=== alu_sequencer ===
==> src/rtl/alu_sequencer.sv <==
// alu_sequencer: multi-cycle controller for one decoded 8051 arithmetic/logic
// instruction. Fetches the source operand from IRAM (immediate, direct, Rn or
// @Ri), drives the shared ALU for one cycle, then writes ACC and PSW.
// Optional feature: define ALU_SEQ_PARITY_EN to write PSW on every WB with
// bit 0 carrying the parity of the new accumulator value.
module alu_sequencer #(
    parameter logic [7:0] NOP_OPCODE = 8'h00
) (
    input  logic       clock,
    input  logic       reset,
    input  logic       req_valid,
    output logic       req_ready,
    input  logic [7:0] req_opcode,
    input  logic [7:0] req_operand,
    input  logic [7:0] acc_in,
    input  logic [7:0] psw_in,
    output logic       mem_rd_en,
    output logic [7:0] mem_addr,
    input  logic [7:0] mem_rd_data,
    output logic       alu_en,
    output logic [7:0] alu_opcode,
    output logic [7:0] alu_op1,
    output logic [7:0] alu_op2,
    input  logic [8:0] alu_result,
    input  logic       alu_c,
    input  logic       alu_ac,
    input  logic       alu_ov,
    output logic       acc_wr_en,
    output logic [7:0] acc_wr_data,
    output logic       psw_wr_en,
    output logic [7:0] psw_wr_data,
    output logic       done,
    output logic       err
);

    typedef enum logic [2:0] {
        S_IDLE, S_RD_PTR, S_RD_OP, S_EXEC, S_WB, S_ERR
    } state_t;

    typedef enum logic [2:0] {
        SRC_IMM, SRC_DIR, SRC_IND, SRC_REG, SRC_BAD
    } src_t;

    // Classify an opcode by its addressing mode; unsupported opcodes map to SRC_BAD.
    function automatic src_t decode_src(input logic [7:0] op);
        logic [3:0] hi;
        logic [3:0] lo;
        hi = op[7:4];
        lo = op[3:0];
        if (op == 8'h74) return SRC_IMM;
        if (!(hi inside {4'h2, 4'h9, 4'h5, 4'h4, 4'h6, 4'hE})) return SRC_BAD;
        if (lo == 4'h4) return (hi == 4'hE) ? SRC_BAD : SRC_IMM;
        if (lo == 4'h5) return SRC_DIR;
        if (lo == 4'h6 || lo == 4'h7) return SRC_IND;
        if (lo[3]) return SRC_REG;
        return SRC_BAD;
    endfunction

    state_t     state_q, state_d;
    src_t       src_q;
    src_t       req_src;
    logic [7:0] op_q;
    logic [7:0] operand_q;
    logic [7:0] acc_q;
    logic [1:0] bank_q;
    logic       is_arith;
    logic [7:0] flags_psw;
    logic       unused_inputs;

    assign req_src   = decode_src(req_opcode);
    assign is_arith  = (op_q[7:4] == 4'h2) || (op_q[7:4] == 4'h9);
    assign flags_psw = {alu_c, alu_ac, psw_in[5:3], alu_ov, psw_in[1:0]};
    // The carry copy in alu_result[8] and the overwritten PSW flag bits are not needed.
    assign unused_inputs = ^{alu_result[8], psw_in[7:6], psw_in[2]};

    // State register and capture of the accepted instruction context.
    always_ff @(posedge clock) begin
        // NOTE: sequential state uses non-blocking assignments so every register
        // samples the pre-edge values, independent of statement order.
        if (reset) begin
            state_q   <= S_IDLE;
            // NOTE: the capture registers are reset as well so no X can reach the
            // ALU or IRAM address bus after power-up; they are few and cheap.
            src_q     <= SRC_BAD;
            op_q      <= 8'h00;
            operand_q <= 8'h00;
            acc_q     <= 8'h00;
            bank_q    <= 2'b00;
        end else begin
            state_q <= state_d;
            if (state_q == S_IDLE && req_valid) begin
                src_q     <= req_src;
                op_q      <= req_opcode;
                operand_q <= req_operand;
                acc_q     <= acc_in;
                bank_q    <= psw_in[4:3];
            end
        end
    end

    // Next-state decode and Moore outputs for each sequencing step.
    always_comb begin
        // NOTE: every output gets a default first so no path through the case
        // leaves a signal unassigned and infers a latch.
        state_d     = state_q;
        req_ready   = 1'b0;
        mem_rd_en   = 1'b0;
        mem_addr    = 8'h00;
        alu_en      = 1'b0;
        alu_opcode  = NOP_OPCODE;
        alu_op1     = 8'h00;
        alu_op2     = 8'h00;
        acc_wr_en   = 1'b0;
        acc_wr_data = 8'h00;
        psw_wr_en   = 1'b0;
        psw_wr_data = 8'h00;
        done        = 1'b0;
        err         = 1'b0;
        case (state_q)
            S_IDLE: begin
                req_ready = 1'b1;
                if (req_valid) begin
                    case (req_src)
                        SRC_IMM:          state_d = S_EXEC;
                        SRC_DIR, SRC_REG: state_d = S_RD_OP;
                        SRC_IND:          state_d = S_RD_PTR;
                        default:          state_d = S_ERR;
                    endcase
                end
            end
            S_RD_PTR: begin
                mem_rd_en = 1'b1;
                mem_addr  = {3'b000, bank_q, 2'b00, op_q[0]};
                state_d   = S_RD_OP;
            end
            S_RD_OP: begin
                mem_rd_en = 1'b1;
                case (src_q)
                    SRC_IND: mem_addr = mem_rd_data;
                    SRC_DIR: mem_addr = operand_q;
                    default: mem_addr = {3'b000, bank_q, op_q[2:0]};
                endcase
                state_d = S_EXEC;
            end
            S_EXEC: begin
                alu_en     = 1'b1;
                alu_opcode = op_q;
                alu_op1    = acc_q;
                alu_op2    = (src_q == SRC_IMM) ? operand_q : mem_rd_data;
                state_d    = S_WB;
            end
            S_WB: begin
                acc_wr_en   = 1'b1;
                acc_wr_data = alu_result[7:0];
                done        = 1'b1;
`ifdef ALU_SEQ_PARITY_EN
                psw_wr_en      = 1'b1;
                psw_wr_data    = is_arith ? flags_psw : psw_in;
                psw_wr_data[0] = ^alu_result[7:0];
`else
                psw_wr_en   = is_arith;
                psw_wr_data = is_arith ? flags_psw : 8'h00;
`endif
                state_d = S_IDLE;
            end
            S_ERR: begin
                done    = 1'b1;
                err     = 1'b1;
                state_d = S_IDLE;
            end
            default: state_d = S_IDLE;
        endcase
    end

endmodule

==> config.mk <==
export PLATFORM = sky130hd
export DESIGN_NAME = alu_sequencer
export DESIGN_NICKNAME = d
export VERILOG_FILES = /design/src/rtl/alu_sequencer.sv
export SDC_FILE = /design/constraint.sdc
export NUM_CORES = 1
export LEC_CHECK = 0
export CORE_AREA = 2 2 77 79
export DETAILED_ROUTE_END_ITERATION = 7
export DIE_AREA = 0 0 79 81
export GPL_TIMING_DRIVEN = 0
export PLACE_DENSITY = 0.78
export SLEW_MARGIN = 10
export SYNTH_ARGS = -nofsm -noshare
export SYNTH_HDL_FRONTEND = slang
export SYNTH_SLANG_ARGS = --single-unit
export TNS_END_PERCENT = 20
==> constraint.sdc <==
create_clock -name clock -period 1.55 [get_ports clock]
set_clock_uncertainty 0.05 [all_clocks]
set_input_delay 0.2325 -clock clock [delete_from_list [all_inputs] [get_ports clock]]
set_output_delay 0.2325 -clock clock [all_outputs]
set_load 0.005 [all_outputs]
alu_sequencer/cell_classes.png
Fill, decap, tap and diode cells in gray.
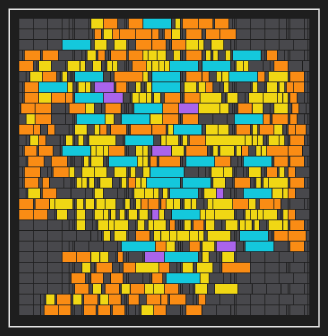
yellow -> all other logic  # cells 207
purple -> clock drivers and dummy loads  # cells 8
cyan -> flip-flops  # cells 32
orange -> other buffers and delay cells  # cells 146

alu_sequencer/port_nets.png
Scale bar: 20 um.
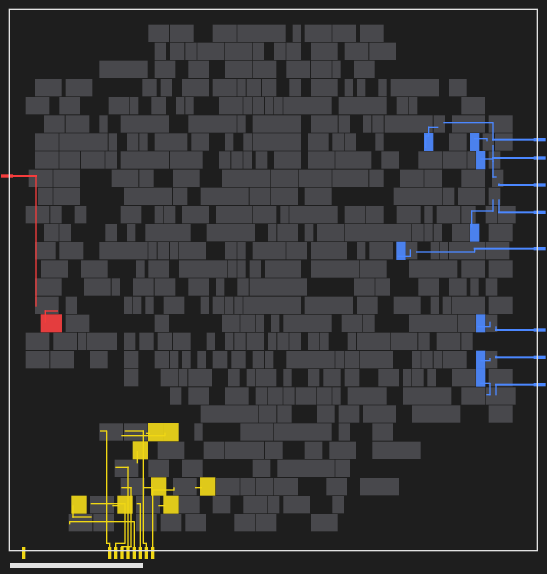
red -> `alu_c`  # bits 1, direction input, edge left, end cells 1, buffers 1, wire 26.5 um
blue -> `alu_op2`  # bits 8, direction output, edge right, end cells 8, buffers 8, wire 105 um
yellow -> `alu_result`  # bits 9, direction input, edge bottom, end cells 8, buffers 8, wire 129 um

==> results.cfg <==
; synthesis and place-and-route metrics
[outcome]
outcome = finished with violations
violations = negative setup slack

[yosys]
synthArstFlopShare_pct = 0
numSynthFlops = 32
synth_seq_share_pct = 34.8
edf_count = 0
ys_chip_area_mm2 = 0.00184
synthesis.nets = 307
yosys.area.top_type = dfxtp_1
yosys_warnings = 0

[clock_network]
h-tree-depth = 2
cts_hold_buf = 0
clock_latency_ns = 0.28
tritoncts = built

[timing]
finalClockPeriodUsage_pct = 130
setup_viol = 59
hold_violations = 0
worst_slack_ns = -0.465
hold_slack_ns = 0.255

[drt]
drc_errors = 0
drtIter0Drc = 89
wl_mm = 6.69
vias = 2292

[power_and_ir_drop]
vdd_drop_max_v = 0.000585
p_clk_mw = 0.672
p_per_area_mw_per_mm2 = 1070
pwr-share-seq_pct = 32.0
powerSeq_mw = 1.20
p_sw_share_pct = 36.5
power_leader = combinational cells

[grt]
grt_max_degree = 11
grt_pass1_wl_mm = 10.1

[setup_path]
crit_path_max_fanout = 6
slowest_stage = dfxtp_4

[final_layout]
design_area_mm2 = 0.00349
finish.utilization_pct = 61.6
final_cell_mix = nand2_1, clkdlybuf4s50_1, buf_6
area_delta_synth_final_pct = 89.9
num_antenna_cells = 0
lay_top_count = nand2_1

[die]
core_util_floorplan_pct = 32.4
rows = 28
die_h_um = 81

[run]
warnings = 32

[placed_design]
place_area_mm2 = 0.00298
place_ws_ns = -0.890
alu_sequencer/metal_stack.png
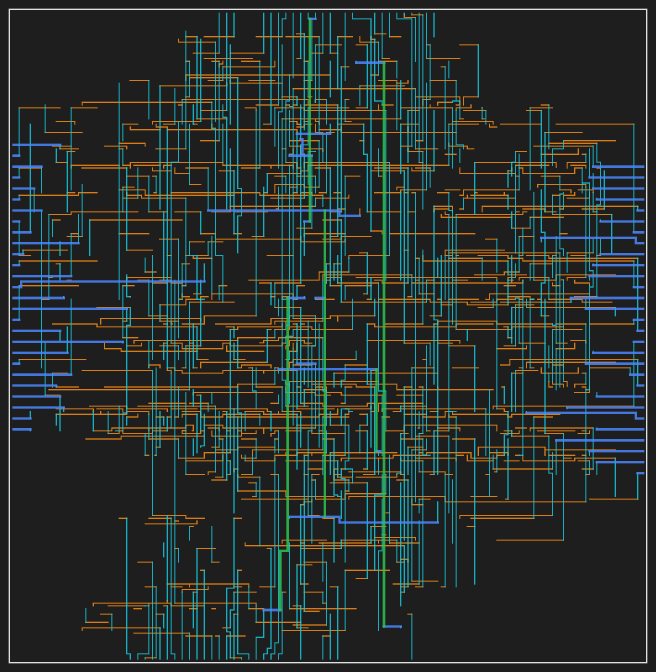
green -> met4  # wire length 183 um
cyan -> met2  # wire length 3,360 um
orange -> met1  # wire length 2,780 um
blue -> met3  # wire length 372 um

state kept, by name (all words and copies together), names as in the netlist:
register,flops
acc_q,8
src_q,3
op_q,8
operand_q,8
bank_q,2
state_q,3
layer usage:
| metal | GRT usage [%] | share of wire [%] | up-vias |
|---|---|---|---|
| met5 | 0 | 0 | - |
| met4 | 7.07 | 2.7 | 0 |
| met3 | 3.67 | 5.5 | 11 |
| met2 | 35.7 | 50 | 76 |
| met1 | 24.2 | 41 | 1073 |
| li1 | - | - | 1132 |
final timing paths:
kind / start / endpoint / depth (start not counted)
hold / removal: req_opcode[3] / op_q[3] / 3
setup / recovery: state_q[1] / psw_wr_data[4] / 7
hold reg to reg: acc_q[2] / acc_q[2] / 2
setup reg to reg: state_q[2] / src_q[1] / 7
final cells by class:
cell class	instances	area [um2]
inverters	2	10.0
fillers	537	2180
flip-flops and latches	32	659
repair buffers	136	1260
clock buffers	6	82.6
well taps	75	93.8
plain buffers	10	78.8
clock inverters	2	10.0
multi-input cells	205	1300
cells by family after synthesis:
kind of cell | count (synthesis) | synth area share [%]
buf+inv | 15 | 3.54
simple gates | 139 | 38.4
mux | 8 | 4.35
compound gates | 58 | 18.8
flops | 32 | 34.8

=== rvfpm_issue_ctrl ===
rvfpm_issue_ctrl/cell_classes.png
Fill, decap, tap and diode cells in gray.
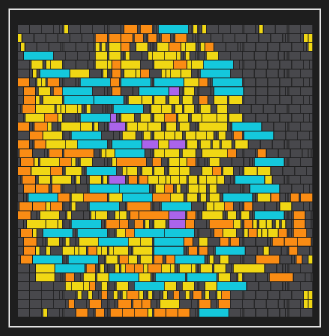
rvfpm_issue_ctrl/metal_stack.png
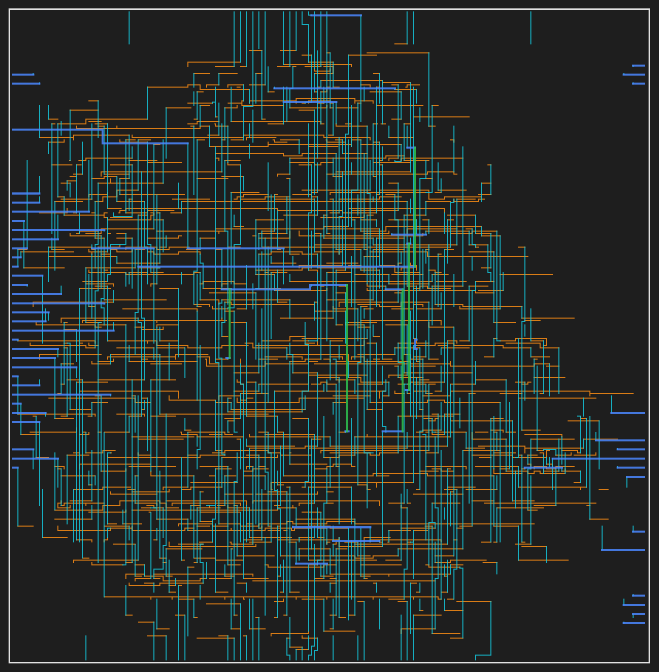
`src/rtl/rvfpm_issue_pkg.sv`:
```
// Shared constants, FSM state and scoreboard entry type for the rvfpm issue controller.
package rvfpm_issue_pkg;

    localparam int unsigned FREG_AW = 5;

    localparam logic [6:0] OP_FLW    = 7'b0000111;
    localparam logic [6:0] OP_FMADD  = 7'b1000011;
    localparam logic [6:0] OP_FMSUB  = 7'b1000111;
    localparam logic [6:0] OP_FNMSUB = 7'b1001011;
    localparam logic [6:0] OP_FNMADD = 7'b1001111;
    localparam logic [6:0] OP_FP     = 7'b1010011;

    localparam logic [6:0] F7_FMV_X_W = 7'b1110000;
    localparam logic [6:0] F7_FCMP    = 7'b1010000;
    localparam logic [6:0] F7_FCVT_W  = 7'b1100000;

    typedef enum logic [1:0] {
        ST_IDLE,
        ST_HOLD,
        ST_DRAIN
    } issue_state_t;

    typedef struct packed {
        logic               valid;
        logic [FREG_AW-1:0] rd;
    } sb_entry_t;

    function automatic logic is_fused(input logic [6:0] op);
        return (op == OP_FMADD) || (op == OP_FMSUB) ||
               (op == OP_FNMSUB) || (op == OP_FNMADD);
    endfunction

    // FP ops whose result lands in an integer register do not claim an F destination.
    function automatic logic writes_f(input logic [31:0] ins);
        logic [6:0] op;
        logic [6:0] f7;
        op = ins[6:0];
        f7 = ins[31:25];
        if ((op == OP_FLW) || is_fused(op)) begin
            return 1'b1;
        end
        if (op == OP_FP) begin
            return !((f7 == F7_FMV_X_W) || (f7 == F7_FCMP) || (f7 == F7_FCVT_W));
        end
        return 1'b0;
    endfunction

endpackage

```
`src/rtl/rvfpm_issue_ctrl_scoreboard.sv`:
```
// In-flight F destination tracker: one shift slot per execute stage, plus source hazard compare.
module rvfpm_scoreboard
    import rvfpm_issue_pkg::*;
#(
    parameter int DEPTH = 4
) (
    input  logic               ck,
    input  logic               rst_n,
    input  logic               enable,
    input  logic               load,
    input  sb_entry_t          load_entry,
    input  logic [FREG_AW-1:0] rs1,
    input  logic [FREG_AW-1:0] rs2,
    input  logic [FREG_AW-1:0] rs3,
    input  logic               rs3_en,
    output logic               hit,
    output logic               any_valid
);

    sb_entry_t slot [DEPTH];

    always_ff @(posedge ck or negedge rst_n) begin
        if (!rst_n) begin
            for (int i = 0; i < DEPTH; i++) begin
                slot[i] <= '0;
            end
        end else if (enable) begin
            slot[0] <= load ? load_entry : '0;
            for (int i = 1; i < DEPTH; i++) begin
                slot[i] <= slot[i-1];
            end
        end
    end

    // The last slot writes back at the end of this cycle, so it no longer blocks a reader.
    always_comb begin
        hit = 1'b0;
        for (int i = 0; i < DEPTH - 1; i++) begin
            if (slot[i].valid && ((slot[i].rd == rs1) || (slot[i].rd == rs2) ||
                                  (rs3_en && (slot[i].rd == rs3)))) begin
                hit = 1'b1;
            end
        end
    end

    always_comb begin
        any_valid = 1'b0;
        for (int i = 0; i < DEPTH; i++) begin
            if (slot[i].valid) begin
                any_valid = 1'b1;
            end
        end
    end

endmodule

```
`src/rtl/rvfpm_issue_ctrl.sv`:
```
// Single-entry issue controller for the rvfpm pipeline with RAW hazard stall and flush drain.
// Optional hazard stall counter built only with RVFPM_ISSUE_STALL_CNT_EN defined.
module rvfpm_issue_ctrl
    import rvfpm_issue_pkg::*;
#(
    parameter int NUM_F_REGS      = 32,
    parameter int PIPELINE_STAGES = 4
) (
    input  logic        ck,
    input  logic        rst_n,
    input  logic        enable,
    input  logic        flush,
    input  logic        instr_valid,
    output logic        instr_ready,
    input  logic [31:0] instruction,
    output logic        issue_valid,
    output logic [31:0] issue_instr,
    output logic        busy,
    output logic [15:0] stall_cnt
);

    // state  | meaning
    // IDLE   | hold register empty
    // HOLD   | hold register full, waiting for hazard to clear
    // DRAIN  | flushed, waiting for in-flight results to retire

    localparam int RW = $clog2(NUM_F_REGS);

    issue_state_t       state;
    logic [31:0]        hold_instr;
    logic               sb_hit;
    logic               sb_any;
    logic               hazard;
    logic               issue;
    logic               ready_int;
    logic               accept;
    logic [FREG_AW-1:0] rs1;
    logic [FREG_AW-1:0] rs2;
    logic [FREG_AW-1:0] rs3;
    sb_entry_t          issue_entry;

    assign rs1               = FREG_AW'(hold_instr[15 +: RW]);
    assign rs2               = FREG_AW'(hold_instr[20 +: RW]);
    assign rs3               = FREG_AW'(hold_instr[27 +: RW]);
    assign issue_entry.valid = writes_f(hold_instr);
    assign issue_entry.rd    = FREG_AW'(hold_instr[7 +: RW]);

    assign hazard    = (state == ST_HOLD) && sb_hit;
    assign issue     = enable && (state == ST_HOLD) && !hazard && !flush;
    assign ready_int = enable && (state != ST_DRAIN) && ((state == ST_IDLE) || issue);
    assign accept    = instr_valid && ready_int;

    // Reset gating kept on the output only so rst_n never feeds a flop data path.
    assign instr_ready = ready_int && rst_n;
    assign issue_valid = issue;
    assign issue_instr = issue ? hold_instr : '0;
    assign busy        = (state != ST_IDLE) || sb_any;

    always_ff @(posedge ck or negedge rst_n) begin
        if (!rst_n) begin
            state      <= ST_IDLE;
            hold_instr <= '0;
        end else if (enable) begin
            if (flush) begin
                state      <= ST_DRAIN;
                hold_instr <= '0;
            end else begin
                case (state)
                    ST_IDLE: begin
                        if (accept) begin
                            state      <= ST_HOLD;
                            hold_instr <= instruction;
                        end
                    end
                    ST_HOLD: begin
                        if (accept) begin
                            hold_instr <= instruction;
                        end else if (issue) begin
                            state      <= ST_IDLE;
                            hold_instr <= '0;
                        end
                    end
                    ST_DRAIN: begin
                        if (!sb_any) begin
                            state <= ST_IDLE;
                        end
                    end
                    default: begin
                        state      <= ST_IDLE;
                        hold_instr <= '0;
                    end
                endcase
            end
        end
    end

    rvfpm_scoreboard #(
        .DEPTH (PIPELINE_STAGES)
    ) u_scoreboard (
        .ck         (ck),
        .rst_n      (rst_n),
        .enable     (enable),
        .load       (issue),
        .load_entry (issue_entry),
        .rs1        (rs1),
        .rs2        (rs2),
        .rs3        (rs3),
        .rs3_en     (is_fused(hold_instr[6:0])),
        .hit        (sb_hit),
        .any_valid  (sb_any)
    );

`ifdef RVFPM_ISSUE_STALL_CNT_EN
    always_ff @(posedge ck or negedge rst_n) begin
        if (!rst_n) begin
            stall_cnt <= '0;
        end else if (enable && hazard && (stall_cnt != 16'hFFFF)) begin
            stall_cnt <= stall_cnt + 16'd1;
        end
    end
`else
    assign stall_cnt = '0;
`endif

endmodule

```
`config.mk`:
```
export PLATFORM = sky130hd
export DESIGN_NAME = rvfpm_issue_ctrl
export DESIGN_NICKNAME = d
export VERILOG_FILES = /design/src/rtl/rvfpm_issue_pkg.sv /design/src/rtl/rvfpm_issue_ctrl_scoreboard.sv /design/src/rtl/rvfpm_issue_ctrl.sv
export SDC_FILE = /design/constraint.sdc
export NUM_CORES = 1
export LEC_CHECK = 0
export ABC_CLOCK_PERIOD_IN_PS = 2800
export CORE_AREA = 2 2 93 95
export DETAILED_ROUTE_END_ITERATION = 8
export DIE_AREA = 0 0 95 97
export GPL_TIMING_DRIVEN = 1
export PLACE_DENSITY = 0.7
export SKIP_CTS_REPAIR_TIMING = 1
export SYNTH_ARGS = -nofsm -noshare
export SYNTH_HDL_FRONTEND = slang
export SYNTH_SLANG_ARGS = --single-unit
```
`constraint.sdc`:
```
create_clock -name ck -period 2.8 [get_ports ck]
set_clock_uncertainty 0.2 [all_clocks]
set_input_delay 0.56 -clock ck [delete_from_list [all_inputs] [get_ports ck]]
set_output_delay 0.56 -clock ck [all_outputs]
set_load 0.02 [all_outputs]
```
==> results.cfg <==
; synthesis and place-and-route metrics
[outcome]
outcome = finished with violations
violations = negative setup slack

[yosys]
ys_sh_mux_pct = 14.6
netlist_area_mm2 = 0.00321
synth_top_flop_cell = dfrtp_1
yosys_cells = 330
edf_count = 0

[final_layout]
nonClockInverterCount = 33
nets = 485
clkbuf_count = 6
dominant-cell-class = multi-input combinational cells
nMultiInputCombCells = 226
lay_top_count = buf_4

[drt]
avgRoutedWirePerCell_um = 16.6
first_pass_iters = 4
drc_errors = 0
wl_met3_um = 413
ant_nets = 0
vias = 2755
wl_met1_mm = 3.99
drtIter0Drc = 126

[timing]
slew_violations = 0
finalClockPeriodUsage_pct = 115
hold_violations = 0
setup_viol = 66
worst_slack_ns = -0.426
hold_slack_ns = 0.197

[setup_path]
endpoint_kind = output pin
r2r_slack_ns = -0.08
cp-start-kind = flop

[grt]
grt-ovfl-total = 0
grt_usage_pct = 18.6
met1_usage_pct = 25.2
grt_use_met3_pct = 2.80
grt_pass1_wl_mm = 13.7

[die]
die_x_um = 95
die_area_mm2 = 0.00922

[power_and_ir_drop]
finalPower_mw = 1.95

[clock_network]
cts-root-buf = clkbuf_8
clock_latency_ns = 0.31

[placed_design]
place_congestion = 0.861

[run]
warnings = 28
Notes on rvfpm_issue_ctrl/cell_classes.png above:
purple -> clock drivers and dummy loads  # cells 8
orange -> other buffers and delay cells  # cells 129
yellow -> all other logic  # cells 259
cyan -> flip-flops  # cells 53

Notes on rvfpm_issue_ctrl/metal_stack.png above:
cyan -> met2  # wire length 4,700 um
blue -> met3  # wire length 414 um
green -> met4  # wire length 92.5 um
orange -> met1  # wire length 3,990 um

[worst max path at each step]
stage                               from  slack (ns)  cells past startpoint         endpoint
floorplan                 hold_instr[29]       -0.04                      9  issue_instr[12]
global placement                  enable       -0.51                      6  issue_instr[26]
detailed placement                enable       -0.52                      6  issue_instr[26]
CTS                       hold_instr[20]       -0.83                      8   issue_instr[0]
global route        u_scoreboard.slot[6]       -0.53                      9  issue_instr[19]
finish              u_scoreboard.slot[6]       -0.43                      9  issue_instr[19]
[critical path, stage by stage, from the launching register on]
cell	delay (ns)
dfrtp_1	0.45
buf_4	0.16
xor2_1	0.26
nor4b_4	0.10
nor4_4	0.33
nand3_2	0.19
buf_6	0.18
clkbuf_16	0.17
nor3_4	0.19
buf_6	0.14
[sequential cells by signal, summed over array words and instances (netlist names)]
name	flops
hold_instr	32
u_scoreboard.slot	19
state	2
[report_power, final]
group          switching [mW]  total [mW]  leakage, nW  internal [mW]
Clock                   0.256       0.457       0.0512          0.201
Sequential             0.0695       0.899        0.718          0.830
Combinational           0.315       0.593         1.72          0.278
Total                   0.641        1.95         2.49           1.31

=== br_flow_checks_valid_data ===
--- config.mk ---
export PLATFORM = sky130hd
export DESIGN_NAME = br_flow_checks_valid_data
export DESIGN_NICKNAME = d
export VERILOG_FILES = /design/src/rtl/br_flow_checks_pkg.sv /design/src/rtl/br_flow_checks_valid_data_lane.sv /design/src/rtl/br_flow_checks_valid_data.sv
export SDC_FILE = /design/constraint.sdc
export NUM_CORES = 1
export LEC_CHECK = 0
export ABC_AREA = 1
export CORE_AREA = 2 2 39 41
export DETAILED_ROUTE_END_ITERATION = 8
export DIE_AREA = 0 0 41 43
export GPL_ROUTABILITY_DRIVEN = 0
export HOLD_SLACK_MARGIN = 0.1
export REMOVE_ABC_BUFFERS = 1
export SLEW_MARGIN = 40
export SYNTH_ARGS = -nofsm -noshare
export SYNTH_HDL_FRONTEND = slang
export SYNTH_SLANG_ARGS = --single-unit
export TNS_END_PERCENT = 50
--- constraint.sdc ---
create_clock -name clk -period 1.2 [get_ports clk]
set_input_delay 0.12 -clock clk [delete_from_list [all_inputs] [get_ports clk]]
set_output_delay 0.12 -clock clk [all_outputs]
set_load 0.005 [all_outputs]
--- src/rtl/br_flow_checks_pkg.sv ---
// Shared types for the ready-valid flow checkers.
// Latency: n/a (types only).
// Backpressure: n/a (types only).
//
// flow_chk_flags_t groups the three per-flow conditions a checker lane tracks,
// used both for the error set and for the cover set of a lane.
package br_flow_checks_pkg;

  typedef struct packed {
    logic valid_unstable;
    logic data_unstable;
    logic backpressure;
  } flow_chk_flags_t;

  localparam flow_chk_flags_t FLAGS_CLEAR = '{valid_unstable: 1'b0,
                                              data_unstable:  1'b0,
                                              backpressure:   1'b0};

endpackage

--- src/rtl/br_flow_checks_valid_data_lane.sv ---
// One-flow ready-valid protocol checker lane: history regs plus event detection.
// Latency: an event in cycle t sets its sticky flag at the edge ending t; visible from t+1.
// Backpressure: passive observer, never stalls; backpressure itself is only detected.
//
// Ports:
//   clk, rst_n   clock, asynchronous active-low reset
//   valid/ready  this flow's handshake signals
//   data         this flow's payload
//   err_flags    sticky error flags (only the enabled checks can set them)
//   cov_flags    sticky cover flags
module br_flow_checks_valid_data_lane
  import br_flow_checks_pkg::*;
#(
  parameter int Width                      = 1,
  parameter int EnableCoverBackpressure    = 1,
  parameter int EnableAssertValidStability = 1,
  parameter int EnableAssertDataStability  = 1
) (
  input  logic             clk,
  input  logic             rst_n,
  input  logic             valid,
  input  logic             ready,
  input  logic [Width-1:0] data,
  output flow_chk_flags_t  err_flags,
  output flow_chk_flags_t  cov_flags
);

  localparam bit EnBpErr    = (EnableCoverBackpressure == 0);
  localparam bit EnValidErr = (EnableAssertValidStability != 0);
  localparam bit EnDataErr  = (EnableAssertDataStability != 0);

  logic             valid_q;
  logic             ready_q;
  logic [Width-1:0] data_q;
  logic             stall_q;

  logic            ev_bp;
  logic            ev_valid_drop;
  logic            ev_data_change;
  flow_chk_flags_t err_set;
  flow_chk_flags_t cov_set;
  flow_chk_flags_t err_q;
  flow_chk_flags_t cov_q;

  // Previous cycle offered a beat that was not taken.
  assign stall_q = valid_q & ~ready_q;

  always_comb begin
    ev_bp          = valid & ~ready;
    ev_valid_drop  = stall_q & ~valid;
    // Gated on valid so that a valid drop is never double-reported as a data change.
    ev_data_change = stall_q & valid & (data != data_q);

    err_set                = FLAGS_CLEAR;
    err_set.valid_unstable = ev_valid_drop & EnValidErr;
    err_set.data_unstable  = ev_data_change & EnDataErr;
    err_set.backpressure   = ev_bp & EnBpErr;

    cov_set                = FLAGS_CLEAR;
    cov_set.valid_unstable = ev_valid_drop & ~EnValidErr;
    cov_set.data_unstable  = ev_data_change & ~EnDataErr;
    // Backpressure is always covered, even when it is also an error.
    cov_set.backpressure   = ev_bp;
  end

  always_ff @(posedge clk or negedge rst_n) begin
    if (!rst_n) begin
      valid_q <= 1'b0;
      ready_q <= 1'b0;
      data_q  <= '0;
      err_q   <= FLAGS_CLEAR;
      cov_q   <= FLAGS_CLEAR;
    end else begin
      valid_q <= valid;
      ready_q <= ready;
      data_q  <= data;
      err_q.valid_unstable <= err_q.valid_unstable | err_set.valid_unstable;
      err_q.data_unstable  <= err_q.data_unstable  | err_set.data_unstable;
      err_q.backpressure   <= err_q.backpressure   | err_set.backpressure;
      cov_q.valid_unstable <= cov_q.valid_unstable | cov_set.valid_unstable;
      cov_q.data_unstable  <= cov_q.data_unstable  | cov_set.data_unstable;
      cov_q.backpressure   <= cov_q.backpressure   | cov_set.backpressure;
    end
  end

  assign err_flags = err_q;
  assign cov_flags = cov_q;

endmodule

--- src/rtl/br_flow_checks_valid_data.sv ---
// Protocol checker for NumFlows parallel ready-valid push interfaces.
// Latency: sticky flags visible the cycle after the offending cycle; err_any adds no latency.
// Backpressure: passive observer, never stalls; checks valid/data stability under backpressure.
//
// Ports:
//   clk, rst_n          clock, asynchronous active-low reset
//   ready/valid/data    per-flow handshake and payload, data packed [NumFlows-1:0][Width-1:0]
//   end_of_test         environment's final-cycle indicator
//   err_*               sticky per-flow errors, err_final_valid global
//   cov_*               sticky per-flow covers
//   err_any             OR of every err_* bit
module br_flow_checks_valid_data
  import br_flow_checks_pkg::*;
#(
  parameter int NumFlows                   = 1,
  parameter int Width                      = 1,
  parameter int EnableCoverBackpressure    = 1,
  parameter int EnableAssertValidStability = 1,
  parameter int EnableAssertDataStability  = 1,
  parameter int EnableAssertFinalNotValid  = 1
) (
  input  logic                           clk,
  input  logic                           rst_n,
  input  logic [NumFlows-1:0]            ready,
  input  logic [NumFlows-1:0]            valid,
  input  logic [NumFlows-1:0][Width-1:0] data,
  input  logic                           end_of_test,
  output logic [NumFlows-1:0]            err_valid_unstable,
  output logic [NumFlows-1:0]            err_data_unstable,
  output logic [NumFlows-1:0]            err_backpressure,
  output logic                           err_final_valid,
  output logic [NumFlows-1:0]            cov_backpressure,
  output logic [NumFlows-1:0]            cov_valid_unstable,
  output logic [NumFlows-1:0]            cov_data_unstable,
  output logic                           err_any
);

  localparam bit EnFinalErr = (EnableAssertFinalNotValid != 0);

  flow_chk_flags_t lane_err [NumFlows];
  flow_chk_flags_t lane_cov [NumFlows];
  logic            err_final_q;

  for (genvar i = 0; i < NumFlows; i++) begin : g_lane
    br_flow_checks_valid_data_lane #(
      .Width                      (Width),
      .EnableCoverBackpressure    (EnableCoverBackpressure),
      .EnableAssertValidStability (EnableAssertValidStability),
      .EnableAssertDataStability  (EnableAssertDataStability)
    ) u_lane (
      .clk       (clk),
      .rst_n     (rst_n),
      .valid     (valid[i]),
      .ready     (ready[i]),
      .data      (data[i]),
      .err_flags (lane_err[i]),
      .cov_flags (lane_cov[i])
    );

    assign err_valid_unstable[i] = lane_err[i].valid_unstable;
    assign err_data_unstable[i]  = lane_err[i].data_unstable;
    assign err_backpressure[i]   = lane_err[i].backpressure;
    assign cov_valid_unstable[i] = lane_cov[i].valid_unstable;
    assign cov_data_unstable[i]  = lane_cov[i].data_unstable;
    assign cov_backpressure[i]   = lane_cov[i].backpressure;
  end

  // Any flow still offering while the environment says the test is over.
  always_ff @(posedge clk or negedge rst_n) begin
    if (!rst_n) begin
      err_final_q <= 1'b0;
    end else begin
      err_final_q <= err_final_q | (EnFinalErr & end_of_test & (|valid));
    end
  end

  assign err_final_valid = err_final_q;

  assign err_any = (|err_valid_unstable) | (|err_data_unstable) |
                   (|err_backpressure) | err_final_valid;

endmodule

br_flow_checks_valid_data/drive_strength.png
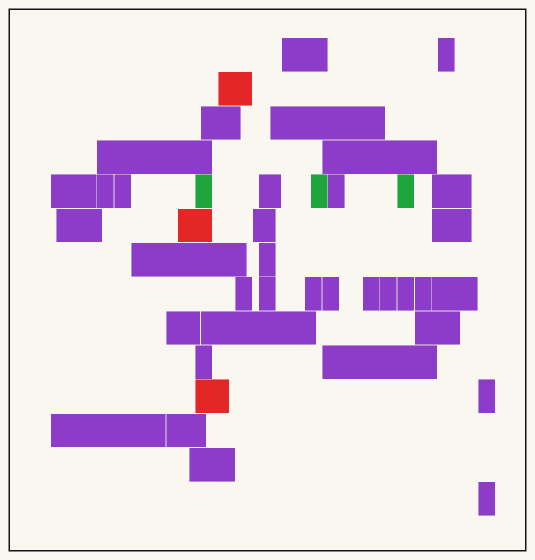
red -> drive 3 to 4  # cells 3
green -> drive 2  # cells 3
purple -> drive 1 or less  # cells 36

br_flow_checks_valid_data/final_placement.png
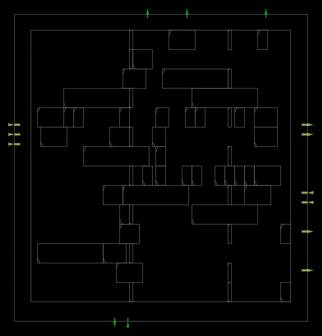
fill cell count: 157
utilization after layout: 29.0%

br_flow_checks_valid_data/port_nets.png
Scale bar: 10 um.
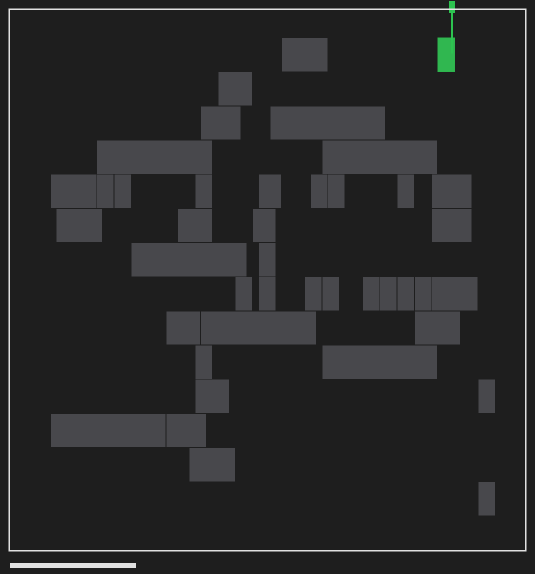
green -> `err_backpressure`  # bits 1, direction output, edge top, end cells 1, buffers 0, wire 3.10 um

==> results.cfg <==
; synthesis and place-and-route metrics
[setup_path]
r2r_cells = 4
arrival_ns = 0.97
cp-start-kind = flop
crit_path_max_fanout = 2
cp.depth = 3
path_cells = inv_2 -> nand3_1 -> clkdlybuf4s15_1
critical_path.max_stage_delay_ns = 0.38
endpoint_kind = output pin

[die]
io_pins = 14
die_h_um = 43

[timing]
grt_setup_unrepaired = no
hold_slack_ns = 0.136
worst_slack_ns = 0.115
finClkSkew_ns = 0.00138
setup_viol = 0
fin_crit_ns = 1.09
slew_violations = 0
max_clock_freq_mhz = 922

[power_and_ir_drop]
powerSeq_mw = 0.243
p_sw_share_pct = 21.2
finalPower_mw = 0.490
pwr-share-comb_pct = 6.7
power.net_switching_mw = 0.104
vdd_drop_max_v = 0.000399
power_leader = sequential cells

[final_layout]
stdcell_count = 58
lay_top_count = dfrtp_1

[yosys]
yosys.area_share.aoi_pct = 4.55
synth_seq_share_pct = 63.6
postSynthCellCount = 29
synthAdderAreaFrac_pct = 0
synth_top_flop_cell = dfrtp_1
edf_count = 0
numSynthFlops = 7
synth.avg_cell_area_um2 = 9.49
simple_gate_area_share_pct = 14.1
synth_top_cell_by_count = dfrtp_1

[drt]
ant_nets = 0
wl_met3_um = 47
drtIter0Drc = 3
avgRoutedWirePerCell_um = 8.57
highest_layer = met3

[min_path]
holdCritPathClass = primary input to async pin

[grt]
met2_usage_pct = 9.06
grt_usage_pct = 7.07
met1_usage_pct = 7.54
grt_pass1_wl_um = 738
grt.busiest_layer = met2

[clock_network]
clk_pin_slew_worst_paths_ns = 0.05
clockBufferDepth = 2
tritoncts = built
cts-root-buf = clkbuf_4
clock_latency_ns = 0.25
post_cts_buffers = 0
cts_sinks = 7

[outcome]
outcome = finished, final reports clean

[run]
max_cap_viol_count = 0

[placed_design]
place_area_um2 = 380
-- cell type report --
cell class	count	area, um2
fill	157	982
sequential	7	175
timing repair buffer	10	95.1
multi-input combinational	15	62.6
clock buffer	4	26.3
inverter	6	22.5
tap	16	20.0
-- flip-flops by register name (all words and copies together) (netlist names) --
name,cells
g_lane.u_lane.err_flags,2
err_final_valid,1
g_lane.u_lane.cov_flags,1
g_lane.u_lane.data_q,1
g_lane.u_lane.ready_q,1
g_lane.u_lane.valid_q,1
-- repair_timing --
| action | in CTS | in global routing |
|---|---|---|
| gates resized | 5 | 4 |
| setup endpoints to repair | 5 | 1 |
| hold endpoints to repair | 0 | 0 |
-- path summary, 6_finish.rpt --
check	startpoint	end	slack, ns
worst max-delay path	g_lane[0].u_lane.err_flags[1]	err_any	0.11
worst min-delay path	rst_n	g_lane[0].u_lane.data_q	0.14
worst max register to register	g_lane[0].u_lane.data_q	g_lane[0].u_lane.err_flags[1]	0.48
worst min register to register	err_final_valid	err_final_valid	0.47
max in group asynchronous	rst_n	g_lane[0].u_lane.err_flags[2]	0.82
min in group clk	ready	g_lane[0].u_lane.ready_q	0.35

=== serial_comparator_ctrl ===
serial_comparator_ctrl/cell_classes.png
Fill, decap, tap and diode cells in gray.
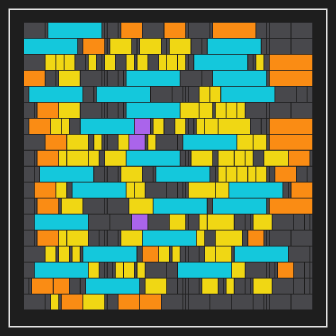
serial_comparator_ctrl/drive_strength.png
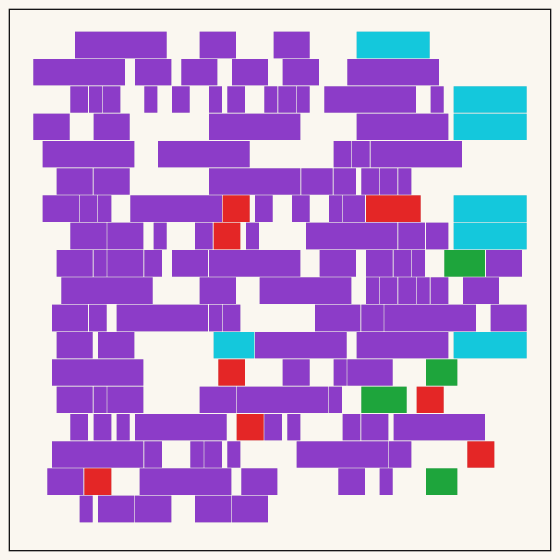
===== config.mk =====
export PLATFORM = sky130hd
export DESIGN_NAME = serial_comparator_ctrl
export DESIGN_NICKNAME = d
export VERILOG_FILES = /design/src/rtl/serial_comparator_ctrl.sv
export SDC_FILE = /design/constraint.sdc
export NUM_CORES = 1
export LEC_CHECK = 0
export CORE_MARGIN = 2
export CORE_UTILIZATION = 50
export CTS_CLUSTER_SIZE = 16
export DETAILED_ROUTE_END_ITERATION = 16
export PLACE_DENSITY_LB_ADDON = 0.08
export SLEW_MARGIN = 30
export SYNTH_ARGS = -nofsm -noshare
export SYNTH_HDL_FRONTEND = slang
export SYNTH_SLANG_ARGS = --single-unit

===== constraint.sdc =====
create_clock -name clk -period 1.68 [get_ports clk]
set_input_delay 0.252 -clock clk [delete_from_list [all_inputs] [get_ports clk]]
set_output_delay 0.252 -clock clk [all_outputs]
set_load 0.1 [all_outputs]

===== src/rtl/serial_comparator_ctrl.sv =====
// Bit-serial unsigned magnitude comparator, MSB first, with an IDLE/RUN/DONE controller.
// Optional early termination on the first differing bit: define SERIAL_CMP_EARLY_EXIT_EN.
module serial_comparator_ctrl #(
  parameter int WIDTH = 8
) (
  input  logic             clk,
  input  logic             rst,
  input  logic             start,
  input  logic [WIDTH-1:0] a,
  input  logic [WIDTH-1:0] b,
  output logic             busy,
  output logic             done,
  output logic             eq,
  output logic             gt,
  output logic             lt
);

  localparam int IW = (WIDTH > 1) ? $clog2(WIDTH) : 1;

  typedef enum logic [1:0] {
    IDLE,
    RUN,
    DONE
  } state_t;

  state_t           state_q, state_d;
  logic [WIDTH-1:0] a_sh_q, a_sh_d;
  logic [WIDTH-1:0] b_sh_q, b_sh_d;
  logic [IW-1:0]    idx_q, idx_d;
  logic             eq_acc_q, eq_acc_d;
  logic             gt_acc_q, gt_acc_d;
  logic             eq_q, eq_d;
  logic             gt_q, gt_d;
  logic             lt_q, lt_d;

  logic bit_a, bit_b, eq_step, gt_step, finish;

  // The current bit pair always sits in the MSB of the shift registers.
  assign bit_a   = a_sh_q[WIDTH-1];
  assign bit_b   = b_sh_q[WIDTH-1];
  assign eq_step = eq_acc_q & ~(bit_a ^ bit_b);
  assign gt_step = gt_acc_q | (eq_acc_q & bit_a & ~bit_b);

  always_comb begin
    state_d  = state_q;
    a_sh_d   = a_sh_q;
    b_sh_d   = b_sh_q;
    idx_d    = idx_q;
    eq_acc_d = eq_acc_q;
    gt_acc_d = gt_acc_q;
    eq_d     = eq_q;
    gt_d     = gt_q;
    lt_d     = lt_q;
    finish   = 1'b0;

    case (state_q)
      IDLE: begin
        if (start) begin
          a_sh_d   = a;
          b_sh_d   = b;
          idx_d    = IW'(WIDTH - 1);
          eq_acc_d = 1'b1;
          gt_acc_d = 1'b0;
          state_d  = RUN;
        end
      end
      RUN: begin
        eq_acc_d = eq_step;
        gt_acc_d = gt_step;
        a_sh_d   = a_sh_q << 1;
        b_sh_d   = b_sh_q << 1;
        idx_d    = idx_q - IW'(1);
`ifdef SERIAL_CMP_EARLY_EXIT_EN
        finish   = (idx_q == '0) | ~eq_step;
`else
        finish   = (idx_q == '0);
`endif
        // Results are taken from the post-step accumulators so DONE shows them at once.
        if (finish) begin
          eq_d    = eq_step;
          gt_d    = gt_step;
          lt_d    = ~eq_step & ~gt_step;
          state_d = DONE;
        end
      end
      DONE: begin
        state_d = IDLE;
      end
      default: begin
        state_d = IDLE;
      end
    endcase
  end

  always_ff @(posedge clk or posedge rst) begin
    if (rst) begin
      state_q  <= IDLE;
      a_sh_q   <= '0;
      b_sh_q   <= '0;
      idx_q    <= '0;
      eq_acc_q <= 1'b0;
      gt_acc_q <= 1'b0;
      eq_q     <= 1'b0;
      gt_q     <= 1'b0;
      lt_q     <= 1'b0;
    end else begin
      state_q  <= state_d;
      a_sh_q   <= a_sh_d;
      b_sh_q   <= b_sh_d;
      idx_q    <= idx_d;
      eq_acc_q <= eq_acc_d;
      gt_acc_q <= gt_acc_d;
      eq_q     <= eq_d;
      gt_q     <= gt_d;
      lt_q     <= lt_d;
    end
  end

  assign busy = (state_q == RUN);
  assign done = (state_q == DONE);
  assign eq   = eq_q;
  assign gt   = gt_q;
  assign lt   = lt_q;

endmodule


==> results.cfg <==
; synthesis and place-and-route metrics
[grt]
grt_max_degree = 34
grt-ovfl-total = 0
grt_pass1_wl_mm = 3.37

[setup_path]
worstSetupPathType = flop to output pin
critPathTopFamily = flip-flops
r2r_cells = 4
endpoint_kind = output pin
critPathCapture = busy

[yosys]
edf_count = 0
synthTopCellsByCount = dfrtp_1, nand2_1, o21ai_0
synth_top_flop_cell = dfrtp_1
topCellsByArea = dfrtp_1, mux2i_1, o21ai_0
synth_seq_share_pct = 52.5
yosys_cells = 117
simple_gate_area_share_pct = 10.8
ys_sh_mux_pct = 12.5

[drt]
wl_mm = 1.96
via_per_inst = 5.03

[final_layout]
final-clk-cell-share_pct = 1.42
comb_area_um2 = 507
area_delta_synth_final_pct = 27.9

[die]
core-area_mm2 = 0.00241
die_area_mm2 = 0.00289

[power_and_ir_drop]
p_per_area_mw_per_mm2 = 1790

[timing]
fin_tns_setup_ns = 0

[outcome]
outcome = finished, final reports clean
## Picture notes: serial_comparator_ctrl/cell_classes.png
yellow -> all other logic  # cells 85
cyan -> flip-flops  # cells 26
purple -> cells driving clock nets  # cells 3
orange -> other buffers and delay cells  # cells 28

## Picture notes: serial_comparator_ctrl/drive_strength.png
cyan -> drive 6 and up  # cells 7
green -> drive 2  # cells 4
purple -> drive 1 or less  # cells 123
red -> drive 3 to 4  # cells 8

-- through the flow --
step                utilization [%]  setup slack (ns)  power (mW)  instance area (um2)
floorplan                         -             0.337        2.19                 1240
global placement               64.7             0.326        2.58                 1560
detailed placement             64.7             0.290        2.61                 1560
CTS                            65.8            0.0756        2.86                 1590
global route                   65.8           0.00806        3.05                 1590
finish                         65.8            0.0848        2.83                 1590
-- power groups by stage --
stage	Sequential, mW	Clock (mW)	Combinational, mW
4_1_cts	1.08	0.258	1.53
5_1_grt	1.12	0.279	1.66
6_report	1.08	0.254	1.50
3_3_place_gp	1.08	0	1.49
3_5_place_dp	1.09	0	1.52
2_1_floorplan	1.30	0	0.889
-- cells in the final DEF (no fill, tap or decap), types with 2 or more instances in the layout --
cell and count:
clkbuf_4 3, o21ai_0 15, a22oi_1 2, nor2b_1 2, ha_1 2, nand2_1 17, buf_12 6, inv_1 7
clkdlybuf4s50_1 18, o21ai_1 6, a31oi_1 2, a21oi_1 4, mux2i_1 14, dfrtp_1 26, buf_4 4
-- flip-flops by register name, summed over array words and instances, names as in the netlist --
signal	cells
a_sh_q	8
state_q	2
gt	1
idx_q	3
b_sh_q	8
eq_acc_q	1
lt	1
gt_acc_q	1
eq	1

=== load_store_unit ===
`config.mk`:
```
export PLATFORM = sky130hd
export DESIGN_NAME = load_store_unit
export DESIGN_NICKNAME = d
export VERILOG_FILES = /design/src/rtl/lsu_pkg.sv /design/src/rtl/lsu_lane_align.sv /design/src/rtl/load_store_unit.sv
export SDC_FILE = /design/constraint.sdc
export NUM_CORES = 1
export LEC_CHECK = 0
export CAP_MARGIN = 20
export CORE_ASPECT_RATIO = 0.7
export CORE_MARGIN = 4
export CORE_UTILIZATION = 35
export CTS_CLUSTER_DIAMETER = 200
export CTS_CLUSTER_SIZE = 40
export DETAILED_ROUTE_END_ITERATION = 10
export MAX_ROUTING_LAYER = met4
export SLEW_MARGIN = 40
export SYNTH_ARGS = -nofsm -noshare
export SYNTH_HDL_FRONTEND = slang
export SYNTH_SLANG_ARGS = --single-unit
```
`constraint.sdc`:
```
create_clock -name clk -period 3.94 [get_ports clk]
set_clock_uncertainty 0.15 [all_clocks]
set_input_delay 0.394 -clock clk [delete_from_list [all_inputs] [get_ports clk]]
set_output_delay 0.394 -clock clk [all_outputs]
set_load 0.005 [all_outputs]
```
`src/rtl/lsu_pkg.sv`:
```
// lsu_pkg: shared state encoding, access size codes and memory map defaults for the load/store unit
package lsu_pkg;
  typedef enum logic [1:0] {IDLE, READ, WRITE, RESP} state_t;
  localparam logic [1:0] SZ_BYTE = 2'b00;
  localparam logic [1:0] SZ_HALF = 2'b01;
  localparam logic [1:0] SZ_WORD = 2'b10;
  localparam logic [31:0] MEM_TOP_DEF = 32'h0002FFFC;
  localparam logic [31:0] ROM_END_DEF = 32'h0001FFFF;
endpackage

```
`src/rtl/lsu_lane_align.sv`:
```
// lsu_lane_align: byte/halfword lane extract with sign/zero extension for loads and lane merge for stores
module lsu_lane_align import lsu_pkg::*; (
  input  logic [1:0]  addr_lo,
  input  logic [1:0]  size,
  input  logic        is_signed,
  input  logic [31:0] rdata,
  input  logic [31:0] wdata,
  output logic [31:0] load_data,
  output logic [31:0] merge_data
);
  logic [4:0]  sh;
  logic [31:0] lane;
  logic [31:0] mask;
  always_comb begin
    sh = size == SZ_BYTE ? {addr_lo, 3'b000} : {addr_lo[1], 4'b0000};
    lane = rdata >> sh;
    load_data = size == SZ_BYTE ? {{24{is_signed & lane[7]}}, lane[7:0]} :
                size == SZ_HALF ? {{16{is_signed & lane[15]}}, lane[15:0]} : rdata;
    mask = (size == SZ_BYTE ? 32'h0000_00FF : 32'h0000_FFFF) << sh;
    merge_data = size == SZ_WORD ? wdata : (rdata & ~mask) | ((wdata << sh) & mask);
  end
endmodule

```
`src/rtl/load_store_unit.sv`:
```
// load_store_unit: core request to word-aligned memory bridge with RMW sub-word stores; LSU_WORD_STORE_BYPASS_EN skips READ for word stores
module load_store_unit import lsu_pkg::*; #(
  parameter logic [31:0] MEM_TOP = MEM_TOP_DEF,
  parameter logic [31:0] ROM_END = ROM_END_DEF
) (
  input  logic        clk,
  input  logic        rst,
  input  logic        req_valid,
  output logic        req_ready,
  input  logic        req_we,
  input  logic [1:0]  req_size,
  input  logic        req_signed,
  input  logic [31:0] req_addr,
  input  logic [31:0] req_wdata,
  output logic        resp_done,
  output logic [31:0] resp_rdata,
  output logic        resp_fault,
  output logic [31:0] mem_addr,
  output logic        mem_w_en,
  output logic [31:0] mem_w_data,
  input  logic [31:0] mem_r_data
);
  state_t      state_q, state_d;
  logic        we_q, we_d, signed_q, signed_d;
  logic [1:0]  size_q, size_d, addr_lo_q, addr_lo_d;
  logic [31:0] wdata_q, wdata_d;
  logic        resp_done_q, resp_done_d, resp_fault_q, resp_fault_d, mem_w_en_q, mem_w_en_d;
  logic [31:0] resp_rdata_q, resp_rdata_d, mem_addr_q, mem_addr_d, mem_w_data_q, mem_w_data_d;
  logic        fault, bypass;
  logic [31:0] load_data, merge_data;

  lsu_lane_align u_align (
    .addr_lo   (addr_lo_q),
    .size      (size_q),
    .is_signed (signed_q),
    .rdata     (mem_r_data),
    .wdata     (wdata_q),
    .load_data (load_data),
    .merge_data(merge_data)
  );

  assign fault = (req_size == SZ_HALF && req_addr[0]) || (req_size == SZ_WORD && req_addr[1:0] != 2'b00) ||
                 req_size == 2'b11 || req_addr[31:2] > MEM_TOP[31:2] || (req_we && req_addr <= ROM_END);
`ifdef LSU_WORD_STORE_BYPASS_EN
  assign bypass = req_we && req_size == SZ_WORD;
`else
  assign bypass = 1'b0;
`endif

  always_comb begin
    state_d = state_q;
    we_d = we_q;
    size_d = size_q;
    signed_d = signed_q;
    addr_lo_d = addr_lo_q;
    wdata_d = wdata_q;
    mem_addr_d = mem_addr_q;
    mem_w_data_d = mem_w_data_q;
    resp_rdata_d = resp_rdata_q;
    resp_fault_d = resp_fault_q;
    case (state_q)
      IDLE: if (req_valid) begin
        we_d = req_we;
        size_d = req_size;
        signed_d = req_signed;
        addr_lo_d = req_addr[1:0];
        wdata_d = req_wdata;
        resp_fault_d = fault;
        resp_rdata_d = '0;
        state_d = fault ? RESP : bypass ? WRITE : READ;
        if (!fault) mem_addr_d = {req_addr[31:2], 2'b00};
        if (!fault && bypass) mem_w_data_d = req_wdata;
      end
      READ: begin
        state_d = we_q ? WRITE : RESP;
        if (we_q) mem_w_data_d = merge_data;
        else resp_rdata_d = load_data;
      end
      WRITE: state_d = RESP;
      default: state_d = IDLE;
    endcase
    resp_done_d = state_d == RESP;
    mem_w_en_d = state_d == WRITE;
  end

  always_ff @(posedge clk or negedge rst) begin
    if (!rst) begin
      state_q <= IDLE;
      we_q <= 1'b0;
      size_q <= '0;
      signed_q <= 1'b0;
      addr_lo_q <= '0;
      wdata_q <= '0;
      resp_done_q <= 1'b0;
      resp_fault_q <= 1'b0;
      resp_rdata_q <= '0;
      mem_addr_q <= '0;
      mem_w_en_q <= 1'b0;
      mem_w_data_q <= '0;
    end else begin
      state_q <= state_d;
      we_q <= we_d;
      size_q <= size_d;
      signed_q <= signed_d;
      addr_lo_q <= addr_lo_d;
      wdata_q <= wdata_d;
      resp_done_q <= resp_done_d;
      resp_fault_q <= resp_fault_d;
      resp_rdata_q <= resp_rdata_d;
      mem_addr_q <= mem_addr_d;
      mem_w_en_q <= mem_w_en_d;
      mem_w_data_q <= mem_w_data_d;
    end
  end

  assign req_ready = state_q == IDLE;
  assign resp_done = resp_done_q;
  assign resp_fault = resp_fault_q;
  assign resp_rdata = resp_rdata_q;
  assign mem_addr = mem_addr_q;
  assign mem_w_en = mem_w_en_q;
  assign mem_w_data = mem_w_data_q;
endmodule

```
load_store_unit/drive_strength.png
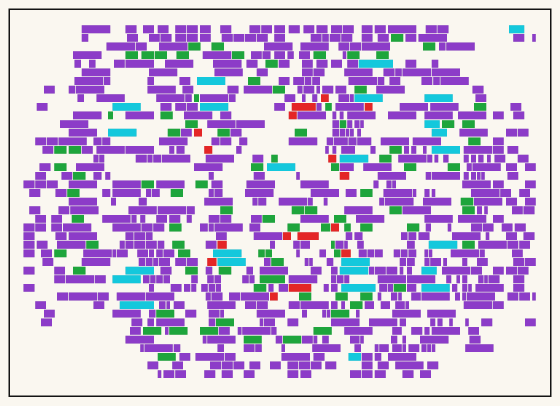
purple -> drive 1 or less  # cells 625
cyan -> drive 6 and up  # cells 25
green -> drive 2  # cells 90
red -> drive 3 to 4  # cells 16

==> results.cfg <==
; synthesis and place-and-route metrics
[clock_network]
cts-root-buf = clkbuf_16
cts_sinks = 137
clock_latency_ns = 0.41
cts_buffers = 17

[grt]
grt_max_degree = 86
met1_usage_pct = 31.2
grt_pass1_vias = 5366
grt-ovfl-total = 0
grt_usage_pct = 20.6

[timing]
hold_slack_ns = 0.328
fin_tns_setup_ns = 0
tightest_slew_ns = 0.738
worst_slack_ns = 1.08
fin_crit_ns = 2.86

[drt]
wl_met1_mm = 10.3
first_pass_iters = 5
wl_met2_mm = 8.91
ant_nets = 0

[setup_path]
path_cells = nor3b_4 -> mux4_2 -> a211oi_4 -> buf_6 -> o41ai_2
worstSetupPathType = flop to flop
path_buffers = 1
endpoint_kind = flop
critPathCapture = resp_rdata[28]
startpoint = size_q[0]
crit_required_ns = 4.08
arrival_ns = 3.00

[power_and_ir_drop]
power.net_switching_mw = 2.46
pwr-share-seq_pct = 33.6
p_leak_nw = 4.01
finalPower_mw = 6.87
clkPwrFrac_pct = 24.2

[placed_design]
place_congestion = 0.875
io_buffers = 200
place_area_mm2 = 0.00863

[min_path]
holdCritPathClass = flop to flop

[outcome]
outcome = finished, final reports clean

[die]
rows = 41
nWellTaps = 236
core-area_mm2 = 0.0181

[final_layout]
ff_count = 137

[yosys]
ys_chip_area_mm2 = 0.00646
synthArstFlopShare_pct = 100
logic_family = multiplexers
yosys.area_share.aoi_pct = 15.0
numSynthFlops = 137

[run]
warnings = 29
## synth_stat cells, drive strengths merged (2+ instances only)
cell / n / share of area [%]
and3: 8 / 0.77
a2bb2oi: 4 / 0.54
mux2: 67 / 12
nand2b: 4 / 0.39
o41ai: 15 / 3.2
or2: 2 / 0.19
a211oi: 9 / 1.2
inv: 5 / 0.29
a32o: 9 / 1.4
ha: 4 / 0.77
a22oi: 16 / 1.9
nand2: 52 / 3.0
or3: 4 / 0.39
nor2: 10 / 0.62
nor2b: 39 / 3.8
dfrtp: 137 / 53
o21ai: 56 / 4.4
mux2i: 33 / 5.1
nor4: 3 / 0.52
buf: 15 / 1.4
clkbuf: 28 / 1.6
o22ai: 8 / 0.77
a21oi: 16 / 1.2
## tightest hold or removal path: cells and delay by family, from the launching register on
| family | cells | cell delay, ns |
|---|---|---|
| compound gates | 1 | 0.06 |
| flops | 1 | 0.34 |
| simple gates | 1 | 0.05 |
## state kept, by name (all words and copies together), names as in the netlist, 2 cells and up
signal / count
mem_w_data: 32
resp_rdata: 32
wdata_q: 32
mem_addr: 30
addr_lo_q: 2
size_q: 2
state_q: 2
## repair_timing
item | CTS | global route
hold buffers | 1 | 0
endpoints found under the hold margin | 83 | 0
resized | 0 | 0

=== stage_if_fetch_flat ===
`src/rtl/stage_if_fetch_if.sv`:
```
// Instruction-memory port of the fetch stage: in-order request channel plus
// a response channel that carries no backpressure.
interface stage_if_fetch_if #(
  parameter int ADDR_WIDTH = 64,
  parameter int INST_WIDTH = 32
);
  // Request transfers on a cycle where imem_req_valid & imem_req_ready; addr is
  // stable while valid is high. Responses return in request order, at least one
  // cycle later, one word per cycle where imem_rsp_valid is high.
  logic                  imem_req_valid;
  logic [ADDR_WIDTH-1:0] imem_req_addr;
  logic                  imem_req_ready;
  logic                  imem_rsp_valid;
  logic [INST_WIDTH-1:0] imem_rsp_data;

  modport master (
    output imem_req_valid,
    output imem_req_addr,
    input  imem_req_ready,
    input  imem_rsp_valid,
    input  imem_rsp_data
  );

  modport slave (
    input  imem_req_valid,
    input  imem_req_addr,
    output imem_req_ready,
    output imem_rsp_valid,
    output imem_rsp_data
  );
endinterface

```
`src/rtl/stage_if_fetch.sv`:
```
// Instruction fetch: sequential PC generation, credit-limited in-order memory
// requests, and a show-ahead buffer feeding decode, with redirect flushing.
module stage_if_fetch #(
  parameter int                    ADDR_WIDTH = 64,
  parameter int                    INST_WIDTH = 32,
  parameter logic [ADDR_WIDTH-1:0] RESET_PC   = '0,
  parameter int                    FIFO_DEPTH = 2
) (
  input  logic                               clk,
  input  logic                               reset,
  input  logic                               stall,
  input  logic                               redirect,
  input  logic [ADDR_WIDTH-1:0]              redirect_pc,
  stage_if_fetch_if.master                   imem,
  output logic                               inst_valid,
  output logic [INST_WIDTH-1:0]              inst,
  output logic [ADDR_WIDTH-1:0]              pc,
  output logic [$clog2(FIFO_DEPTH+1)-1:0]    dbg_count_o,
  output logic [$clog2(FIFO_DEPTH+1)-1:0]    dbg_outstanding_o,
  output logic [$clog2(FIFO_DEPTH+1)-1:0]    dbg_drop_cnt_o
);

  localparam int CW = $clog2(FIFO_DEPTH + 1);
  localparam int PW = (FIFO_DEPTH > 1) ? $clog2(FIFO_DEPTH) : 1;
  localparam logic [CW-1:0] ONE = CW'(1);

  logic [ADDR_WIDTH-1:0] fetch_pc_q, fetch_pc_d;
  logic [ADDR_WIDTH-1:0] fifo_pc_q   [FIFO_DEPTH];
  logic [INST_WIDTH-1:0] fifo_inst_q [FIFO_DEPTH];
  logic [ADDR_WIDTH-1:0] pcq_q       [FIFO_DEPTH];
  logic [PW-1:0]         rd_ptr_q, rd_ptr_d, wr_ptr_q, wr_ptr_d;
  logic [PW-1:0]         pcq_rd_q, pcq_rd_d, pcq_wr_q, pcq_wr_d;
  logic [CW-1:0]         count_q, count_d;
  logic [CW-1:0]         outstanding_q, outstanding_d;
  logic [CW-1:0]         drop_cnt_q, drop_cnt_d;

  logic          pop, accept, keep_rsp, rsp_dec, credit;
  logic [CW:0]   used;
  logic          unused_pc_lsbs;

  function automatic logic [PW-1:0] nxt(input logic [PW-1:0] p);
    return (p == PW'(FIFO_DEPTH - 1)) ? '0 : p + PW'(1);
  endfunction

  assign unused_pc_lsbs = ^redirect_pc[1:0];

  assign inst_valid = (count_q != '0) & ~redirect;
  assign inst       = fifo_inst_q[rd_ptr_q];
  assign pc         = fifo_pc_q[rd_ptr_q];
  assign pop        = inst_valid & ~stall & ~redirect;

  // Credit counts both in-flight requests and buffered words, so every kept
  // response is guaranteed a free slot without memory backpressure.
  assign used     = {1'b0, outstanding_q} + {1'b0, count_q} - (CW + 1)'(pop);
  assign credit   = used < (CW + 1)'(FIFO_DEPTH);

  assign imem.imem_req_valid = reset & credit & ~redirect;
  assign imem.imem_req_addr  = fetch_pc_q;
  assign accept   = imem.imem_req_valid & imem.imem_req_ready;
  assign keep_rsp = imem.imem_rsp_valid & (drop_cnt_q == '0) & ~redirect;
  assign rsp_dec  = imem.imem_rsp_valid & (outstanding_q != '0);

  assign dbg_count_o       = count_q;
  assign dbg_outstanding_o = outstanding_q;
  assign dbg_drop_cnt_o    = drop_cnt_q;

  always_comb begin
    fetch_pc_d    = fetch_pc_q;
    outstanding_d = outstanding_q;
    drop_cnt_d    = drop_cnt_q;
    count_d       = count_q;
    rd_ptr_d      = rd_ptr_q;
    wr_ptr_d      = wr_ptr_q;
    pcq_rd_d      = pcq_rd_q;
    pcq_wr_d      = pcq_wr_q;

    if (accept)  outstanding_d = outstanding_d + ONE;
    if (rsp_dec) outstanding_d = outstanding_d - ONE;

    if (redirect) begin
      // Everything still owed by memory after this edge belongs to the old path.
      fetch_pc_d = {redirect_pc[ADDR_WIDTH-1:2], 2'b00};
      drop_cnt_d = outstanding_d;
      count_d    = '0;
      rd_ptr_d   = '0;
      wr_ptr_d   = '0;
      pcq_rd_d   = '0;
      pcq_wr_d   = '0;
    end else begin
      if (accept) begin
        fetch_pc_d = fetch_pc_q + ADDR_WIDTH'(4);
        pcq_wr_d   = nxt(pcq_wr_q);
      end
      if (keep_rsp) begin
        count_d  = count_d + ONE;
        wr_ptr_d = nxt(wr_ptr_q);
        pcq_rd_d = nxt(pcq_rd_q);
      end else if (imem.imem_rsp_valid && drop_cnt_q != '0) begin
        drop_cnt_d = drop_cnt_q - ONE;
      end
      if (pop) begin
        count_d  = count_d - ONE;
        rd_ptr_d = nxt(rd_ptr_q);
      end
    end
  end

  always_ff @(posedge clk) begin
    if (!reset) begin
      fetch_pc_q    <= RESET_PC;
      outstanding_q <= '0;
      drop_cnt_q    <= '0;
      count_q       <= '0;
      rd_ptr_q      <= '0;
      wr_ptr_q      <= '0;
      pcq_rd_q      <= '0;
      pcq_wr_q      <= '0;
      for (int i = 0; i < FIFO_DEPTH; i++) begin
        fifo_pc_q[i]   <= '0;
        fifo_inst_q[i] <= '0;
        pcq_q[i]       <= '0;
      end
    end else begin
      fetch_pc_q    <= fetch_pc_d;
      outstanding_q <= outstanding_d;
      drop_cnt_q    <= drop_cnt_d;
      count_q       <= count_d;
      rd_ptr_q      <= rd_ptr_d;
      wr_ptr_q      <= wr_ptr_d;
      pcq_rd_q      <= pcq_rd_d;
      pcq_wr_q      <= pcq_wr_d;
      if (keep_rsp) begin
        fifo_pc_q[wr_ptr_q]   <= pcq_q[pcq_rd_q];
        fifo_inst_q[wr_ptr_q] <= imem.imem_rsp_data;
      end
      if (accept) pcq_q[pcq_wr_q] <= fetch_pc_q;
    end
  end

endmodule

```
`src/flat_wrapper.sv`:
```
// flat-port wrapper written by rule: the top's interface ports become plain ports
module stage_if_fetch_flat 
#(
  parameter int                    ADDR_WIDTH = 64,
  parameter int                    INST_WIDTH = 32,
  parameter logic [ADDR_WIDTH-1:0] RESET_PC   = '0,
  parameter int                    FIFO_DEPTH = 2
)
  (clk, reset, stall, redirect, redirect_pc, inst_valid, inst, pc, dbg_count_o, dbg_outstanding_o, dbg_drop_cnt_o, imem_imem_req_valid, imem_imem_req_addr, imem_imem_req_ready, imem_imem_rsp_valid, imem_imem_rsp_data);
  stage_if_fetch_if #(.ADDR_WIDTH(ADDR_WIDTH), .INST_WIDTH(INST_WIDTH)) imem_i ();
  input  logic clk;
  input  logic reset;
  input  logic stall;
  input  logic redirect;
  input  logic [ADDR_WIDTH-1:0] redirect_pc;
  output logic inst_valid;
  output logic [INST_WIDTH-1:0] inst;
  output logic [ADDR_WIDTH-1:0] pc;
  output logic [$clog2(FIFO_DEPTH+1)-1:0] dbg_count_o;
  output logic [$clog2(FIFO_DEPTH+1)-1:0] dbg_outstanding_o;
  output logic [$clog2(FIFO_DEPTH+1)-1:0] dbg_drop_cnt_o;
  output wire logic [$bits(imem_i.imem_req_valid)-1:0] imem_imem_req_valid;
  output wire logic [$bits(imem_i.imem_req_addr)-1:0] imem_imem_req_addr;
  input wire logic [$bits(imem_i.imem_req_ready)-1:0] imem_imem_req_ready;
  input wire logic [$bits(imem_i.imem_rsp_valid)-1:0] imem_imem_rsp_valid;
  input wire logic [$bits(imem_i.imem_rsp_data)-1:0] imem_imem_rsp_data;
  assign imem_imem_req_valid = imem_i.imem_req_valid;
  assign imem_imem_req_addr = imem_i.imem_req_addr;
  assign imem_i.imem_req_ready = imem_imem_req_ready;
  assign imem_i.imem_rsp_valid = imem_imem_rsp_valid;
  assign imem_i.imem_rsp_data = imem_imem_rsp_data;
  stage_if_fetch #(.ADDR_WIDTH(ADDR_WIDTH), .INST_WIDTH(INST_WIDTH), .RESET_PC(RESET_PC), .FIFO_DEPTH(FIFO_DEPTH)) u_core (.clk(clk), .reset(reset), .stall(stall), .redirect(redirect), .redirect_pc(redirect_pc), .imem(imem_i), .inst_valid(inst_valid), .inst(inst), .pc(pc), .dbg_count_o(dbg_count_o), .dbg_outstanding_o(dbg_outstanding_o), .dbg_drop_cnt_o(dbg_drop_cnt_o));
endmodule
```
`config.mk`:
```
export PLATFORM = sky130hd
export DESIGN_NAME = stage_if_fetch_flat
export DESIGN_NICKNAME = d
export VERILOG_FILES = /design/src/rtl/stage_if_fetch_if.sv /design/src/rtl/stage_if_fetch.sv /design/src/flat_wrapper.sv
export SDC_FILE = /design/constraint.sdc
export NUM_CORES = 1
export LEC_CHECK = 0
export ABC_CLOCK_PERIOD_IN_PS = 13150
export CAP_MARGIN = 15
export CORE_UTILIZATION = 45
export DETAILED_ROUTE_END_ITERATION = 12
export GPL_ROUTABILITY_DRIVEN = 0
export PLACE_DENSITY_LB_ADDON = 0.12
export SLEW_MARGIN = 20
export SYNTH_ARGS = -nofsm -noshare
export SYNTH_HDL_FRONTEND = slang
export SYNTH_SLANG_ARGS = --single-unit
```
`constraint.sdc`:
```
create_clock -name clk -period 13.15 [get_ports clk]
set_input_delay 1.315 -clock clk [delete_from_list [all_inputs] [get_ports clk]]
set_output_delay 1.315 -clock clk [all_outputs]
set_load 0.005 [all_outputs]
```
stage_if_fetch_flat/final_placement.png
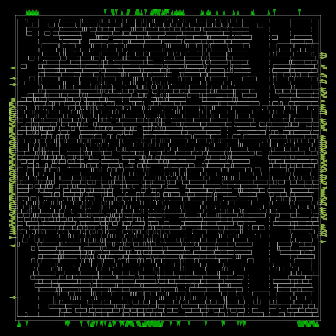
sequential cell area share: 49.0%
area of the core: 0.0388 mm2

==> results.cfg <==
; synthesis and place-and-route metrics
[grt]
grt-ovfl-total = 0
grt_usage_pct = 23.8

[yosys]
yosys_warnings = 0
yosys_cells = 1488
netlist_area_mm2 = 0.0178
edf_count = 312
top_area_share_pct = 52.6
synth_top_cell_by_count = edfxtp_1
synth_top_flop_cell = edfxtp_1
xor_share_pct = 1.22
numSynthFlops = 386
ys_sh_mux_pct = 10.1
synthAdderAreaFrac_pct = 0.464
yosys.area_share.aoi_pct = 5.47

[clock_network]
clock_latency_ns = 0.57
cts_sinks = 386
clk_pin_slew_worst_paths_ns = 0.06
post_cts_buffers = 0

[drt]
via_per_inst = 5.62
first_pass_iters = 5

[setup_path]
critPathTopFamily = buffers and inverters
r2r-end = u_core.imem.imem_req_addr[23]
startpoint = redirect
path_cells = buf_2 -> buf_4 -> nor4_1 -> o21ai_0 -> fa_1 -> xor2_2 -> and3_1 -> clkdlybuf4s50_1
endpoint_kind = output pin
crit_required_ns = 11.84
arrival_ns = 4.61
critPathCapture = imem_imem_req_valid
cp-start-kind = primary input
r2r_cells = 11

[power_and_ir_drop]
pwr-share-comb_pct = 15.3
pwr-share-seq_pct = 48.6
p_int_mw = 2.27
p_sw_share_pct = 25.7
power_leader = sequential cells
p_leak_nw = 7.94
p_clk_mw = 1.10
powerSeq_mw = 1.48

[timing]
finalClockPeriodUsage_pct = 45.1
finClkSkew_ns = 0.0141
grt_setup_unrepaired = no
hold_violations = 0
maxSlewHeadroom_pct = 34.7
fin_crit_ns = 5.93
max_clock_freq_mhz = 169
fin_tns_setup_ns = 0

[outcome]
outcome = finished, final reports clean

[placed_design]
hpwl_mm = 30.4

[run]
warnings = 28

[final_layout]
layout-drive-gt1-share_pct = 11.7
area_delta_synth_final_pct = 24.5
nets = 1820

[die]
rows = 72
die_x_um = 201

[min_path]
min-delay-start = u_core.pcq_rd_q
stage_if_fetch_flat/cell_classes.png
Fill, decap, tap and diode cells in gray.
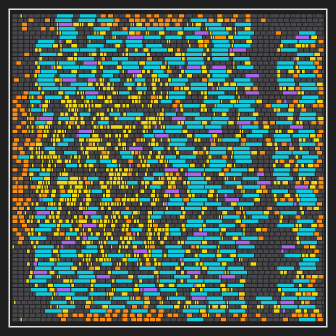
yellow -> all other logic  # cells 997
cyan -> flip-flops  # cells 386
purple -> clock drivers and dummy loads  # cells 80
orange -> other buffers and delay cells  # cells 284

-- final cells by class --
type,instances,area (um2),area share (%)
repair buffers,284,2800,12.6
well taps,518,648,2.92
clock buffers,66,1190,5.38
inverters,18,67.6,0.305
flip-flops and latches,386,10900,49.0
multi-input cells,979,6520,29.4
diodes,1,2.50,0.0113
clock inverters,14,80.1,0.361
-- layer usage --
layer	vias up	global-route usage (%)	routed length, um
li1	5926	-	-
met1	6249	33.2	21500
met2	494	37.5	22200
met3	72	4.19	3130
met4	0	8.15	1250
met5	-	0	0
-- worst min-delay path, stage by stage (launching register included) --
cell and delay, ns:
dfxtp_1 0.33, xor2_1 0.08, nor2_1 0.07
-- through the flow --
| step | hold WS (ns) | worst slack, ns | instances | area, um2 |
|---|---|---|---|---|
| after floorplan | 0.472 | 3.66 | 1491 | 17800 |
| after global placement | 0.482 | 7.17 | 2184 | 20900 |
| after detailed placement | 0.508 | 7.10 | 2185 | 20900 |
| after CTS | 0.522 | 7.27 | 2265 | 22200 |
| after global routing | 0.561 | 7.01 | 2265 | 22200 |
| final | 0.516 | 7.22 | 2266 | 22200 |

=== credit_receiver_mc ===
credit_receiver_mc/cell_classes.png
Fill, decap, tap and diode cells in gray.
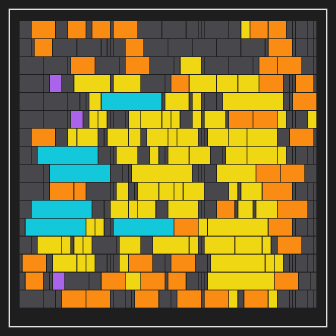
[src/rtl/credit_receiver_mc_pkg.sv]
// Shared definitions for the credit receiver: the receiver state encoding
// and the helper that sizes credit counters from their maximum value.
package credit_receiver_mc_pkg;

    typedef enum logic [1:0] {
        ST_RESET       = 2'd0,
        ST_SENDER_WAIT = 2'd1,
        ST_ACTIVE      = 2'd2
    } rxState_e;

    // Number of bits needed to hold every value 0..maxValue, never below one.
    function automatic int countWidth(input int maxValue);
        int w;
        w = $clog2(maxValue + 1);
        return (w < 1) ? 1 : w;
    endfunction

endpackage

[src/rtl/credit_receiver_counter.sv]
// Saturating up/down counter with synchronous load. The increment may be
// several units wide; the decrement is a single unit. Results below zero
// clamp to zero and results above MAX_VALUE clamp to MAX_VALUE, in which
// case saturated_o flags the clipped update for that cycle.
module credit_receiver_counter #(
    parameter int WIDTH      = 4,
    parameter int INCR_WIDTH = 1,
    parameter int MAX_VALUE  = 8
) (
    input  logic                  clk,
    input  logic                  rst,
    input  logic                  enable_i,
    input  logic                  load_i,
    input  logic [WIDTH-1:0]      loadValue_i,
    input  logic [INCR_WIDTH-1:0] incr_i,
    input  logic                  decr_i,
    output logic [WIDTH-1:0]      count_o,
    output logic                  saturated_o
);

    localparam int SUM_WIDTH = ((WIDTH > INCR_WIDTH) ? WIDTH : INCR_WIDTH) + 1;
    localparam logic [SUM_WIDTH-1:0] MAX_SUM = SUM_WIDTH'(MAX_VALUE);

    logic [WIDTH-1:0]     count_q;
    logic [WIDTH-1:0]     count_d;
    logic [SUM_WIDTH-1:0] grossSum;
    logic [SUM_WIDTH-1:0] netSum;

    // Next count: load wins, otherwise apply increment and decrement together and clamp.
    always_comb begin
        count_d     = count_q;
        saturated_o = 1'b0;
        grossSum    = SUM_WIDTH'(count_q) + SUM_WIDTH'(incr_i);
        netSum      = '0;
        if (load_i) begin
            count_d = loadValue_i;
        end else if (enable_i) begin
            if (grossSum < SUM_WIDTH'(decr_i)) begin
                count_d = '0;
            end else begin
                netSum = grossSum - SUM_WIDTH'(decr_i);
                if (netSum > MAX_SUM) begin
                    count_d     = WIDTH'(MAX_VALUE);
                    saturated_o = 1'b1;
                end else begin
                    count_d = netSum[WIDTH-1:0];
                end
            end
        end
    end

    // Count register, cleared by the asynchronous reset.
    always_ff @(posedge clk or posedge rst) begin
        if (rst) begin
            count_q <= '0;
        end else begin
            count_q <= count_d;
        end
    end

    assign count_o = count_q;

endmodule

[src/rtl/credit_receiver_mc.sv]
// Credit-based flow-control receiver. Holds credits freed by the downstream
// side, returns them one per cycle to the sender (minus a withheld reserve),
// and forwards sender data downstream with zero latency.
// Optional protocol checking is enabled by defining the macro
// CREDIT_RECEIVER_MC_ERROR_CHECK_EN; without it credit_error is tied low and
// no outstanding-credit counter is built.
module credit_receiver_mc
    import credit_receiver_mc_pkg::*;
#(
    parameter int  DATA_WIDTH          = 8,
    parameter int  MAX_CREDITS         = 8,
    parameter int  POP_CREDIT_MAX_INCR = 1,
    localparam int CW                  = countWidth(MAX_CREDITS),
    localparam int IW                  = countWidth(POP_CREDIT_MAX_INCR)
) (
    input  logic                  clk,
    input  logic                  rst,
    input  logic                  push_sender_in_reset,
    output logic                  push_receiver_in_reset,
    input  logic                  push_credit_stall,
    output logic                  push_credit,
    input  logic                  push_valid,
    input  logic [DATA_WIDTH-1:0] push_data,
    output logic                  pop_valid,
    output logic [DATA_WIDTH-1:0] pop_data,
    input  logic [IW-1:0]         pop_credit,
    input  logic [CW-1:0]         credit_initial,
    input  logic [CW-1:0]         credit_withhold,
    output logic [CW-1:0]         credit_count,
    output logic [CW-1:0]         credit_available,
    output logic                  credit_error
);

    rxState_e state_q;
    rxState_e state_d;
    logic     isActive;
    logic     loadInitial;
    logic     countSat;

    // State register: the asynchronous reset parks the receiver in RESET.
    always_ff @(posedge clk or posedge rst) begin
        if (rst) begin
            state_q <= ST_RESET;
        end else begin
            state_q <= state_d;
        end
    end

    // Next state: leave RESET at once, wait for the sender to come out of
    // reset, and fall back to waiting whenever the sender resets mid-run.
    always_comb begin
        state_d = state_q;
        unique case (state_q)
            ST_RESET:       state_d = ST_SENDER_WAIT;
            ST_SENDER_WAIT: if (!push_sender_in_reset) state_d = ST_ACTIVE;
            ST_ACTIVE:      if (push_sender_in_reset) state_d = ST_SENDER_WAIT;
            default:        state_d = ST_RESET;
        endcase
    end

    // Combinational outputs: withheld credits are never offered, one credit
    // goes back per cycle while active and unstalled, data passes straight through.
    always_comb begin
        isActive               = (state_q == ST_ACTIVE);
        loadInitial            = (state_q == ST_SENDER_WAIT);
        push_receiver_in_reset = (state_q == ST_RESET);
        credit_available       = '0;
        if (credit_count > credit_withhold) begin
            credit_available = credit_count - credit_withhold;
        end
        push_credit = isActive && !push_credit_stall && (credit_available != '0);
        pop_valid   = push_valid && isActive;
        pop_data    = push_data;
    end

    credit_receiver_counter #(
        .WIDTH      (CW),
        .INCR_WIDTH (IW),
        .MAX_VALUE  (MAX_CREDITS)
    ) creditCounter (
        .clk         (clk),
        .rst         (rst),
        .enable_i    (isActive),
        .load_i      (loadInitial),
        .loadValue_i (credit_initial),
        .incr_i      (pop_credit),
        .decr_i      (push_credit),
        .count_o     (credit_count),
        .saturated_o (countSat)
    );

`ifdef CREDIT_RECEIVER_MC_ERROR_CHECK_EN

    localparam logic [CW-1:0] MAX_CREDITS_CW = CW'(MAX_CREDITS);

    logic [CW-1:0] outstanding;
    logic          unusedOutstandingSat;
    logic          creditError_q;
    logic          creditError_d;

    credit_receiver_counter #(
        .WIDTH      (CW),
        .INCR_WIDTH (1),
        .MAX_VALUE  (MAX_CREDITS)
    ) outstandingCounter (
        .clk         (clk),
        .rst         (rst),
        .enable_i    (isActive),
        .load_i      (!isActive || push_sender_in_reset),
        .loadValue_i ('0),
        .incr_i      (push_credit),
        .decr_i      (pop_valid),
        .count_o     (outstanding),
        .saturated_o (unusedOutstandingSat)
    );

    // Sticky error: data without a credit, credit overflow, or an oversized initial load.
    always_comb begin
        creditError_d = creditError_q;
        if (pop_valid && (outstanding == '0) && !push_credit) begin
            creditError_d = 1'b1;
        end
        if (isActive && countSat) begin
            creditError_d = 1'b1;
        end
        if (loadInitial && (credit_initial > MAX_CREDITS_CW)) begin
            creditError_d = 1'b1;
        end
    end

    // Error flag register; only the main reset clears it.
    always_ff @(posedge clk or posedge rst) begin
        if (rst) begin
            creditError_q <= 1'b0;
        end else begin
            creditError_q <= creditError_d;
        end
    end

    assign credit_error = creditError_q;

`else

    logic unusedCountSat;
    assign unusedCountSat = countSat;
    assign credit_error   = 1'b0;

`endif

endmodule

[config.mk]
export PLATFORM = sky130hd
export DESIGN_NAME = credit_receiver_mc
export DESIGN_NICKNAME = d
export VERILOG_FILES = /design/src/rtl/credit_receiver_mc_pkg.sv /design/src/rtl/credit_receiver_counter.sv /design/src/rtl/credit_receiver_mc.sv
export SDC_FILE = /design/constraint.sdc
export NUM_CORES = 1
export LEC_CHECK = 0
export CORE_UTILIZATION = 36
export CTS_BUF_LIST = sky130_fd_sc_hd__clkbuf_2
export CTS_CLUSTER_DIAMETER = 60
export CTS_CLUSTER_SIZE = 14
export DETAILED_ROUTE_END_ITERATION = 6
export GPL_TIMING_DRIVEN = 0
export PLACE_DENSITY = 0.83
export SLEW_MARGIN = 20
export SYNTH_ARGS = -nofsm -noshare
export SYNTH_HDL_FRONTEND = slang
export SYNTH_HIERARCHICAL = 1
export SYNTH_SLANG_ARGS = --single-unit
[constraint.sdc]
create_clock -name clk -period 3.15 [get_ports clk]
set_input_delay 0.315 -clock clk [delete_from_list [all_inputs] [get_ports clk]]
set_output_delay 0.315 -clock clk [all_outputs]
set_load 0.01 [all_outputs]
==> results.cfg <==
; synthesis and place-and-route metrics
[clock_network]
cts_buffers = 3
h-tree-depth = 1
tritoncts = built
clk_pin_slew_worst_paths_ns = 0.06

[timing]
hold_violations = 0
fin_crit_ns = 3.08

[setup_path]
endpoint_kind = flop
critPathTopFamily = AND-OR/OR-AND gates
r2r_slack_ns = 0.09
r2r-start = creditCounter/count_o[0]
critPathCapture = creditCounter/count_o[1]
arrival_ns = 3.23
crit_path_max_fanout = 5
path_cells = clkdlybuf4s50_1 -> inv_1 -> ha_4 -> a21oi_2 -> o21ai_2 -> xnor2_1 -> a2111oi_4 -> ha_2 -> ha_4 -> a21oi_2 -> o221a_1 -> or3b_4 -> o21ai_2

[placed_design]
hpwl_mm = 1.42
place_congestion = 0.745

[die]
die_area_mm2 = 0.00229
die_h_um = 47.9
core_util_floorplan_pct = 38.6
die_x_um = 47.9

[final_layout]
layout-drive-gt1-share_pct = 31.8
final_cell_mix = clkdlybuf4s50_1, inv_1, buf_4

[power_and_ir_drop]
p_sw_share_pct = 44.3
p_int_mw = 0.494
finalPower_mw = 0.887
powerComb_mw = 0.681
powerSeq_mw = 0.152
power_leader = combinational cells
pwr-share-comb_pct = 76.8

[yosys]
netlist_area_um2 = 757
yosys_warnings = 6

[drt]
drtIter0Drc = 3
avgRoutedWirePerCell_um = 11.4

[outcome]
outcome = finished, final reports clean

[grt]
grt-ovfl-total = 0

[min_path]
holdCritPathClass = primary input to async pin
Notes on credit_receiver_mc/cell_classes.png above:
purple -> cells driving clock nets  # cells 3
yellow -> all other logic  # cells 78
cyan -> flip-flops  # cells 6
orange -> other buffers and delay cells  # cells 45

==> registers in the layout, indices dropped and copies added, names as in the netlist <==
name	count
creditCounter/count_o	4
state_q	2
==> per-stage QoR <==
step / worst slack (ns) / cell area [um2] / TNS, ns / utilization (%) / instances
after floorplan: 0.0298 / 777 / 0 / - / 94
after global placement: -0.305 / 1130 / -1.09 / 57.7 / 153
after detailed placement: -0.355 / 1130 / -1.31 / 57.7 / 153
after CTS: -0.00531 / 1160 / -0.00531 / 59.2 / 156
after global routing: -0.00984 / 1250 / -0.00984 / 63.6 / 159
final: 0.0748 / 1250 / 0 / 63.6 / 159
==> layout make-up <==
class,instances,share of cell area (%)
buffer,10,5.81
clock buffer,3,1.20
inverter,16,4.81
multi-input combinational,62,45.6
sequential,6,12.0
tap,27,2.71
timing repair buffer,35,27.9
==> per-layer routing <==
layer  GRT usage, %  vias up  share of wire, %
met3           2.26        2               6.0
met5              0        -                 0
met2           29.5       24                51
met4           6.67        0              0.94
met1           19.4      337                42
li1               -      384                 -
==> what timing repair did <==
item | CTS | global route
pin swaps | 5 | 11
endpoints found under the setup margin | 4 | 4
resized | 4 | 15
hold buffers | 0 | 0
setup buffers | 0 | 3
gates cloned | 0 | 0

=== blinky ===
blinky/drive_strength.png
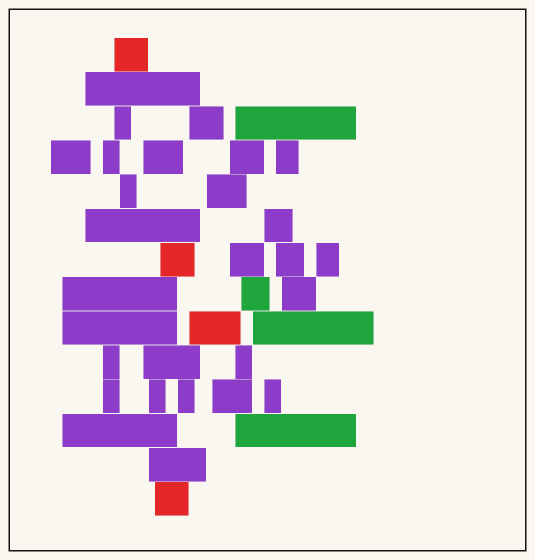
### config.mk
export PLATFORM = sky130hd
export DESIGN_NAME = blinky
export DESIGN_NICKNAME = d
export VERILOG_FILES = /design/src/rtl/blinky_timer.sv /design/src/rtl/blinky.sv
export SDC_FILE = /design/constraint.sdc
export NUM_CORES = 1
export LEC_CHECK = 0
export CAP_MARGIN = 20
export CELL_PAD_IN_SITES_DETAIL_PLACEMENT = 1
export CELL_PAD_IN_SITES_GLOBAL_PLACEMENT = 2
export CORE_AREA = 2 2 39 41
export DETAILED_ROUTE_END_ITERATION = 12
export DIE_AREA = 0 0 41 43
export DONT_BUFFER_PORTS = 1
export GPL_ROUTABILITY_DRIVEN = 0
export PLACE_DENSITY_LB_ADDON = 0.3
export SYNTH_ARGS = -nofsm -noshare
export SYNTH_HDL_FRONTEND = slang
export SYNTH_HIERARCHICAL = 1
export SYNTH_SLANG_ARGS = --single-unit
export TNS_END_PERCENT = 1
### constraint.sdc
create_clock -name clk_i -period 3.5 [get_ports clk_i]
set_clock_uncertainty 0.05 [all_clocks]
set_input_delay 0.7 -clock clk_i [delete_from_list [all_inputs] [get_ports clk_i]]
set_output_delay 0.7 -clock clk_i [all_outputs]
set_load 0.005 [all_outputs]
### src/rtl/blinky_timer.sv
// blinky_timer: reloadable down-counter that flags the cycle in which it reaches zero.
// The expire flag is decoded from the count register, so it is high for exactly one cycle per reload.
`timescale 1us/1ns
module blinky_timer #(
  parameter int unsigned ResetValue   = 100,
  parameter int unsigned CounterWidth = 7
) (
  input  logic clk_i,
  input  logic rst_ni,
  output logic expire_o
);

  localparam logic [CounterWidth-1:0] Reload = CounterWidth'(ResetValue);
  localparam logic [CounterWidth-1:0] One    = CounterWidth'(1);

  logic [CounterWidth-1:0] r_cnt;

  assign expire_o = (r_cnt == '0);

  // NOTE: sequential state uses non-blocking assignments so every flop samples pre-edge values.
  always_ff @(posedge clk_i or negedge rst_ni) begin
    if (!rst_ni) begin
      r_cnt <= Reload;
    end else if (expire_o) begin
      r_cnt <= Reload;
    end else begin
      r_cnt <= r_cnt - One;
    end
  end

endmodule

### src/rtl/blinky.sv
// blinky: free-running heartbeat LED, 50% duty square wave.
// The LED toggles once per timer expiry, giving a half-period of ResetValue+1 clk_i cycles.
`timescale 1us/1ns
module blinky #(
  parameter int unsigned ResetValue = 100
) (
  input  logic clk_i,
  input  logic rst_ni,
  output logic led_o
);

  // A zero reload still needs one counter bit.
  localparam int unsigned CounterWidth = (ResetValue == 0) ? 1 : $clog2(ResetValue + 1);

  logic w_expire;
  logic r_led;

  blinky_timer #(
    .ResetValue  (ResetValue),
    .CounterWidth(CounterWidth)
  ) u_timer (
    .clk_i   (clk_i),
    .rst_ni  (rst_ni),
    .expire_o(w_expire)
  );

  always_ff @(posedge clk_i or negedge rst_ni) begin
    if (!rst_ni) begin
      r_led <= 1'b0;
    end else if (w_expire) begin
      r_led <= ~r_led;
    end
  end

  assign led_o = r_led;

endmodule

==> results.cfg <==
; synthesis and place-and-route metrics
[timing]
worst_slack_ns = 1.96
fin_tns_setup_ns = 0
max_clock_freq_mhz = 651
hold_violations = 0
slew_violations = 0

[yosys]
synth_top_cell_by_count = dfrtp_1
synthesis.nets = 36
synthArstFlopShare_pct = 100
topCellsByArea = dfrtp_1, dfstp_2, ha_1
ys_chip_area_um2 = 364
top_area_share_pct = 34.4
synth_top_flop_cell = dfrtp_1

[clock_network]
cts_buffers = 3
cts_hold_buf = 0
cts-root-buf = clkbuf_4
tritoncts = built
post_cts_buffers = 0
h-tree-depth = 1

[grt]
grt_usage_pct = 10.5
grt_max_degree = 9
grt-ovfl-total = 0
grt_pass1_wl_mm = 1.16
antenna_found_initial = 0

[final_layout]
area_delta_synth_final_pct = 12.7
layout-drive-gt1-share_pct = 22.2
stdcell_count = 52
fill_cells = 156

[placed_design]
io_buffers = 0
hpwl_um = 474
place_ws_ns = 1.99
placedCellCount = 48

[setup_path]
worstSetupPathType = flop to flop
crit_path_max_fanout = 5
r2r-start = u_timer/r_cnt[4]
endpoint_kind = flop
r2r_cells = 4
arrival_ns = 1.67
cp-start-kind = flop
r2r-end = led_o

[drt]
drc_errors = 0
vias = 231

[die]
die_x_um = 41
io_pins = 3

[run]
max_cap_viol_count = 0

[outcome]
outcome = finished, final reports clean
Notes on blinky/drive_strength.png above:
green -> drive 2  # cells 4
red -> drive 3 to 4  # cells 4
purple -> drive 1 or less  # cells 28

==> cells by family after synthesis <==
family,after synthesis,share of synthesized area (%)
AND/OR/NAND/NOR,12,19.2
XOR/XNOR,4,9.62
adder cells (fa/ha/maj),2,6.87
buffers and inverters,3,3.09
flip-flops,8,56.0
AND-OR/OR-AND,3,5.16
==> critical path, stage by stage (launching register included) <==
cell	delay [ns]
dfrtp_1	0.41
nor4_1	0.43
nand3b_1	0.21
inv_1	0.19
xor2_1	0.17
==> flip-flops by register name, indices dropped and copies added (netlist names) <==
register / flops
led_o: 1
u_timer/r_cnt: 7
==> metal layers <==
metal  track usage, %  wire (um)
met2             15.6        335
met5                0          0
met1             10.6        258
met3             2.09         27
met4             12.0         16
==> area by class of cell <==
cell class                 instances  area [um2]  share of cell area [%]
tap                               16        20.0                    4.88
clock buffer                       4        26.3                    6.40
sequential                         8         204                    49.7
inverter                           3        11.3                    2.74
multi-input combinational         21         149                    36.3

=== axis_cpu_loader ===
axis_cpu_loader/drive_strength.png
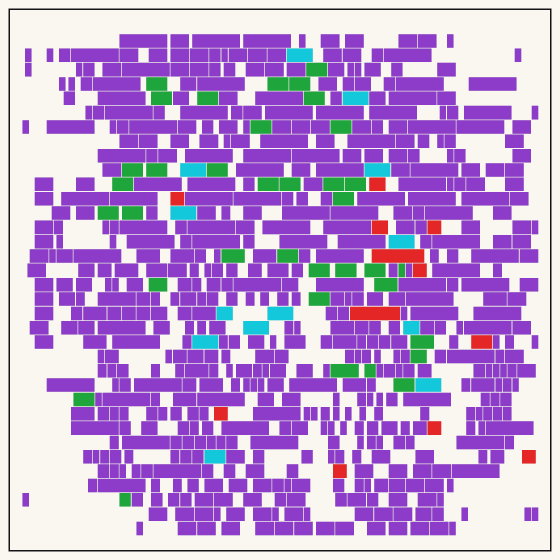
$ cat src/rtl/axis_cpu_defs.sv
// Shared command/status definitions for axis_cpu and its loader.
// Pure declarations: no logic, no latency.
// Field layouts are fixed; all widths are visible here.
package axis_cpu_defs;

  localparam int CMD_W  = 32;
  localparam int ID_W   = 12;
  localparam int OP_W   = 4;
  localparam int DATA_W = 16;

  typedef enum logic [OP_W-1:0] {
    OP_NONE  = 4'd0,
    OP_ADDR  = 4'd1,
    OP_WR_HI = 4'd2,
    OP_WR_LO = 4'd3,  // commit; CPU post-increments its write address
    OP_RUN   = 4'd4,
    OP_ACK   = 4'd8   // CPU to loader, data = committed address
  } op_e;

  typedef enum logic [2:0] {
    ERR_OK       = 3'd0,
    ERR_TIMEOUT  = 3'd1,
    ERR_MISMATCH = 3'd2,
    ERR_OVERFLOW = 3'd3,
    ERR_EMPTY    = 3'd4
  } err_e;

  // Command word: [31:20] id, [19:16] op, [15:0] data
  typedef struct packed {
    logic [ID_W-1:0]   id;
    op_e               op;
    logic [DATA_W-1:0] data;
  } cmd_word_t;

  // Status flit: [31:29] error, [28:16] reserved, [15:0] committed count
  typedef struct packed {
    err_e        err;
    logic [12:0] rsvd;
    logic [15:0] cnt;
  } status_t;

  typedef enum logic [3:0] {
    ST_IDLE,
    ST_ADDR,
    ST_FETCH,
    ST_HI,
    ST_LO,
    ST_WAIT_ACK,
    ST_RUN,
    ST_DRAIN,
    ST_STAT
  } ldr_state_e;

  function automatic status_t pack_status(input err_e err, input logic [15:0] cnt);
    status_t s;
    s.err  = err;
    s.rsvd = '0;
    s.cnt  = cnt;
    return s;
  endfunction

endpackage

$ cat src/rtl/axis_cpu_cmd_fmt.sv
// Packs target id, op code and data into one 32-bit command word.
// Purely combinational, zero latency.
// No flow control; output follows inputs.
module axis_cpu_cmd_fmt
  import axis_cpu_defs::*;
#(
  parameter int CPU_ID_WIDTH = 12
) (
  input  logic [CPU_ID_WIDTH-1:0] id_i,
  input  op_e                     op_i,
  input  logic [DATA_W-1:0]       data_i,
  output logic [CMD_W-1:0]        word_o
);

  cmd_word_t word_c;

  // Zero-extend the id into the fixed-width field and assemble the word
  always_comb begin
    word_c      = '0;
    word_c.id   = ID_W'(id_i);
    word_c.op   = op_i;
    word_c.data = data_i;
    word_o      = word_c;
  end

endmodule

$ cat src/rtl/axis_cpu_loader.sv
// Serialises an AXI-Stream program packet into axis_cpu command words, checks acks, emits one status flit.
// Latency: flit accept -> WR_HI next cycle -> WR_LO the cycle after; then waits for the CPU ack.
// Backpressure: prog_TREADY drops while a command/ack is in flight; status holds until stat_TREADY.
module axis_cpu_loader
  import axis_cpu_defs::*;
#(
  parameter int CODE_ADDR_WIDTH = 10,
  parameter int CPU_ID_WIDTH    = 12,
  parameter int TARGET_ID       = 0,
  parameter int ACK_TIMEOUT     = 63
) (
  input  logic        clk,
  input  logic        rst,
  input  logic [31:0] prog_TDATA,
  input  logic        prog_TVALID,
  output logic        prog_TREADY,
  input  logic        prog_TLAST,
  output logic [31:0] cmd_TDATA,
  output logic        cmd_TVALID,
  input  logic [31:0] resp_TDATA,
  input  logic        resp_TVALID,
  output logic [31:0] stat_TDATA,
  output logic        stat_TVALID,
  input  logic        stat_TREADY,
  output logic        stat_TLAST,
  output logic        busy
);

  localparam int AW = CODE_ADDR_WIDTH;
  localparam int TW = (ACK_TIMEOUT < 2) ? 1 : $clog2(ACK_TIMEOUT + 1);
  localparam logic [AW:0]             ADDR_MAX   = {1'b0, {AW{1'b1}}};
  localparam logic [TW-1:0]           TIMER_INIT = TW'(ACK_TIMEOUT);
  localparam logic [ID_W-1:0]         RESP_ID    = ID_W'(TARGET_ID);
  localparam logic [CPU_ID_WIDTH-1:0] CPU_ID     = CPU_ID_WIDTH'(TARGET_ID);

  ldr_state_e        state_q, state_d;
  logic [AW-1:0]     addr_q, addr_d;
  logic [AW:0]       cnt_q, cnt_d;
  logic [15:0]       instr_lo_q, instr_lo_d;
  logic              last_q, last_d;
  err_e              err_q, err_d;
  logic [TW-1:0]     timer_q, timer_d;
  logic              rdy_q, rdy_d;
  logic              cmd_vld_q, cmd_vld_d;
  logic [CMD_W-1:0]  cmd_dat_q, cmd_dat_d;

  logic [15:0]       instr_hi_c;
  op_e               cmd_op_c;
  logic [15:0]       cmd_data_c;
  logic [CMD_W-1:0]  cmd_word_c;
  logic [AW:0]       slot_c;
  cmd_word_t         resp_w;
  logic              prog_acc_c;
  logic              resp_hit_c;
  logic              resp_data_ok_c;

  // Next write slot, one bit wider than the code address so wrap is visible
  assign slot_c         = {1'b0, addr_q} + cnt_q;
  assign prog_acc_c     = prog_TVALID && rdy_q;
  assign resp_w         = resp_TDATA;
  assign resp_hit_c     = resp_TVALID && (resp_w.id == RESP_ID) && (resp_w.op == OP_ACK);
  assign resp_data_ok_c = (resp_w.data == 16'(slot_c));

  // State and datapath registers; reset abandons any packet in progress
  always_ff @(posedge clk or negedge rst) begin
    if (!rst) begin
      state_q    <= ST_IDLE;
      addr_q     <= '0;
      cnt_q      <= '0;
      instr_lo_q <= '0;
      last_q     <= 1'b0;
      err_q      <= ERR_OK;
      timer_q    <= '0;
      rdy_q      <= 1'b0;
      cmd_vld_q  <= 1'b0;
      cmd_dat_q  <= '0;
    end else begin
      state_q    <= state_d;
      addr_q     <= addr_d;
      cnt_q      <= cnt_d;
      instr_lo_q <= instr_lo_d;
      last_q     <= last_d;
      err_q      <= err_d;
      timer_q    <= timer_d;
      rdy_q      <= rdy_d;
      cmd_vld_q  <= cmd_vld_d;
      cmd_dat_q  <= cmd_dat_d;
    end
  end

  // Packet FSM: next state, counters, error capture
  always_comb begin
    state_d    = state_q;
    addr_d     = addr_q;
    cnt_d      = cnt_q;
    instr_lo_d = instr_lo_q;
    last_d     = last_q;
    err_d      = err_q;
    timer_d    = timer_q;
    instr_hi_c = '0;
    case (state_q)
      ST_IDLE: begin
        if (prog_acc_c) begin
          addr_d = prog_TDATA[AW-1:0];
          cnt_d  = '0;
          err_d  = ERR_OK;
          if (prog_TLAST) begin
            err_d   = ERR_EMPTY;
            state_d = ST_STAT;
          end else begin
            state_d = ST_ADDR;
          end
        end
      end
      ST_ADDR: state_d = ST_FETCH;
      ST_FETCH: begin
        if (prog_acc_c) begin
          instr_lo_d = prog_TDATA[15:0];
          instr_hi_c = prog_TDATA[31:16];
          last_d     = prog_TLAST;
          if (slot_c > ADDR_MAX) begin
            err_d   = ERR_OVERFLOW;
            state_d = prog_TLAST ? ST_STAT : ST_DRAIN;
          end else begin
            state_d = ST_HI;
          end
        end
      end
      ST_HI: state_d = ST_LO;
      ST_LO: begin
        timer_d = TIMER_INIT;
        state_d = ST_WAIT_ACK;
      end
      ST_WAIT_ACK: begin
        timer_d = timer_q - 1'b1;
        // A qualifying resp takes priority over a simultaneous timer expiry
        if (resp_hit_c) begin
          if (resp_data_ok_c) begin
            cnt_d   = cnt_q + 1'b1;
            state_d = last_q ? ST_RUN : ST_FETCH;
          end else begin
            err_d   = ERR_MISMATCH;
            state_d = last_q ? ST_STAT : ST_DRAIN;
          end
        end else if (timer_q <= TW'(1)) begin
          err_d   = ERR_TIMEOUT;
          state_d = last_q ? ST_STAT : ST_DRAIN;
        end
      end
      ST_RUN: state_d = ST_STAT;
      ST_DRAIN: begin
        if (prog_acc_c && prog_TLAST) state_d = ST_STAT;
      end
      ST_STAT: begin
        if (stat_TREADY) state_d = ST_IDLE;
      end
      default: state_d = ST_IDLE;
    endcase
  end

  // Command and ready for the state being entered, so both are registered outputs
  always_comb begin
    cmd_vld_d  = 1'b0;
    cmd_op_c   = OP_NONE;
    cmd_data_c = '0;
    rdy_d      = (state_d == ST_IDLE) || (state_d == ST_FETCH) || (state_d == ST_DRAIN);
    case (state_d)
      ST_ADDR: begin
        cmd_vld_d  = 1'b1;
        cmd_op_c   = OP_ADDR;
        cmd_data_c = 16'(addr_d);
      end
      ST_HI: begin
        cmd_vld_d  = 1'b1;
        cmd_op_c   = OP_WR_HI;
        cmd_data_c = instr_hi_c;
      end
      ST_LO: begin
        cmd_vld_d  = 1'b1;
        cmd_op_c   = OP_WR_LO;
        cmd_data_c = instr_lo_q;
      end
      ST_RUN: begin
        cmd_vld_d  = 1'b1;
        cmd_op_c   = OP_RUN;
      end
      default: ;
    endcase
  end

  axis_cpu_cmd_fmt #(
    .CPU_ID_WIDTH(CPU_ID_WIDTH)
  ) u_cmd_fmt (
    .id_i  (CPU_ID),
    .op_i  (cmd_op_c),
    .data_i(cmd_data_c),
    .word_o(cmd_word_c)
  );

  assign cmd_dat_d   = cmd_vld_d ? cmd_word_c : '0;

  assign prog_TREADY = rdy_q;
  assign cmd_TVALID  = cmd_vld_q;
  assign cmd_TDATA   = cmd_dat_q;
  assign stat_TVALID = (state_q == ST_STAT);
  assign stat_TLAST  = stat_TVALID;
  assign stat_TDATA  = stat_TVALID ? pack_status(err_q, 16'(cnt_q)) : '0;
  assign busy        = (state_q != ST_IDLE);

endmodule

$ cat config.mk
export PLATFORM = sky130hd
export DESIGN_NAME = axis_cpu_loader
export DESIGN_NICKNAME = d
export VERILOG_FILES = /design/src/rtl/axis_cpu_defs.sv /design/src/rtl/axis_cpu_cmd_fmt.sv /design/src/rtl/axis_cpu_loader.sv
export SDC_FILE = /design/constraint.sdc
export NUM_CORES = 1
export LEC_CHECK = 0
export CORE_MARGIN = 2
export CORE_UTILIZATION = 53
export DETAILED_ROUTE_END_ITERATION = 8
export PLACE_DENSITY = 0.95
export SETUP_SLACK_MARGIN = 0.5
export SYNTH_ARGS = -nofsm -noshare
export SYNTH_HDL_FRONTEND = slang
export SYNTH_HIERARCHICAL = 1
export SYNTH_SLANG_ARGS = --single-unit
$ cat constraint.sdc
create_clock -name clk -period 10 [get_ports clk]
set_input_delay 2 -clock clk [delete_from_list [all_inputs] [get_ports clk]]
set_output_delay 2 -clock clk [all_outputs]
set_load 0.005 [all_outputs]
==> results.cfg <==
; synthesis and place-and-route metrics
[outcome]
outcome = finished, final reports clean

[setup_path]
cp.depth = 15
critPathCapture = cmd_TDATA[4]
r2r-start = cnt_q[0]
worstSetupPathType = primary input to flop
critPathTopFamily = AND-OR/OR-AND gates

[timing]
fin_crit_ns = 6.52
finalClockPeriodUsage_pct = 65.2
worst_slack_ns = 3.48
hold_slack_ns = 0.523

[power_and_ir_drop]
p_leak_nw = 2.73
power_leader = combinational cells
pwr-share-seq_pct = 37.1
pwr-share-comb_pct = 46.9
p_sw_share_pct = 39.1
clkPwrFrac_pct = 15.9

[grt]
grt-ovfl-total = 0
antenna_found_initial = 0
grt_usage_pct = 26.0

[clock_network]
h-tree-depth = 3
post_cts_buffers = 0
clock_latency_ns = 0.36
clockBufferDepth = 2
cts_sinks = 85
cts_buffers = 9

[final_layout]
seqCellArea_mm2 = 0.00213
final_cell_mix = clkdlybuf4s50_1, dfrtp_1, and2_1
num_antenna_cells = 0
nets = 703
sh_comb_area_pct = 40.7
nonClockInverterCount = 15
comb_area_mm2 = 0.00259
dominant-cell-class = multi-input combinational cells
final-clk-cell-share_pct = 3.01

[yosys]
synthDistinctLibCells = 64
yosys_cells = 521

[die]
die_x_um = 102
io_pins = 139
rows = 35
nWellTaps = 129

[placed_design]
place_area_mm2 = 0.00617
placedCellCount = 734

[drt]
wl_met1_mm = 5.13
ant_nets = 0
drc_errors = 0
Notes on axis_cpu_loader/drive_strength.png above:
green -> drive 2  # cells 36
cyan -> drive 6 and up  # cells 13
purple -> drive 1 or less  # cells 560
red -> drive 3 to 4  # cells 12

-- cell usage after synthesis (all sizes together), types with 10 or more instances --
cell | instances | area [um2]
a221o | 10 | 100
dfrtp | 85 | 2130
nand2 | 21 | 78.8
clkbuf | 17 | 63.8
a21oi | 29 | 145
or3 | 14 | 87.6
nand3 | 14 | 70.1
buf | 54 | 409
nor2b | 15 | 93.8
inv | 14 | 52.6
and3 | 12 | 75.1
ha | 16 | 200
nor3 | 11 | 55.1
mux2 | 26 | 293
and2 | 40 | 250
o21ai | 24 | 124
nor2 | 24 | 90.1
-- kinds of logic after synthesis --
family	count (synthesis)	synth area share, %
fa+ha+maj	17	4.29
buf+inv	86	10.3
other cells	1	0.0730
xor+xnor	15	2.56
flops	85	41.4
mux	26	5.70
simple gates	184	20.5
compound gates	107	15.1
-- worst register-to-register path: stages, from the launching register on --
cell	delay [ns]
dfrtp_1	0.46
ha_1	0.21
inv_1	0.05
fa_1	0.50
xor2_1	0.14
o311ai_0	0.15
a2111oi_0	0.53
nand4b_1	0.17
nor4_1	0.42
nand2_1	0.21
ha_1	0.23
nor3_1	0.20
a31oi_1	0.09
a221oi_2	0.33
clkinv_1	0.34
a2111oi_4	0.95
a221o_1	0.31
and2_1	0.13

=== alu_st_arbiter ===
alu_st_arbiter/cell_classes.png
Fill, decap, tap and diode cells in gray.
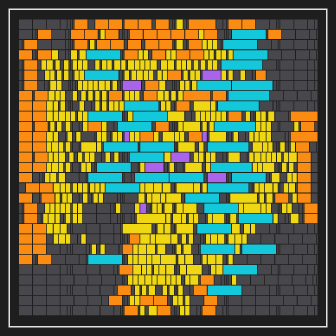
alu_st_arbiter/metal_stack.png
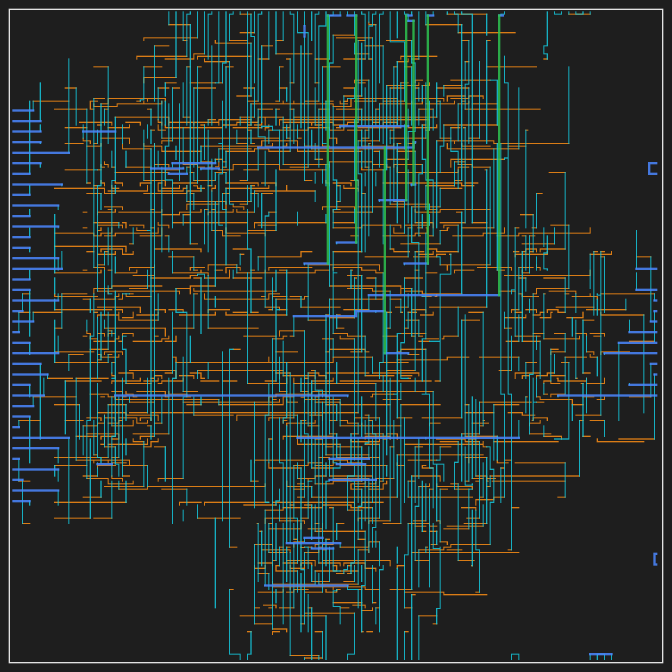
alu_st_arbiter/port_nets.png
Scale bar: 20 um.
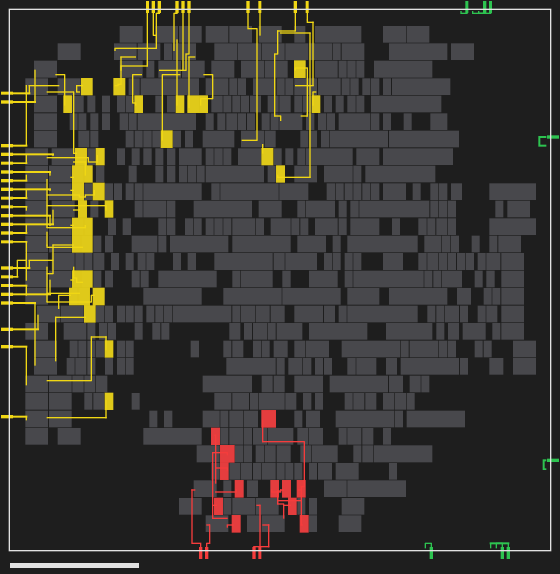
### src/rtl/alu_st_arbiter.sv
// Round-robin arbiter sharing one two-operand streaming unit among N_REQ requesters.
// Optional `ALU_ST_ARB_LOCK_EN adds req_lock for repeated grants to one requester.
module alu_st_arbiter #(
    parameter int N_REQ     = 4,
    parameter int DATA_W    = 8,
    parameter int ORD_DEPTH = 4
) (
    input  logic                      clock,
    input  logic                      reset,
    input  logic [N_REQ-1:0]          req_valid,
    output logic [N_REQ-1:0]          req_ready,
    input  logic [N_REQ*DATA_W-1:0]   req_a,
    input  logic [N_REQ*DATA_W-1:0]   req_b,
`ifdef ALU_ST_ARB_LOCK_EN
    input  logic [N_REQ-1:0]          req_lock,
`endif
    output logic [N_REQ-1:0]          rsp_valid,
    input  logic [N_REQ-1:0]          rsp_ready,
    output logic [DATA_W-1:0]         rsp_data,
    output logic                      a_valid,
    input  logic                      a_ready,
    output logic [DATA_W-1:0]         a_data,
    output logic                      b_valid,
    input  logic                      b_ready,
    output logic [DATA_W-1:0]         b_data,
    input  logic                      r_valid,
    output logic                      r_ready,
    input  logic [DATA_W-1:0]         r_data
);

    localparam int ID_W  = $clog2(N_REQ);
    localparam int PTR_W = $clog2(ORD_DEPTH);
    localparam int CNT_W = PTR_W + 1;

    typedef enum logic {IDLE, ISSUE} state_t;

    state_t          state;
    logic [ID_W-1:0] rr;
    logic [ID_W-1:0] gnt_id;
    logic [ID_W-1:0] rr_next;
    logic [ID_W:0]   idx;
    logic            gnt_any;
    logic            accept;
    logic            a_left;
    logic            b_left;

    logic [ID_W-1:0]  fifo [ORD_DEPTH];
    logic [PTR_W-1:0] wr_ptr;
    logic [PTR_W-1:0] rd_ptr;
    logic [CNT_W-1:0] count;
    logic [ID_W-1:0]  head;
    logic             full;
    logic             empty;
    logic             pop;

`ifdef ALU_ST_ARB_LOCK_EN
    logic            lock_vld;
    logic [ID_W-1:0] lock_id;
    logic            lock_hit;
    assign lock_hit = lock_vld && req_valid[lock_id];
`endif

    // First valid requester at or after rr, wrapping at N_REQ.
    always_comb begin
        gnt_any = 1'b0;
        gnt_id  = rr;
        idx     = '0;
        for (int k = 0; k < N_REQ; k++) begin
            idx = {1'b0, rr} + (ID_W+1)'(k);
            if (idx >= (ID_W+1)'(N_REQ))
                idx = idx - (ID_W+1)'(N_REQ);
            if (!gnt_any && req_valid[idx[ID_W-1:0]]) begin
                gnt_any = 1'b1;
                gnt_id  = idx[ID_W-1:0];
            end
        end
`ifdef ALU_ST_ARB_LOCK_EN
        if (lock_hit) begin
            gnt_any = 1'b1;
            gnt_id  = lock_id;
        end
`endif
    end

    assign rr_next = (gnt_id == ID_W'(N_REQ-1)) ? '0 : gnt_id + ID_W'(1);
    assign accept  = reset && (state == IDLE) && !full && gnt_any;

    always_comb begin
        req_ready = '0;
        if (accept)
            req_ready[gnt_id] = 1'b1;
    end

    assign head    = fifo[rd_ptr];
    assign empty   = (count == '0);
    assign full    = (count == CNT_W'(ORD_DEPTH));
    assign r_ready = !empty && rsp_ready[head];
    assign pop     = r_valid && r_ready;
    assign rsp_data = r_data;

    always_comb begin
        rsp_valid = '0;
        if (r_valid && !empty)
            rsp_valid[head] = 1'b1;
    end

    assign a_left = a_valid && !a_ready;
    assign b_left = b_valid && !b_ready;

    always_ff @(posedge clock or negedge reset) begin
        if (!reset) begin
            state   <= IDLE;
            rr      <= '0;
            a_valid <= 1'b0;
            b_valid <= 1'b0;
            a_data  <= '0;
            b_data  <= '0;
`ifdef ALU_ST_ARB_LOCK_EN
            lock_vld <= 1'b0;
            lock_id  <= '0;
`endif
        end else begin
            unique case (state)
                IDLE: begin
                    if (accept) begin
                        a_data  <= req_a[gnt_id*DATA_W +: DATA_W];
                        b_data  <= req_b[gnt_id*DATA_W +: DATA_W];
                        a_valid <= 1'b1;
                        b_valid <= 1'b1;
                        state   <= ISSUE;
`ifdef ALU_ST_ARB_LOCK_EN
                        lock_vld <= req_lock[gnt_id];
                        lock_id  <= gnt_id;
                        if (!req_lock[gnt_id])
                            rr <= rr_next;
`else
                        rr <= rr_next;
`endif
                    end
                end
                ISSUE: begin
                    // Each valid drops on its own handshake; leave once both are gone.
                    a_valid <= a_left;
                    b_valid <= b_left;
                    if (!a_left && !b_left)
                        state <= IDLE;
                end
            endcase
        end
    end

    always_ff @(posedge clock) begin
        if (accept)
            fifo[wr_ptr] <= gnt_id;
    end

    always_ff @(posedge clock or negedge reset) begin
        if (!reset) begin
            wr_ptr <= '0;
            rd_ptr <= '0;
            count  <= '0;
        end else begin
            if (accept)
                wr_ptr <= wr_ptr + PTR_W'(1);
            if (pop)
                rd_ptr <= rd_ptr + PTR_W'(1);
            unique case ({accept, pop})
                2'b10:   count <= count + CNT_W'(1);
                2'b01:   count <= count - CNT_W'(1);
                default: count <= count;
            endcase
        end
    end

endmodule
### config.mk
export PLATFORM = sky130hd
export DESIGN_NAME = alu_st_arbiter
export DESIGN_NICKNAME = d
export VERILOG_FILES = /design/src/rtl/alu_st_arbiter.sv
export SDC_FILE = /design/constraint.sdc
export NUM_CORES = 1
export LEC_CHECK = 0
export ABC_AREA = 1
export CAP_MARGIN = 20
export CORE_MARGIN = 2
export CORE_UTILIZATION = 45
export DETAILED_ROUTE_END_ITERATION = 10
export GPL_ROUTABILITY_DRIVEN = 0
export PLACE_DENSITY = 0.95
export SYNTH_ARGS = -nofsm -noshare
export SYNTH_HDL_FRONTEND = slang
export SYNTH_SLANG_ARGS = --single-unit
### constraint.sdc
create_clock -name clock -period 5.1 [get_ports clock]
set_clock_uncertainty 0.05 [all_clocks]
set_input_delay 1.02 -clock clock [delete_from_list [all_inputs] [get_ports clock]]
set_output_delay 1.02 -clock clock [all_outputs]
set_load 0.05 [all_outputs]
==> results.cfg <==
; synthesis and place-and-route metrics
[yosys]
simple_gate_area_share_pct = 46.5
synth.avg_cell_area_um2 = 6.61
synthDistinctLibCells = 29
yosys_cells = 436
logic_family = simple AND/OR/NAND/NOR gates
netlist_area_mm2 = 0.00288
yosys.area_share.aoi_pct = 3.08

[drt]
drtIter0Drc = 181
via_per_inst = 4.97
highest_layer = met4
vias = 2981
wl_mm = 7.46

[timing]
grt_setup_unrepaired = no
tightest_slew_ns = 0.547
slew_violations = 0
finalClockPeriodUsage_pct = 90.3
hold_slack_ns = 0.434
fin_crit_ns = 4.61
hold_violations = 0
worst_slack_ns = 0.494

[final_layout]
nonClockInverterCount = 36
lay_top_count = nand2_1
seqCellArea_um2 = 941
layout-drive-gt1-share_pct = 8.22
nets = 617
nMultiInputCombCells = 337
buffer_area_share_pct = 27.7
finish.utilization_pct = 62.9
ff_count = 36
seq_share_pct = 23.8
num_antenna_cells = 0
fill_cells = 554
stdcell_count = 600

[die]
core-area_mm2 = 0.00628
die_area_mm2 = 0.00706

[setup_path]
r2r_cells = 15
worstSetupPathType = primary input to output pin
critical_path.max_stage_delay_ns = 0.53
r2r-end = count[2]
crit_top_cell = nand2_1
startpoint = req_valid[1]
r2r-start = rr[0]
critPathTopFamily = simple AND/OR/NAND/NOR gates
cp.depth = 13
r2r_slack_ns = 1.83

[placed_design]
place_ws_ns = 0.531
placedCellCount = 592

[grt]
grt_pass1_vias = 2899
grt_pass1_wl_mm = 12.4
grt_use_met3_pct = 3.26
grt.busiest_layer = met2
grt-ovfl-total = 0

[run]
max_cap_viol_count = 0
warnings = 32

[clock_network]
h-tree-depth = 2
cts-root-buf = clkbuf_8
cts_buffers = 5
cts_sinks = 36
post_cts_resized = 0
post_cts_buffers = 0
clk_pin_slew_worst_paths_ns = 0.06
clockBufferDepth = 2
cts_hold_buf = 0

[min_path]
holdCritPathClass = flop to flop
hold_depth = 2

[power_and_ir_drop]
p_leak_nw = 2.02

[outcome]
outcome = finished, final reports clean
Notes on alu_st_arbiter/cell_classes.png above:
orange -> other buffers and delay cells  # cells 106
yellow -> all other logic  # cells 373
cyan -> flip-flops  # cells 36
purple -> clock drivers and dummy loads  # cells 8

Notes on alu_st_arbiter/metal_stack.png above:
blue -> met3  # wire length 375 um
green -> met4  # wire length 201 um
cyan -> met2  # wire length 3,990 um
orange -> met1  # wire length 2,900 um

Notes on alu_st_arbiter/port_nets.png above:
yellow -> `req_a`  # bits 32, direction input, edge 22 left, 10 top, end cells 32, buffers 32, wire 519 um
green -> `rsp_data`  # bits 8, direction output, edge 3 bottom, 3 top, 2 right, end cells 0, buffers 0, wire 20.0 um
red -> `req_valid`  # bits 4, direction input, edge bottom, end cells 12, buffers 4, wire 96.5 um

per-stage QoR:
stage          power (mW)  area [um2]
4_1_cts              2.97        3950
2_1_floorplan        2.31        2880
5_1_grt              3.25        3950
3_3_place_gp         2.67        3860
6_report             2.97        3950
3_5_place_dp         2.76        3860
synth_stat cells:
cell type,instances,area share [%]
nand2_2,17,3.7
edfxtp_1,8,8.3
o21a_1,1,0.26
buf_6,6,2.3
inv_1,32,4.2
nand4_1,2,0.43
a21oi_1,1,0.17
ha_1,9,3.9
nand4_4,2,1.5
buf_4,13,3.4
o21ai_0,10,1.7
nor2_4,1,0.39
inv_2,3,0.39
xnor2_1,1,0.30
inv_4,1,0.22
a31oi_1,1,0.22
nand2_1,214,28
nand3_2,1,0.35
xor2_1,3,0.91
nor3_1,1,0.17
nand2_4,4,1.6
or2_2,1,0.22
o22ai_1,2,0.43
buf_2,8,1.4
nand3_1,46,8.0
dfrtp_1,28,24
o211ai_1,1,0.26
fa_1,1,0.70
nor2_1,18,2.3
power breakdown:
group	leakage [nW]	switching [mW]	internal (mW)
Clock	0.0422	0.0957	0.0958
Combinational	1.56	1.51	0.721
Sequential	0.418	0.105	0.447
Total	2.02	1.71	1.26

=== gb_interrupt_bus_responder ===
gb_interrupt_bus_responder/metal_stack.png
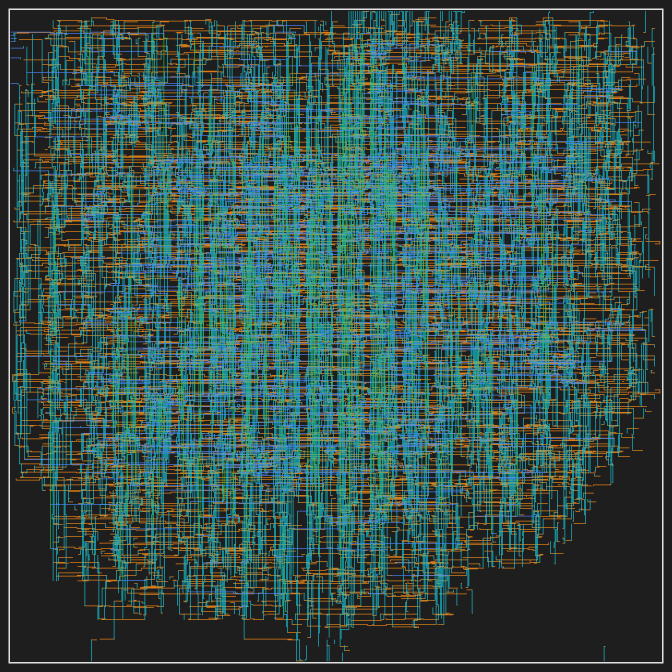
gb_interrupt_bus_responder/final_placement.png
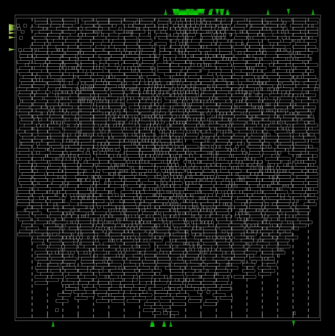
<file path="src/rtl/gb_cpu_common_pkg.sv">
// Shared constants and helpers for the CPU-side bus blocks: register addresses,
// interrupt indices and the acknowledge priority mask.
package gb_cpu_common_pkg;

    localparam logic [15:0] ADDR_IF      = 16'hFF0F;
    localparam logic [15:0] ADDR_IE      = 16'hFFFF;
    localparam logic [15:0] ADDR_HRAM_LO = 16'hFF80;
    localparam logic [15:0] ADDR_HRAM_HI = 16'hFFFE;

    localparam int IRQ_W = 5;

    typedef enum logic [2:0] {
        IRQ_VBLANK,
        IRQ_STAT,
        IRQ_TIMER,
        IRQ_SERIAL,
        IRQ_JOYPAD
    } irq_idx_t;

    // One-hot mask of the lowest set bit; zero when nothing is set.
    function automatic logic [4:0] lowestSetMask5(input logic [4:0] v);
        logic [4:0] m;
        m = '0;
        for (int i = IRQ_W - 1; i >= 0; i--) begin
            if (v[i]) m = 5'b00001 << i;
        end
        return m;
    endfunction

endpackage

</file>
<file path="src/rtl/gb_hram.sv">
// 127-byte high RAM: combinational read, write committed on the clock edge.
module gb_hram (
    input  logic       clk,
    input  logic       we,
    input  logic [6:0] addr,
    input  logic [7:0] wdata,
    output logic [7:0] rdata
);

    logic [7:0] mem [0:126];

    // NOTE: RAM arrays carry no reset; clearing them would forbid RAM inference
    // and software never relies on power-up HRAM contents.
    always_ff @(posedge clk) begin
        if (we) mem[addr] <= wdata;
    end

    assign rdata = mem[addr];

endmodule

</file>
<file path="src/rtl/gb_interrupt_bus_responder.sv">
// CPU-side responder for IF, IE and HRAM; owns the interrupt flag/enable
// registers, latches peripheral request edges and services CPU acknowledges.
module gb_interrupt_bus_responder
    import gb_cpu_common_pkg::*;
#(
    parameter bit          HRAM_EN  = 1'b1,
    parameter int unsigned IRQ_SYNC = 0
) (
    input  logic             clk,
    input  logic             reset,
    input  logic [15:0]      addr_i,
    input  logic [7:0]       data_i,
    input  logic             wr_en_i,
    input  logic             clear_interrupt_flag,
    input  logic [IRQ_W-1:0] irq_req_i,
    output logic [7:0]       data_o,
    output logic             hit_o,
    output logic [7:0]       reg_IF,
    output logic [7:0]       reg_IE,
    output logic             irq_pending_o
);

    logic [IRQ_W-1:0] if_q;
    logic [7:0]       ie_q;
    logic [IRQ_W-1:0] req_s;
    logic [IRQ_W-1:0] req_prev;

    logic             if_hit;
    logic             ie_hit;
    logic             hram_hit;
    logic [7:0]       hram_rdata;

    assign if_hit = (addr_i == ADDR_IF);
    assign ie_hit = (addr_i == ADDR_IE);

    generate
        if (IRQ_SYNC != 0) begin : g_sync
            logic [IRQ_W-1:0] sync1;
            logic [IRQ_W-1:0] sync2;

            always_ff @(posedge clk or posedge reset) begin
                if (reset) begin
                    sync1 <= '0;
                    sync2 <= '0;
                end else begin
                    sync1 <= irq_req_i;
                    sync2 <= sync1;
                end
            end

            assign req_s = sync2;
        end else begin : g_nosync
            assign req_s = irq_req_i;
        end
    endgenerate

    generate
        if (HRAM_EN) begin : g_hram
            logic hram_we;

            assign hram_hit = (addr_i >= ADDR_HRAM_LO) && (addr_i <= ADDR_HRAM_HI);
            assign hram_we  = wr_en_i && hram_hit;

            gb_hram u_hram (
                .clk   (clk),
                .we    (hram_we),
                .addr  (addr_i[6:0]),
                .wdata (data_i),
                .rdata (hram_rdata)
            );
        end else begin : g_no_hram
            assign hram_hit   = 1'b0;
            assign hram_rdata = 8'hFF;
        end
    endgenerate

    // Order within one cycle: CPU write, then acknowledge, then request set, so
    // a fresh edge always survives a same-cycle clear or zero write.
    logic [IRQ_W-1:0] set_mask;
    logic [IRQ_W-1:0] clr_mask;
    logic [IRQ_W-1:0] if_wr;
    logic [IRQ_W-1:0] if_next;
    logic [7:0]       ie_next;

    always_comb begin
        set_mask = req_s & ~req_prev;
        clr_mask = clear_interrupt_flag ? lowestSetMask5(if_q) : '0;
        if_wr    = (wr_en_i && if_hit) ? data_i[IRQ_W-1:0] : if_q;
        if_next  = (if_wr & ~clr_mask) | set_mask;
        ie_next  = (wr_en_i && ie_hit) ? data_i : ie_q;
    end

    // NOTE: state registers use non-blocking assignments so every flop samples
    // the pre-edge values regardless of the order the blocks are evaluated.
    always_ff @(posedge clk or posedge reset) begin
        if (reset) begin
            if_q     <= '0;
            ie_q     <= 8'h00;
            req_prev <= '0;
        end else begin
            if_q     <= if_next;
            ie_q     <= ie_next;
            req_prev <= req_s;
        end
    end

    assign reg_IF        = {3'b111, if_q};
    assign reg_IE        = ie_q;
    assign irq_pending_o = |(if_q & ie_q[IRQ_W-1:0]);

    // NOTE: defaults first, so every path assigns both outputs and no latch forms.
    always_comb begin
        hit_o  = if_hit || ie_hit || hram_hit;
        data_o = 8'hFF;
        if (if_hit)        data_o = {3'b111, if_q};
        else if (ie_hit)   data_o = ie_q;
        else if (hram_hit) data_o = hram_rdata;
    end

endmodule

</file>
<file path="config.mk">
export PLATFORM = sky130hd
export DESIGN_NAME = gb_interrupt_bus_responder
export DESIGN_NICKNAME = d
export VERILOG_FILES = /design/src/rtl/gb_cpu_common_pkg.sv /design/src/rtl/gb_hram.sv /design/src/rtl/gb_interrupt_bus_responder.sv
export SDC_FILE = /design/constraint.sdc
export NUM_CORES = 1
export LEC_CHECK = 0
export CORE_UTILIZATION = 55
export DETAILED_ROUTE_END_ITERATION = 8
export GPL_ROUTABILITY_DRIVEN = 0
export MAX_ROUTING_LAYER = met4
export PLACE_DENSITY = 0.67
export SLEW_MARGIN = 25
export SYNTH_ARGS = -nofsm -noshare
export SYNTH_HDL_FRONTEND = slang
export SYNTH_SLANG_ARGS = --single-unit
</file>
<file path="constraint.sdc">
create_clock -name clk -period 2.85 [get_ports clk]
set_input_delay 0.4275 -clock clk [delete_from_list [all_inputs] [get_ports clk]]
set_output_delay 0.4275 -clock clk [all_outputs]
set_load 0.02 [all_outputs]
</file>
==> results.cfg <==
; synthesis and place-and-route metrics
[outcome]
outcome = finished with violations
violations = negative setup slack

[final_layout]
layout-drive-gt1-share_pct = 31.9
comb_area_mm2 = 0.00975
design_area_mm2 = 0.0503
dominant-cell-class = registers
ff_count = 1034
nNonClkBuffers = 547
nonClockInverterCount = 14
nMultiInputCombCells = 1196

[setup_path]
critPathTopFamily = AND-OR/OR-AND gates
r2r-start = if_q[1]
path_cells = mux2_4 -> a221o_1 -> a221oi_2 -> buf_4 -> a31oi_4 -> a2111oi_4 -> buf_4 -> o2111ai_4 -> o221a_4 -> buf_6
slowest_stage = a2111oi_4
crit_required_ns = 2.42
worstSetupPathType = flop to output pin

[placed_design]
place_ws_ns = -1.32
hpwl_mm = 86.3
io_buffers = 55

[min_path]
holdCritPathClass = primary input to flop

[yosys]
edf_count = 1016
topCellsByArea = edfxtp_1, mux2i_1, mux2_2
yosys_warnings = 0
top_area_share_pct = 74.5
xor_share_pct = 0
synth_seq_share_pct = 75.6
ys_sh_mux_pct = 8.63
simple_gate_area_share_pct = 4.36
ys_chip_area_mm2 = 0.0409
numSynthFlops = 1034
synthTopCellsByCount = edfxtp_1, nor2_1, mux2i_1

[timing]
setup_viol = 8
worst_slack_ns = -0.596
maxSlewHeadroom_pct = 30.7
hold_slack_ns = 0.0513
slew_violations = 0

[power_and_ir_drop]
p_clk_mw = 13.2
pwr-share-comb_pct = 7.5
powerSeq_mw = 16.7

[die]
die_area_mm2 = 0.0755
rows = 99
die_x_um = 275
die_h_um = 275

[drt]
highest_layer = met4
wl_mm = 129

[clock_network]
cts-root-buf = clkbuf_16
clk_pin_slew_worst_paths_ns = 0.06
cts_buffers = 101
post_cts_buffers = 22
tritoncts = built
cts_hold_buf = 0
clock_latency_ns = 0.68

[grt]
grt_use_met3_pct = 8.57
grt_usage_pct = 35.5

[run]
max_cap_viol_count = 0
warnings = 28
Notes on gb_interrupt_bus_responder/metal_stack.png above:
blue -> met3  # wire length 16,100 um
orange -> met1  # wire length 46.2 mm
green -> met4  # wire length 7,450 um
cyan -> met2  # wire length 58.7 mm

Notes on gb_interrupt_bus_responder/final_placement.png above:
sequential cell area share: 61.6%
utilization after layout: 68.5%
area of the core: 0.0733 mm2
Final Instance Count excl. Fillers: 3,935

-- sequential cells by signal (all words and copies together) (netlist names) --
register / cells
g_hram.u_hram.mem: 1016
reg_IE: 8
if_q: 5
req_prev: 5
-- placed cells by master, fill, tap and decap left out, types with 47 or more instances in the layout --
cell type,netlist,layout
mux2i_1,128,122
mux2_2,98,96
edfxtp_1,1016,1016
clkbuf_16,0,102
a21oi_1,93,86
buf_4,30,428
mux4_2,49,49
o21ai_0,81,65
buf_12,0,47
nor2_1,212,192
nand2_1,88,84
a22oi_1,65,65
a221oi_1,77,60
-- worst max-delay path by stage --
stage	start	to	slack (ns)	cells past startpoint
after floorplan	addr_i[2]	data_o[1]	0.03	11
after global placement	addr_i[0]	data_o[4]	-1.29	11
after detailed placement	addr_i[0]	data_o[4]	-1.32	11
after CTS	g_hram.u_hram.mem[26][4]	data_o[4]	-0.59	10
after global routing	g_hram.u_hram.mem[26][4]	data_o[4]	-0.66	10
final	g_hram.u_hram.mem[26][4]	data_o[4]	-0.60	10

=== btn_event_fsm ===
btn_event_fsm/port_nets.png
Scale bar: 20 um.
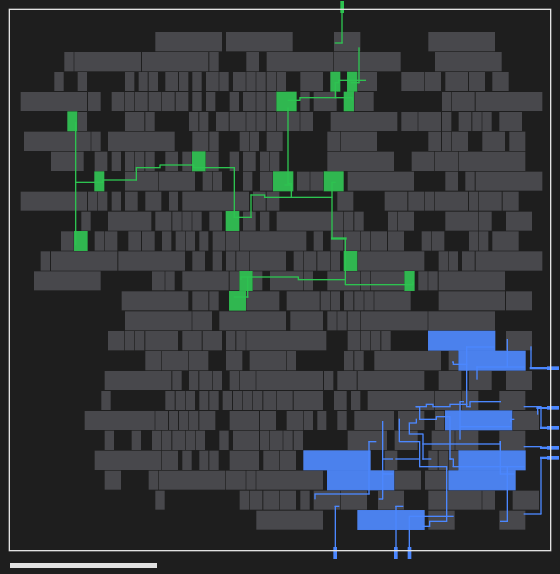
btn_event_fsm/drive_strength.png
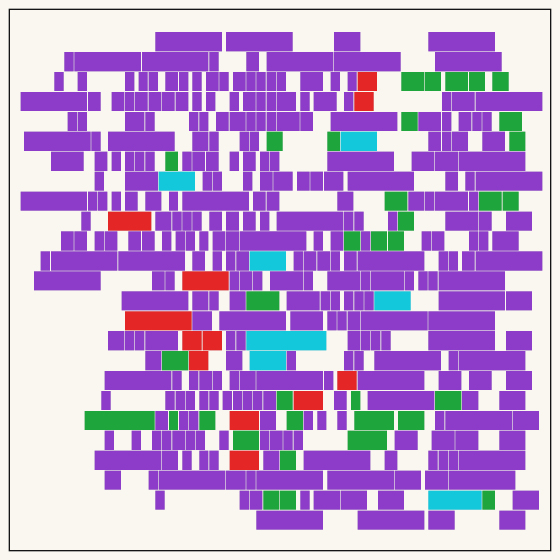
**src/rtl/btn_event_fsm.sv**
```systemverilog
// Button event decoder: turns a periodic "held" tick stream into
// press / short / long / repeat / release pulses plus a press counter.
//
// Ports:
//   CLK_100_I    100 MHz clock, rising edge
//   RST_N_I      asynchronous active-low reset
//   DBTN_I       one-cycle tick, periodic while the button is held
//   PRESS_O      pulse: press accepted after DEB_TICKS ticks
//   SHORT_O      pulse: released before the long-press threshold
//   LONG_O       pulse: LONG_TICKS ticks reached
//   REPEAT_O     pulse: every REP_TICKS ticks while in long-press
//   RELEASE_O    pulse: an accepted press was released
//   HELD_O       level: an accepted press is active
//   PRESS_CNT_O  count of accepted presses, wraps 255 -> 0
module btn_event_fsm #(
  parameter int DEB_TICKS  = 8,
  parameter int LONG_TICKS = 400,
  parameter int REP_TICKS  = 80,
  parameter int GAP_CYCLES = 131088
) (
  input  logic       CLK_100_I,
  input  logic       RST_N_I,
  input  logic       DBTN_I,
  output logic       PRESS_O,
  output logic       SHORT_O,
  output logic       LONG_O,
  output logic       REPEAT_O,
  output logic       RELEASE_O,
  output logic       HELD_O,
  output logic [7:0] PRESS_CNT_O
);

  localparam int TW = $clog2(LONG_TICKS + 1);
  localparam int RW = $clog2(REP_TICKS + 1);
  localparam int GW = $clog2(GAP_CYCLES + 1);

  localparam logic [TW-1:0] DEB_T   = TW'(DEB_TICKS);
  localparam logic [TW-1:0] LONG_T  = TW'(LONG_TICKS);
  localparam logic [RW-1:0] REP_T   = RW'(REP_TICKS);
  localparam logic [GW-1:0] GAP_MAX = GW'(GAP_CYCLES);
  localparam logic [GW-1:0] GAP_TO  = GW'(GAP_CYCLES - 1);

  typedef enum logic [1:0] {
    S_IDLE,
    S_DEBOUNCE,
    S_HELD,
    S_LONG
  } state_t;

  state_t          r_state;
  state_t          w_state_nxt;
  logic [TW-1:0]   r_tick_cnt;
  logic [TW-1:0]   w_tick_nxt;
  logic [TW-1:0]   w_tick_inc;
  logic [RW-1:0]   r_rep_cnt;
  logic [RW-1:0]   w_rep_nxt;
  logic [RW-1:0]   w_rep_inc;
  logic [GW-1:0]   r_gap_cnt;
  logic            w_timeout;

  logic            w_press;
  logic            w_short;
  logic            w_long;
  logic            w_repeat;
  logic            w_release;
  logic            w_held;

  logic            r_press;
  logic            r_short;
  logic            r_long;
  logic            r_repeat;
  logic            r_release;
  logic            r_held;
  logic [7:0]      r_press_cnt;

  assign w_tick_inc = r_tick_cnt + TW'(1);
  assign w_rep_inc  = r_rep_cnt + RW'(1);

  // Release is inferred from GAP_CYCLES tick-free cycles, the current
  // one included; a tick cycle can never also be a timeout cycle.
  assign w_timeout = !DBTN_I
                  && (r_gap_cnt == GAP_TO)
                  && (r_state != S_IDLE);

  always_ff @(posedge CLK_100_I or negedge RST_N_I) begin
    if (!RST_N_I) begin
      r_gap_cnt <= '0;
    end else if (DBTN_I) begin
      r_gap_cnt <= '0;
    end else if (r_gap_cnt != GAP_MAX) begin
      r_gap_cnt <= r_gap_cnt + GW'(1);
    end
  end

  always_comb begin
    w_state_nxt = r_state;
    w_tick_nxt  = r_tick_cnt;
    w_rep_nxt   = r_rep_cnt;
    w_press     = 1'b0;
    w_short     = 1'b0;
    w_long      = 1'b0;
    w_repeat    = 1'b0;
    w_release   = 1'b0;
    unique case (r_state)
      S_IDLE: begin
        w_tick_nxt = '0;
        if (DBTN_I) begin
          w_state_nxt = S_DEBOUNCE;
          w_tick_nxt  = TW'(1);
        end
      end
      S_DEBOUNCE: begin
        if (DBTN_I) begin
          w_tick_nxt = w_tick_inc;
          if (w_tick_inc == DEB_T) begin
            w_state_nxt = S_HELD;
            w_press     = 1'b1;
          end
        end else if (w_timeout) begin
          w_state_nxt = S_IDLE;
          w_tick_nxt  = '0;
        end
      end
      S_HELD: begin
        if (DBTN_I) begin
          w_tick_nxt = w_tick_inc;
          if (w_tick_inc == LONG_T) begin
            w_state_nxt = S_LONG;
            w_long      = 1'b1;
            w_rep_nxt   = '0;
          end
        end else if (w_timeout) begin
          w_state_nxt = S_IDLE;
          w_tick_nxt  = '0;
          w_short     = 1'b1;
          w_release   = 1'b1;
        end
      end
      S_LONG: begin
        // tick_cnt parks at LONG_TICKS here; rep_cnt paces repeats
        if (DBTN_I) begin
          if (w_rep_inc == REP_T) begin
            w_repeat  = 1'b1;
            w_rep_nxt = '0;
          end else begin
            w_rep_nxt = w_rep_inc;
          end
        end else if (w_timeout) begin
          w_state_nxt = S_IDLE;
          w_tick_nxt  = '0;
          w_release   = 1'b1;
        end
      end
      default: begin
        w_state_nxt = S_IDLE;
        w_tick_nxt  = '0;
        w_rep_nxt   = '0;
      end
    endcase
    w_held = (w_state_nxt == S_HELD)
          || (w_state_nxt == S_LONG);
  end

  always_ff @(posedge CLK_100_I or negedge RST_N_I) begin
    if (!RST_N_I) begin
      r_state     <= S_IDLE;
      r_tick_cnt  <= '0;
      r_rep_cnt   <= '0;
      r_press     <= 1'b0;
      r_short     <= 1'b0;
      r_long      <= 1'b0;
      r_repeat    <= 1'b0;
      r_release   <= 1'b0;
      r_held      <= 1'b0;
      r_press_cnt <= '0;
    end else begin
      r_state     <= w_state_nxt;
      r_tick_cnt  <= w_tick_nxt;
      r_rep_cnt   <= w_rep_nxt;
      r_press     <= w_press;
      r_short     <= w_short;
      r_long      <= w_long;
      r_repeat    <= w_repeat;
      r_release   <= w_release;
      r_held      <= w_held;
      r_press_cnt <= r_press_cnt + {7'd0, w_press};
    end
  end

  assign PRESS_O     = r_press;
  assign SHORT_O     = r_short;
  assign LONG_O      = r_long;
  assign REPEAT_O    = r_repeat;
  assign RELEASE_O   = r_release;
  assign HELD_O      = r_held;
  assign PRESS_CNT_O = r_press_cnt;

endmodule

```
**config.mk**
```make
export PLATFORM = sky130hd
export DESIGN_NAME = btn_event_fsm
export DESIGN_NICKNAME = d
export VERILOG_FILES = /design/src/rtl/btn_event_fsm.sv
export SDC_FILE = /design/constraint.sdc
export NUM_CORES = 1
export LEC_CHECK = 0
export ABC_AREA = 1
export CAP_MARGIN = 15
export CORE_MARGIN = 1
export CORE_UTILIZATION = 55
export DETAILED_ROUTE_END_ITERATION = 8
export HOLD_SLACK_MARGIN = 0.12
export PLACE_DENSITY = 0.79
export SYNTH_ARGS = -nofsm -noshare
export SYNTH_HDL_FRONTEND = slang
export SYNTH_SLANG_ARGS = --single-unit
```
**constraint.sdc**
```tcl
create_clock -name CLK_100_I -period 2.5 [get_ports CLK_100_I]
set_input_delay 0.375 -clock CLK_100_I [delete_from_list [all_inputs] [get_ports CLK_100_I]]
set_output_delay 0.375 -clock CLK_100_I [all_outputs]
set_load 0.01 [all_outputs]
```
==> results.cfg <==
; synthesis and place-and-route metrics
[yosys]
netlist_area_mm2 = 0.00283
yosys_cells = 349
postSynthCellCount = 349
numSynthFlops = 50
synth.avg_cell_area_um2 = 8.10

[timing]
max_clock_freq_mhz = 426
maxSlewHeadroom_pct = 60.4
hold_slack_ns = 0.478

[grt]
grt.busiest_layer = met2
met2_usage_pct = 37.8
grt-ovfl-total = 0

[final_layout]
stdcell_count = 445
clkbuf_count = 5

[die]
io_pins = 17

[outcome]
outcome = finished, final reports clean
About btn_event_fsm/port_nets.png:
green -> `DBTN_I`  # bits 1, direction input, edge top, end cells 15, buffers 2, wire 150 um
blue -> `PRESS_CNT_O`  # bits 8, direction output, edge 5 right, 3 bottom, end cells 8, buffers 8, wire 218 um

About btn_event_fsm/drive_strength.png:
purple -> drive 1 or less  # cells 324
cyan -> drive 6 and up  # cells 7
red -> drive 3 to 4  # cells 12
green -> drive 2  # cells 35

==> how the worst min path moves through the flow <==
stage                     endpoint  slack (ns)  cells after the start
global route        PRESS_CNT_O[7]        0.49                      1
detailed placement  PRESS_CNT_O[2]        0.42                      1
global placement    PRESS_CNT_O[2]        0.41                      1
floorplan                   HELD_O        0.08                      0
CTS                 PRESS_CNT_O[7]        0.48                      1
finish              PRESS_CNT_O[7]        0.48                      1
==> critical path, stage by stage, from the launching register on <==
cell     delay (ns)
dfrtp_2        0.45
ha_4           0.19
inv_1          0.05
nand2_1        0.06
nand2_1        0.08
nand2_1        0.09
nor2_2         0.15
nand3_1        0.09
nor2_1         0.14
nand3_1        0.11
inv_2          0.07
ha_2           0.17
ha_2           0.19
nand3_2        0.10
nor3_2         0.19
xor2_1         0.15
==> cells by family after synthesis <==
kind of cell	share of synthesized area (%)
compound gates	10.2
fa+ha+maj	5.75
xor+xnor	4.03
flops	44.3
simple gates	28.7
buf+inv	7.04
==> power by group <==
part	switching, mW	internal [mW]
sequential	0.0640	0.865
combinational	0.350	0.197
clock	0.274	0.295
total	0.688	1.36

=== instr_prefetch_queue_flat ===
instr_prefetch_queue_flat/final_placement.png
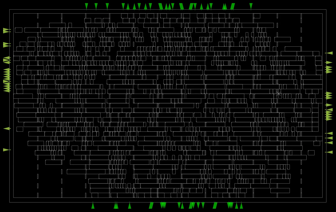
instr_prefetch_queue_flat/metal_stack.png
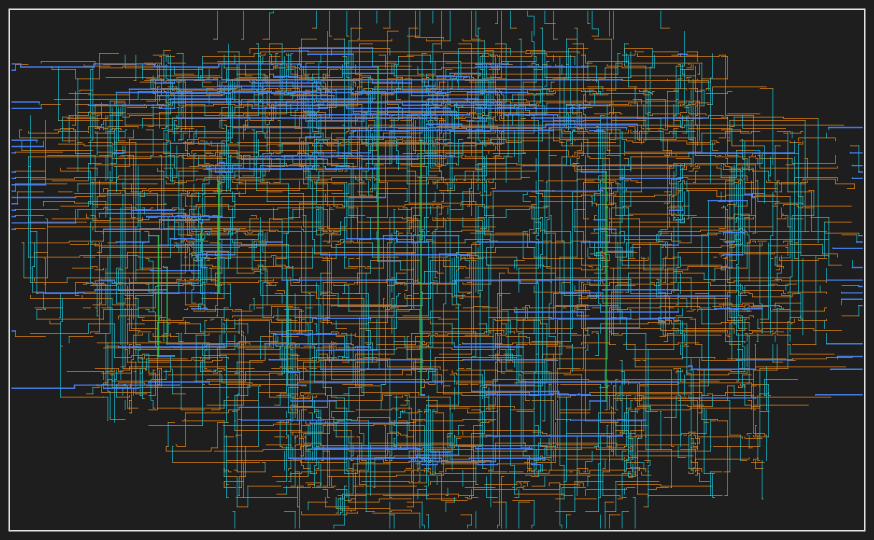
`config.mk`:
```
export PLATFORM = sky130hd
export DESIGN_NAME = instr_prefetch_queue_flat
export DESIGN_NICKNAME = d
export VERILOG_FILES = /design/src/rtl/instr_prefetch_queue_if.sv /design/src/rtl/instr_prefetch_queue.sv /design/src/flat_wrapper.sv
export SDC_FILE = /design/constraint.sdc
export NUM_CORES = 1
export LEC_CHECK = 0
export ABC_AREA = 1
export ABC_CLOCK_PERIOD_IN_PS = 7000
export CORE_ASPECT_RATIO = 0.6
export CORE_MARGIN = 2
export CORE_UTILIZATION = 50
export CTS_BUF_LIST = sky130_fd_sc_hd__clkbuf_4 sky130_fd_sc_hd__clkbuf_8 sky130_fd_sc_hd__clkbuf_16
export CTS_CLUSTER_DIAMETER = 80
export DETAILED_ROUTE_END_ITERATION = 6
export GPL_TIMING_DRIVEN = 0
export PLACE_DENSITY = 0.71
export SETUP_SLACK_MARGIN = 0.5
export SLEW_MARGIN = 40
export SYNTH_ARGS = -nofsm -noshare
export SYNTH_HDL_FRONTEND = slang
export SYNTH_SLANG_ARGS = --single-unit
```
`constraint.sdc`:
```
create_clock -name clock -period 7 [get_ports clock]
set_input_delay 1.4 -clock clock [delete_from_list [all_inputs] [get_ports clock]]
set_output_delay 1.4 -clock clock [all_outputs]
set_load 0.05 [all_outputs]
```
`src/rtl/instr_prefetch_queue_if.sv`:
```
// Bundle of the fetch-stage buses: instruction-memory req/ack, the IR
// valid/ready handshake toward decode and the branch redirect from execute.
// master: the prefetch queue itself. slave: memory/decode/execute side.
interface instr_prefetch_queue_if;
  // Instruction memory
  logic        imem_req;
  logic [15:0] imem_addr;
  logic        imem_ack;
  logic [15:0] imem_rdata;
  // Decode
  logic        ir_valid;
  logic [15:0] ir_data;
  logic [15:0] ir_pc;
  logic        ir_ready;
  // Execute
  logic        redirect;
  logic [15:0] redirect_pc;

  modport master (
    output imem_req,
    output imem_addr,
    input  imem_ack,
    input  imem_rdata,
    output ir_valid,
    output ir_data,
    output ir_pc,
    input  ir_ready,
    input  redirect,
    input  redirect_pc
  );

  modport slave (
    input  imem_req,
    input  imem_addr,
    output imem_ack,
    output imem_rdata,
    input  ir_valid,
    input  ir_data,
    input  ir_pc,
    output ir_ready,
    output redirect,
    output redirect_pc
  );
endinterface

```
`src/rtl/instr_prefetch_queue.sv`:
```
// Instruction prefetch queue: sequential fetch over a variable-latency
// req/ack memory port, a DEPTH-entry {pc, instr} FIFO feeding decode, and
// branch redirect with flush. At most one memory request is outstanding.
//
// Optional feature macro: FETCH_BYPASS_EN. When defined, an ack arriving
// while the FIFO is empty is forwarded to decode combinationally in the ack
// cycle (and only written into the FIFO if decode does not take it).
module instr_prefetch_queue #(
  parameter int unsigned DEPTH    = 4,
  parameter logic [15:0] RESET_PC = 16'h0000,
  parameter logic [15:0] PC_STEP  = 16'd2
) (
  input logic                     clock,
  input logic                     reset_n,
  instr_prefetch_queue_if.master  bus_io
);

  localparam int unsigned AW = $clog2(DEPTH);
  localparam int unsigned PW = AW + 1;
  localparam logic [PW-1:0] DepthCount = PW'(DEPTH);

  typedef enum logic [1:0] {StFetch, StWait, StDiscard} state_e;

  state_e        state_q;
  logic [15:0]   fetch_pc_q;
  logic [15:0]   target_q;

  logic [PW-1:0] wptr_q, wptr_d;
  logic [PW-1:0] rptr_q, rptr_d;
  logic [PW-1:0] count;
  logic [31:0]   fifo_q [DEPTH];

  logic [15:0]   ir_pc_q, ir_data_q;
  logic [31:0]   head_d;

  logic          fifo_empty;
  logic          credit;
  logic          issue;
  logic          ack_accept;
  logic          bypass;
  logic          push;
  logic          pop;

  // Occupancy and handshake qualifiers. Redirect dominates every push/pop.
  always_comb begin
    count      = wptr_q - rptr_q;
    fifo_empty = (count == '0);
    // Free slot exists for the one request we may open; since only one request
    // is ever outstanding, an ack can never find the FIFO full.
    credit     = (count < DepthCount);
    issue      = (state_q == StFetch) && credit && !bus_io.redirect;
    ack_accept = (state_q == StWait) && bus_io.imem_ack && !bus_io.redirect;
  end

`ifdef FETCH_BYPASS_EN
  // Empty FIFO cannot be popping, so the ack word can go straight to decode.
  assign bypass = ack_accept && fifo_empty;
`else
  assign bypass = 1'b0;
`endif

  assign push = ack_accept && !(bypass && bus_io.ir_ready);
  assign pop  = !fifo_empty && bus_io.ir_ready && !bus_io.redirect;

  // Next-state pointers and the registered head (IR) value.
  always_comb begin
    wptr_d = wptr_q;
    rptr_d = rptr_q;
    head_d = {ir_pc_q, ir_data_q};
    if (bus_io.redirect) begin
      wptr_d = '0;
      rptr_d = '0;
    end else begin
      if (push) wptr_d = wptr_q + PW'(1);
      if (pop)  rptr_d = rptr_q + PW'(1);
      if (ack_accept && fifo_empty) begin
        // Arriving word becomes the head (or, when bypassed and consumed, the
        // last value decode saw, which IR must then hold).
        head_d = {fetch_pc_q, bus_io.imem_rdata};
      end else if (wptr_d != rptr_d) begin
        // The new head may be the entry being written this very cycle.
        if (push && (rptr_d == wptr_q)) begin
          head_d = {fetch_pc_q, bus_io.imem_rdata};
        end else begin
          head_d = fifo_q[rptr_d[AW-1:0]];
        end
      end
      // FIFO drains to empty: IR holds its last value.
    end
  end

  // FIFO storage; contents are qualified by the pointers, so no reset needed.
  always_ff @(posedge clock) begin
    if (push) fifo_q[wptr_q[AW-1:0]] <= {fetch_pc_q, bus_io.imem_rdata};
  end

  // Pointers and IR head registers.
  always_ff @(posedge clock or negedge reset_n) begin
    if (!reset_n) begin
      wptr_q    <= '0;
      rptr_q    <= '0;
      ir_pc_q   <= '0;
      ir_data_q <= '0;
    end else begin
      wptr_q    <= wptr_d;
      rptr_q    <= rptr_d;
      ir_pc_q   <= head_d[31:16];
      ir_data_q <= head_d[15:0];
    end
  end

  // Fetch FSM: owns the fetch address and the saved redirect target.
  always_ff @(posedge clock or negedge reset_n) begin
    if (!reset_n) begin
      state_q    <= StFetch;
      fetch_pc_q <= RESET_PC;
      target_q   <= RESET_PC;
    end else begin
      case (state_q)
        StFetch: begin
          if (bus_io.redirect) begin
            fetch_pc_q <= bus_io.redirect_pc;
          end else if (credit) begin
            state_q <= StWait;
          end
        end
        StWait: begin
          if (bus_io.redirect) begin
            if (bus_io.imem_ack) begin
              // Ack consumed and dropped; nothing left in flight.
              fetch_pc_q <= bus_io.redirect_pc;
              state_q    <= StFetch;
            end else begin
              // Old request still owed an ack; remember where to go after it.
              target_q <= bus_io.redirect_pc;
              state_q  <= StDiscard;
            end
          end else if (bus_io.imem_ack) begin
            fetch_pc_q <= fetch_pc_q + PC_STEP;
            state_q    <= StFetch;
          end
        end
        StDiscard: begin
          if (bus_io.imem_ack) begin
            fetch_pc_q <= bus_io.redirect ? bus_io.redirect_pc : target_q;
            state_q    <= StFetch;
          end else if (bus_io.redirect) begin
            target_q <= bus_io.redirect_pc;
          end
        end
        default: state_q <= StFetch;
      endcase
    end
  end

  // Memory request: opens in FETCH, held through WAIT/DISCARD until ack.
  // Gated by reset_n so the request drops in the same cycle reset asserts.
  assign bus_io.imem_req  = reset_n &&
                            (issue || (state_q == StWait) || (state_q == StDiscard));
  assign bus_io.imem_addr = fetch_pc_q;

  // Decode side.
  assign bus_io.ir_valid = !fifo_empty || bypass;
  assign bus_io.ir_data  = bypass ? bus_io.imem_rdata : ir_data_q;
  assign bus_io.ir_pc    = bypass ? fetch_pc_q : ir_pc_q;

endmodule

```
`src/flat_wrapper.sv`:
```
// flat-port wrapper written by rule: the top's interface ports become plain ports
module instr_prefetch_queue_flat 
#(
  parameter int unsigned DEPTH    = 4,
  parameter logic [15:0] RESET_PC = 16'h0000,
  parameter logic [15:0] PC_STEP  = 16'd2
)
  (clock, reset_n, bus_io_imem_req, bus_io_imem_addr, bus_io_imem_ack, bus_io_imem_rdata, bus_io_ir_valid, bus_io_ir_data, bus_io_ir_pc, bus_io_ir_ready, bus_io_redirect, bus_io_redirect_pc);
  instr_prefetch_queue_if bus_io_i ();
  input logic clock;
  input logic reset_n;
  output wire logic [$bits(bus_io_i.imem_req)-1:0] bus_io_imem_req;
  output wire logic [$bits(bus_io_i.imem_addr)-1:0] bus_io_imem_addr;
  input wire logic [$bits(bus_io_i.imem_ack)-1:0] bus_io_imem_ack;
  input wire logic [$bits(bus_io_i.imem_rdata)-1:0] bus_io_imem_rdata;
  output wire logic [$bits(bus_io_i.ir_valid)-1:0] bus_io_ir_valid;
  output wire logic [$bits(bus_io_i.ir_data)-1:0] bus_io_ir_data;
  output wire logic [$bits(bus_io_i.ir_pc)-1:0] bus_io_ir_pc;
  input wire logic [$bits(bus_io_i.ir_ready)-1:0] bus_io_ir_ready;
  input wire logic [$bits(bus_io_i.redirect)-1:0] bus_io_redirect;
  input wire logic [$bits(bus_io_i.redirect_pc)-1:0] bus_io_redirect_pc;
  assign bus_io_imem_req = bus_io_i.imem_req;
  assign bus_io_imem_addr = bus_io_i.imem_addr;
  assign bus_io_i.imem_ack = bus_io_imem_ack;
  assign bus_io_i.imem_rdata = bus_io_imem_rdata;
  assign bus_io_ir_valid = bus_io_i.ir_valid;
  assign bus_io_ir_data = bus_io_i.ir_data;
  assign bus_io_ir_pc = bus_io_i.ir_pc;
  assign bus_io_i.ir_ready = bus_io_ir_ready;
  assign bus_io_i.redirect = bus_io_redirect;
  assign bus_io_i.redirect_pc = bus_io_redirect_pc;
  instr_prefetch_queue #(.DEPTH(DEPTH), .RESET_PC(RESET_PC), .PC_STEP(PC_STEP)) u_core (.clock(clock), .reset_n(reset_n), .bus_io(bus_io_i));
endmodule
```
==> results.cfg <==
; synthesis and place-and-route metrics
[outcome]
outcome = finished with violations
violations = design-rule violations

[setup_path]
critPathTopFamily = buffers and inverters
path_cells = clkdlybuf4s50_1 -> buf_2 -> nor2_1 -> nand3_1 -> a21boi_0 -> clkdlybuf4s50_1
cp.depth = 6
startpoint = bus_io_redirect
path_buffers = 3
r2r-end = u_core.bus_io.ir_data[13]

[clock_network]
h-tree-depth = 4
cts_buffers = 17
post_cts_buffers = 0

[final_layout]
lay_top_count = nand2_1
nMultiInputCombCells = 706
design_area_mm2 = 0.0115
nets = 1192
seqCellArea_mm2 = 0.00565
dominant-cell-class = registers
nNonClkBuffers = 148

[grt]
grt-ovfl-total = 0

[power_and_ir_drop]
powerSeq_mw = 1.76
powerComb_mw = 2.02
pwr-share-seq_pct = 37.2
p_per_area_mw_per_mm2 = 413
clkPwrFrac_pct = 20.1

[drt]
wl_met3_mm = 2.91
avgRoutedWirePerCell_um = 18.4
drc_errors = 1

[timing]
fin_crit_ns = 4.90
grt_setup_unrepaired = no
hold_violations = 0

[yosys]
ys_sh_mux_pct = 0
synthesis.nets = 1079
yosys_cells = 1030
synthAdderAreaFrac_pct = 1.57
About instr_prefetch_queue_flat/final_placement.png:
utilization after layout: 60.7%
fill cell count: 1,555
std cell rows: 39

About instr_prefetch_queue_flat/metal_stack.png:
green -> met4  # wire length 239 um
blue -> met3  # wire length 2,910 um
orange -> met1  # wire length 12,200 um
cyan -> met2  # wire length 10,500 um

-- metrics by stage --
stage | std cells | util [%] | TNS (ns) | setup WS, ns | power, mW
3_5_place_dp | 1370 | 57.8 | 0 | 2.14 | 3.77
3_3_place_gp | 1362 | 56.8 | -0.0391 | -0.0391 | 3.74
2_1_floorplan | 1030 | - | 0 | 2.64 | 3.07
5_1_grt | 1402 | 60.7 | 0 | 2.02 | 4.99
6_report | 1402 | 60.7 | 0 | 2.10 | 4.74
4_1_cts | 1402 | 60.7 | 0 | 2.12 | 4.72
-- worst reg2reg max path, cell delays in order, from the launching register on --
cell and delay [ns]:
dfrtp_1 0.41, inv_1 0.11, ha_1 0.40, inv_2 0.13, nor2_4 0.26, nand2_4 0.19, nor2_4 0.35, buf_8 0.21
xor2_2 0.20, nand3b_1 0.13, nand2_1 0.10, nand3_2 0.13, nand2_4 0.09, inv_2 0.15, buf_6 0.17, nand3_1 0.12
nand2_1 0.08
-- sequential cells by signal (all words and copies together), names as in the netlist --
name and count:
u_core.bus_io.ir_pc 16, u_core.bus_io.ir_data 16, u_core.wptr_q 3, u_core.rptr_q 3, u_core.fifo_q 128, u_core.target_q 16
u_core.state_q 2, u_core.bus_io.imem_addr 16

=== hash_state_deserializer ===
hash_state_deserializer/metal_stack.png
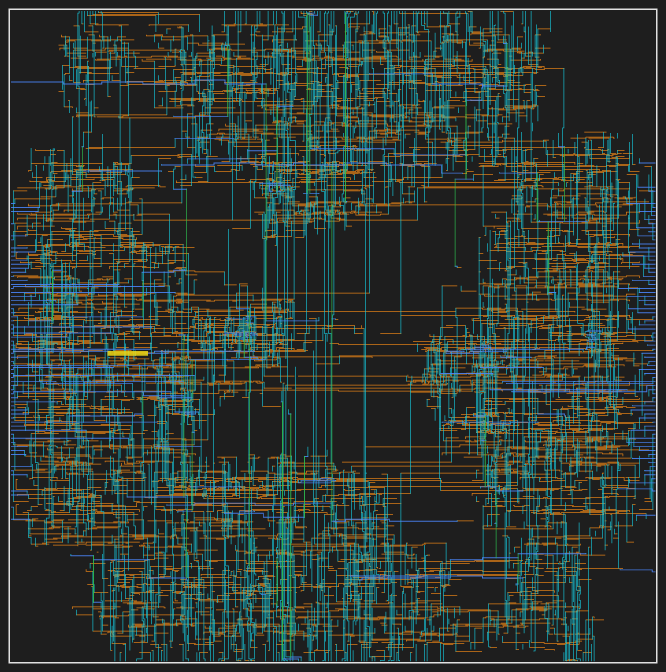
hash_state_deserializer/final_placement.png
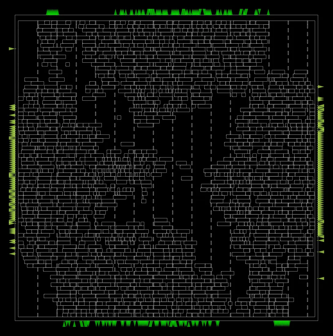
hash_state_deserializer/port_nets.png
Scale bar: 50 um.
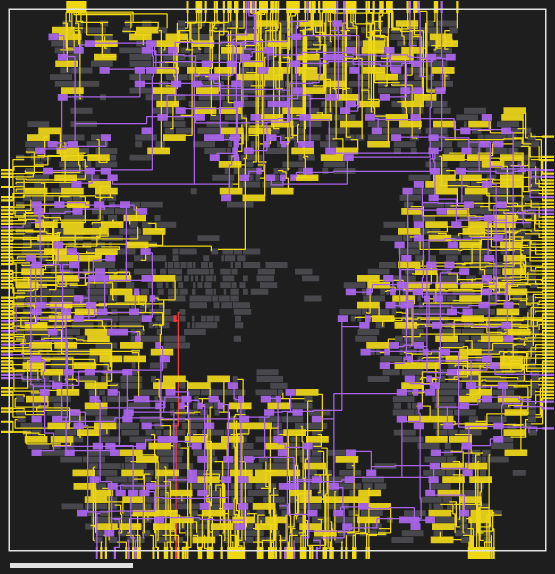
## config.mk

```make
export PLATFORM = sky130hd
export DESIGN_NAME = hash_state_deserializer
export DESIGN_NICKNAME = d
export VERILOG_FILES = /design/src/rtl/hash_state_deserializer_pkg.sv /design/src/rtl/hash_state_deserializer_field_reg.sv /design/src/rtl/hash_state_deserializer.sv
export SDC_FILE = /design/constraint.sdc
export NUM_CORES = 1
export LEC_CHECK = 0
export ABC_CLOCK_PERIOD_IN_PS = 3000
export CAP_MARGIN = 40
export CORE_AREA = 2 2 215 217
export DETAILED_ROUTE_END_ITERATION = 16
export DIE_AREA = 0 0 217 219
export PLACE_DENSITY = 0.77
export SLEW_MARGIN = 20
export SYNTH_ARGS = -nofsm -noshare
export SYNTH_HDL_FRONTEND = slang
export SYNTH_SLANG_ARGS = --single-unit
```

## constraint.sdc

```tcl
create_clock -name clk -period 3 [get_ports clk]
set_clock_uncertainty 0.2 [all_clocks]
set_input_delay 0.9 -clock clk [delete_from_list [all_inputs] [get_ports clk]]
set_output_delay 0.9 -clock clk [all_outputs]
set_load 0.05 [all_outputs]
```

## src/rtl/hash_state_deserializer_pkg.sv

```systemverilog
`default_nettype none
// ============================================================================
//  Module   : hash_state_deserializer_pkg
//  Purpose  : Shared SHA-256 working-state types and the word index type.
//  Revision : 1.0 - initial release
// ============================================================================
package hash_state_deserializer_pkg;

    localparam int NWORDS = 8;

    typedef logic [2:0] StateIdx;

    // Field a sits in the most significant bits, matching {a..h} concatenation.
    typedef struct packed {
        logic [31:0] a;
        logic [31:0] b;
        logic [31:0] c;
        logic [31:0] d;
        logic [31:0] e;
        logic [31:0] f;
        logic [31:0] g;
        logic [31:0] h;
    } HashState;

endpackage
`default_nettype wire

```

## src/rtl/hash_state_deserializer_field_reg.sv

```systemverilog
`default_nettype none
// ============================================================================
//  Module   : hash_state_deserializer_field_reg
//  Purpose  : Enabled field register with asynchronous active-low clear.
//  Revision : 1.0 - initial release
// ============================================================================
module hash_state_deserializer_field_reg #(
    parameter int WIDTH = 32
) (
    input  logic             clk,
    input  logic             rst_n,
    input  logic             en,
    input  logic [WIDTH-1:0] d,
    output logic [WIDTH-1:0] q
);

    logic [WIDTH-1:0] r_q;

    always_ff @(posedge clk or negedge rst_n) begin
        if (!rst_n) begin
            r_q <= '0;
        end else if (en) begin
            r_q <= d;
        end
    end

    assign q = r_q;

endmodule
`default_nettype wire

```

## src/rtl/hash_state_deserializer.sv

```systemverilog
`default_nettype none
// ============================================================================
//  Module   : hash_state_deserializer
//  Purpose  : Collects eight serial 32-bit words a..h into one HashState.
//  Revision : 1.0 - initial release
// ============================================================================
module hash_state_deserializer
    import hash_state_deserializer_pkg::*;
#(
    parameter int NWORDS = 8,
    parameter int WIDTH  = 32
) (
    input  logic             clk,
    input  logic             rst_n,
    input  logic             in_valid,
    input  logic             in_first,
    input  logic [WIDTH-1:0] in_data,
    output logic             in_ready,
    output logic             out_valid,
    input  logic             out_ready,
    output HashState         out_state,
    output logic             err
);

    typedef enum logic [0:0] {
        S_COLLECT = 1'b0,
        S_FULL    = 1'b1
    } collect_state_t;

    localparam StateIdx c_last_idx = StateIdx'(NWORDS - 1);

    collect_state_t   r_state;
    collect_state_t   w_state_next;
    StateIdx          r_cnt;
    StateIdx          w_cnt_next;
    HashState         r_out_state;
    HashState         w_frame;
    logic             r_out_valid;
    logic             r_err;
    logic             w_err_next;
    logic             w_in_ready;
    logic             w_accept;
    logic             w_slot_free;
    logic             w_load_out;
    logic             w_load_direct;
    logic [NWORDS-1:0] w_wr_en;
    logic [WIDTH-1:0] w_words [NWORDS];

    assign w_accept    = in_valid && w_in_ready;
    assign w_slot_free = !r_out_valid || out_ready;

    // A first-marked word always restarts at slot a; otherwise cnt steers it.
    for (genvar k = 0; k < NWORDS; k++) begin : g_field
        assign w_wr_en[k] = w_accept &&
                            (in_first ? (k == 0)
                                      : ((r_cnt != '0) && (r_cnt == StateIdx'(k))));

        hash_state_deserializer_field_reg #(
            .WIDTH (WIDTH)
        ) u_field (
            .clk   (clk),
            .rst_n (rst_n),
            .en    (w_wr_en[k]),
            .d     (in_data),
            .q     (w_words[k])
        );
    end

    // On the fast path h bypasses its field register so the frame lands one edge after the h beat.
    always_comb begin
        w_frame = '{a: w_words[0], b: w_words[1], c: w_words[2], d: w_words[3],
                    e: w_words[4], f: w_words[5], g: w_words[6],
                    h: (w_load_direct ? in_data : w_words[7])};
    end

    always_ff @(posedge clk or negedge rst_n) begin
        if (!rst_n) begin
            r_state <= S_COLLECT;
        end else begin
            r_state <= w_state_next;
        end
    end

    always_comb begin
        w_state_next  = r_state;
        w_cnt_next    = r_cnt;
        w_in_ready    = 1'b0;
        w_load_out    = 1'b0;
        w_load_direct = 1'b0;
        w_err_next    = 1'b0;
        case (r_state)
            S_COLLECT: begin
                w_in_ready = 1'b1;
                if (in_valid) begin
                    if (in_first) begin
                        w_cnt_next = StateIdx'(1);
                        w_err_next = (r_cnt != '0);
                    end else if (r_cnt == '0) begin
                        w_err_next = 1'b1;
                    end else if (r_cnt == c_last_idx) begin
                        if (w_slot_free) begin
                            w_load_out    = 1'b1;
                            w_load_direct = 1'b1;
                            w_cnt_next    = '0;
                        end else begin
                            w_state_next = S_FULL;
                        end
                    end else begin
                        w_cnt_next = r_cnt + StateIdx'(1);
                    end
                end
            end
            S_FULL: begin
                if (w_slot_free) begin
                    w_load_out   = 1'b1;
                    w_cnt_next   = '0;
                    w_state_next = S_COLLECT;
                end
            end
            default: begin
                w_state_next = S_COLLECT;
            end
        endcase
    end

    always_ff @(posedge clk or negedge rst_n) begin
        if (!rst_n) begin
            r_cnt       <= '0;
            r_out_state <= '0;
            r_out_valid <= 1'b0;
            r_err       <= 1'b0;
        end else begin
            r_cnt <= w_cnt_next;
            r_err <= w_err_next;
            if (w_load_out) begin
                r_out_state <= w_frame;
                r_out_valid <= 1'b1;
            end else if (r_out_valid && out_ready) begin
                r_out_valid <= 1'b0;
            end
        end
    end

    assign in_ready  = w_in_ready;
    assign out_valid = r_out_valid;
    assign out_state = r_out_state;
    assign err       = r_err;

endmodule
`default_nettype wire

```

==> results.cfg <==
; synthesis and place-and-route metrics
[final_layout]
lay_top_count = dfrtp_1
area_delta_synth_final_pct = 30.3

[setup_path]
cp-start-kind = flop

[clock_network]
cts_sinks = 518
clockBufferDepth = 3

[yosys]
yosys_warnings = 0
synthArstFlopShare_pct = 100
xor_share_pct = 0
edf_count = 0

[timing]
hold_violations = 0

[outcome]
outcome = finished, final reports clean

[placed_design]
place_congestion = 0.752

[run]
max_cap_viol_count = 0

[grt]
grt_usage_pct = 20.2

[die]
die_h_um = 219
die_area_mm2 = 0.0475
About hash_state_deserializer/metal_stack.png:
orange -> met1  # wire length 20.5 mm
blue -> met3  # wire length 2,840 um
yellow -> met5  # wire length 12.0 um
green -> met4  # wire length 1,130 um
cyan -> met2  # wire length 22.9 mm

About hash_state_deserializer/final_placement.png:
sequential cell area share: 50.5%
Tap Cells: 600

About hash_state_deserializer/port_nets.png:
yellow -> `out_state`  # bits 256, direction output, edge 68 top, 67 bottom, 66 right, 55 left, end cells 256, buffers 256, wire 11,500 um
red -> `in_ready`  # bits 1, direction output, edge bottom, end cells 1, buffers 1, wire 100 um
purple -> `in_data`  # bits 32, direction input, edge 9 right, 9 top, 7 left, 7 bottom, end cells 288, buffers 32, wire 6,400 um

-- layout make-up --
type | count | area, um2
flip-flops and latches | 518 | 13000
multi-input cells | 623 | 6320
inverters | 6 | 22.5
repair buffers | 364 | 3880
diodes | 1 | 2.50
clock inverters | 17 | 254
clock buffers | 77 | 1480
well taps | 600 | 751
fillers | 3579 | 19400
-- worst max-delay path by stage --
stage,to,slack (ns),depth (start not counted)
after global routing,out_state[22],0.0003,1
after detailed placement,out_state[55],-0.01,7
after global placement,out_state[77],0.02,7
after floorplan,out_state[235],0.38,8
final,out_state[18],0.05,1
after CTS,out_state[21],0.005,1
-- layer usage --
metal | vias up | wire length [um] | global-route usage, %
met2 | 322 | 22900 | 32.8
li1 | 5122 | - | -
met4 | 2 | 1130 | 5.96
met3 | 79 | 2840 | 5.20
met5 | - | 11 | 0
met1 | 6160 | 20500 | 26.9
-- power breakdown --
part	switching [mW]	internal (mW)	leakage, nW	total (mW)
Clock	2.65	3.93	0.844	6.59
Combinational	3.95	2.88	4.61	6.82
Sequential	1.12	9.00	6.78	10.1
-- sequential cells by signal (all words and copies together) (netlist names) --
register and cells:
err 1, out_valid 1, r_cnt 3, r_state 1
out_state 256, g_field.u_field.q 256

=== led_pattern_gen ===
$ cat src/rtl/led_pattern_gen.sv
// rtl/led_pattern_gen.sv - multi-channel LED driver (off / PWM dim / blink / breathe)
// Optional breathe mode: define LED_PATTERN_BREATHE_EN; otherwise mode 11 behaves as DIM.
module led_pattern_gen #(
  parameter int CHANNELS    = 4,
  parameter int PRESCALE    = 16000,
  parameter int DW          = 8,
  parameter int BLINK_TICKS = 500
) (
  input  logic                   pin3_clk_16mhz,
  input  logic                   rst_n,
  input  logic                   enable,
  input  logic [2*CHANNELS-1:0]  mode,
  input  logic [DW*CHANNELS-1:0] duty,
  output logic [CHANNELS-1:0]    led,
  output logic                   tick
);

  localparam int PW = $clog2(PRESCALE);
  localparam int BW = (BLINK_TICKS > 1) ? $clog2(BLINK_TICKS) : 1;
  localparam logic [DW-1:0] FULL = '1;

  typedef enum logic [1:0] {
    M_OFF     = 2'b00,
    M_DIM     = 2'b01,
    M_BLINK   = 2'b10,
    M_BREATHE = 2'b11
  } mode_t;

  logic [PW-1:0]                  pre_cnt;
  logic [DW-1:0]                  pwm_cnt;
  logic                           tick_evt;
  logic [CHANNELS-1:0][1:0]       mode_v;
  logic [CHANNELS-1:0][DW-1:0]    duty_v;
  logic [CHANNELS-1:0][1:0]       mode_q;
  logic [CHANNELS-1:0][BW-1:0]    bcnt, bcnt_nxt;
  logic [CHANNELS-1:0]            phase, phase_nxt;
  logic [CHANNELS-1:0]            led_nxt;

`ifdef LED_PATTERN_BREATHE_EN
  localparam logic DIR_UP   = 1'b0;
  localparam logic DIR_DOWN = 1'b1;
  logic [CHANNELS-1:0][DW-1:0]    level, level_nxt;
  logic [CHANNELS-1:0]            dir, dir_nxt;
`endif

  assign mode_v   = mode;
  assign duty_v   = duty;
  assign tick_evt = enable && (pre_cnt == PW'(PRESCALE - 1));

  function automatic logic pwm(input logic [DW-1:0] x, input logic [DW-1:0] cnt);
    return (cnt < x) || (x == FULL);
  endfunction

  // LED drive is computed from next-state phase/level so a restart shows on the very next cycle
  always_comb begin
    bcnt_nxt  = bcnt;
    phase_nxt = phase;
    led_nxt   = '0;
`ifdef LED_PATTERN_BREATHE_EN
    level_nxt = level;
    dir_nxt   = dir;
`endif
    for (int i = 0; i < CHANNELS; i++) begin
      if (mode_v[i] != mode_q[i]) begin
        bcnt_nxt[i]  = '0;
        phase_nxt[i] = 1'b1;
`ifdef LED_PATTERN_BREATHE_EN
        level_nxt[i] = '0;
        dir_nxt[i]   = DIR_UP;
`endif
      end else if (tick_evt) begin
        if (bcnt[i] == BW'(BLINK_TICKS - 1)) begin
          bcnt_nxt[i]  = '0;
          phase_nxt[i] = ~phase[i];
        end else begin
          bcnt_nxt[i] = bcnt[i] + BW'(1);
        end
`ifdef LED_PATTERN_BREATHE_EN
        if (dir[i] == DIR_UP) begin
          if (level[i] < duty_v[i]) begin
            level_nxt[i] = level[i] + DW'(1);
            if (level[i] + DW'(1) == duty_v[i]) dir_nxt[i] = DIR_DOWN;
          end else begin
            dir_nxt[i] = DIR_DOWN;
          end
        end else begin
          if (level[i] != '0) begin
            level_nxt[i] = level[i] - DW'(1);
            if (level[i] == DW'(1)) dir_nxt[i] = DIR_UP;
          end else begin
            dir_nxt[i] = DIR_UP;
          end
        end
`endif
      end

      case (mode_v[i])
        M_OFF:     led_nxt[i] = 1'b0;
        M_DIM:     led_nxt[i] = pwm(duty_v[i], pwm_cnt);
        M_BLINK:   led_nxt[i] = phase_nxt[i] & pwm(duty_v[i], pwm_cnt);
`ifdef LED_PATTERN_BREATHE_EN
        M_BREATHE: led_nxt[i] = pwm(level_nxt[i], pwm_cnt);
`else
        M_BREATHE: led_nxt[i] = pwm(duty_v[i], pwm_cnt);
`endif
        default:   led_nxt[i] = 1'b0;
      endcase
    end
  end

  always_ff @(posedge pin3_clk_16mhz or negedge rst_n) begin
    if (!rst_n) begin
      pre_cnt <= '0;
      pwm_cnt <= '0;
      tick    <= 1'b0;
      led     <= '0;
      mode_q  <= '0;
      bcnt    <= '0;
      phase   <= '1;
`ifdef LED_PATTERN_BREATHE_EN
      level   <= '0;
      dir     <= {CHANNELS{DIR_UP}};
`endif
    end else if (enable) begin
      pre_cnt <= tick_evt ? '0 : pre_cnt + PW'(1);
      pwm_cnt <= pwm_cnt + DW'(1);
      tick    <= tick_evt;
      led     <= led_nxt;
      mode_q  <= mode_v;
      bcnt    <= bcnt_nxt;
      phase   <= phase_nxt;
`ifdef LED_PATTERN_BREATHE_EN
      level   <= level_nxt;
      dir     <= dir_nxt;
`endif
    end else begin
      tick <= 1'b0;
      led  <= '0;
    end
  end

endmodule

$ cat config.mk
export PLATFORM = sky130hd
export DESIGN_NAME = led_pattern_gen
export DESIGN_NICKNAME = d
export VERILOG_FILES = /design/src/rtl/led_pattern_gen.sv
export SDC_FILE = /design/constraint.sdc
export NUM_CORES = 1
export LEC_CHECK = 0
export CORE_UTILIZATION = 50
export DETAILED_ROUTE_END_ITERATION = 12
export PLACE_DENSITY_LB_ADDON = 0.08
export SLEW_MARGIN = 30
export SYNTH_ARGS = -nofsm -noshare
export SYNTH_HDL_FRONTEND = slang
export SYNTH_SLANG_ARGS = --single-unit
$ cat constraint.sdc
create_clock -name pin3_clk_16mhz -period 2.5 [get_ports pin3_clk_16mhz]
set_clock_uncertainty 0.05 [all_clocks]
set_input_delay 0.25 -clock pin3_clk_16mhz [delete_from_list [all_inputs] [get_ports pin3_clk_16mhz]]
set_output_delay 0.25 -clock pin3_clk_16mhz [all_outputs]
set_load 0.005 [all_outputs]
led_pattern_gen/metal_stack.png
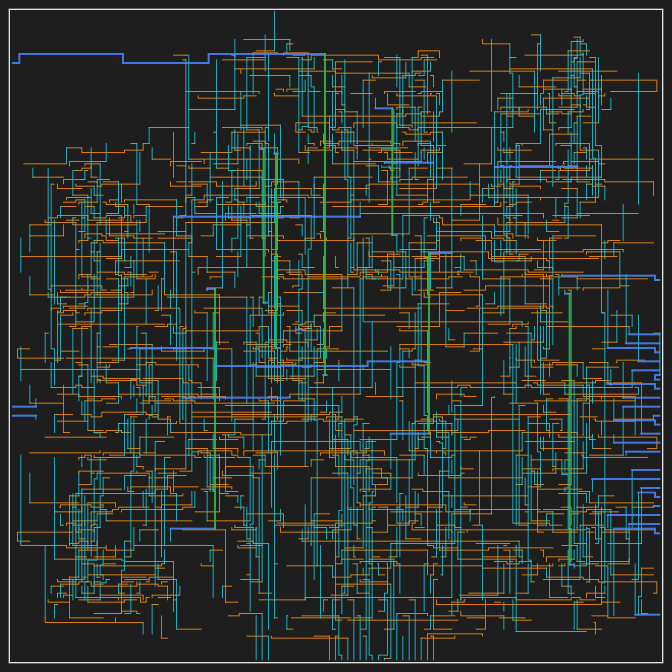
cyan -> met2  # wire length 4,990 um
blue -> met3  # wire length 321 um
orange -> met1  # wire length 4,870 um
green -> met4  # wire length 224 um

led_pattern_gen/port_nets.png
Scale bar: 20 um.
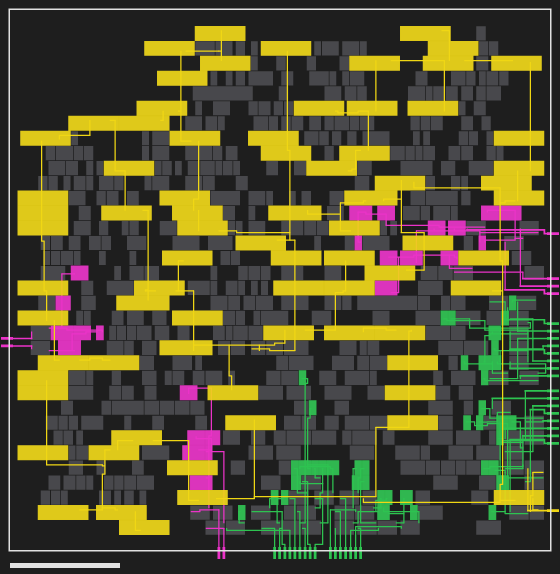
yellow -> `rst_n`  # bits 1, direction input, edge right, end cells 75, buffers 4, wire 722 um
magenta -> `mode`  # bits 8, direction input, edge 4 right, 2 bottom, 2 left, end cells 24, buffers 8, wire 289 um
green -> `duty`  # bits 32, direction input, edge 16 right, 16 bottom, end cells 40, buffers 32, wire 699 um

led_pattern_gen/final_placement.png
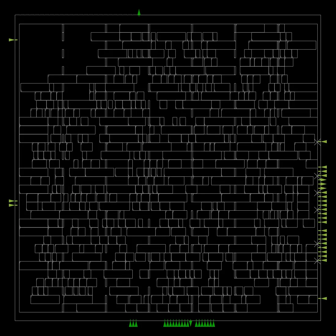
fill cell count: 738
sequential cell area share: 34.1%
Final Instance Count excl. Fillers: 670
area of the core: 0.00885 mm2
utilization after layout: 62.4%

==> results.cfg <==
; synthesis and place-and-route metrics
[outcome]
outcome = finished with violations
violations = design-rule violations

[drt]
drtIter0Drc = 85
via_per_inst = 5.81
first_pass_iters = 9
ant_nets = 0
drc_errors = 6

[yosys]
synth_top_flop_cell = dfrtp_1
numSynthFlops = 75
yosys.area_share.aoi_pct = 17.0
netlist_area_mm2 = 0.00462
logic_family = simple AND/OR/NAND/NOR gates
synthArstFlopShare_pct = 100

[clock_network]
post_cts_buffers = 0
tritoncts = built
clk_pin_slew_worst_paths_ns = 0.09
post_cts_resized = 0

[power_and_ir_drop]
p_sw_share_pct = 31.9
power_leader = sequential cells
p_per_area_mw_per_mm2 = 632
clkPwrFrac_pct = 31.2
p_leak_nw = 2.50
p_clk_mw = 1.09

[setup_path]
path_buffers = 0
cp.depth = 6
arrival_ns = 2.44
cp-start-kind = flop
crit_path_max_fanout = 13
crit_required_ns = 2.74
path_cells = ha_1 -> nand2_1 -> or2_2 -> or4_1 -> a31oi_1 -> o31a_1
r2r_cells = 6
worstSetupPathType = flop to flop
critPathCapture = led[3]
startpoint = pre_cnt[0]

[timing]
maxSlewHeadroom_pct = 63.4
fin_tns_setup_ns = 0
finalClockPeriodUsage_pct = 88.0
max_clock_freq_mhz = 455
worst_slack_ns = 0.301
tightest_slew_ns = 0.548

[die]
die_x_um = 98.1
die_area_mm2 = 0.00962
rows = 34

[final_layout]
layout-drive-gt1-share_pct = 9.79
top_regs = bcnt (36), pre_cnt (14)
lay_top_count = dfrtp_1
final_cell_mix = dfrtp_1, o21ai_0, clkdlybuf4s50_1

[placed_design]
placedCellCount = 653
hpwl_mm = 7.55
io_buffers = 47

[grt]
antenna_found_initial = 0
grt_usage_pct = 23.7
-- layer usage --
metal	part of all wire (%)	wire [um]	track usage, %
met1	47	4870	28.9
met2	48	4990	41.8
met3	3.1	321	3.44
met4	2.1	223	9.91
met5	0	0	0
-- cells in the mapped netlist, drive strengths merged, types with 10 or more instances --
cell type	count	area share, %
and3	18	2.4
dfrtp	71	38
ha	34	9.2
inv	36	2.9
nand2	33	2.7
nand2b	15	2.0
nand3	20	2.2
nand4	13	1.8
nor2	34	2.9
o21ai	54	5.9
o31ai	10	1.6
xnor2	26	4.9
-- layout make-up --
type / count / area (um2)
Sequential cell: 75 / 1880
Inverter: 37 / 139
Multi-Input combinational cell: 372 / 2560
Clock buffer: 9 / 124
Clock inverter: 7 / 105
Fill cell: 738 / 3320
Timing Repair Buffer: 62 / 583
Tap cell: 108 / 135
-- metrics by stage --
stage / hold slack, ns / utilization [%] / power, mW
3_3_place_gp: 0.214 / 59.7 / 2.38
2_1_floorplan: -0.0956 / - / 2.06
5_1_grt: 0.415 / 62.4 / 3.73
4_1_cts: 0.367 / 62.4 / 3.52
3_5_place_dp: 0.216 / 59.7 / 2.43
6_report: 0.370 / 62.4 / 3.49

=== switch_conditioner_flat ===
===== config.mk =====
export PLATFORM = sky130hd
export DESIGN_NAME = switch_conditioner_flat
export DESIGN_NICKNAME = d
export VERILOG_FILES = /design/src/rtl/switch_conditioner_pkg.sv /design/src/rtl/switch_conditioner_if.sv /design/src/rtl/switch_conditioner_sync.sv /design/src/rtl/switch_conditioner.sv /design/src/flat_wrapper.sv
export SDC_FILE = /design/constraint.sdc
export NUM_CORES = 1
export LEC_CHECK = 0
export CAP_MARGIN = 20
export CORE_ASPECT_RATIO = 1.5
export CORE_MARGIN = 2
export CORE_UTILIZATION = 54
export DETAILED_ROUTE_END_ITERATION = 12
export GPL_ROUTABILITY_DRIVEN = 0
export PLACE_DENSITY = 0.87
export SYNTH_ARGS = -nofsm -noshare
export SYNTH_HDL_FRONTEND = slang
export SYNTH_SLANG_ARGS = --single-unit

===== constraint.sdc =====
create_clock -name CLK_12MHz -period 2.45 [get_ports CLK_12MHz]
set_input_delay 0.3675 -clock CLK_12MHz [delete_from_list [all_inputs] [get_ports CLK_12MHz]]
set_output_delay 0.3675 -clock CLK_12MHz [all_outputs]
set_load 0.01 [all_outputs]

===== src/rtl/switch_conditioner_pkg.sv =====
// Shared types and constants for the switch conditioner
// and the board-level clocking logic.
package switch_conditioner_pkg;

  typedef enum logic [2:0] {
    IDLE,
    PRESS_WAIT,
    PRESSED,
    LONG_HELD,
    RELEASE_WAIT
  } state_e;

  localparam logic PRESSED_LVL = 1'b1;

  localparam int unsigned BOARD_CLK_HZ = 12000000;

  // Counter width for a count up to n, never zero bits.
  function automatic int unsigned cnt_w(input int unsigned n);
    return (n < 2) ? 1 : $clog2(n);
  endfunction

endpackage


===== src/rtl/switch_conditioner_if.sv =====
// Conditioned switch outputs bundle: the conditioner drives
// it (master), consumer logic reads it (slave).
interface switch_conditioner_if;

  logic       SW_LEVEL;
  logic       PRESS_PULSE;
  logic       RELEASE_PULSE;
  logic       LONG_PULSE;
  logic       HELD_LONG;
  logic [7:0] PRESS_COUNT;

  modport master (
    output SW_LEVEL,
    output PRESS_PULSE,
    output RELEASE_PULSE,
    output LONG_PULSE,
    output HELD_LONG,
    output PRESS_COUNT
  );

  modport slave (
    input SW_LEVEL,
    input PRESS_PULSE,
    input RELEASE_PULSE,
    input LONG_PULSE,
    input HELD_LONG,
    input PRESS_COUNT
  );

endinterface


===== src/rtl/switch_conditioner_sync.sv =====
// Multi-flop synchroniser for the raw asynchronous pin,
// reset to a caller-chosen idle level.
module switch_sync #(
  parameter int unsigned STAGES = 2
) (
  input  logic clk_i,
  input  logic rst_i,
  input  logic rst_val_i,
  input  logic d_i,
  output logic q_o
);

  logic [STAGES-1:0] sync_q;
  logic [STAGES-1:0] sync_d;

  // shift the pin in at bit 0
  always_comb begin
    sync_d = {sync_q[STAGES-2:0], d_i};
  end

  // flop chain, loads the idle level on reset
  always_ff @(posedge clk_i) begin
    if (rst_i) sync_q <= {STAGES{rst_val_i}};
    else       sync_q <= sync_d;
  end

  assign q_o = sync_q[STAGES-1];

endmodule


===== src/rtl/switch_conditioner.sv =====
// Push-button conditioner: sync, debounce, press/release
// pulses, long-press detect and a wrapping press count.
module switch_conditioner
  import switch_conditioner_pkg::*;
#(
  parameter int unsigned SYNC_STAGES     = 2,
  parameter int unsigned DEBOUNCE_CYCLES = 240000,
  parameter int unsigned LONG_CYCLES     = 12000000,
  parameter bit          ACTIVE_LOW      = 1'b1
) (
  input  logic CLK_12MHz,
  input  logic RST,
  input  logic MYSWITCH,
  switch_conditioner_if.master sw
);

  localparam int unsigned DW = cnt_w(DEBOUNCE_CYCLES);
  localparam int unsigned LW = cnt_w(LONG_CYCLES);
  // The sample that leaves IDLE/PRESSED/LONG_HELD is the
  // first stable one, so the wait states need D-1 more.
  localparam logic [DW-1:0] D_LAST = DW'(DEBOUNCE_CYCLES - 2);
  localparam logic [LW-1:0] L_LAST = LW'(LONG_CYCLES - 1);
  localparam logic REL_RAW = ACTIVE_LOW ? PRESSED_LVL
                                        : ~PRESSED_LVL;

  logic sync_raw;
  logic s;

  state_e        state_q, state_d;
  logic [DW-1:0] dcnt_q, dcnt_d;
  logic [LW-1:0] lcnt_q, lcnt_d;
  logic          longf_q, longf_d;

  logic       level_q, level_d;
  logic       press_q, press_d;
  logic       rel_q, rel_d;
  logic       long_q, long_d;
  logic       held_q, held_d;
  logic [7:0] count_q, count_d;

  switch_sync #(
    .STAGES (SYNC_STAGES)
  ) u_sync (
    .clk_i     (CLK_12MHz),
    .rst_i     (RST),
    .rst_val_i (REL_RAW),
    .d_i       (MYSWITCH),
    .q_o       (sync_raw)
  );

  assign s = ACTIVE_LOW ? ~sync_raw : sync_raw;

  // state, counters and registered outputs
  always_ff @(posedge CLK_12MHz) begin
    if (RST) begin
      state_q <= IDLE;
      dcnt_q  <= '0;
      lcnt_q  <= '0;
      longf_q <= 1'b0;
      level_q <= 1'b0;
      press_q <= 1'b0;
      rel_q   <= 1'b0;
      long_q  <= 1'b0;
      held_q  <= 1'b0;
      count_q <= '0;
    end else begin
      state_q <= state_d;
      dcnt_q  <= dcnt_d;
      lcnt_q  <= lcnt_d;
      longf_q <= longf_d;
      level_q <= level_d;
      press_q <= press_d;
      rel_q   <= rel_d;
      long_q  <= long_d;
      held_q  <= held_d;
      count_q <= count_d;
    end
  end

  // next state and counter updates
  always_comb begin
    state_d = state_q;
    dcnt_d  = dcnt_q;
    lcnt_d  = lcnt_q;
    longf_d = longf_q;
    unique case (state_q)
      IDLE: begin
        if (s) begin
          state_d = PRESS_WAIT;
          dcnt_d  = '0;
        end
      end
      PRESS_WAIT: begin
        if (!s) begin
          state_d = IDLE;
        end else if (dcnt_q == D_LAST) begin
          state_d = PRESSED;
          lcnt_d  = '0;
        end else begin
          dcnt_d = dcnt_q + 1'b1;
        end
      end
      PRESSED: begin
        if (!s) begin
          state_d = RELEASE_WAIT;
          dcnt_d  = '0;
          longf_d = 1'b0;
        end else if (lcnt_q == L_LAST) begin
          state_d = LONG_HELD;
        end else begin
          lcnt_d = lcnt_q + 1'b1;
        end
      end
      LONG_HELD: begin
        if (!s) begin
          state_d = RELEASE_WAIT;
          dcnt_d  = '0;
          longf_d = 1'b1;
        end
      end
      RELEASE_WAIT: begin
        if (s) begin
          if (longf_q || lcnt_q == L_LAST) begin
            state_d = LONG_HELD;
          end else begin
            state_d = PRESSED;
            lcnt_d  = lcnt_q + 1'b1;
          end
        end else if (dcnt_q == D_LAST) begin
          state_d = IDLE;
        end else begin
          dcnt_d = dcnt_q + 1'b1;
        end
      end
      default: state_d = IDLE;
    endcase
  end

  // output next values, one pulse per transition
  always_comb begin
    press_d = (state_q == PRESS_WAIT) && s &&
              (dcnt_q == D_LAST);
    rel_d   = (state_q == RELEASE_WAIT) && !s &&
              (dcnt_q == D_LAST);
    long_d  = s && (lcnt_q == L_LAST) &&
              ((state_q == PRESSED) ||
               ((state_q == RELEASE_WAIT) && !longf_q));
    level_d = press_d ? 1'b1 : (rel_d ? 1'b0 : level_q);
    held_d  = long_d ? 1'b1 : (rel_d ? 1'b0 : held_q);
    count_d = count_q + {7'd0, press_d};
  end

  assign sw.SW_LEVEL      = level_q;
  assign sw.PRESS_PULSE   = press_q;
  assign sw.RELEASE_PULSE = rel_q;
  assign sw.LONG_PULSE    = long_q;
  assign sw.HELD_LONG     = held_q;
  assign sw.PRESS_COUNT   = count_q;

endmodule


===== src/flat_wrapper.sv =====
// flat-port wrapper written by rule: the top's interface ports become plain ports
module switch_conditioner_flat import switch_conditioner_pkg::*;
#(
  parameter int unsigned SYNC_STAGES     = 2,
  parameter int unsigned DEBOUNCE_CYCLES = 240000,
  parameter int unsigned LONG_CYCLES     = 12000000,
  parameter bit          ACTIVE_LOW      = 1'b1
)
  (CLK_12MHz, RST, MYSWITCH, sw_SW_LEVEL, sw_PRESS_PULSE, sw_RELEASE_PULSE, sw_LONG_PULSE, sw_HELD_LONG, sw_PRESS_COUNT);
  switch_conditioner_if sw_i ();
  input  logic CLK_12MHz;
  input  logic RST;
  input  logic MYSWITCH;
  output wire logic [$bits(sw_i.SW_LEVEL)-1:0] sw_SW_LEVEL;
  output wire logic [$bits(sw_i.PRESS_PULSE)-1:0] sw_PRESS_PULSE;
  output wire logic [$bits(sw_i.RELEASE_PULSE)-1:0] sw_RELEASE_PULSE;
  output wire logic [$bits(sw_i.LONG_PULSE)-1:0] sw_LONG_PULSE;
  output wire logic [$bits(sw_i.HELD_LONG)-1:0] sw_HELD_LONG;
  output wire logic [$bits(sw_i.PRESS_COUNT)-1:0] sw_PRESS_COUNT;
  assign sw_SW_LEVEL = sw_i.SW_LEVEL;
  assign sw_PRESS_PULSE = sw_i.PRESS_PULSE;
  assign sw_RELEASE_PULSE = sw_i.RELEASE_PULSE;
  assign sw_LONG_PULSE = sw_i.LONG_PULSE;
  assign sw_HELD_LONG = sw_i.HELD_LONG;
  assign sw_PRESS_COUNT = sw_i.PRESS_COUNT;
  switch_conditioner #(.SYNC_STAGES(SYNC_STAGES), .DEBOUNCE_CYCLES(DEBOUNCE_CYCLES), .LONG_CYCLES(LONG_CYCLES), .ACTIVE_LOW(ACTIVE_LOW)) u_core (.CLK_12MHz(CLK_12MHz), .RST(RST), .MYSWITCH(MYSWITCH), .sw(sw_i));
endmodule

switch_conditioner_flat/port_nets.png
Scale bar: 20 um.
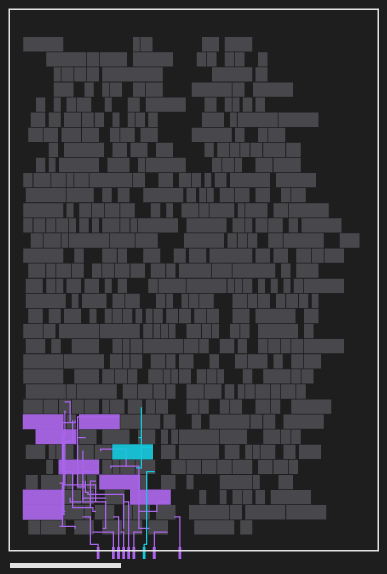
cyan -> `sw_SW_LEVEL`  # bits 1, direction output, edge bottom, end cells 1, buffers 1, wire 29.7 um
purple -> `sw_PRESS_COUNT`  # bits 8, direction output, edge bottom, end cells 8, buffers 8, wire 238 um

==> results.cfg <==
; synthesis and place-and-route metrics
[setup_path]
critPathCapture = u_core.lcnt_q[18]
endpoint_kind = flop
cp-start-kind = flop
worstSetupPathType = flop to flop

[timing]
fin_crit_ns = 2.49
hold_slack_ns = 0.418
hold_violations = 0
finClkSkew_ns = 0.00667
worst_slack_ns = -0.0416
setup_viol = 3
fin_tns_setup_ns = -0.0650

[min_path]
worstHoldEndpoint = u_core.u_sync.sync_q[1]
min-delay-start = u_core.u_sync.sync_q[0]

[final_layout]
nets = 431
layout-drive-gt1-share_pct = 15.0
final_cell_mix = dfxtp_1, a21oi_1, buf_4
seqCellArea_mm2 = 0.00122
sh_comb_area_pct = 48.7
area_delta_synth_final_pct = 20.0
clkbuf_count = 13
design_area_mm2 = 0.00376

[yosys]
ys_sh_mux_pct = 0
synth_top_cell_by_count = dfxtp_1
synth_top_flop_cell = dfxtp_1
ys_chip_area_mm2 = 0.00313
netlist_area_mm2 = 0.00313
yosys_cells = 386
synthArstFlopShare_pct = 0
postSynthCellCount = 386

[drt]
avgRoutedWirePerCell_um = 15.7
drtIter0Drc = 212
via_per_inst = 6.26
drc_errors = 0

[power_and_ir_drop]
power.net_switching_mw = 0.430
pwr-share-seq_pct = 52.0
p_per_area_mw_per_mm2 = 511
vdd_drop_max_v = 0.000500

[grt]
met1_usage_pct = 28.2
grt_use_met3_pct = 6.03

[outcome]
outcome = finished with violations
violations = negative setup slack

[placed_design]
hpwl_mm = 5.45

[clock_network]
cts_sinks = 61
tritoncts = built
h-tree-depth = 3

[die]
die_h_um = 97.3
switch_conditioner_flat/final_placement.png
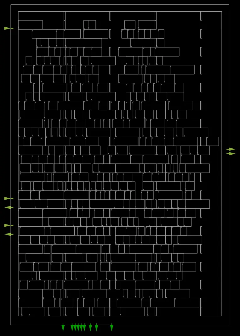
fill cell count: 495
utilization after layout: 65.9%
area of the core: 0.00570 mm2

## power by group through the flow
stage | Clock [mW] | Combinational, mW | Sequential, mW
3_5_place_dp | 0 | 0.0751 | 1.02
2_1_floorplan | 0 | 0.0488 | 1.02
3_3_place_gp | 0 | 0.0740 | 1.02
5_1_grt | 0.895 | 0.0889 | 0.999
6_report | 0.841 | 0.0809 | 0.999
4_1_cts | 0.852 | 0.0764 | 1.00
## sequential cells by signal, indices dropped and copies added, names as in the netlist
name and cells:
u_core.sw.RELEASE_PULSE 1, u_core.u_sync.sync_q 2, u_core.sw.SW_LEVEL 1, u_core.lcnt_q 24
u_core.sw.PRESS_COUNT 8, u_core.sw.LONG_PULSE 1, u_core.sw.HELD_LONG 1, u_core.longf_q 1
u_core.state_q 3, u_core.sw.PRESS_PULSE 1, u_core.dcnt_q 18
## worst max-delay path: stages (launching register included)
cell and delay, ns:
dfxtp_1 0.31, or4_4 0.54, or4_4 0.46, o21ai_4 0.26, buf_4 0.16, o211ai_1 0.18
or3_1 0.37, a21oi_1 0.15
## timing repair
item                       CTS  global route
buffers inserted             0             5
cloned                       0             1
resized                      0            14
setup endpoints to repair    6            18
pin swaps                    0             8

=== stream_mux_nch ===
[src/rtl/stream_mux_nch.sv]
// Registered N-channel stream multiplexer with packet locking.
// Grant comes from an external select (MODE=0) or round-robin arbitration (MODE=1).
module stream_mux_nch #(
   parameter int WORD_SIZE = 8,
   parameter int NUM_CH    = 4,
   parameter int MODE      = 0,
   localparam int SEL_W    = $clog2(NUM_CH)
) (
   input  logic                        clk,
   input  logic                        rst_n,
   input  logic [SEL_W-1:0]            sel,
   input  logic [NUM_CH*WORD_SIZE-1:0] in_data,
   input  logic [NUM_CH-1:0]           in_valid,
   input  logic [NUM_CH-1:0]           in_last,
   output logic [NUM_CH-1:0]           in_ready,
   output logic [WORD_SIZE-1:0]        out_data,
   output logic                        out_valid,
   output logic                        out_last,
   output logic [SEL_W-1:0]            out_ch,
   input  logic                        out_ready,
   output logic                        sel_err
);

   typedef enum logic {IDLE = 1'b0, LOCKED = 1'b1} state_t;

   localparam logic [SEL_W:0] CH_LIM = (SEL_W + 1)'(NUM_CH);

   state_t                 state_q, state_d;
   logic [SEL_W-1:0]       grant_q, grant_d;
   logic [SEL_W-1:0]       rr_ptr_q, rr_ptr_d;
   logic [WORD_SIZE-1:0]   out_data_q, out_data_d;
   logic                   out_last_q, out_last_d;
   logic [SEL_W-1:0]       out_ch_q, out_ch_d;
   logic                   out_valid_q, out_valid_d;

   logic [WORD_SIZE-1:0]   ch_data [NUM_CH];
   logic [NUM_CH-1:0]      ready_raw;
   logic                   sel_err_raw;
   logic                   found;
   logic [SEL_W-1:0]       cand;

   for (genvar k = 0; k < NUM_CH; k++) begin : g_unpack
      assign ch_data[k] = in_data[k*WORD_SIZE +: WORD_SIZE];
   end

   always_comb begin
      state_d     = state_q;
      grant_d     = grant_q;
      rr_ptr_d    = rr_ptr_q;
      out_data_d  = out_data_q;
      out_last_d  = out_last_q;
      out_ch_d    = out_ch_q;
      out_valid_d = out_valid_q;
      ready_raw   = '0;
      sel_err_raw = 1'b0;
      found       = 1'b0;
      cand        = '0;

      case (state_q)
         IDLE: begin
            if (MODE == 0) begin
               if ({1'b0, sel} >= CH_LIM) begin
                  sel_err_raw = 1'b1;
               end else if (in_valid[sel]) begin
                  grant_d = sel;
                  state_d = LOCKED;
               end
            end else begin
               // Search starts just past the last winner so every channel gets a turn.
               for (int i = 1; i <= NUM_CH; i++) begin
                  cand = SEL_W'((int'(rr_ptr_q) + i) % NUM_CH);
                  if (!found && in_valid[cand]) begin
                     found    = 1'b1;
                     grant_d  = cand;
                     rr_ptr_d = cand;
                     state_d  = LOCKED;
                  end
               end
            end
         end
         LOCKED: begin
            ready_raw[grant_q] = !out_valid_q || out_ready;
         end
         default: state_d = IDLE;
      endcase

      if (state_q == LOCKED && in_valid[grant_q] && ready_raw[grant_q]) begin
         out_data_d  = ch_data[grant_q];
         out_last_d  = in_last[grant_q];
         out_ch_d    = grant_q;
         out_valid_d = 1'b1;
         if (in_last[grant_q]) state_d = IDLE;
      end else if (out_valid_q && out_ready) begin
         out_valid_d = 1'b0;
      end
   end

   // Handshake outputs are held quiet while reset is asserted.
   assign in_ready  = rst_n ? ready_raw : '0;
   assign sel_err   = rst_n & sel_err_raw;
   assign out_data  = out_data_q;
   assign out_valid = out_valid_q;
   assign out_last  = out_last_q;
   assign out_ch    = out_ch_q;

   always_ff @(posedge clk) begin
      if (!rst_n) begin
         state_q     <= IDLE;
         grant_q     <= '0;
         rr_ptr_q    <= SEL_W'(NUM_CH - 1);
         out_data_q  <= '0;
         out_last_q  <= 1'b0;
         out_ch_q    <= '0;
         out_valid_q <= 1'b0;
      end else begin
         state_q     <= state_d;
         grant_q     <= grant_d;
         rr_ptr_q    <= rr_ptr_d;
         out_data_q  <= out_data_d;
         out_last_q  <= out_last_d;
         out_ch_q    <= out_ch_d;
         out_valid_q <= out_valid_d;
      end
   end

endmodule

[config.mk]
export PLATFORM = sky130hd
export DESIGN_NAME = stream_mux_nch
export DESIGN_NICKNAME = d
export VERILOG_FILES = /design/src/rtl/stream_mux_nch.sv
export SDC_FILE = /design/constraint.sdc
export NUM_CORES = 1
export LEC_CHECK = 0
export CORE_MARGIN = 2
export CORE_UTILIZATION = 38
export CTS_BUF_LIST = sky130_fd_sc_hd__clkbuf_8
export DETAILED_ROUTE_END_ITERATION = 10
export PLACE_DENSITY = 0.87
export SKIP_CTS_REPAIR_TIMING = 1
export SYNTH_ARGS = -nofsm -noshare
export SYNTH_HDL_FRONTEND = slang
export SYNTH_SLANG_ARGS = --single-unit
export TNS_END_PERCENT = 10
[constraint.sdc]
create_clock -name clk -period 1.7 [get_ports clk]
set_input_delay 0.34 -clock clk [delete_from_list [all_inputs] [get_ports clk]]
set_output_delay 0.34 -clock clk [all_outputs]
set_load 0.05 [all_outputs]
stream_mux_nch/metal_stack.png
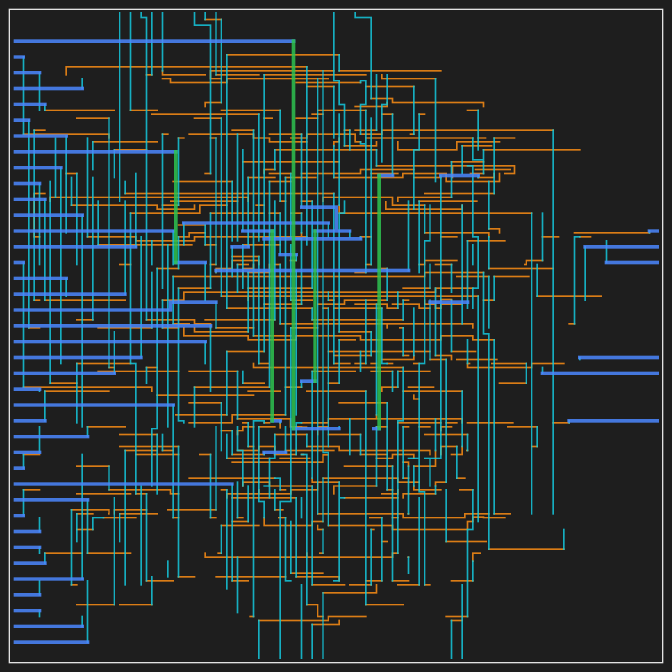
orange -> met1  # wire length 1,330 um
green -> met4  # wire length 93.8 um
cyan -> met2  # wire length 1,800 um
blue -> met3  # wire length 362 um

-- worst paths after layout --
check | to | slack, ns | depth (start not counted)
setup / recovery | grant_q[0] | -0.17 | 4
hold / removal | state_q | 0.49 | 2
setup reg to reg | out_data[7] | 0.18 | 4
hold reg to reg | out_ch[1] | 0.53 | 2
-- worst max-delay path, cell delays in order --
cell	delay, ns
clkdlybuf4s50_1	0.56
mux4_2	0.60
nor2b_1	0.19
o31ai_1	0.30
-- cells in the final DEF, fill, tap and decap left out, drive strengths merged --
| cell | n |
|---|---|
| mux2 | 1 |
| buf | 27 |
| nand4b | 2 |
| a31o | 11 |
| dfxtp | 15 |
| conb | 1 |
| nand2b | 1 |
| o211a | 1 |
| nand3 | 2 |
| mux4 | 11 |
| clkdlybuf4s50 | 40 |
| nor3 | 4 |
| o31ai | 2 |
| nor2b | 1 |
| nand4 | 11 |
| a21oi | 12 |
| clkbuf | 3 |
| inv | 15 |
| dlymetal6s2s | 4 |
-- layer usage --
metal | routed length, um | global-route usage [%] | vias up
met5 | 0 | 0 | -
li1 | - | - | 509
met4 | 93 | 11.2 | 0
met3 | 362 | 7.67 | 10
met2 | 1800 | 36.6 | 69
met1 | 1330 | 23.9 | 525
==> results.cfg <==
; synthesis and place-and-route metrics
[final_layout]
finish.utilization_pct = 73.1
nonClockInverterCount = 14
dominant-cell-class = buffers
seq_share_pct = 16.6
design_area_mm2 = 0.00184
ff_count = 15
num_antenna_cells = 0
layout-drive-gt1-share_pct = 37.2
nMultiInputCombCells = 60

[yosys]
synth_seq_share_pct = 29.2
synthDistinctLibCells = 21
synth_top_flop_cell = dfxtp_1
yosys.area.top_type = dfxtp_1
ys_sh_mux_pct = 25.2
yosys_warnings = 0
yosys_cells = 102
simple_gate_area_share_pct = 12.5
netlist_area_mm2 = 0.00103
synthesis.nets = 147
edf_count = 0

[die]
die_h_um = 56.1
core_util_floorplan_pct = 40.8
rows = 18

[grt]
grt_pass1_wl_mm = 5.26
grt_max_degree = 28
antenna_found_initial = 0
grt_pass1_vias = 1119
grt_usage_pct = 21.7
grt-ovfl-total = 0

[power_and_ir_drop]
vdd_drop_max_v = 0.000399
p_sw_share_pct = 33.8
powerSeq_mw = 0.396
power_leader = combinational cells
power.net_switching_mw = 0.406
pwr-share-comb_pct = 43.0
pwr-share-seq_pct = 33.0
p_leak_nw = 0.702
powerComb_mw = 0.516

[timing]
max_clock_freq_mhz = 536
grt_setup_unrepaired = yes
hold_slack_ns = 0.488
worst_slack_ns = -0.167
fin_tns_setup_ns = -0.225
slew_violations = 0
setup_viol = 3
finClkSkew_ns = 0.00405

[outcome]
violations = negative setup slack
outcome = finished with violations

[min_path]
holdCritPathClass = primary input to flop
min-delay-start = rst_n

[setup_path]
r2r-start = grant_q[0]
crit_required_ns = 1.83
crit_path_max_fanout = 4
startpoint = sel[0]
worstSetupPathType = primary input to flop

[clock_network]
cts-root-buf = clkbuf_8
cts_buffers = 3

[run]
warnings = 28

[placed_design]
place_area_mm2 = 0.00174
placedCellCount = 187

[drt]
first_pass_iters = 4
avgRoutedWirePerCell_um = 18.5

=== serial_frame_rx_flat ===
serial_frame_rx_flat/final_placement.png
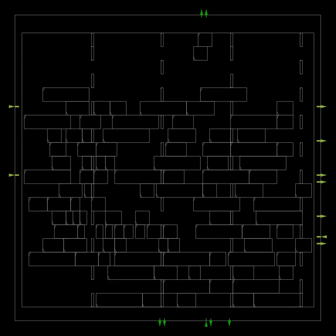
serial_frame_rx_flat/metal_stack.png
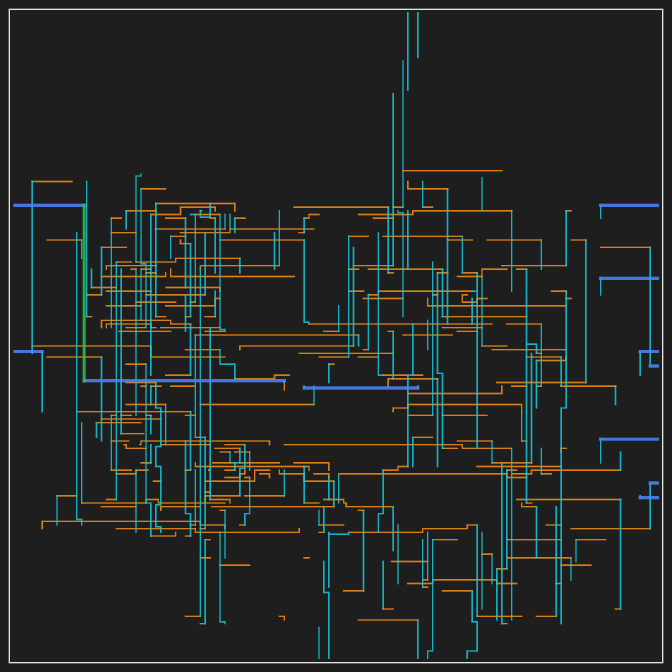
==> src/rtl/serial_frame_pkg.sv <==
// Shared definitions for the serial frame receiver.
// Contents:
//   rx_state_e  - receiver FSM states (IDLE, DATA, PARITY, STOP)
//   *_LVL       - serial line levels for idle, start and stop bits
//   cnt_width() - bit-counter width able to count 0..data_w
package serial_frame_pkg;

  typedef enum logic [1:0] {
    ST_IDLE   = 2'd0,
    ST_DATA   = 2'd1,
    ST_PARITY = 2'd2,
    ST_STOP   = 2'd3
  } rx_state_e;

  localparam logic IDLE_LVL  = 1'b1;
  localparam logic START_LVL = 1'b0;
  localparam logic STOP_LVL  = 1'b1;

  function automatic int cnt_width(input int data_w);
    return $clog2(data_w + 1);
  endfunction

endpackage

==> src/rtl/serial_frame_rx_if.sv <==
// Parallel valid/ready word interface between the frame receiver and its consumer.
// Signals:
//   out_data  - recovered word (producer -> consumer)
//   out_valid - out_data holds an unconsumed word (producer -> consumer)
//   out_ready - consumer takes the word on a valid && ready edge (consumer -> producer)
// Modports: master = receiver side, slave = consumer side.
interface serial_frame_rx_if #(
  parameter int DATA_W = 8
) ();

  logic [DATA_W-1:0] out_data;
  logic              out_valid;
  logic              out_ready;

  modport master (output out_data, output out_valid, input out_ready);
  modport slave  (input out_data, input out_valid, output out_ready);

endinterface

==> src/rtl/rx_hold_reg.sv <==
// Single-entry valid/ready holding register for received words.
// Ports:
//   clk, reset - clock, asynchronous active-low reset
//   load       - store load_data this edge (only asserted when free = 1)
//   load_data  - word to store
//   ready      - consumer ready
//   data/valid - held word and its valid flag
//   free       - the register can take a word this edge (empty, or being consumed)
module rx_hold_reg #(
  parameter int DATA_W = 8
) (
  input  logic              clk,
  input  logic              reset,
  input  logic              load,
  input  logic [DATA_W-1:0] load_data,
  input  logic              ready,
  output logic [DATA_W-1:0] data,
  output logic              valid,
  output logic              free
);

  assign free = !valid || ready;

  always_ff @(posedge clk or negedge reset) begin
    if (!reset) begin
      data  <= '0;
      valid <= 1'b0;
    end else if (load) begin
      // A load on a consuming edge simply replaces the word and keeps valid high.
      data  <= load_data;
      valid <= 1'b1;
    end else if (valid && ready) begin
      valid <= 1'b0;
    end
  end

endmodule

==> src/rtl/serial_frame_rx.sv <==
// Serial frame receiver: start bit, DATA_W data bits (LSB first), optional
// even parity bit, stop bit. One serial bit is sampled per clock edge.
// Ports:
//   clk         - clock
//   reset       - asynchronous active-low reset
//   datain      - serial stream, idle high
//   out_if      - valid/ready word output (master modport)
//   parity_err  - 1-cycle pulse, parity mismatch, word discarded
//   framing_err - 1-cycle pulse, stop bit low, word discarded
//   overrun     - 1-cycle pulse, good word dropped because the holder was full
module serial_frame_rx
  import serial_frame_pkg::*;
#(
  parameter int DATA_W    = 8,
  parameter int PARITY_EN = 1
) (
  input  logic                 clk,
  input  logic                 reset,
  input  logic                 datain,
  serial_frame_rx_if.master    out_if,
  output logic                 parity_err,
  output logic                 framing_err,
  output logic                 overrun
);

  localparam int              CNT_W    = cnt_width(DATA_W);
  localparam logic [CNT_W-1:0] LAST_BIT = CNT_W'(DATA_W - 1);

  localparam logic [1:0] IDLE   = ST_IDLE;
  localparam logic [1:0] DATA   = ST_DATA;
  localparam logic [1:0] PARITY = ST_PARITY;
  localparam logic [1:0] STOP   = ST_STOP;

  logic [1:0]        state_reg;
  logic [DATA_W-1:0] shift_reg;
  logic [CNT_W-1:0]  cnt_reg;
  logic              par_reg;    // running XOR of data bits, then of the parity bit

  logic              stop_edge;
  logic              mismatch;
  logic              good_word;
  logic              hold_free;
  logic              load;
  logic [DATA_W-1:0] hold_data;
  logic              hold_valid;

  assign stop_edge = (state_reg == STOP);
  // With parity disabled the accumulator still holds the data XOR, so mask it.
  assign mismatch  = (PARITY_EN != 0) && par_reg;
  assign good_word = stop_edge && (datain == STOP_LVL) && !mismatch;
  assign load      = good_word && hold_free;

  always_ff @(posedge clk or negedge reset) begin
    if (!reset) begin
      state_reg   <= IDLE;
      shift_reg   <= '0;
      cnt_reg     <= '0;
      par_reg     <= 1'b0;
      parity_err  <= 1'b0;
      framing_err <= 1'b0;
      overrun     <= 1'b0;
    end else begin
      // Framing error wins over parity error; the three pulses are exclusive.
      framing_err <= stop_edge && (datain != STOP_LVL);
      parity_err  <= stop_edge && (datain == STOP_LVL) && mismatch;
      overrun     <= good_word && !hold_free;

      case (state_reg)
        IDLE: begin
          if (datain == START_LVL) begin
            state_reg <= DATA;
            cnt_reg   <= '0;
            par_reg   <= 1'b0;
          end
        end
        DATA: begin
          // Right shift: the first-received bit ends up at bit 0.
          shift_reg <= {datain, shift_reg[DATA_W-1:1]};
          par_reg   <= par_reg ^ datain;
          cnt_reg   <= cnt_reg + 1'b1;
          if (cnt_reg == LAST_BIT) begin
            state_reg <= (PARITY_EN != 0) ? PARITY : STOP;
          end
        end
        PARITY: begin
          par_reg   <= par_reg ^ datain;
          state_reg <= STOP;
        end
        STOP: begin
          // No idle gap needed: the next edge can already see a start bit.
          state_reg <= IDLE;
        end
        default: state_reg <= IDLE;
      endcase
    end
  end

  rx_hold_reg #(.DATA_W(DATA_W)) u_hold (
    .clk       (clk),
    .reset     (reset),
    .load      (load),
    .load_data (shift_reg),
    .ready     (out_if.out_ready),
    .data      (hold_data),
    .valid     (hold_valid),
    .free      (hold_free)
  );

  assign out_if.out_data  = hold_data;
  assign out_if.out_valid = hold_valid;

endmodule

==> src/flat_wrapper.sv <==
// flat-port wrapper written by rule: the top's interface ports become plain ports
module serial_frame_rx_flat import serial_frame_pkg::*;
#(
  parameter int DATA_W    = 8,
  parameter int PARITY_EN = 1
)
  (clk, reset, datain, parity_err, framing_err, overrun, out_if_out_data, out_if_out_valid, out_if_out_ready);
  serial_frame_rx_if #(.DATA_W(DATA_W)) out_if_i ();
  input  logic clk;
  input  logic reset;
  input  logic datain;
  output logic parity_err;
  output logic framing_err;
  output logic overrun;
  output wire logic [$bits(out_if_i.out_data)-1:0] out_if_out_data;
  output wire logic [$bits(out_if_i.out_valid)-1:0] out_if_out_valid;
  input wire logic [$bits(out_if_i.out_ready)-1:0] out_if_out_ready;
  assign out_if_out_data = out_if_i.out_data;
  assign out_if_out_valid = out_if_i.out_valid;
  assign out_if_i.out_ready = out_if_out_ready;
  serial_frame_rx #(.DATA_W(DATA_W), .PARITY_EN(PARITY_EN)) u_core (.clk(clk), .reset(reset), .datain(datain), .out_if(out_if_i), .parity_err(parity_err), .framing_err(framing_err), .overrun(overrun));
endmodule
==> config.mk <==
export PLATFORM = sky130hd
export DESIGN_NAME = serial_frame_rx_flat
export DESIGN_NICKNAME = d
export VERILOG_FILES = /design/src/rtl/serial_frame_pkg.sv /design/src/rtl/serial_frame_rx_if.sv /design/src/rtl/rx_hold_reg.sv /design/src/rtl/serial_frame_rx.sv /design/src/flat_wrapper.sv
export SDC_FILE = /design/constraint.sdc
export NUM_CORES = 1
export LEC_CHECK = 0
export CAP_MARGIN = 5
export CORE_UTILIZATION = 35
export CTS_CLUSTER_DIAMETER = 60
export DETAILED_ROUTE_END_ITERATION = 7
export PLACE_DENSITY = 0.66
export SLEW_MARGIN = 5
export SYNTH_ARGS = -nofsm -noshare
export SYNTH_HDL_FRONTEND = slang
export SYNTH_HIERARCHICAL = 1
export SYNTH_SLANG_ARGS = --single-unit
==> constraint.sdc <==
create_clock -name clk -period 1.9 [get_ports clk]
set_input_delay 0.38 -clock clk [delete_from_list [all_inputs] [get_ports clk]]
set_output_delay 0.38 -clock clk [all_outputs]
set_load 0.05 [all_outputs]
==> results.cfg <==
; synthesis and place-and-route metrics
[yosys]
ys_chip_area_mm2 = 0.00120
top_area_share_pct = 56.1
yosys.area.top_type = dfrtp_1
xor_share_pct = 0
netlist_area_mm2 = 0.00120
synthTopCellsByCount = dfrtp_1, mux2_2, mux2_4

[grt]
antenna_found_initial = 0
grt-ovfl-total = 0

[setup_path]
critPathTopFamily = buffers and inverters
cp.depth = 1
crit_required_ns = 1.52
worstSetupPathType = flop to output pin
critPathCapture = framing_err

[power_and_ir_drop]
p_int_mw = 1.49
pwr-share-comb_pct = 51.1
p_clk_mw = 0.254
p_sw_share_pct = 41.9
power.net_switching_mw = 1.08
clkPwrFrac_pct = 9.9

[timing]
fin_tns_setup_ns = 0
maxSlewHeadroom_pct = 66.5
slew_violations = 0

[placed_design]
place_area_mm2 = 0.00141
io_buffers = 15
hpwl_mm = 1.40

[final_layout]
num_antenna_cells = 0

[run]
warnings = 30

[outcome]
outcome = finished, final reports clean

[clock_network]
cts_hold_buf = 0
## Picture notes: serial_frame_rx_flat/final_placement.png
Final Instance Count excl. Fillers: 150
sequential cell area share: 46.9%
flip-flops: 27
utilization after layout: 45.7%
area of the core: 0.00315 mm2

## Picture notes: serial_frame_rx_flat/metal_stack.png
blue -> met3  # wire length 58.6 um
cyan -> met2  # wire length 1,020 um
green -> met4  # wire length 16.3 um
orange -> met1  # wire length 879 um

==> cell type report <==
cell class / instances / area share [%]
Clock buffer: 3 / 1.56
Timing Repair Buffer: 19 / 11.9
Tap cell: 44 / 3.82
Inverter: 4 / 1.04
Multi-Input combinational cell: 52 / 34.2
Sequential cell: 27 / 46.9
Clock inverter: 1 / 0.521
==> per-stage QoR <==
| step | cells | utilization [%] |
|---|---|---|
| floorplan | 86 | - |
| global placement | 146 | 44.8 |
| detailed placement | 146 | 44.8 |
| CTS | 150 | 45.5 |
| global route | 150 | 45.7 |
| finish | 150 | 45.7 |
==> repair_timing <==
action / CTS / global route
gates resized: 7 / 2
setup endpoints to repair: 7 / 2
gates cloned: 0 / 0
==> placed cells by master, fill, tap and decap left out, types with 3 or more instances in the layout <==
cell type,n
mux2_4,8
dlygate4sd2_1,7
mux2_2,11
buf_4,6
inv_1,4
ha_1,6
nand2b_1,3
dfrtp_1,27
clkbuf_4,3
a21oi_1,4
clkdlybuf4s50_1,4
==> layer usage <==
| layer | share of wire, % | vias up |
|---|---|---|
| li1 | - | 344 |
| met1 | 45 | 361 |
| met2 | 52 | 11 |
| met3 | 2.9 | 2 |
| met4 | 0.81 | 0 |
| met5 | 0 | - |

=== uart_tx_arb ===
===== src/rtl/uart_arb_pkg.sv =====
// Shared types and default sizing for the UART transmit arbiter.
package uart_arb_pkg;

    typedef enum logic [1:0] {
        IDLE    = 2'd0,
        GRANT   = 2'd1,
        RELEASE = 2'd2
    } arb_state_e;

    localparam int DEF_NUM_REQ   = 4;
    localparam int DEF_DATA_W    = 32;
    localparam int DEF_MAX_BURST = 16;

endpackage


===== src/rtl/uart_rr_pick.sv =====
// Rotate-priority picker: first set request found scanning upward from rr_ptr+1.
module uart_rr_pick #(
    parameter  int NUM_REQ = 4,
    localparam int IDX_W   = $clog2(NUM_REQ)
) (
    input  logic [NUM_REQ-1:0] req_i,
    input  logic [IDX_W-1:0]   rr_ptr_i,
    output logic               found_o,
    output logic [IDX_W-1:0]   idx_o
);

    int cand;

    always_comb begin
        found_o = 1'b0;
        idx_o   = '0;
        cand    = 0;
        for (int k = 1; k <= NUM_REQ; k++) begin
            cand = (int'(rr_ptr_i) + k) % NUM_REQ;
            if (!found_o && req_i[IDX_W'(cand)]) begin
                found_o = 1'b1;
                idx_o   = IDX_W'(cand);
            end
        end
    end

endmodule


===== src/rtl/uart_tx_arb.sv =====
// Round-robin arbiter merging NUM_REQ FWFT transmit FIFOs into one FWFT port
// for uart_state, with bounded bursts per grant.
module uart_tx_arb
    import uart_arb_pkg::*;
#(
    parameter  int NUM_REQ   = DEF_NUM_REQ,
    parameter  int DATA_W    = DEF_DATA_W,
    parameter  int MAX_BURST = DEF_MAX_BURST,
    localparam int IDX_W     = $clog2(NUM_REQ),
    localparam int CNT_W     = $clog2(MAX_BURST + 1)
) (
    input  logic                      clock_125,
    input  logic                      rst_125,
    input  logic                      arb_en,
    input  logic [NUM_REQ-1:0]        req_empty,
    output logic [NUM_REQ-1:0]        req_rden,
    input  logic [NUM_REQ*DATA_W-1:0] req_data,
    output logic                      uart_txfifo_empty,
    input  logic                      uart_txfifo_rden,
    output logic [DATA_W-1:0]         uart_txfifo_data,
    output logic                      grant_vld,
    output logic [IDX_W-1:0]          grant_id
);

    arb_state_e       state_q, state_d;
    logic [IDX_W-1:0] rr_ptr_q, rr_ptr_d;
    logic [IDX_W-1:0] grant_id_q, grant_id_d;
    logic [CNT_W-1:0] burst_cnt_q, burst_cnt_d;

    logic             pick_found;
    logic [IDX_W-1:0] pick_idx;
    logic             head_empty;
    logic             pop;

    uart_rr_pick #(.NUM_REQ(NUM_REQ)) u_pick (
        .req_i    (~req_empty),
        .rr_ptr_i (rr_ptr_q),
        .found_o  (pick_found),
        .idx_o    (pick_idx)
    );

    always_ff @(posedge clock_125) begin
        if (rst_125) begin
            state_q     <= IDLE;
            rr_ptr_q    <= IDX_W'(NUM_REQ - 1);
            grant_id_q  <= '0;
            burst_cnt_q <= '0;
        end else begin
            state_q     <= state_d;
            rr_ptr_q    <= rr_ptr_d;
            grant_id_q  <= grant_id_d;
            burst_cnt_q <= burst_cnt_d;
        end
    end

    assign head_empty = req_empty[grant_id_q];
    // Pops are forwarded only to a non-empty granted FIFO; anything else is dropped.
    assign pop        = (state_q == GRANT) && uart_txfifo_rden && !head_empty;

    always_comb begin
        state_d           = state_q;
        rr_ptr_d          = rr_ptr_q;
        grant_id_d        = grant_id_q;
        burst_cnt_d       = burst_cnt_q;
        req_rden          = '0;
        uart_txfifo_empty = 1'b1;
        uart_txfifo_data  = '0;
        grant_vld         = 1'b0;

        case (state_q)
            IDLE: begin
                if (arb_en && pick_found) begin
                    grant_id_d  = pick_idx;
                    burst_cnt_d = '0;
                    state_d     = GRANT;
                end
            end
            GRANT: begin
                grant_vld            = 1'b1;
                uart_txfifo_empty    = head_empty;
                uart_txfifo_data     = req_data[int'(grant_id_q)*DATA_W +: DATA_W];
                req_rden[grant_id_q] = pop;
                if (pop) begin
                    burst_cnt_d = burst_cnt_q + CNT_W'(1);
                    if (burst_cnt_q == CNT_W'(MAX_BURST - 1)) begin
                        state_d = RELEASE;
                    end
                end else if (head_empty || !arb_en) begin
                    state_d = RELEASE;
                end
            end
            RELEASE: begin
                rr_ptr_d = grant_id_q;
                state_d  = IDLE;
            end
            default: state_d = IDLE;
        endcase
    end

    assign grant_id = grant_id_q;

endmodule


===== config.mk =====
export PLATFORM = sky130hd
export DESIGN_NAME = uart_tx_arb
export DESIGN_NICKNAME = d
export VERILOG_FILES = /design/src/rtl/uart_arb_pkg.sv /design/src/rtl/uart_rr_pick.sv /design/src/rtl/uart_tx_arb.sv
export SDC_FILE = /design/constraint.sdc
export NUM_CORES = 1
export LEC_CHECK = 0
export ABC_AREA = 0
export CELL_PAD_IN_SITES_DETAIL_PLACEMENT = 1
export CELL_PAD_IN_SITES_GLOBAL_PLACEMENT = 2
export CORE_ASPECT_RATIO = 1.4
export CORE_MARGIN = 4
export CORE_UTILIZATION = 14
export DETAILED_ROUTE_END_ITERATION = 10
export PLACE_DENSITY = 0.86
export SLEW_MARGIN = 20
export SYNTH_ARGS = -nofsm -noshare
export SYNTH_HDL_FRONTEND = slang
export SYNTH_SLANG_ARGS = --single-unit

===== constraint.sdc =====
create_clock -name clock_125 -period 1.8 [get_ports clock_125]
set_input_delay 0.27 -clock clock_125 [delete_from_list [all_inputs] [get_ports clock_125]]
set_output_delay 0.27 -clock clock_125 [all_outputs]
set_load 0.1 [all_outputs]

uart_tx_arb/drive_strength.png
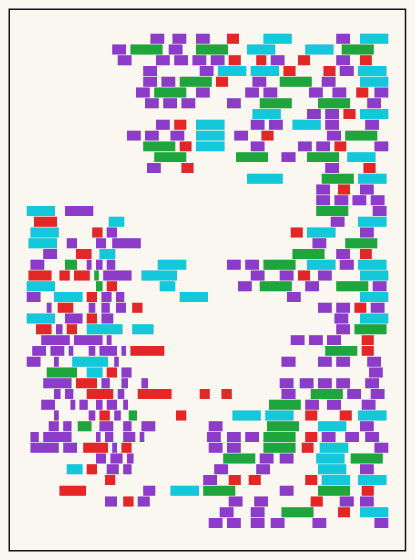
red -> drive 3 to 4  # cells 61
cyan -> drive 6 and up  # cells 52
green -> drive 2  # cells 38
purple -> drive 1 or less  # cells 198

-- cells in the final DEF (no fill, tap or decap), drive strengths merged, types with 2 or more instances in the layout --
cell,synthesis,final
nor3,5,5
a21boi,2,2
nand3b,2,2
dlygate4sd2,0,3
mux2i,4,4
o21ai,2,2
nand3,5,5
clkinv,1,2
mux4,32,32
buf,5,65
o2bb2ai,2,2
and2,32,32
ha,2,2
nand2b,4,4
a31oi,3,3
clkbuf,7,4
nand2,6,6
o211ai,5,5
a21oi,3,3
inv,5,5
clkdlybuf4s50,0,132
dfxtp,11,11
nor2,5,5
and3,2,2
-- flip-flops by register name (all words and copies together), names as in the netlist --
register,cells
grant_id,2
burst_cnt_q,5
state_q,2
rr_ptr_q,2
-- what timing repair did --
action                                  4_1_cts  5_1_grt
cloned                                        0        1
resized                                      32        7
endpoints found under the setup margin       38       42
pin swaps                                     2        6
setup buffers                                 4        2
-- per-layer routing --
metal	global-route usage, %	up-vias	wire, um
li1	-	1003	-
met1	14.1	1027	3370
met2	26.9	113	5380
met3	4.31	10	863
met4	2.13	6	70
met5	0	-	29
-- critical path, stage by stage, from the launching register on --
cell     delay, ns
dfxtp_4       0.40
buf_12        0.18
mux4_2        0.51
and2_4        0.18
buf_12        0.16
==> results.cfg <==
; synthesis and place-and-route metrics
[placed_design]
place_ws_ns = -0.131
hpwl_mm = 8.17
placedCellCount = 484

[setup_path]
r2r-end = burst_cnt_q[4]
r2r_cells = 6
startpoint = grant_id[0]
crit_path_max_fanout = 14
cp-start-kind = flop

[final_layout]
dominant-cell-class = buffers
comb_area_mm2 = 0.00150
seqCellArea_um2 = 229
final-clk-cell-share_pct = 1.81
ff_count = 11
nNonClkBuffers = 201
finish.utilization_pct = 38.6
area_delta_synth_final_pct = 168

[yosys]
synthArstFlopShare_pct = 0
synth_top_flop_cell = dfxtp_1
topCellsByArea = mux4_2, dfxtp_1, and2_1
top_area_share_pct = 43.7
yosys_cells = 156
yosys.area.top_type = mux4_2
synth.avg_cell_area_um2 = 10.6
yosys_warnings = 0

[timing]
tightest_slew_ns = 0.437
setup_viol = 37
slew_violations = 0
grt_setup_unrepaired = yes
fin_tns_setup_ns = -4.54
finalClockPeriodUsage_pct = 109
worst_slack_ns = -0.153

[power_and_ir_drop]
pwr-share-comb_pct = 69.2
powerSeq_mw = 0.274
powerComb_mw = 1.55
p_int_mw = 1.35
power_leader = combinational cells

[run]
warnings = 29
max_cap_viol_count = 0

[grt]
antenna_found_initial = 4
grt_pass1_wl_mm = 14.2
grt_max_degree = 33

[clock_network]
cts_buffers = 3
tritoncts = built
cts_sinks = 11
clk_pin_slew_worst_paths_ns = 0.04

[outcome]
outcome = finished with violations
violations = negative setup slack

[drt]
wl_mm = 9.71
via_per_inst = 4.37
drtIter0Drc = 21
first_pass_iters = 3

=== f3_rd_ctrl ===
f3_rd_ctrl/drive_strength.png
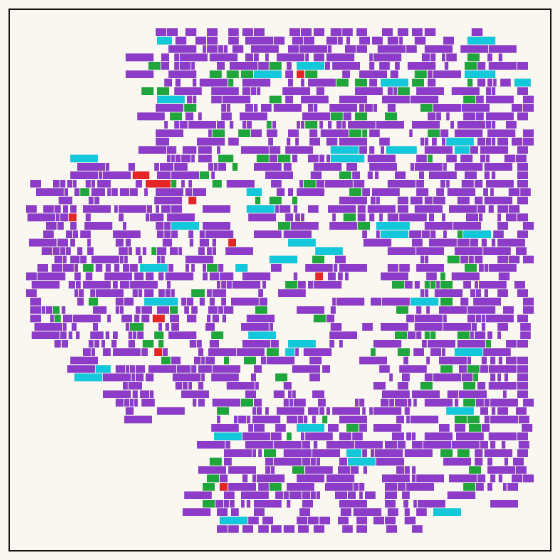
f3_rd_ctrl/final_placement.png
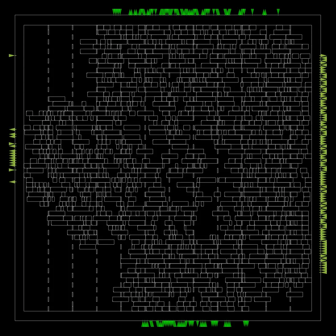
**src/rtl/lenet_pkg.sv**
```systemverilog
// Shared LeNet definitions: default F3 map geometry and the F3 read FSM encoding.
package lenet_pkg;

  localparam int LN_IMG_W = 14;
  localparam int LN_K     = 5;
  localparam int LN_OUT   = LN_IMG_W - LN_K + 1;
  localparam int F3_CH    = 6;

  typedef enum logic [1:0] {
    RD_IDLE  = 2'd0,
    RD_RUN   = 2'd1,
    RD_DRAIN = 2'd2
  } rd_state_t;

  typedef struct packed {
    logic first;
    logic last;
    logic frame_last;
  } px_flags_t;

endpackage

```
**src/rtl/f3_skid_buf.sv**
```systemverilog
// Two-entry registered output buffer; dout always shows the oldest entry.
module f3_skid_buf #(
  parameter int W = 8
) (
  input  logic         clk,
  input  logic         rst_n,
  input  logic         push,
  input  logic [W-1:0] din,
  input  logic         pop,
  output logic         out_valid,
  output logic [W-1:0] dout,
  output logic [1:0]   count
);

  logic [W-1:0] head, tail;
  logic [1:0]   cnt;
  logic         do_pop;

  assign do_pop    = pop && (cnt != 2'd0);
  assign out_valid = (cnt != 2'd0);
  assign dout      = head;
  assign count     = cnt;

  // The issuer's credit check guarantees push never lands on a full buffer.
  always_ff @(posedge clk or negedge rst_n) begin
    if (!rst_n) begin
      head <= '0;
      tail <= '0;
      cnt  <= 2'd0;
    end else begin
      case ({push, do_pop})
        2'b10: begin
          if (cnt == 2'd0) head <= din;
          else             tail <= din;
          cnt <= cnt + 2'd1;
        end
        2'b01: begin
          head <= tail;
          cnt  <= cnt - 2'd1;
        end
        2'b11: begin
          if (cnt == 2'd1) begin
            head <= din;
          end else begin
            head <= tail;
            tail <= din;
          end
        end
        default: ;
      endcase
    end
  end

endmodule

```
**src/rtl/f3_rd_ctrl.sv**
```systemverilog
// F3 window reader: scans every KxK window of the F3 map and streams 6-channel pixels.
// Optional feature: F3_RD_PERF_CNT_EN adds the stall_cnt output.
module f3_rd_ctrl
  import lenet_pkg::*;
#(
  parameter int IMG_W = LN_IMG_W,
  parameter int K     = LN_K,
  parameter int DW    = 16,
  parameter int AW    = 8
) (
  input  logic          clk,
  input  logic          rst_n,
  input  logic          start,
  output logic          busy,
  output logic          done,
  output logic [AW-1:0] f3_raddr,
  input  logic [DW-1:0] f3_1_rdata,
  input  logic [DW-1:0] f3_2_rdata,
  input  logic [DW-1:0] f3_3_rdata,
  input  logic [DW-1:0] f3_4_rdata,
  input  logic [DW-1:0] f3_5_rdata,
  input  logic [DW-1:0] f3_6_rdata,
  output logic [DW-1:0] px_1_data,
  output logic [DW-1:0] px_2_data,
  output logic [DW-1:0] px_3_data,
  output logic [DW-1:0] px_4_data,
  output logic [DW-1:0] px_5_data,
  output logic [DW-1:0] px_6_data,
  output logic          px_valid,
  input  logic          px_ready,
  output logic          px_first,
  output logic          px_last,
  output logic          frame_last
`ifdef F3_RD_PERF_CNT_EN
  ,
  output logic [15:0]   stall_cnt
`endif
);

  localparam int OUT    = IMG_W - K + 1;
  localparam int PW     = (OUT > 1) ? $clog2(OUT) : 1;
  localparam int KW     = (K > 1) ? $clog2(K) : 1;
  localparam int BW     = $bits(px_flags_t) + F3_CH * DW;
  localparam int STAGES = 1;

  localparam logic [PW-1:0] POS_MAX  = PW'(OUT - 1);
  localparam logic [KW-1:0] K_MAX    = KW'(K - 1);
  localparam logic [AW-1:0] ROW_STEP = AW'(IMG_W);
  // Last column of a window row to column 0 of the next: IMG_W - (OUT-1) == K.
  localparam logic [AW-1:0] WROW_STEP = AW'(K);

  rd_state_t state, state_nx;

  logic [PW-1:0] row, col;
  logic [KW-1:0] kr, kc;
  logic [AW-1:0] addr, line_base, win_base;

  logic [STAGES:0] vld_pipe;
  px_flags_t       issue_flags, rd_flags, out_flags;
  logic            issue, pop, last_issue, scan_start;
  logic [1:0]      occ;
  logic [2:0]      pending;
  logic            buf_valid;
  logic [BW-1:0]   buf_din, buf_dout;

  logic [F3_CH-1:0][DW-1:0] rdata, px_data;

  assign rdata = {f3_6_rdata, f3_5_rdata, f3_4_rdata, f3_3_rdata, f3_2_rdata, f3_1_rdata};

  assign scan_start = (state == RD_IDLE) && start;
  assign pop        = buf_valid && px_ready;
  assign pending    = {1'b0, occ} + {2'b0, vld_pipe[STAGES]};
  assign issue      = (state == RD_RUN) && (pop ? (pending < 3'd3) : (pending < 3'd2));
  assign last_issue = issue && issue_flags.frame_last;
  assign f3_raddr   = addr;
  assign busy       = (state != RD_IDLE);

  always_comb begin
    issue_flags            = '0;
    issue_flags.first      = (kr == '0) && (kc == '0);
    issue_flags.last       = (kr == K_MAX) && (kc == K_MAX);
    issue_flags.frame_last = issue_flags.last && (row == POS_MAX) && (col == POS_MAX);
  end

  // FSM
  always_ff @(posedge clk or negedge rst_n) begin
    if (!rst_n) state <= RD_IDLE;
    else        state <= state_nx;
  end

  always_comb begin
    state_nx = state;
    case (state)
      RD_IDLE:  if (start) state_nx = RD_RUN;
      RD_RUN:   if (last_issue) state_nx = RD_DRAIN;
      RD_DRAIN: if (pop && out_flags.frame_last) state_nx = RD_IDLE;
      default:  state_nx = RD_IDLE;
    endcase
  end

  // Address generation: window base, kernel-row base and pixel address tracked by adders.
  always_ff @(posedge clk or negedge rst_n) begin
    if (!rst_n) begin
      row <= '0; col <= '0; kr <= '0; kc <= '0;
      addr <= '0; line_base <= '0; win_base <= '0;
    end else if (scan_start) begin
      row <= '0; col <= '0; kr <= '0; kc <= '0;
      addr <= '0; line_base <= '0; win_base <= '0;
    end else if (issue) begin
      if (kc != K_MAX) begin
        kc   <= kc + KW'(1);
        addr <= addr + AW'(1);
      end else begin
        kc <= '0;
        if (kr != K_MAX) begin
          kr        <= kr + KW'(1);
          line_base <= line_base + ROW_STEP;
          addr      <= line_base + ROW_STEP;
        end else begin
          kr <= '0;
          if (col != POS_MAX) begin
            col       <= col + PW'(1);
            win_base  <= win_base + AW'(1);
            line_base <= win_base + AW'(1);
            addr      <= win_base + AW'(1);
          end else if (row != POS_MAX) begin
            col       <= '0;
            row       <= row + PW'(1);
            win_base  <= win_base + WROW_STEP;
            line_base <= win_base + WROW_STEP;
            addr      <= win_base + WROW_STEP;
          end else begin
            col <= '0; row <= '0;
            win_base <= '0; line_base <= '0; addr <= '0;
          end
        end
      end
    end
  end

  // Read-latency pipe: flags ride alongside the outstanding read.
  assign vld_pipe[0] = issue;

  always_ff @(posedge clk or negedge rst_n) begin
    if (!rst_n) begin
      vld_pipe[STAGES:1] <= '0;
      rd_flags           <= '0;
      done               <= 1'b0;
    end else begin
      vld_pipe[STAGES:1] <= vld_pipe[STAGES-1:0];
      rd_flags           <= issue_flags;
      done               <= pop && out_flags.frame_last;
    end
  end

  assign buf_din = {rd_flags, rdata};

  f3_skid_buf #(.W(BW)) u_skid (
    .clk       (clk),
    .rst_n     (rst_n),
    .push      (vld_pipe[STAGES]),
    .din       (buf_din),
    .pop       (pop),
    .out_valid (buf_valid),
    .dout      (buf_dout),
    .count     (occ)
  );

  assign {out_flags, px_data} = buf_dout;

  assign px_valid   = buf_valid;
  assign px_first   = out_flags.first;
  assign px_last    = out_flags.last;
  assign frame_last = out_flags.frame_last;
  assign px_1_data  = px_data[0];
  assign px_2_data  = px_data[1];
  assign px_3_data  = px_data[2];
  assign px_4_data  = px_data[3];
  assign px_5_data  = px_data[4];
  assign px_6_data  = px_data[5];

`ifdef F3_RD_PERF_CNT_EN
  always_ff @(posedge clk or negedge rst_n) begin
    if (!rst_n)                                            stall_cnt <= '0;
    else if (scan_start)                                   stall_cnt <= '0;
    else if (px_valid && !px_ready && stall_cnt != 16'hFFFF) stall_cnt <= stall_cnt + 16'd1;
  end
`endif

endmodule
```
**config.mk**
```make
export PLATFORM = sky130hd
export DESIGN_NAME = f3_rd_ctrl
export DESIGN_NICKNAME = d
export VERILOG_FILES = /design/src/rtl/lenet_pkg.sv /design/src/rtl/f3_skid_buf.sv /design/src/rtl/f3_rd_ctrl.sv
export SDC_FILE = /design/constraint.sdc
export NUM_CORES = 1
export LEC_CHECK = 0
export CAP_MARGIN = 20
export CORE_MARGIN = 5
export CORE_UTILIZATION = 40
export DETAILED_ROUTE_END_ITERATION = 6
export GPL_ROUTABILITY_DRIVEN = 0
export GPL_TIMING_DRIVEN = 0
export PLACE_DENSITY = 0.68
export SLEW_MARGIN = 20
export SYNTH_ARGS = -nofsm -noshare
export SYNTH_HDL_FRONTEND = slang
export SYNTH_SLANG_ARGS = --single-unit
```
**constraint.sdc**
```tcl
create_clock -name clk -period 3.4 [get_ports clk]
set_clock_uncertainty 0.1 [all_clocks]
set_input_delay 0.68 -clock clk [delete_from_list [all_inputs] [get_ports clk]]
set_output_delay 0.68 -clock clk [all_outputs]
set_load 0.02 [all_outputs]
```
==> results.cfg <==
; synthesis and place-and-route metrics
[outcome]
outcome = finished, final reports clean

[drt]
avgRoutedWirePerCell_um = 18.6
drtIter0Drc = 713
wl_met3_mm = 1.68
via_per_inst = 5.40
wl_mm = 29.0
ant_nets = 0

[setup_path]
critPathCapture = u_skid.tail[85]
critical_path.max_stage_delay_ns = 0.48
cp-start-kind = flop
cp.depth = 12
path_buffers = 5
arrival_ns = 3.56
crit_path_max_fanout = 10
slowest_stage = a21oi_2
startpoint = u_skid.count[0]

[die]
core-area_mm2 = 0.0268
die_h_um = 174
core_util_floorplan_pct = 40.4

[final_layout]
ff_count = 245
layout-drive-gt1-share_pct = 13.5
seqCellArea_mm2 = 0.00613
fill_cells = 2360
final-clk-cell-share_pct = 6.26
area_delta_synth_final_pct = 32.2
nonClockInverterCount = 20

[timing]
maxSlewHeadroom_pct = 42.8
finalClockPeriodUsage_pct = 95.7
setup_viol = 0
fin_tns_setup_ns = 0

[clock_network]
clk_pin_slew_worst_paths_ns = 0.06
post_cts_buffers = 0
cts_hold_buf = 0
cts_buffers = 27
tritoncts = built
h-tree-depth = 1
clock_latency_ns = 0.53

[yosys]
yosys_cells = 960
synthAdderAreaFrac_pct = 2.31
numSynthFlops = 245
netlist_area_mm2 = 0.0108
ys_chip_area_mm2 = 0.0108
simple_gate_area_share_pct = 9.36
synth_seq_share_pct = 56.7
synth.avg_cell_area_um2 = 11.3
logic_family = AND-OR/OR-AND gates
synthesis.nets = 1080
yosys.area_share.aoi_pct = 16.4
ys_sh_mux_pct = 10.8
synth_top_flop_cell = dfrtp_1

[run]
warnings = 36
max_cap_viol_count = 0

[power_and_ir_drop]
p_leak_nw = 6.02
finalPower_mw = 14.6
pwr-share-comb_pct = 46.0
clkPwrFrac_pct = 20.2
pwr-share-seq_pct = 33.8
p_per_area_mw_per_mm2 = 1020

[grt]
grt-ovfl-total = 0
grt_max_degree = 89
met1_usage_pct = 25.1
grt_use_met3_pct = 3.63
About f3_rd_ctrl/drive_strength.png:
cyan -> drive 6 and up  # cells 40
green -> drive 2  # cells 114
red -> drive 3 to 4  # cells 10
purple -> drive 1 or less  # cells 1,054

About f3_rd_ctrl/final_placement.png:
sequential cell area share: 42.9%
Tap Cells: 341

==> stage by stage <==
step,utilization (%),instance area [um2]
after global routing,53.4,14300
after global placement,49.8,13300
final,53.4,14300
after floorplan,-,10800
after CTS,53.3,14300
after detailed placement,50.0,13400
==> placed cells by master (no fill, tap or decap), types with 3 or more instances in the layout <==
master / count
clkbuf_1: 36
clkdlybuf4s50_1: 208
or3_1: 6
mux2_1: 24
o31ai_1: 4
clkbuf_16: 27
nand3_1: 16
a21oi_2: 3
nand2b_1: 5
a22oi_1: 101
nand2_1: 135
mux2_2: 75
nand3b_1: 3
clkbuf_8: 5
o22ai_1: 4
a21o_1: 4
buf_1: 8
nand4_1: 3
a21oi_1: 13
clkinvlp_4: 4
ha_1: 20
and3_1: 5
bufinv_16: 3
nor2b_1: 3
nor3_1: 5
inv_1: 20
o21ai_0: 123
and2_1: 4
nor4_1: 6
nor2_1: 9
buf_2: 19
clkinv_2: 4
dfrtp_1: 245
o21ai_1: 4
xnor2_1: 11
a211oi_1: 3
a221o_1: 3
==> what timing repair did <==
item / CTS / global route
endpoints found under the setup margin: 30 / 9
gates resized: 1 / 0
pin swaps: 0 / 0

=== parity_arbiter ===
parity_arbiter/cell_classes.png
Fill, decap, tap and diode cells in gray.
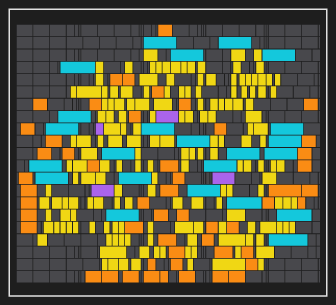
parity_arbiter/drive_strength.png
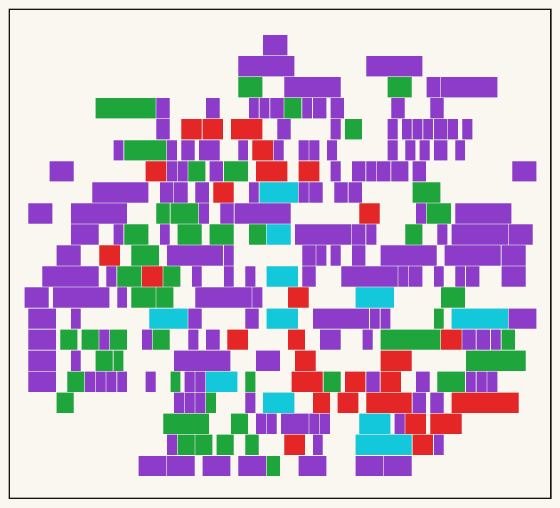
File: src/rtl/parity_arbiter_pkg.sv
// Shared definitions for the parity arbiter: FSM state encodings, requester IDs
// and the round-robin grant rule.
package parity_arbiter_pkg;

  localparam logic [1:0] ST_IDLE  = 2'd0;
  localparam logic [1:0] ST_ACCUM = 2'd1;
  localparam logic [1:0] ST_RESP  = 2'd2;

  localparam logic REQ_ID0 = 1'b0;
  localparam logic REQ_ID1 = 1'b1;

  // On a tie the requester that did not own the previous frame wins.
  function automatic logic rr_pick(input logic v0, input logic v1, input logic last_gnt);
    if (v0 && v1) rr_pick = ~last_gnt;
    else if (v0)  rr_pick = REQ_ID0;
    else          rr_pick = REQ_ID1;
  endfunction

endpackage

File: src/rtl/parity_nibble.sv
// Even-parity reduction of one 4-bit nibble.
module parity_nibble (
  input  logic [3:0] nib_i,
  output logic       par_o
);

  assign par_o = ^nib_i;

endmodule

File: src/rtl/parity_arbiter.sv
// Two-requester round-robin arbiter that accumulates the XOR parity and the
// nibble count of each granted frame and presents one result per frame.
module parity_arbiter
  import parity_arbiter_pkg::*;
#(
  parameter int CNT_W = 8
) (
  input  logic             clk,
  input  logic             rst,
  input  logic             req0_valid,
  input  logic [3:0]       req0_data,
  input  logic             req0_last,
  output logic             req0_ready,
  input  logic             req1_valid,
  input  logic [3:0]       req1_data,
  input  logic             req1_last,
  output logic             req1_ready,
  output logic             res_valid,
  output logic             res_parity,
  output logic             res_id,
  output logic [CNT_W-1:0] res_count,
  input  logic             res_ready
);

  localparam logic [CNT_W-1:0] CNT_MAX = '1;

  logic [1:0]       state_q, state_d;
  logic             gnt_q, gnt_d;
  logic             last_gnt_q, last_gnt_d;
  logic             acc_q, acc_d;
  logic [CNT_W-1:0] cnt_q, cnt_d;
  logic             res_parity_q, res_parity_d;
  logic             res_id_q, res_id_d;
  logic [CNT_W-1:0] res_count_q, res_count_d;

  logic [3:0] gnt_data;
  logic       gnt_valid;
  logic       gnt_last;
  logic       beat;
  logic       nib_par;

  function automatic logic [CNT_W-1:0] sat_inc(input logic [CNT_W-1:0] v);
    sat_inc = (v == CNT_MAX) ? v : v + CNT_W'(1);
  endfunction

  assign gnt_data  = (gnt_q == REQ_ID1) ? req1_data  : req0_data;
  assign gnt_valid = (gnt_q == REQ_ID1) ? req1_valid : req0_valid;
  assign gnt_last  = (gnt_q == REQ_ID1) ? req1_last  : req0_last;

  parity_nibble u_parity_nibble (
    .nib_i (gnt_data),
    .par_o (nib_par)
  );

  assign req0_ready = (state_q == ST_ACCUM) && (gnt_q == REQ_ID0);
  assign req1_ready = (state_q == ST_ACCUM) && (gnt_q == REQ_ID1);
  assign beat       = (state_q == ST_ACCUM) && gnt_valid;

  assign res_valid  = (state_q == ST_RESP);
  assign res_parity = res_parity_q;
  assign res_id     = res_id_q;
  assign res_count  = res_count_q;

  always_comb begin
    state_d      = state_q;
    gnt_d        = gnt_q;
    last_gnt_d   = last_gnt_q;
    acc_d        = acc_q;
    cnt_d        = cnt_q;
    res_parity_d = res_parity_q;
    res_id_d     = res_id_q;
    res_count_d  = res_count_q;
    case (state_q)
      ST_IDLE: begin
        if (req0_valid || req1_valid) begin
          gnt_d   = rr_pick(req0_valid, req1_valid, last_gnt_q);
          state_d = ST_ACCUM;
        end
      end
      ST_ACCUM: begin
        // A stalled owner simply produces no beat; the frame waits indefinitely.
        if (beat) begin
          acc_d = acc_q ^ nib_par;
          cnt_d = sat_inc(cnt_q);
          if (gnt_last) begin
            state_d      = ST_RESP;
            res_parity_d = acc_q ^ nib_par;
            res_count_d  = sat_inc(cnt_q);
            res_id_d     = gnt_q;
          end
        end
      end
      ST_RESP: begin
        if (res_ready) begin
          state_d    = ST_IDLE;
          acc_d      = 1'b0;
          cnt_d      = '0;
          last_gnt_d = gnt_q;
        end
      end
      default: state_d = ST_IDLE;
    endcase
  end

  always_ff @(posedge clk) begin
    if (rst) begin
      state_q      <= ST_IDLE;
      gnt_q        <= REQ_ID0;
      last_gnt_q   <= REQ_ID1;
      acc_q        <= 1'b0;
      cnt_q        <= '0;
      res_parity_q <= 1'b0;
      res_id_q     <= REQ_ID0;
      res_count_q  <= '0;
    end else begin
      state_q      <= state_d;
      gnt_q        <= gnt_d;
      last_gnt_q   <= last_gnt_d;
      acc_q        <= acc_d;
      cnt_q        <= cnt_d;
      res_parity_q <= res_parity_d;
      res_id_q     <= res_id_d;
      res_count_q  <= res_count_d;
    end
  end

endmodule

File: config.mk
export PLATFORM = sky130hd
export DESIGN_NAME = parity_arbiter
export DESIGN_NICKNAME = d
export VERILOG_FILES = /design/src/rtl/parity_arbiter_pkg.sv /design/src/rtl/parity_nibble.sv /design/src/rtl/parity_arbiter.sv
export SDC_FILE = /design/constraint.sdc
export NUM_CORES = 1
export LEC_CHECK = 0
export ABC_AREA = 1
export CELL_PAD_IN_SITES_DETAIL_PLACEMENT = 0
export CELL_PAD_IN_SITES_GLOBAL_PLACEMENT = 1
export CORE_ASPECT_RATIO = 0.9
export CORE_UTILIZATION = 32
export CTS_CLUSTER_SIZE = 16
export DETAILED_ROUTE_END_ITERATION = 8
export PLACE_DENSITY = 0.81
export SLEW_MARGIN = 15
export SYNTH_ARGS = -nofsm -noshare
export SYNTH_HDL_FRONTEND = slang
export SYNTH_HIERARCHICAL = 1
export SYNTH_SLANG_ARGS = --single-unit
File: constraint.sdc
create_clock -name clk -period 1.38 [get_ports clk]
set_input_delay 0.276 -clock clk [delete_from_list [all_inputs] [get_ports clk]]
set_output_delay 0.276 -clock clk [all_outputs]
set_load 0.01 [all_outputs]
==> results.cfg <==
; synthesis and place-and-route metrics
[setup_path]
crit_required_ns = 1.58
worstSetupPathType = flop to flop
crit_top_cell = nand2_2
r2r-start = gnt_q
r2r_cells = 11
critPathCapture = acc_q
path_cells = buf_6 -> nand2_2 -> nand2_2 -> nand2_2 -> inv_2 -> nor2_2 -> nand2_1 -> nand2_2 -> xor2_2 -> nand2_1 -> a21oi_1

[grt]
grt_pass1_vias = 1191
grt_usage_pct = 15.3
antenna_found_initial = 0
grt_max_degree = 14

[clock_network]
clockBufferDepth = 2
clock_latency_ns = 0.27
post_cts_resized = 38

[outcome]
outcome = finished, final reports clean

[drt]
first_pass_iters = 4
via_per_inst = 4.60
wl_mm = 3.24
avgRoutedWirePerCell_um = 11.1

[power_and_ir_drop]
power_leader = sequential cells
p_sw_share_pct = 30.5
p_clk_mw = 0.430
pwr-share-comb_pct = 28.4
clkPwrFrac_pct = 27.0

[min_path]
holdCritPathClass = flop to flop
worstHoldEndpoint = res_id
hold_depth = 2

[yosys]
synth_seq_share_pct = 34.8
synthesis.nets = 212
yosys_cells = 196
postSynthCellCount = 196
top_area_share_pct = 34.8
ys_chip_area_mm2 = 0.00132

[timing]
hold_violations = 0
fin_tns_setup_ns = 0
setup_viol = 0

[die]
core-area_mm2 = 0.00384
io_pins = 28
nWellTaps = 46

[final_layout]
dominant-cell-class = multi-input combinational cells
layout-drive-gt1-share_pct = 34.8
fill_cells = 389
nNonClkBuffers = 52
area_delta_synth_final_pct = 47.0
nonClockInverterCount = 24

[run]
max_cap_viol_count = 0
Notes on parity_arbiter/cell_classes.png above:
yellow -> all other logic  # cells 168
purple -> clock drivers and dummy loads  # cells 4
orange -> other buffers and delay cells  # cells 52
cyan -> flip-flops  # cells 23

Notes on parity_arbiter/drive_strength.png above:
purple -> drive 1 or less  # cells 161
cyan -> drive 6 and up  # cells 11
green -> drive 2  # cells 47
red -> drive 3 to 4  # cells 28

==> kinds of logic (layout without fill, tap and decap cells) <==
group,after synthesis,count (layout),share of synthesized area (%)
XOR/XNOR,1,1,0.662
adder cells (fa/ha/maj),1,1,0.945
buffers and inverters,29,80,10.0
AND/OR/NAND/NOR,113,113,39.3
AND-OR/OR-AND,29,29,14.3
flip-flops,23,23,34.8
==> metal layers <==
metal	up-vias	routed length, um	share of wire [%]
li1	728	-	-
met1	598	1650	51
met2	21	1470	45
met3	2	102	3.1
met4	0	14	0.43
met5	-	0	0
==> state kept, by name, summed over array words and instances, names as in the netlist <==
name        count
last_gnt_q      1
res_parity      1
res_count       8
gnt_q           1
state_q         2
cnt_q           8
acc_q           1
res_id          1
==> cells in the final DEF, fill, tap and decap left out, drive strengths merged <==
cell type,count
nor3,2
inv,24
nand2,64
clkbuf,3
o21ai,8
dfxtp,23
o211ai,1
buf,28
nand3,24
clkinv,1
ha,1
nor2,21
nand3b,1
dlygate4sd2,10
clkdlybuf4s50,14
xor2,1
a21oi,20
nand4,1
==> tightest hold or removal path, delay by kind of cell, from the launching register on <==
family / cells / cell delay, ns
flops: 1 / 0.32
compound gates: 1 / 0.05
simple gates: 1 / 0.07

=== alu_seq_fsm ===
alu_seq_fsm/cell_classes.png
Fill, decap, tap and diode cells in gray.
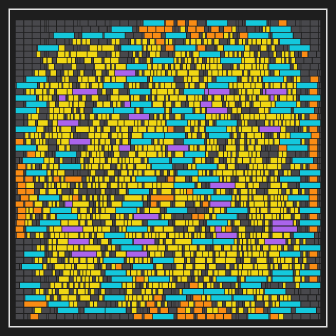
alu_seq_fsm/metal_stack.png
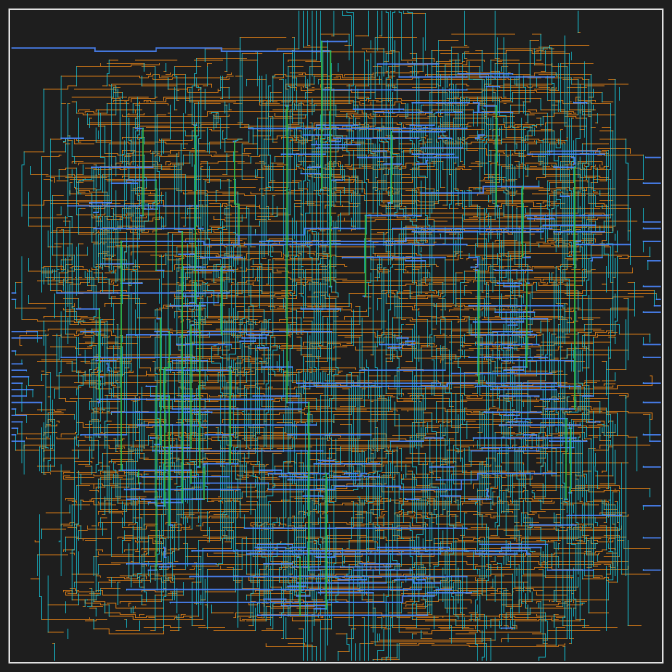
File: src/rtl/alu_seq_fsm.sv
// alu_seq_fsm: sequencer and datapath for the arithmetic instructions (add, mul, div, nand).
// It fetches operands b and c from the register file, executes the operation, and
// writes the result back to register a.
//
// Ports
//   clk        system clock, rising edge
//   init       asynchronous active-high reset
//   en         level enable, held by the control unit for the whole instruction
//   op         00 add, 01 mul, 10 div, 11 nand; sampled in SEL_B
//   reg_a/b/c  destination / first operand / second operand register indices
//   reg_rdata  register file read data, valid one cycle after reg_sel is applied
//   reg_sel    register select
//   reg_we     register write enable; high only in WRITE_A
//   reg_wdata  write-back data
//   finished   instruction complete; held high while in FIN
//   div_zero   sticky divide-by-zero flag, cleared on entry to SEL_B
//
// state   | meaning
// --------+--------------------------------------------------------------
// IDLE    | waiting for en
// SEL_B   | select operand b, latch op, clear div_zero
// SEL_C   | select operand c, capture b into x
// LOAD_C  | capture c into y, prime counter and accumulator, detect x/0
// EXEC    | single-cycle add/nand/fast mul, or iterative mul/div
// WRITE_A | drive acc to register a (suppressed on divide by zero)
// FIN     | finished held high until en drops
module alu_seq_fsm #(
   parameter int WIDTH     = 32,
   parameter int REG_SEL_W = 3,
   parameter int FAST_MUL  = 0
) (
   input  logic                 clk,
   input  logic                 init,
   input  logic                 en,
   input  logic [1:0]           op,
   input  logic [REG_SEL_W-1:0] reg_a,
   input  logic [REG_SEL_W-1:0] reg_b,
   input  logic [REG_SEL_W-1:0] reg_c,
   input  logic [WIDTH-1:0]     reg_rdata,
   output logic [REG_SEL_W-1:0] reg_sel,
   output logic                 reg_we,
   output logic [WIDTH-1:0]     reg_wdata,
   output logic                 finished,
   output logic                 div_zero
);

   localparam int CNT_W = $clog2(WIDTH);

   localparam logic [1:0] OP_ADD  = 2'b00;
   localparam logic [1:0] OP_MUL  = 2'b01;
   localparam logic [1:0] OP_DIV  = 2'b10;
   localparam logic [1:0] OP_NAND = 2'b11;

   typedef enum logic [2:0] {
      IDLE    = 3'd0,
      SEL_B   = 3'd1,
      SEL_C   = 3'd2,
      LOAD_C  = 3'd3,
      EXEC    = 3'd4,
      WRITE_A = 3'd5,
      FIN     = 3'd6
   } state_t;

   state_t           state;
   logic [1:0]       op_q;
   logic [WIDTH-1:0] x;
   logic [WIDTH-1:0] y;
   logic [WIDTH-1:0] acc;
   logic [WIDTH-1:0] rem;
   logic [CNT_W-1:0] cnt;

   // Restoring divide step: shift the next dividend bit into the partial
   // remainder and subtract the divisor when it fits. One bit wider than
   // WIDTH, because the shifted remainder can reach 2*divisor-1.
   logic [WIDTH:0] div_trial;
   logic [WIDTH:0] div_diff;
   logic           div_fits;

   always_comb begin
      div_trial = {rem, x[WIDTH-1]};
      div_diff  = div_trial - {1'b0, y};
      div_fits  = (div_trial >= {1'b0, y});
   end

   always_ff @(posedge clk or posedge init) begin
      if (init) begin
         state    <= IDLE;
         op_q     <= OP_ADD;
         x        <= '0;
         y        <= '0;
         acc      <= '0;
         rem      <= '0;
         cnt      <= '0;
         div_zero <= 1'b0;
      end else if (!en) begin
         // Dropping en abandons any instruction in flight, including one
         // partway through an iterative multiply or divide.
         state <= IDLE;
      end else begin
         case (state)
            IDLE: begin
               state    <= SEL_B;
               div_zero <= 1'b0;
            end
            SEL_B: begin
               op_q  <= op;
               state <= SEL_C;
            end
            SEL_C: begin
               x     <= reg_rdata;
               state <= LOAD_C;
            end
            LOAD_C: begin
               y   <= reg_rdata;
               cnt <= CNT_W'(WIDTH - 1);
               acc <= '0;
               rem <= '0;
               if (op_q == OP_DIV && reg_rdata == '0) begin
                  div_zero <= 1'b1;
                  state    <= WRITE_A;
               end else begin
                  state <= EXEC;
               end
            end
            EXEC: begin
               case (op_q)
                  OP_ADD: begin
                     acc   <= x + y;
                     state <= WRITE_A;
                  end
                  OP_NAND: begin
                     acc   <= ~(x & y);
                     state <= WRITE_A;
                  end
                  OP_MUL: begin
                     if (FAST_MUL != 0) begin
                        acc   <= x * y;
                        state <= WRITE_A;
                     end else begin
                        if (y[0]) acc <= acc + x;
                        x <= x << 1;
                        y <= y >> 1;
                        if (cnt == '0) state <= WRITE_A;
                        else cnt <= cnt - 1'b1;
                     end
                  end
                  default: begin
                     // The dividend is shifted out of x MSB first, and the
                     // quotient is shifted into acc from the bottom.
                     x   <= x << 1;
                     rem <= div_fits ? div_diff[WIDTH-1:0] : div_trial[WIDTH-1:0];
                     acc <= {acc[WIDTH-2:0], div_fits};
                     if (cnt == '0) state <= WRITE_A;
                     else cnt <= cnt - 1'b1;
                  end
               endcase
            end
            WRITE_A: state <= FIN;
            FIN:     state <= FIN;
            default: state <= IDLE;
         endcase
      end
   end

   always_comb begin
      case (state)
         SEL_B:   reg_sel = reg_b;
         SEL_C:   reg_sel = reg_c;
         WRITE_A: reg_sel = reg_a;
         default: reg_sel = '0;
      endcase
      reg_we    = (state == WRITE_A) && !div_zero;
      reg_wdata = acc;
      finished  = (state == FIN);
   end

endmodule

File: config.mk
export PLATFORM = sky130hd
export DESIGN_NAME = alu_seq_fsm
export DESIGN_NICKNAME = d
export VERILOG_FILES = /design/src/rtl/alu_seq_fsm.sv
export SDC_FILE = /design/constraint.sdc
export NUM_CORES = 1
export LEC_CHECK = 0
export CAP_MARGIN = 20
export CORE_MARGIN = 2
export CORE_UTILIZATION = 60
export DETAILED_ROUTE_END_ITERATION = 6
export PLACE_DENSITY = 0.82
export SKIP_CTS_REPAIR_TIMING = 1
export SLEW_MARGIN = 5
export SYNTH_ARGS = -nofsm -noshare
export SYNTH_HDL_FRONTEND = slang
export SYNTH_SLANG_ARGS = --single-unit
File: constraint.sdc
create_clock -name clk -period 5.5 [get_ports clk]
set_input_delay 0.55 -clock clk [delete_from_list [all_inputs] [get_ports clk]]
set_output_delay 0.55 -clock clk [all_outputs]
set_load 0.01 [all_outputs]
==> results.cfg <==
; synthesis and place-and-route metrics
[yosys]
synth_top_flop_cell = dfrtp_1
synthArstFlopShare_pct = 100
synthTopCellsByCount = a21oi_1, dfrtp_1, nand2_1
yosys_warnings = 0
ys_chip_area_mm2 = 0.0107
edf_count = 0
synth.avg_cell_area_um2 = 7.95

[power_and_ir_drop]
powerSeq_mw = 1.62
clkPwrFrac_pct = 18.7
p_int_mw = 3.72
finalPower_mw = 6.90
pwr-share-seq_pct = 23.5
p_leak_nw = 5.21
powerComb_mw = 3.99
power.net_switching_mw = 3.18
p_sw_share_pct = 46.0
p_per_area_mw_per_mm2 = 561

[clock_network]
clk_pin_slew_worst_paths_ns = 0.06
cts_sinks = 139
tritoncts = built

[timing]
slew_violations = 0
worst_slack_ns = 1.45
fin_tns_setup_ns = 0
setup_viol = 0
max_clock_freq_mhz = 247
hold_violations = 0
finClkSkew_ns = 0.0117
finalClockPeriodUsage_pct = 73.7
fin_crit_ns = 4.05

[final_layout]
num_antenna_cells = 0
finish.utilization_pct = 70.9
final_cell_mix = a21oi_1, dfrtp_1, nand2_1
lay_top_count = a21oi_1
nets = 1503
design_area_mm2 = 0.0123
stdcell_count = 1615

[drt]
first_pass_iters = 5
wl_mm = 31.6
via_per_inst = 6.49
ant_nets = 0

[setup_path]
path_buffers = 2
path_cells = inv_1 -> ha_2 -> buf_4 -> o21ai_0 -> ha_1 -> a21oi_1 -> nand2_1 -> a211oi_1 -> a31oi_1 -> a31oi_1 -> o21ai_1 -> a221oi_1 -> mux2i_1 -> o211ai_1
critPathTopFamily = AND-OR/OR-AND gates
slowest_stage = ha_2
r2r_cells = 14
crit_required_ns = 5.80
crit_path_max_fanout = 29
endpoint_kind = flop

[grt]
antenna_found_initial = 0
grt_pass1_vias = 9886

[die]
core-area_mm2 = 0.0174
die_x_um = 138
die_area_mm2 = 0.0189
die_h_um = 138

[placed_design]
place_ws_ns = 1.53
io_buffers = 83
place_congestion = 1.00

[outcome]
outcome = finished, final reports clean
Notes on alu_seq_fsm/cell_classes.png above:
cyan -> flip-flops  # cells 139
orange -> other buffers and delay cells  # cells 98
yellow -> all other logic  # cells 1,122
purple -> clock drivers and dummy loads  # cells 31

Notes on alu_seq_fsm/metal_stack.png above:
cyan -> met2  # wire length 14,300 um
green -> met4  # wire length 868 um
blue -> met3  # wire length 2,820 um
orange -> met1  # wire length 13,600 um

-- metal layers --
| layer | vias to the layer above | global-route usage (%) | part of all wire (%) |
|---|---|---|---|
| met3 | 72 | 6.59 | 8.9 |
| met2 | 512 | 54.2 | 45 |
| met5 | - | 0 | 0 |
| met1 | 4943 | 46.6 | 43 |
| li1 | 4961 | - | - |
| met4 | 0 | 11.7 | 2.8 |
-- logic make-up (layout without fill, tap and decap cells) --
kind of cell               Yosys count  count (layout)  synth area share [%]
AOI/OAI and AO/OA                  502             502                  28.2
and+or+nand+nor                    411             411                  18.4
buffers and inverters              141             185                  5.25
DFF                                139             139                  32.5
adders and majority gates           79              79                  9.38
xor gates and xnor gates            56              56                  4.58
muxes                               18              18                  1.70
-- final cells by class --
| type | count | area (um2) |
|---|---|---|
| Multi-Input combinational cell | 1066 | 6690 |
| Tap cell | 225 | 282 |
| Clock inverter | 11 | 193 |
| Inverter | 56 | 215 |
| Clock buffer | 20 | 457 |
| Fill cell | 1360 | 5050 |
| Timing Repair Buffer | 98 | 996 |
| Sequential cell | 139 | 3480 |
-- flip-flops by register name (all words and copies together), names as in the netlist --
name,flops
x,32
state,3
rem,32
y,32
op_q,2
cnt,5
reg_wdata,32
div_zero,1


==> gallery <==
I/O nets highlighted.
panel A
Scale bar: 20 um.
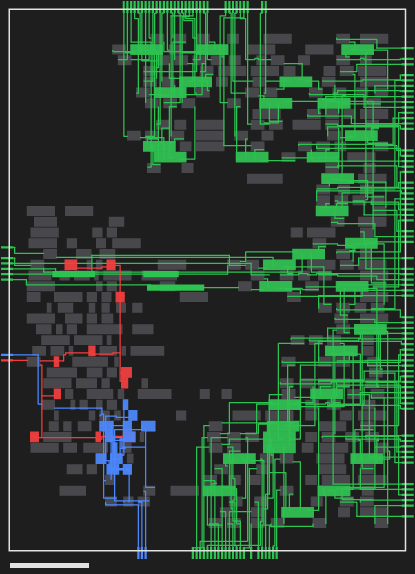
panel B
Scale bar: 20 um.
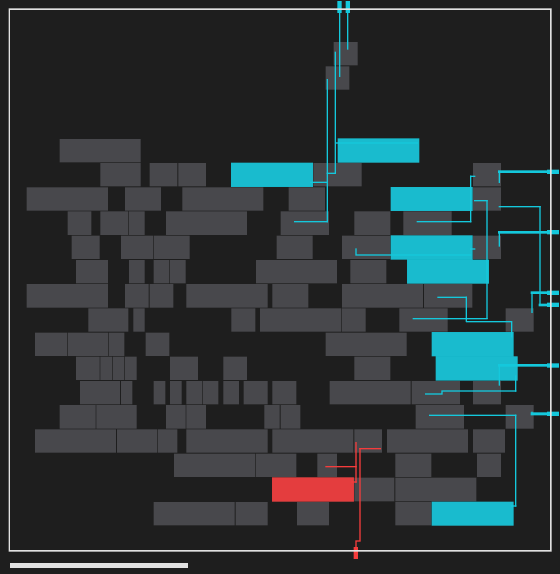
panel C
Scale bar: 10 um.
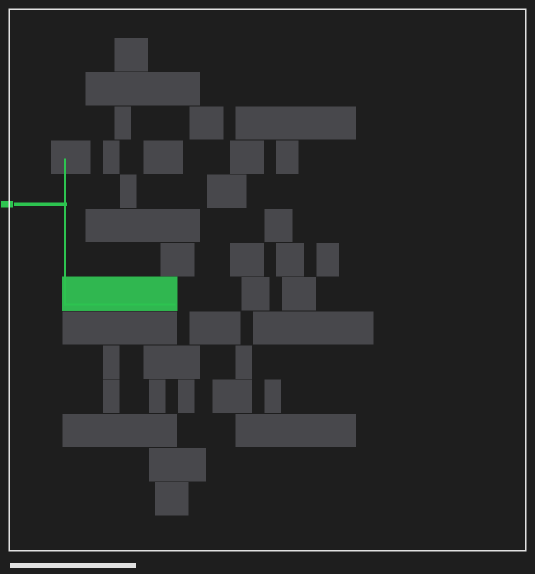
panel D
Scale bar: 50 um.
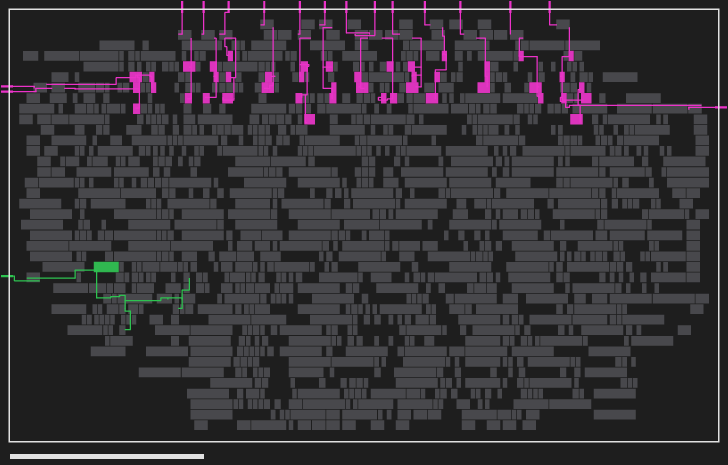
panel E
Scale bar: 20 um.
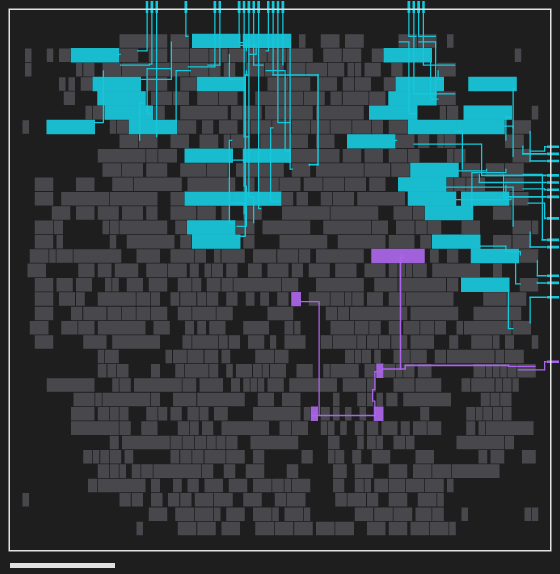
panel F
Scale bar: 20 um.
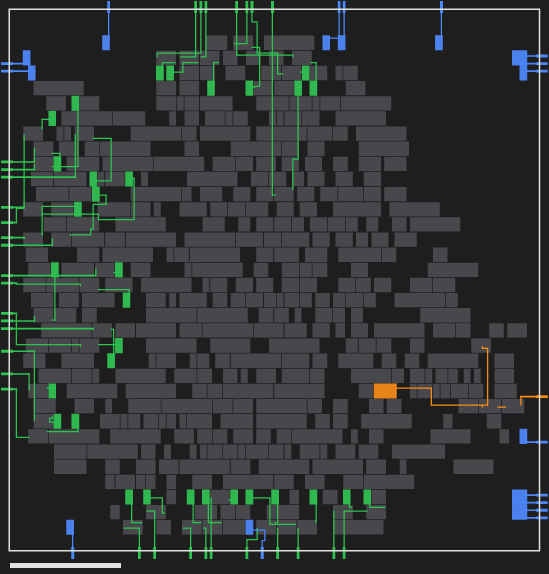
Of these, fewest cells: panel C
panel C -> blinky
panel B -> serial_frame_rx_flat
panel F -> rvfpm_issue_ctrl
panel A -> uart_tx_arb
panel D -> instr_prefetch_queue_flat
panel E -> axis_cpu_loader

Key to panel B:
red -> `out_if_out_valid`  # bits 1, direction output, edge bottom, end cells 1, buffers 1, wire 22.1 um
cyan -> `out_if_out_data`  # bits 8, direction output, edge 6 right, 2 top, end cells 8, buffers 8, wire 193 um


==> gallery <==
Cell outlines without signal wires.
(a)
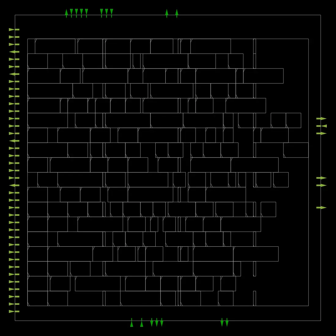
(b)
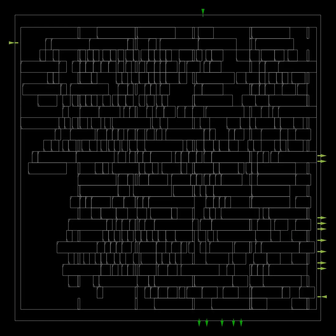
(c)
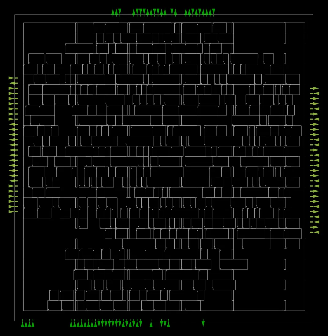
(d)
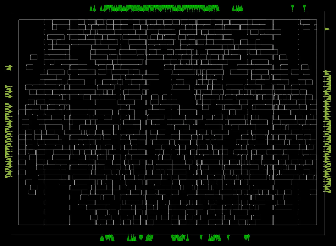
(e)
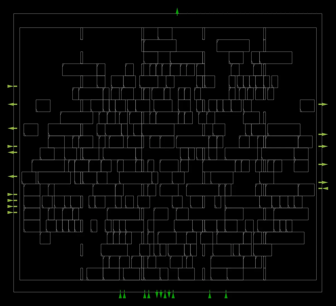
(f)
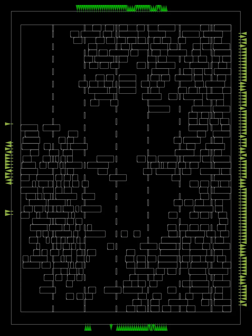
The one with the lowest utilization is (f).
The one with the fewest cells is (a).
For alu_sequencer, see (c).
For uart_tx_arb, see (f).
For parity_arbiter, see (e).
For load_store_unit, see (d).
For btn_event_fsm, see (b).
For stream_mux_nch, see (a).

Power and IR drop assume default switching activity.
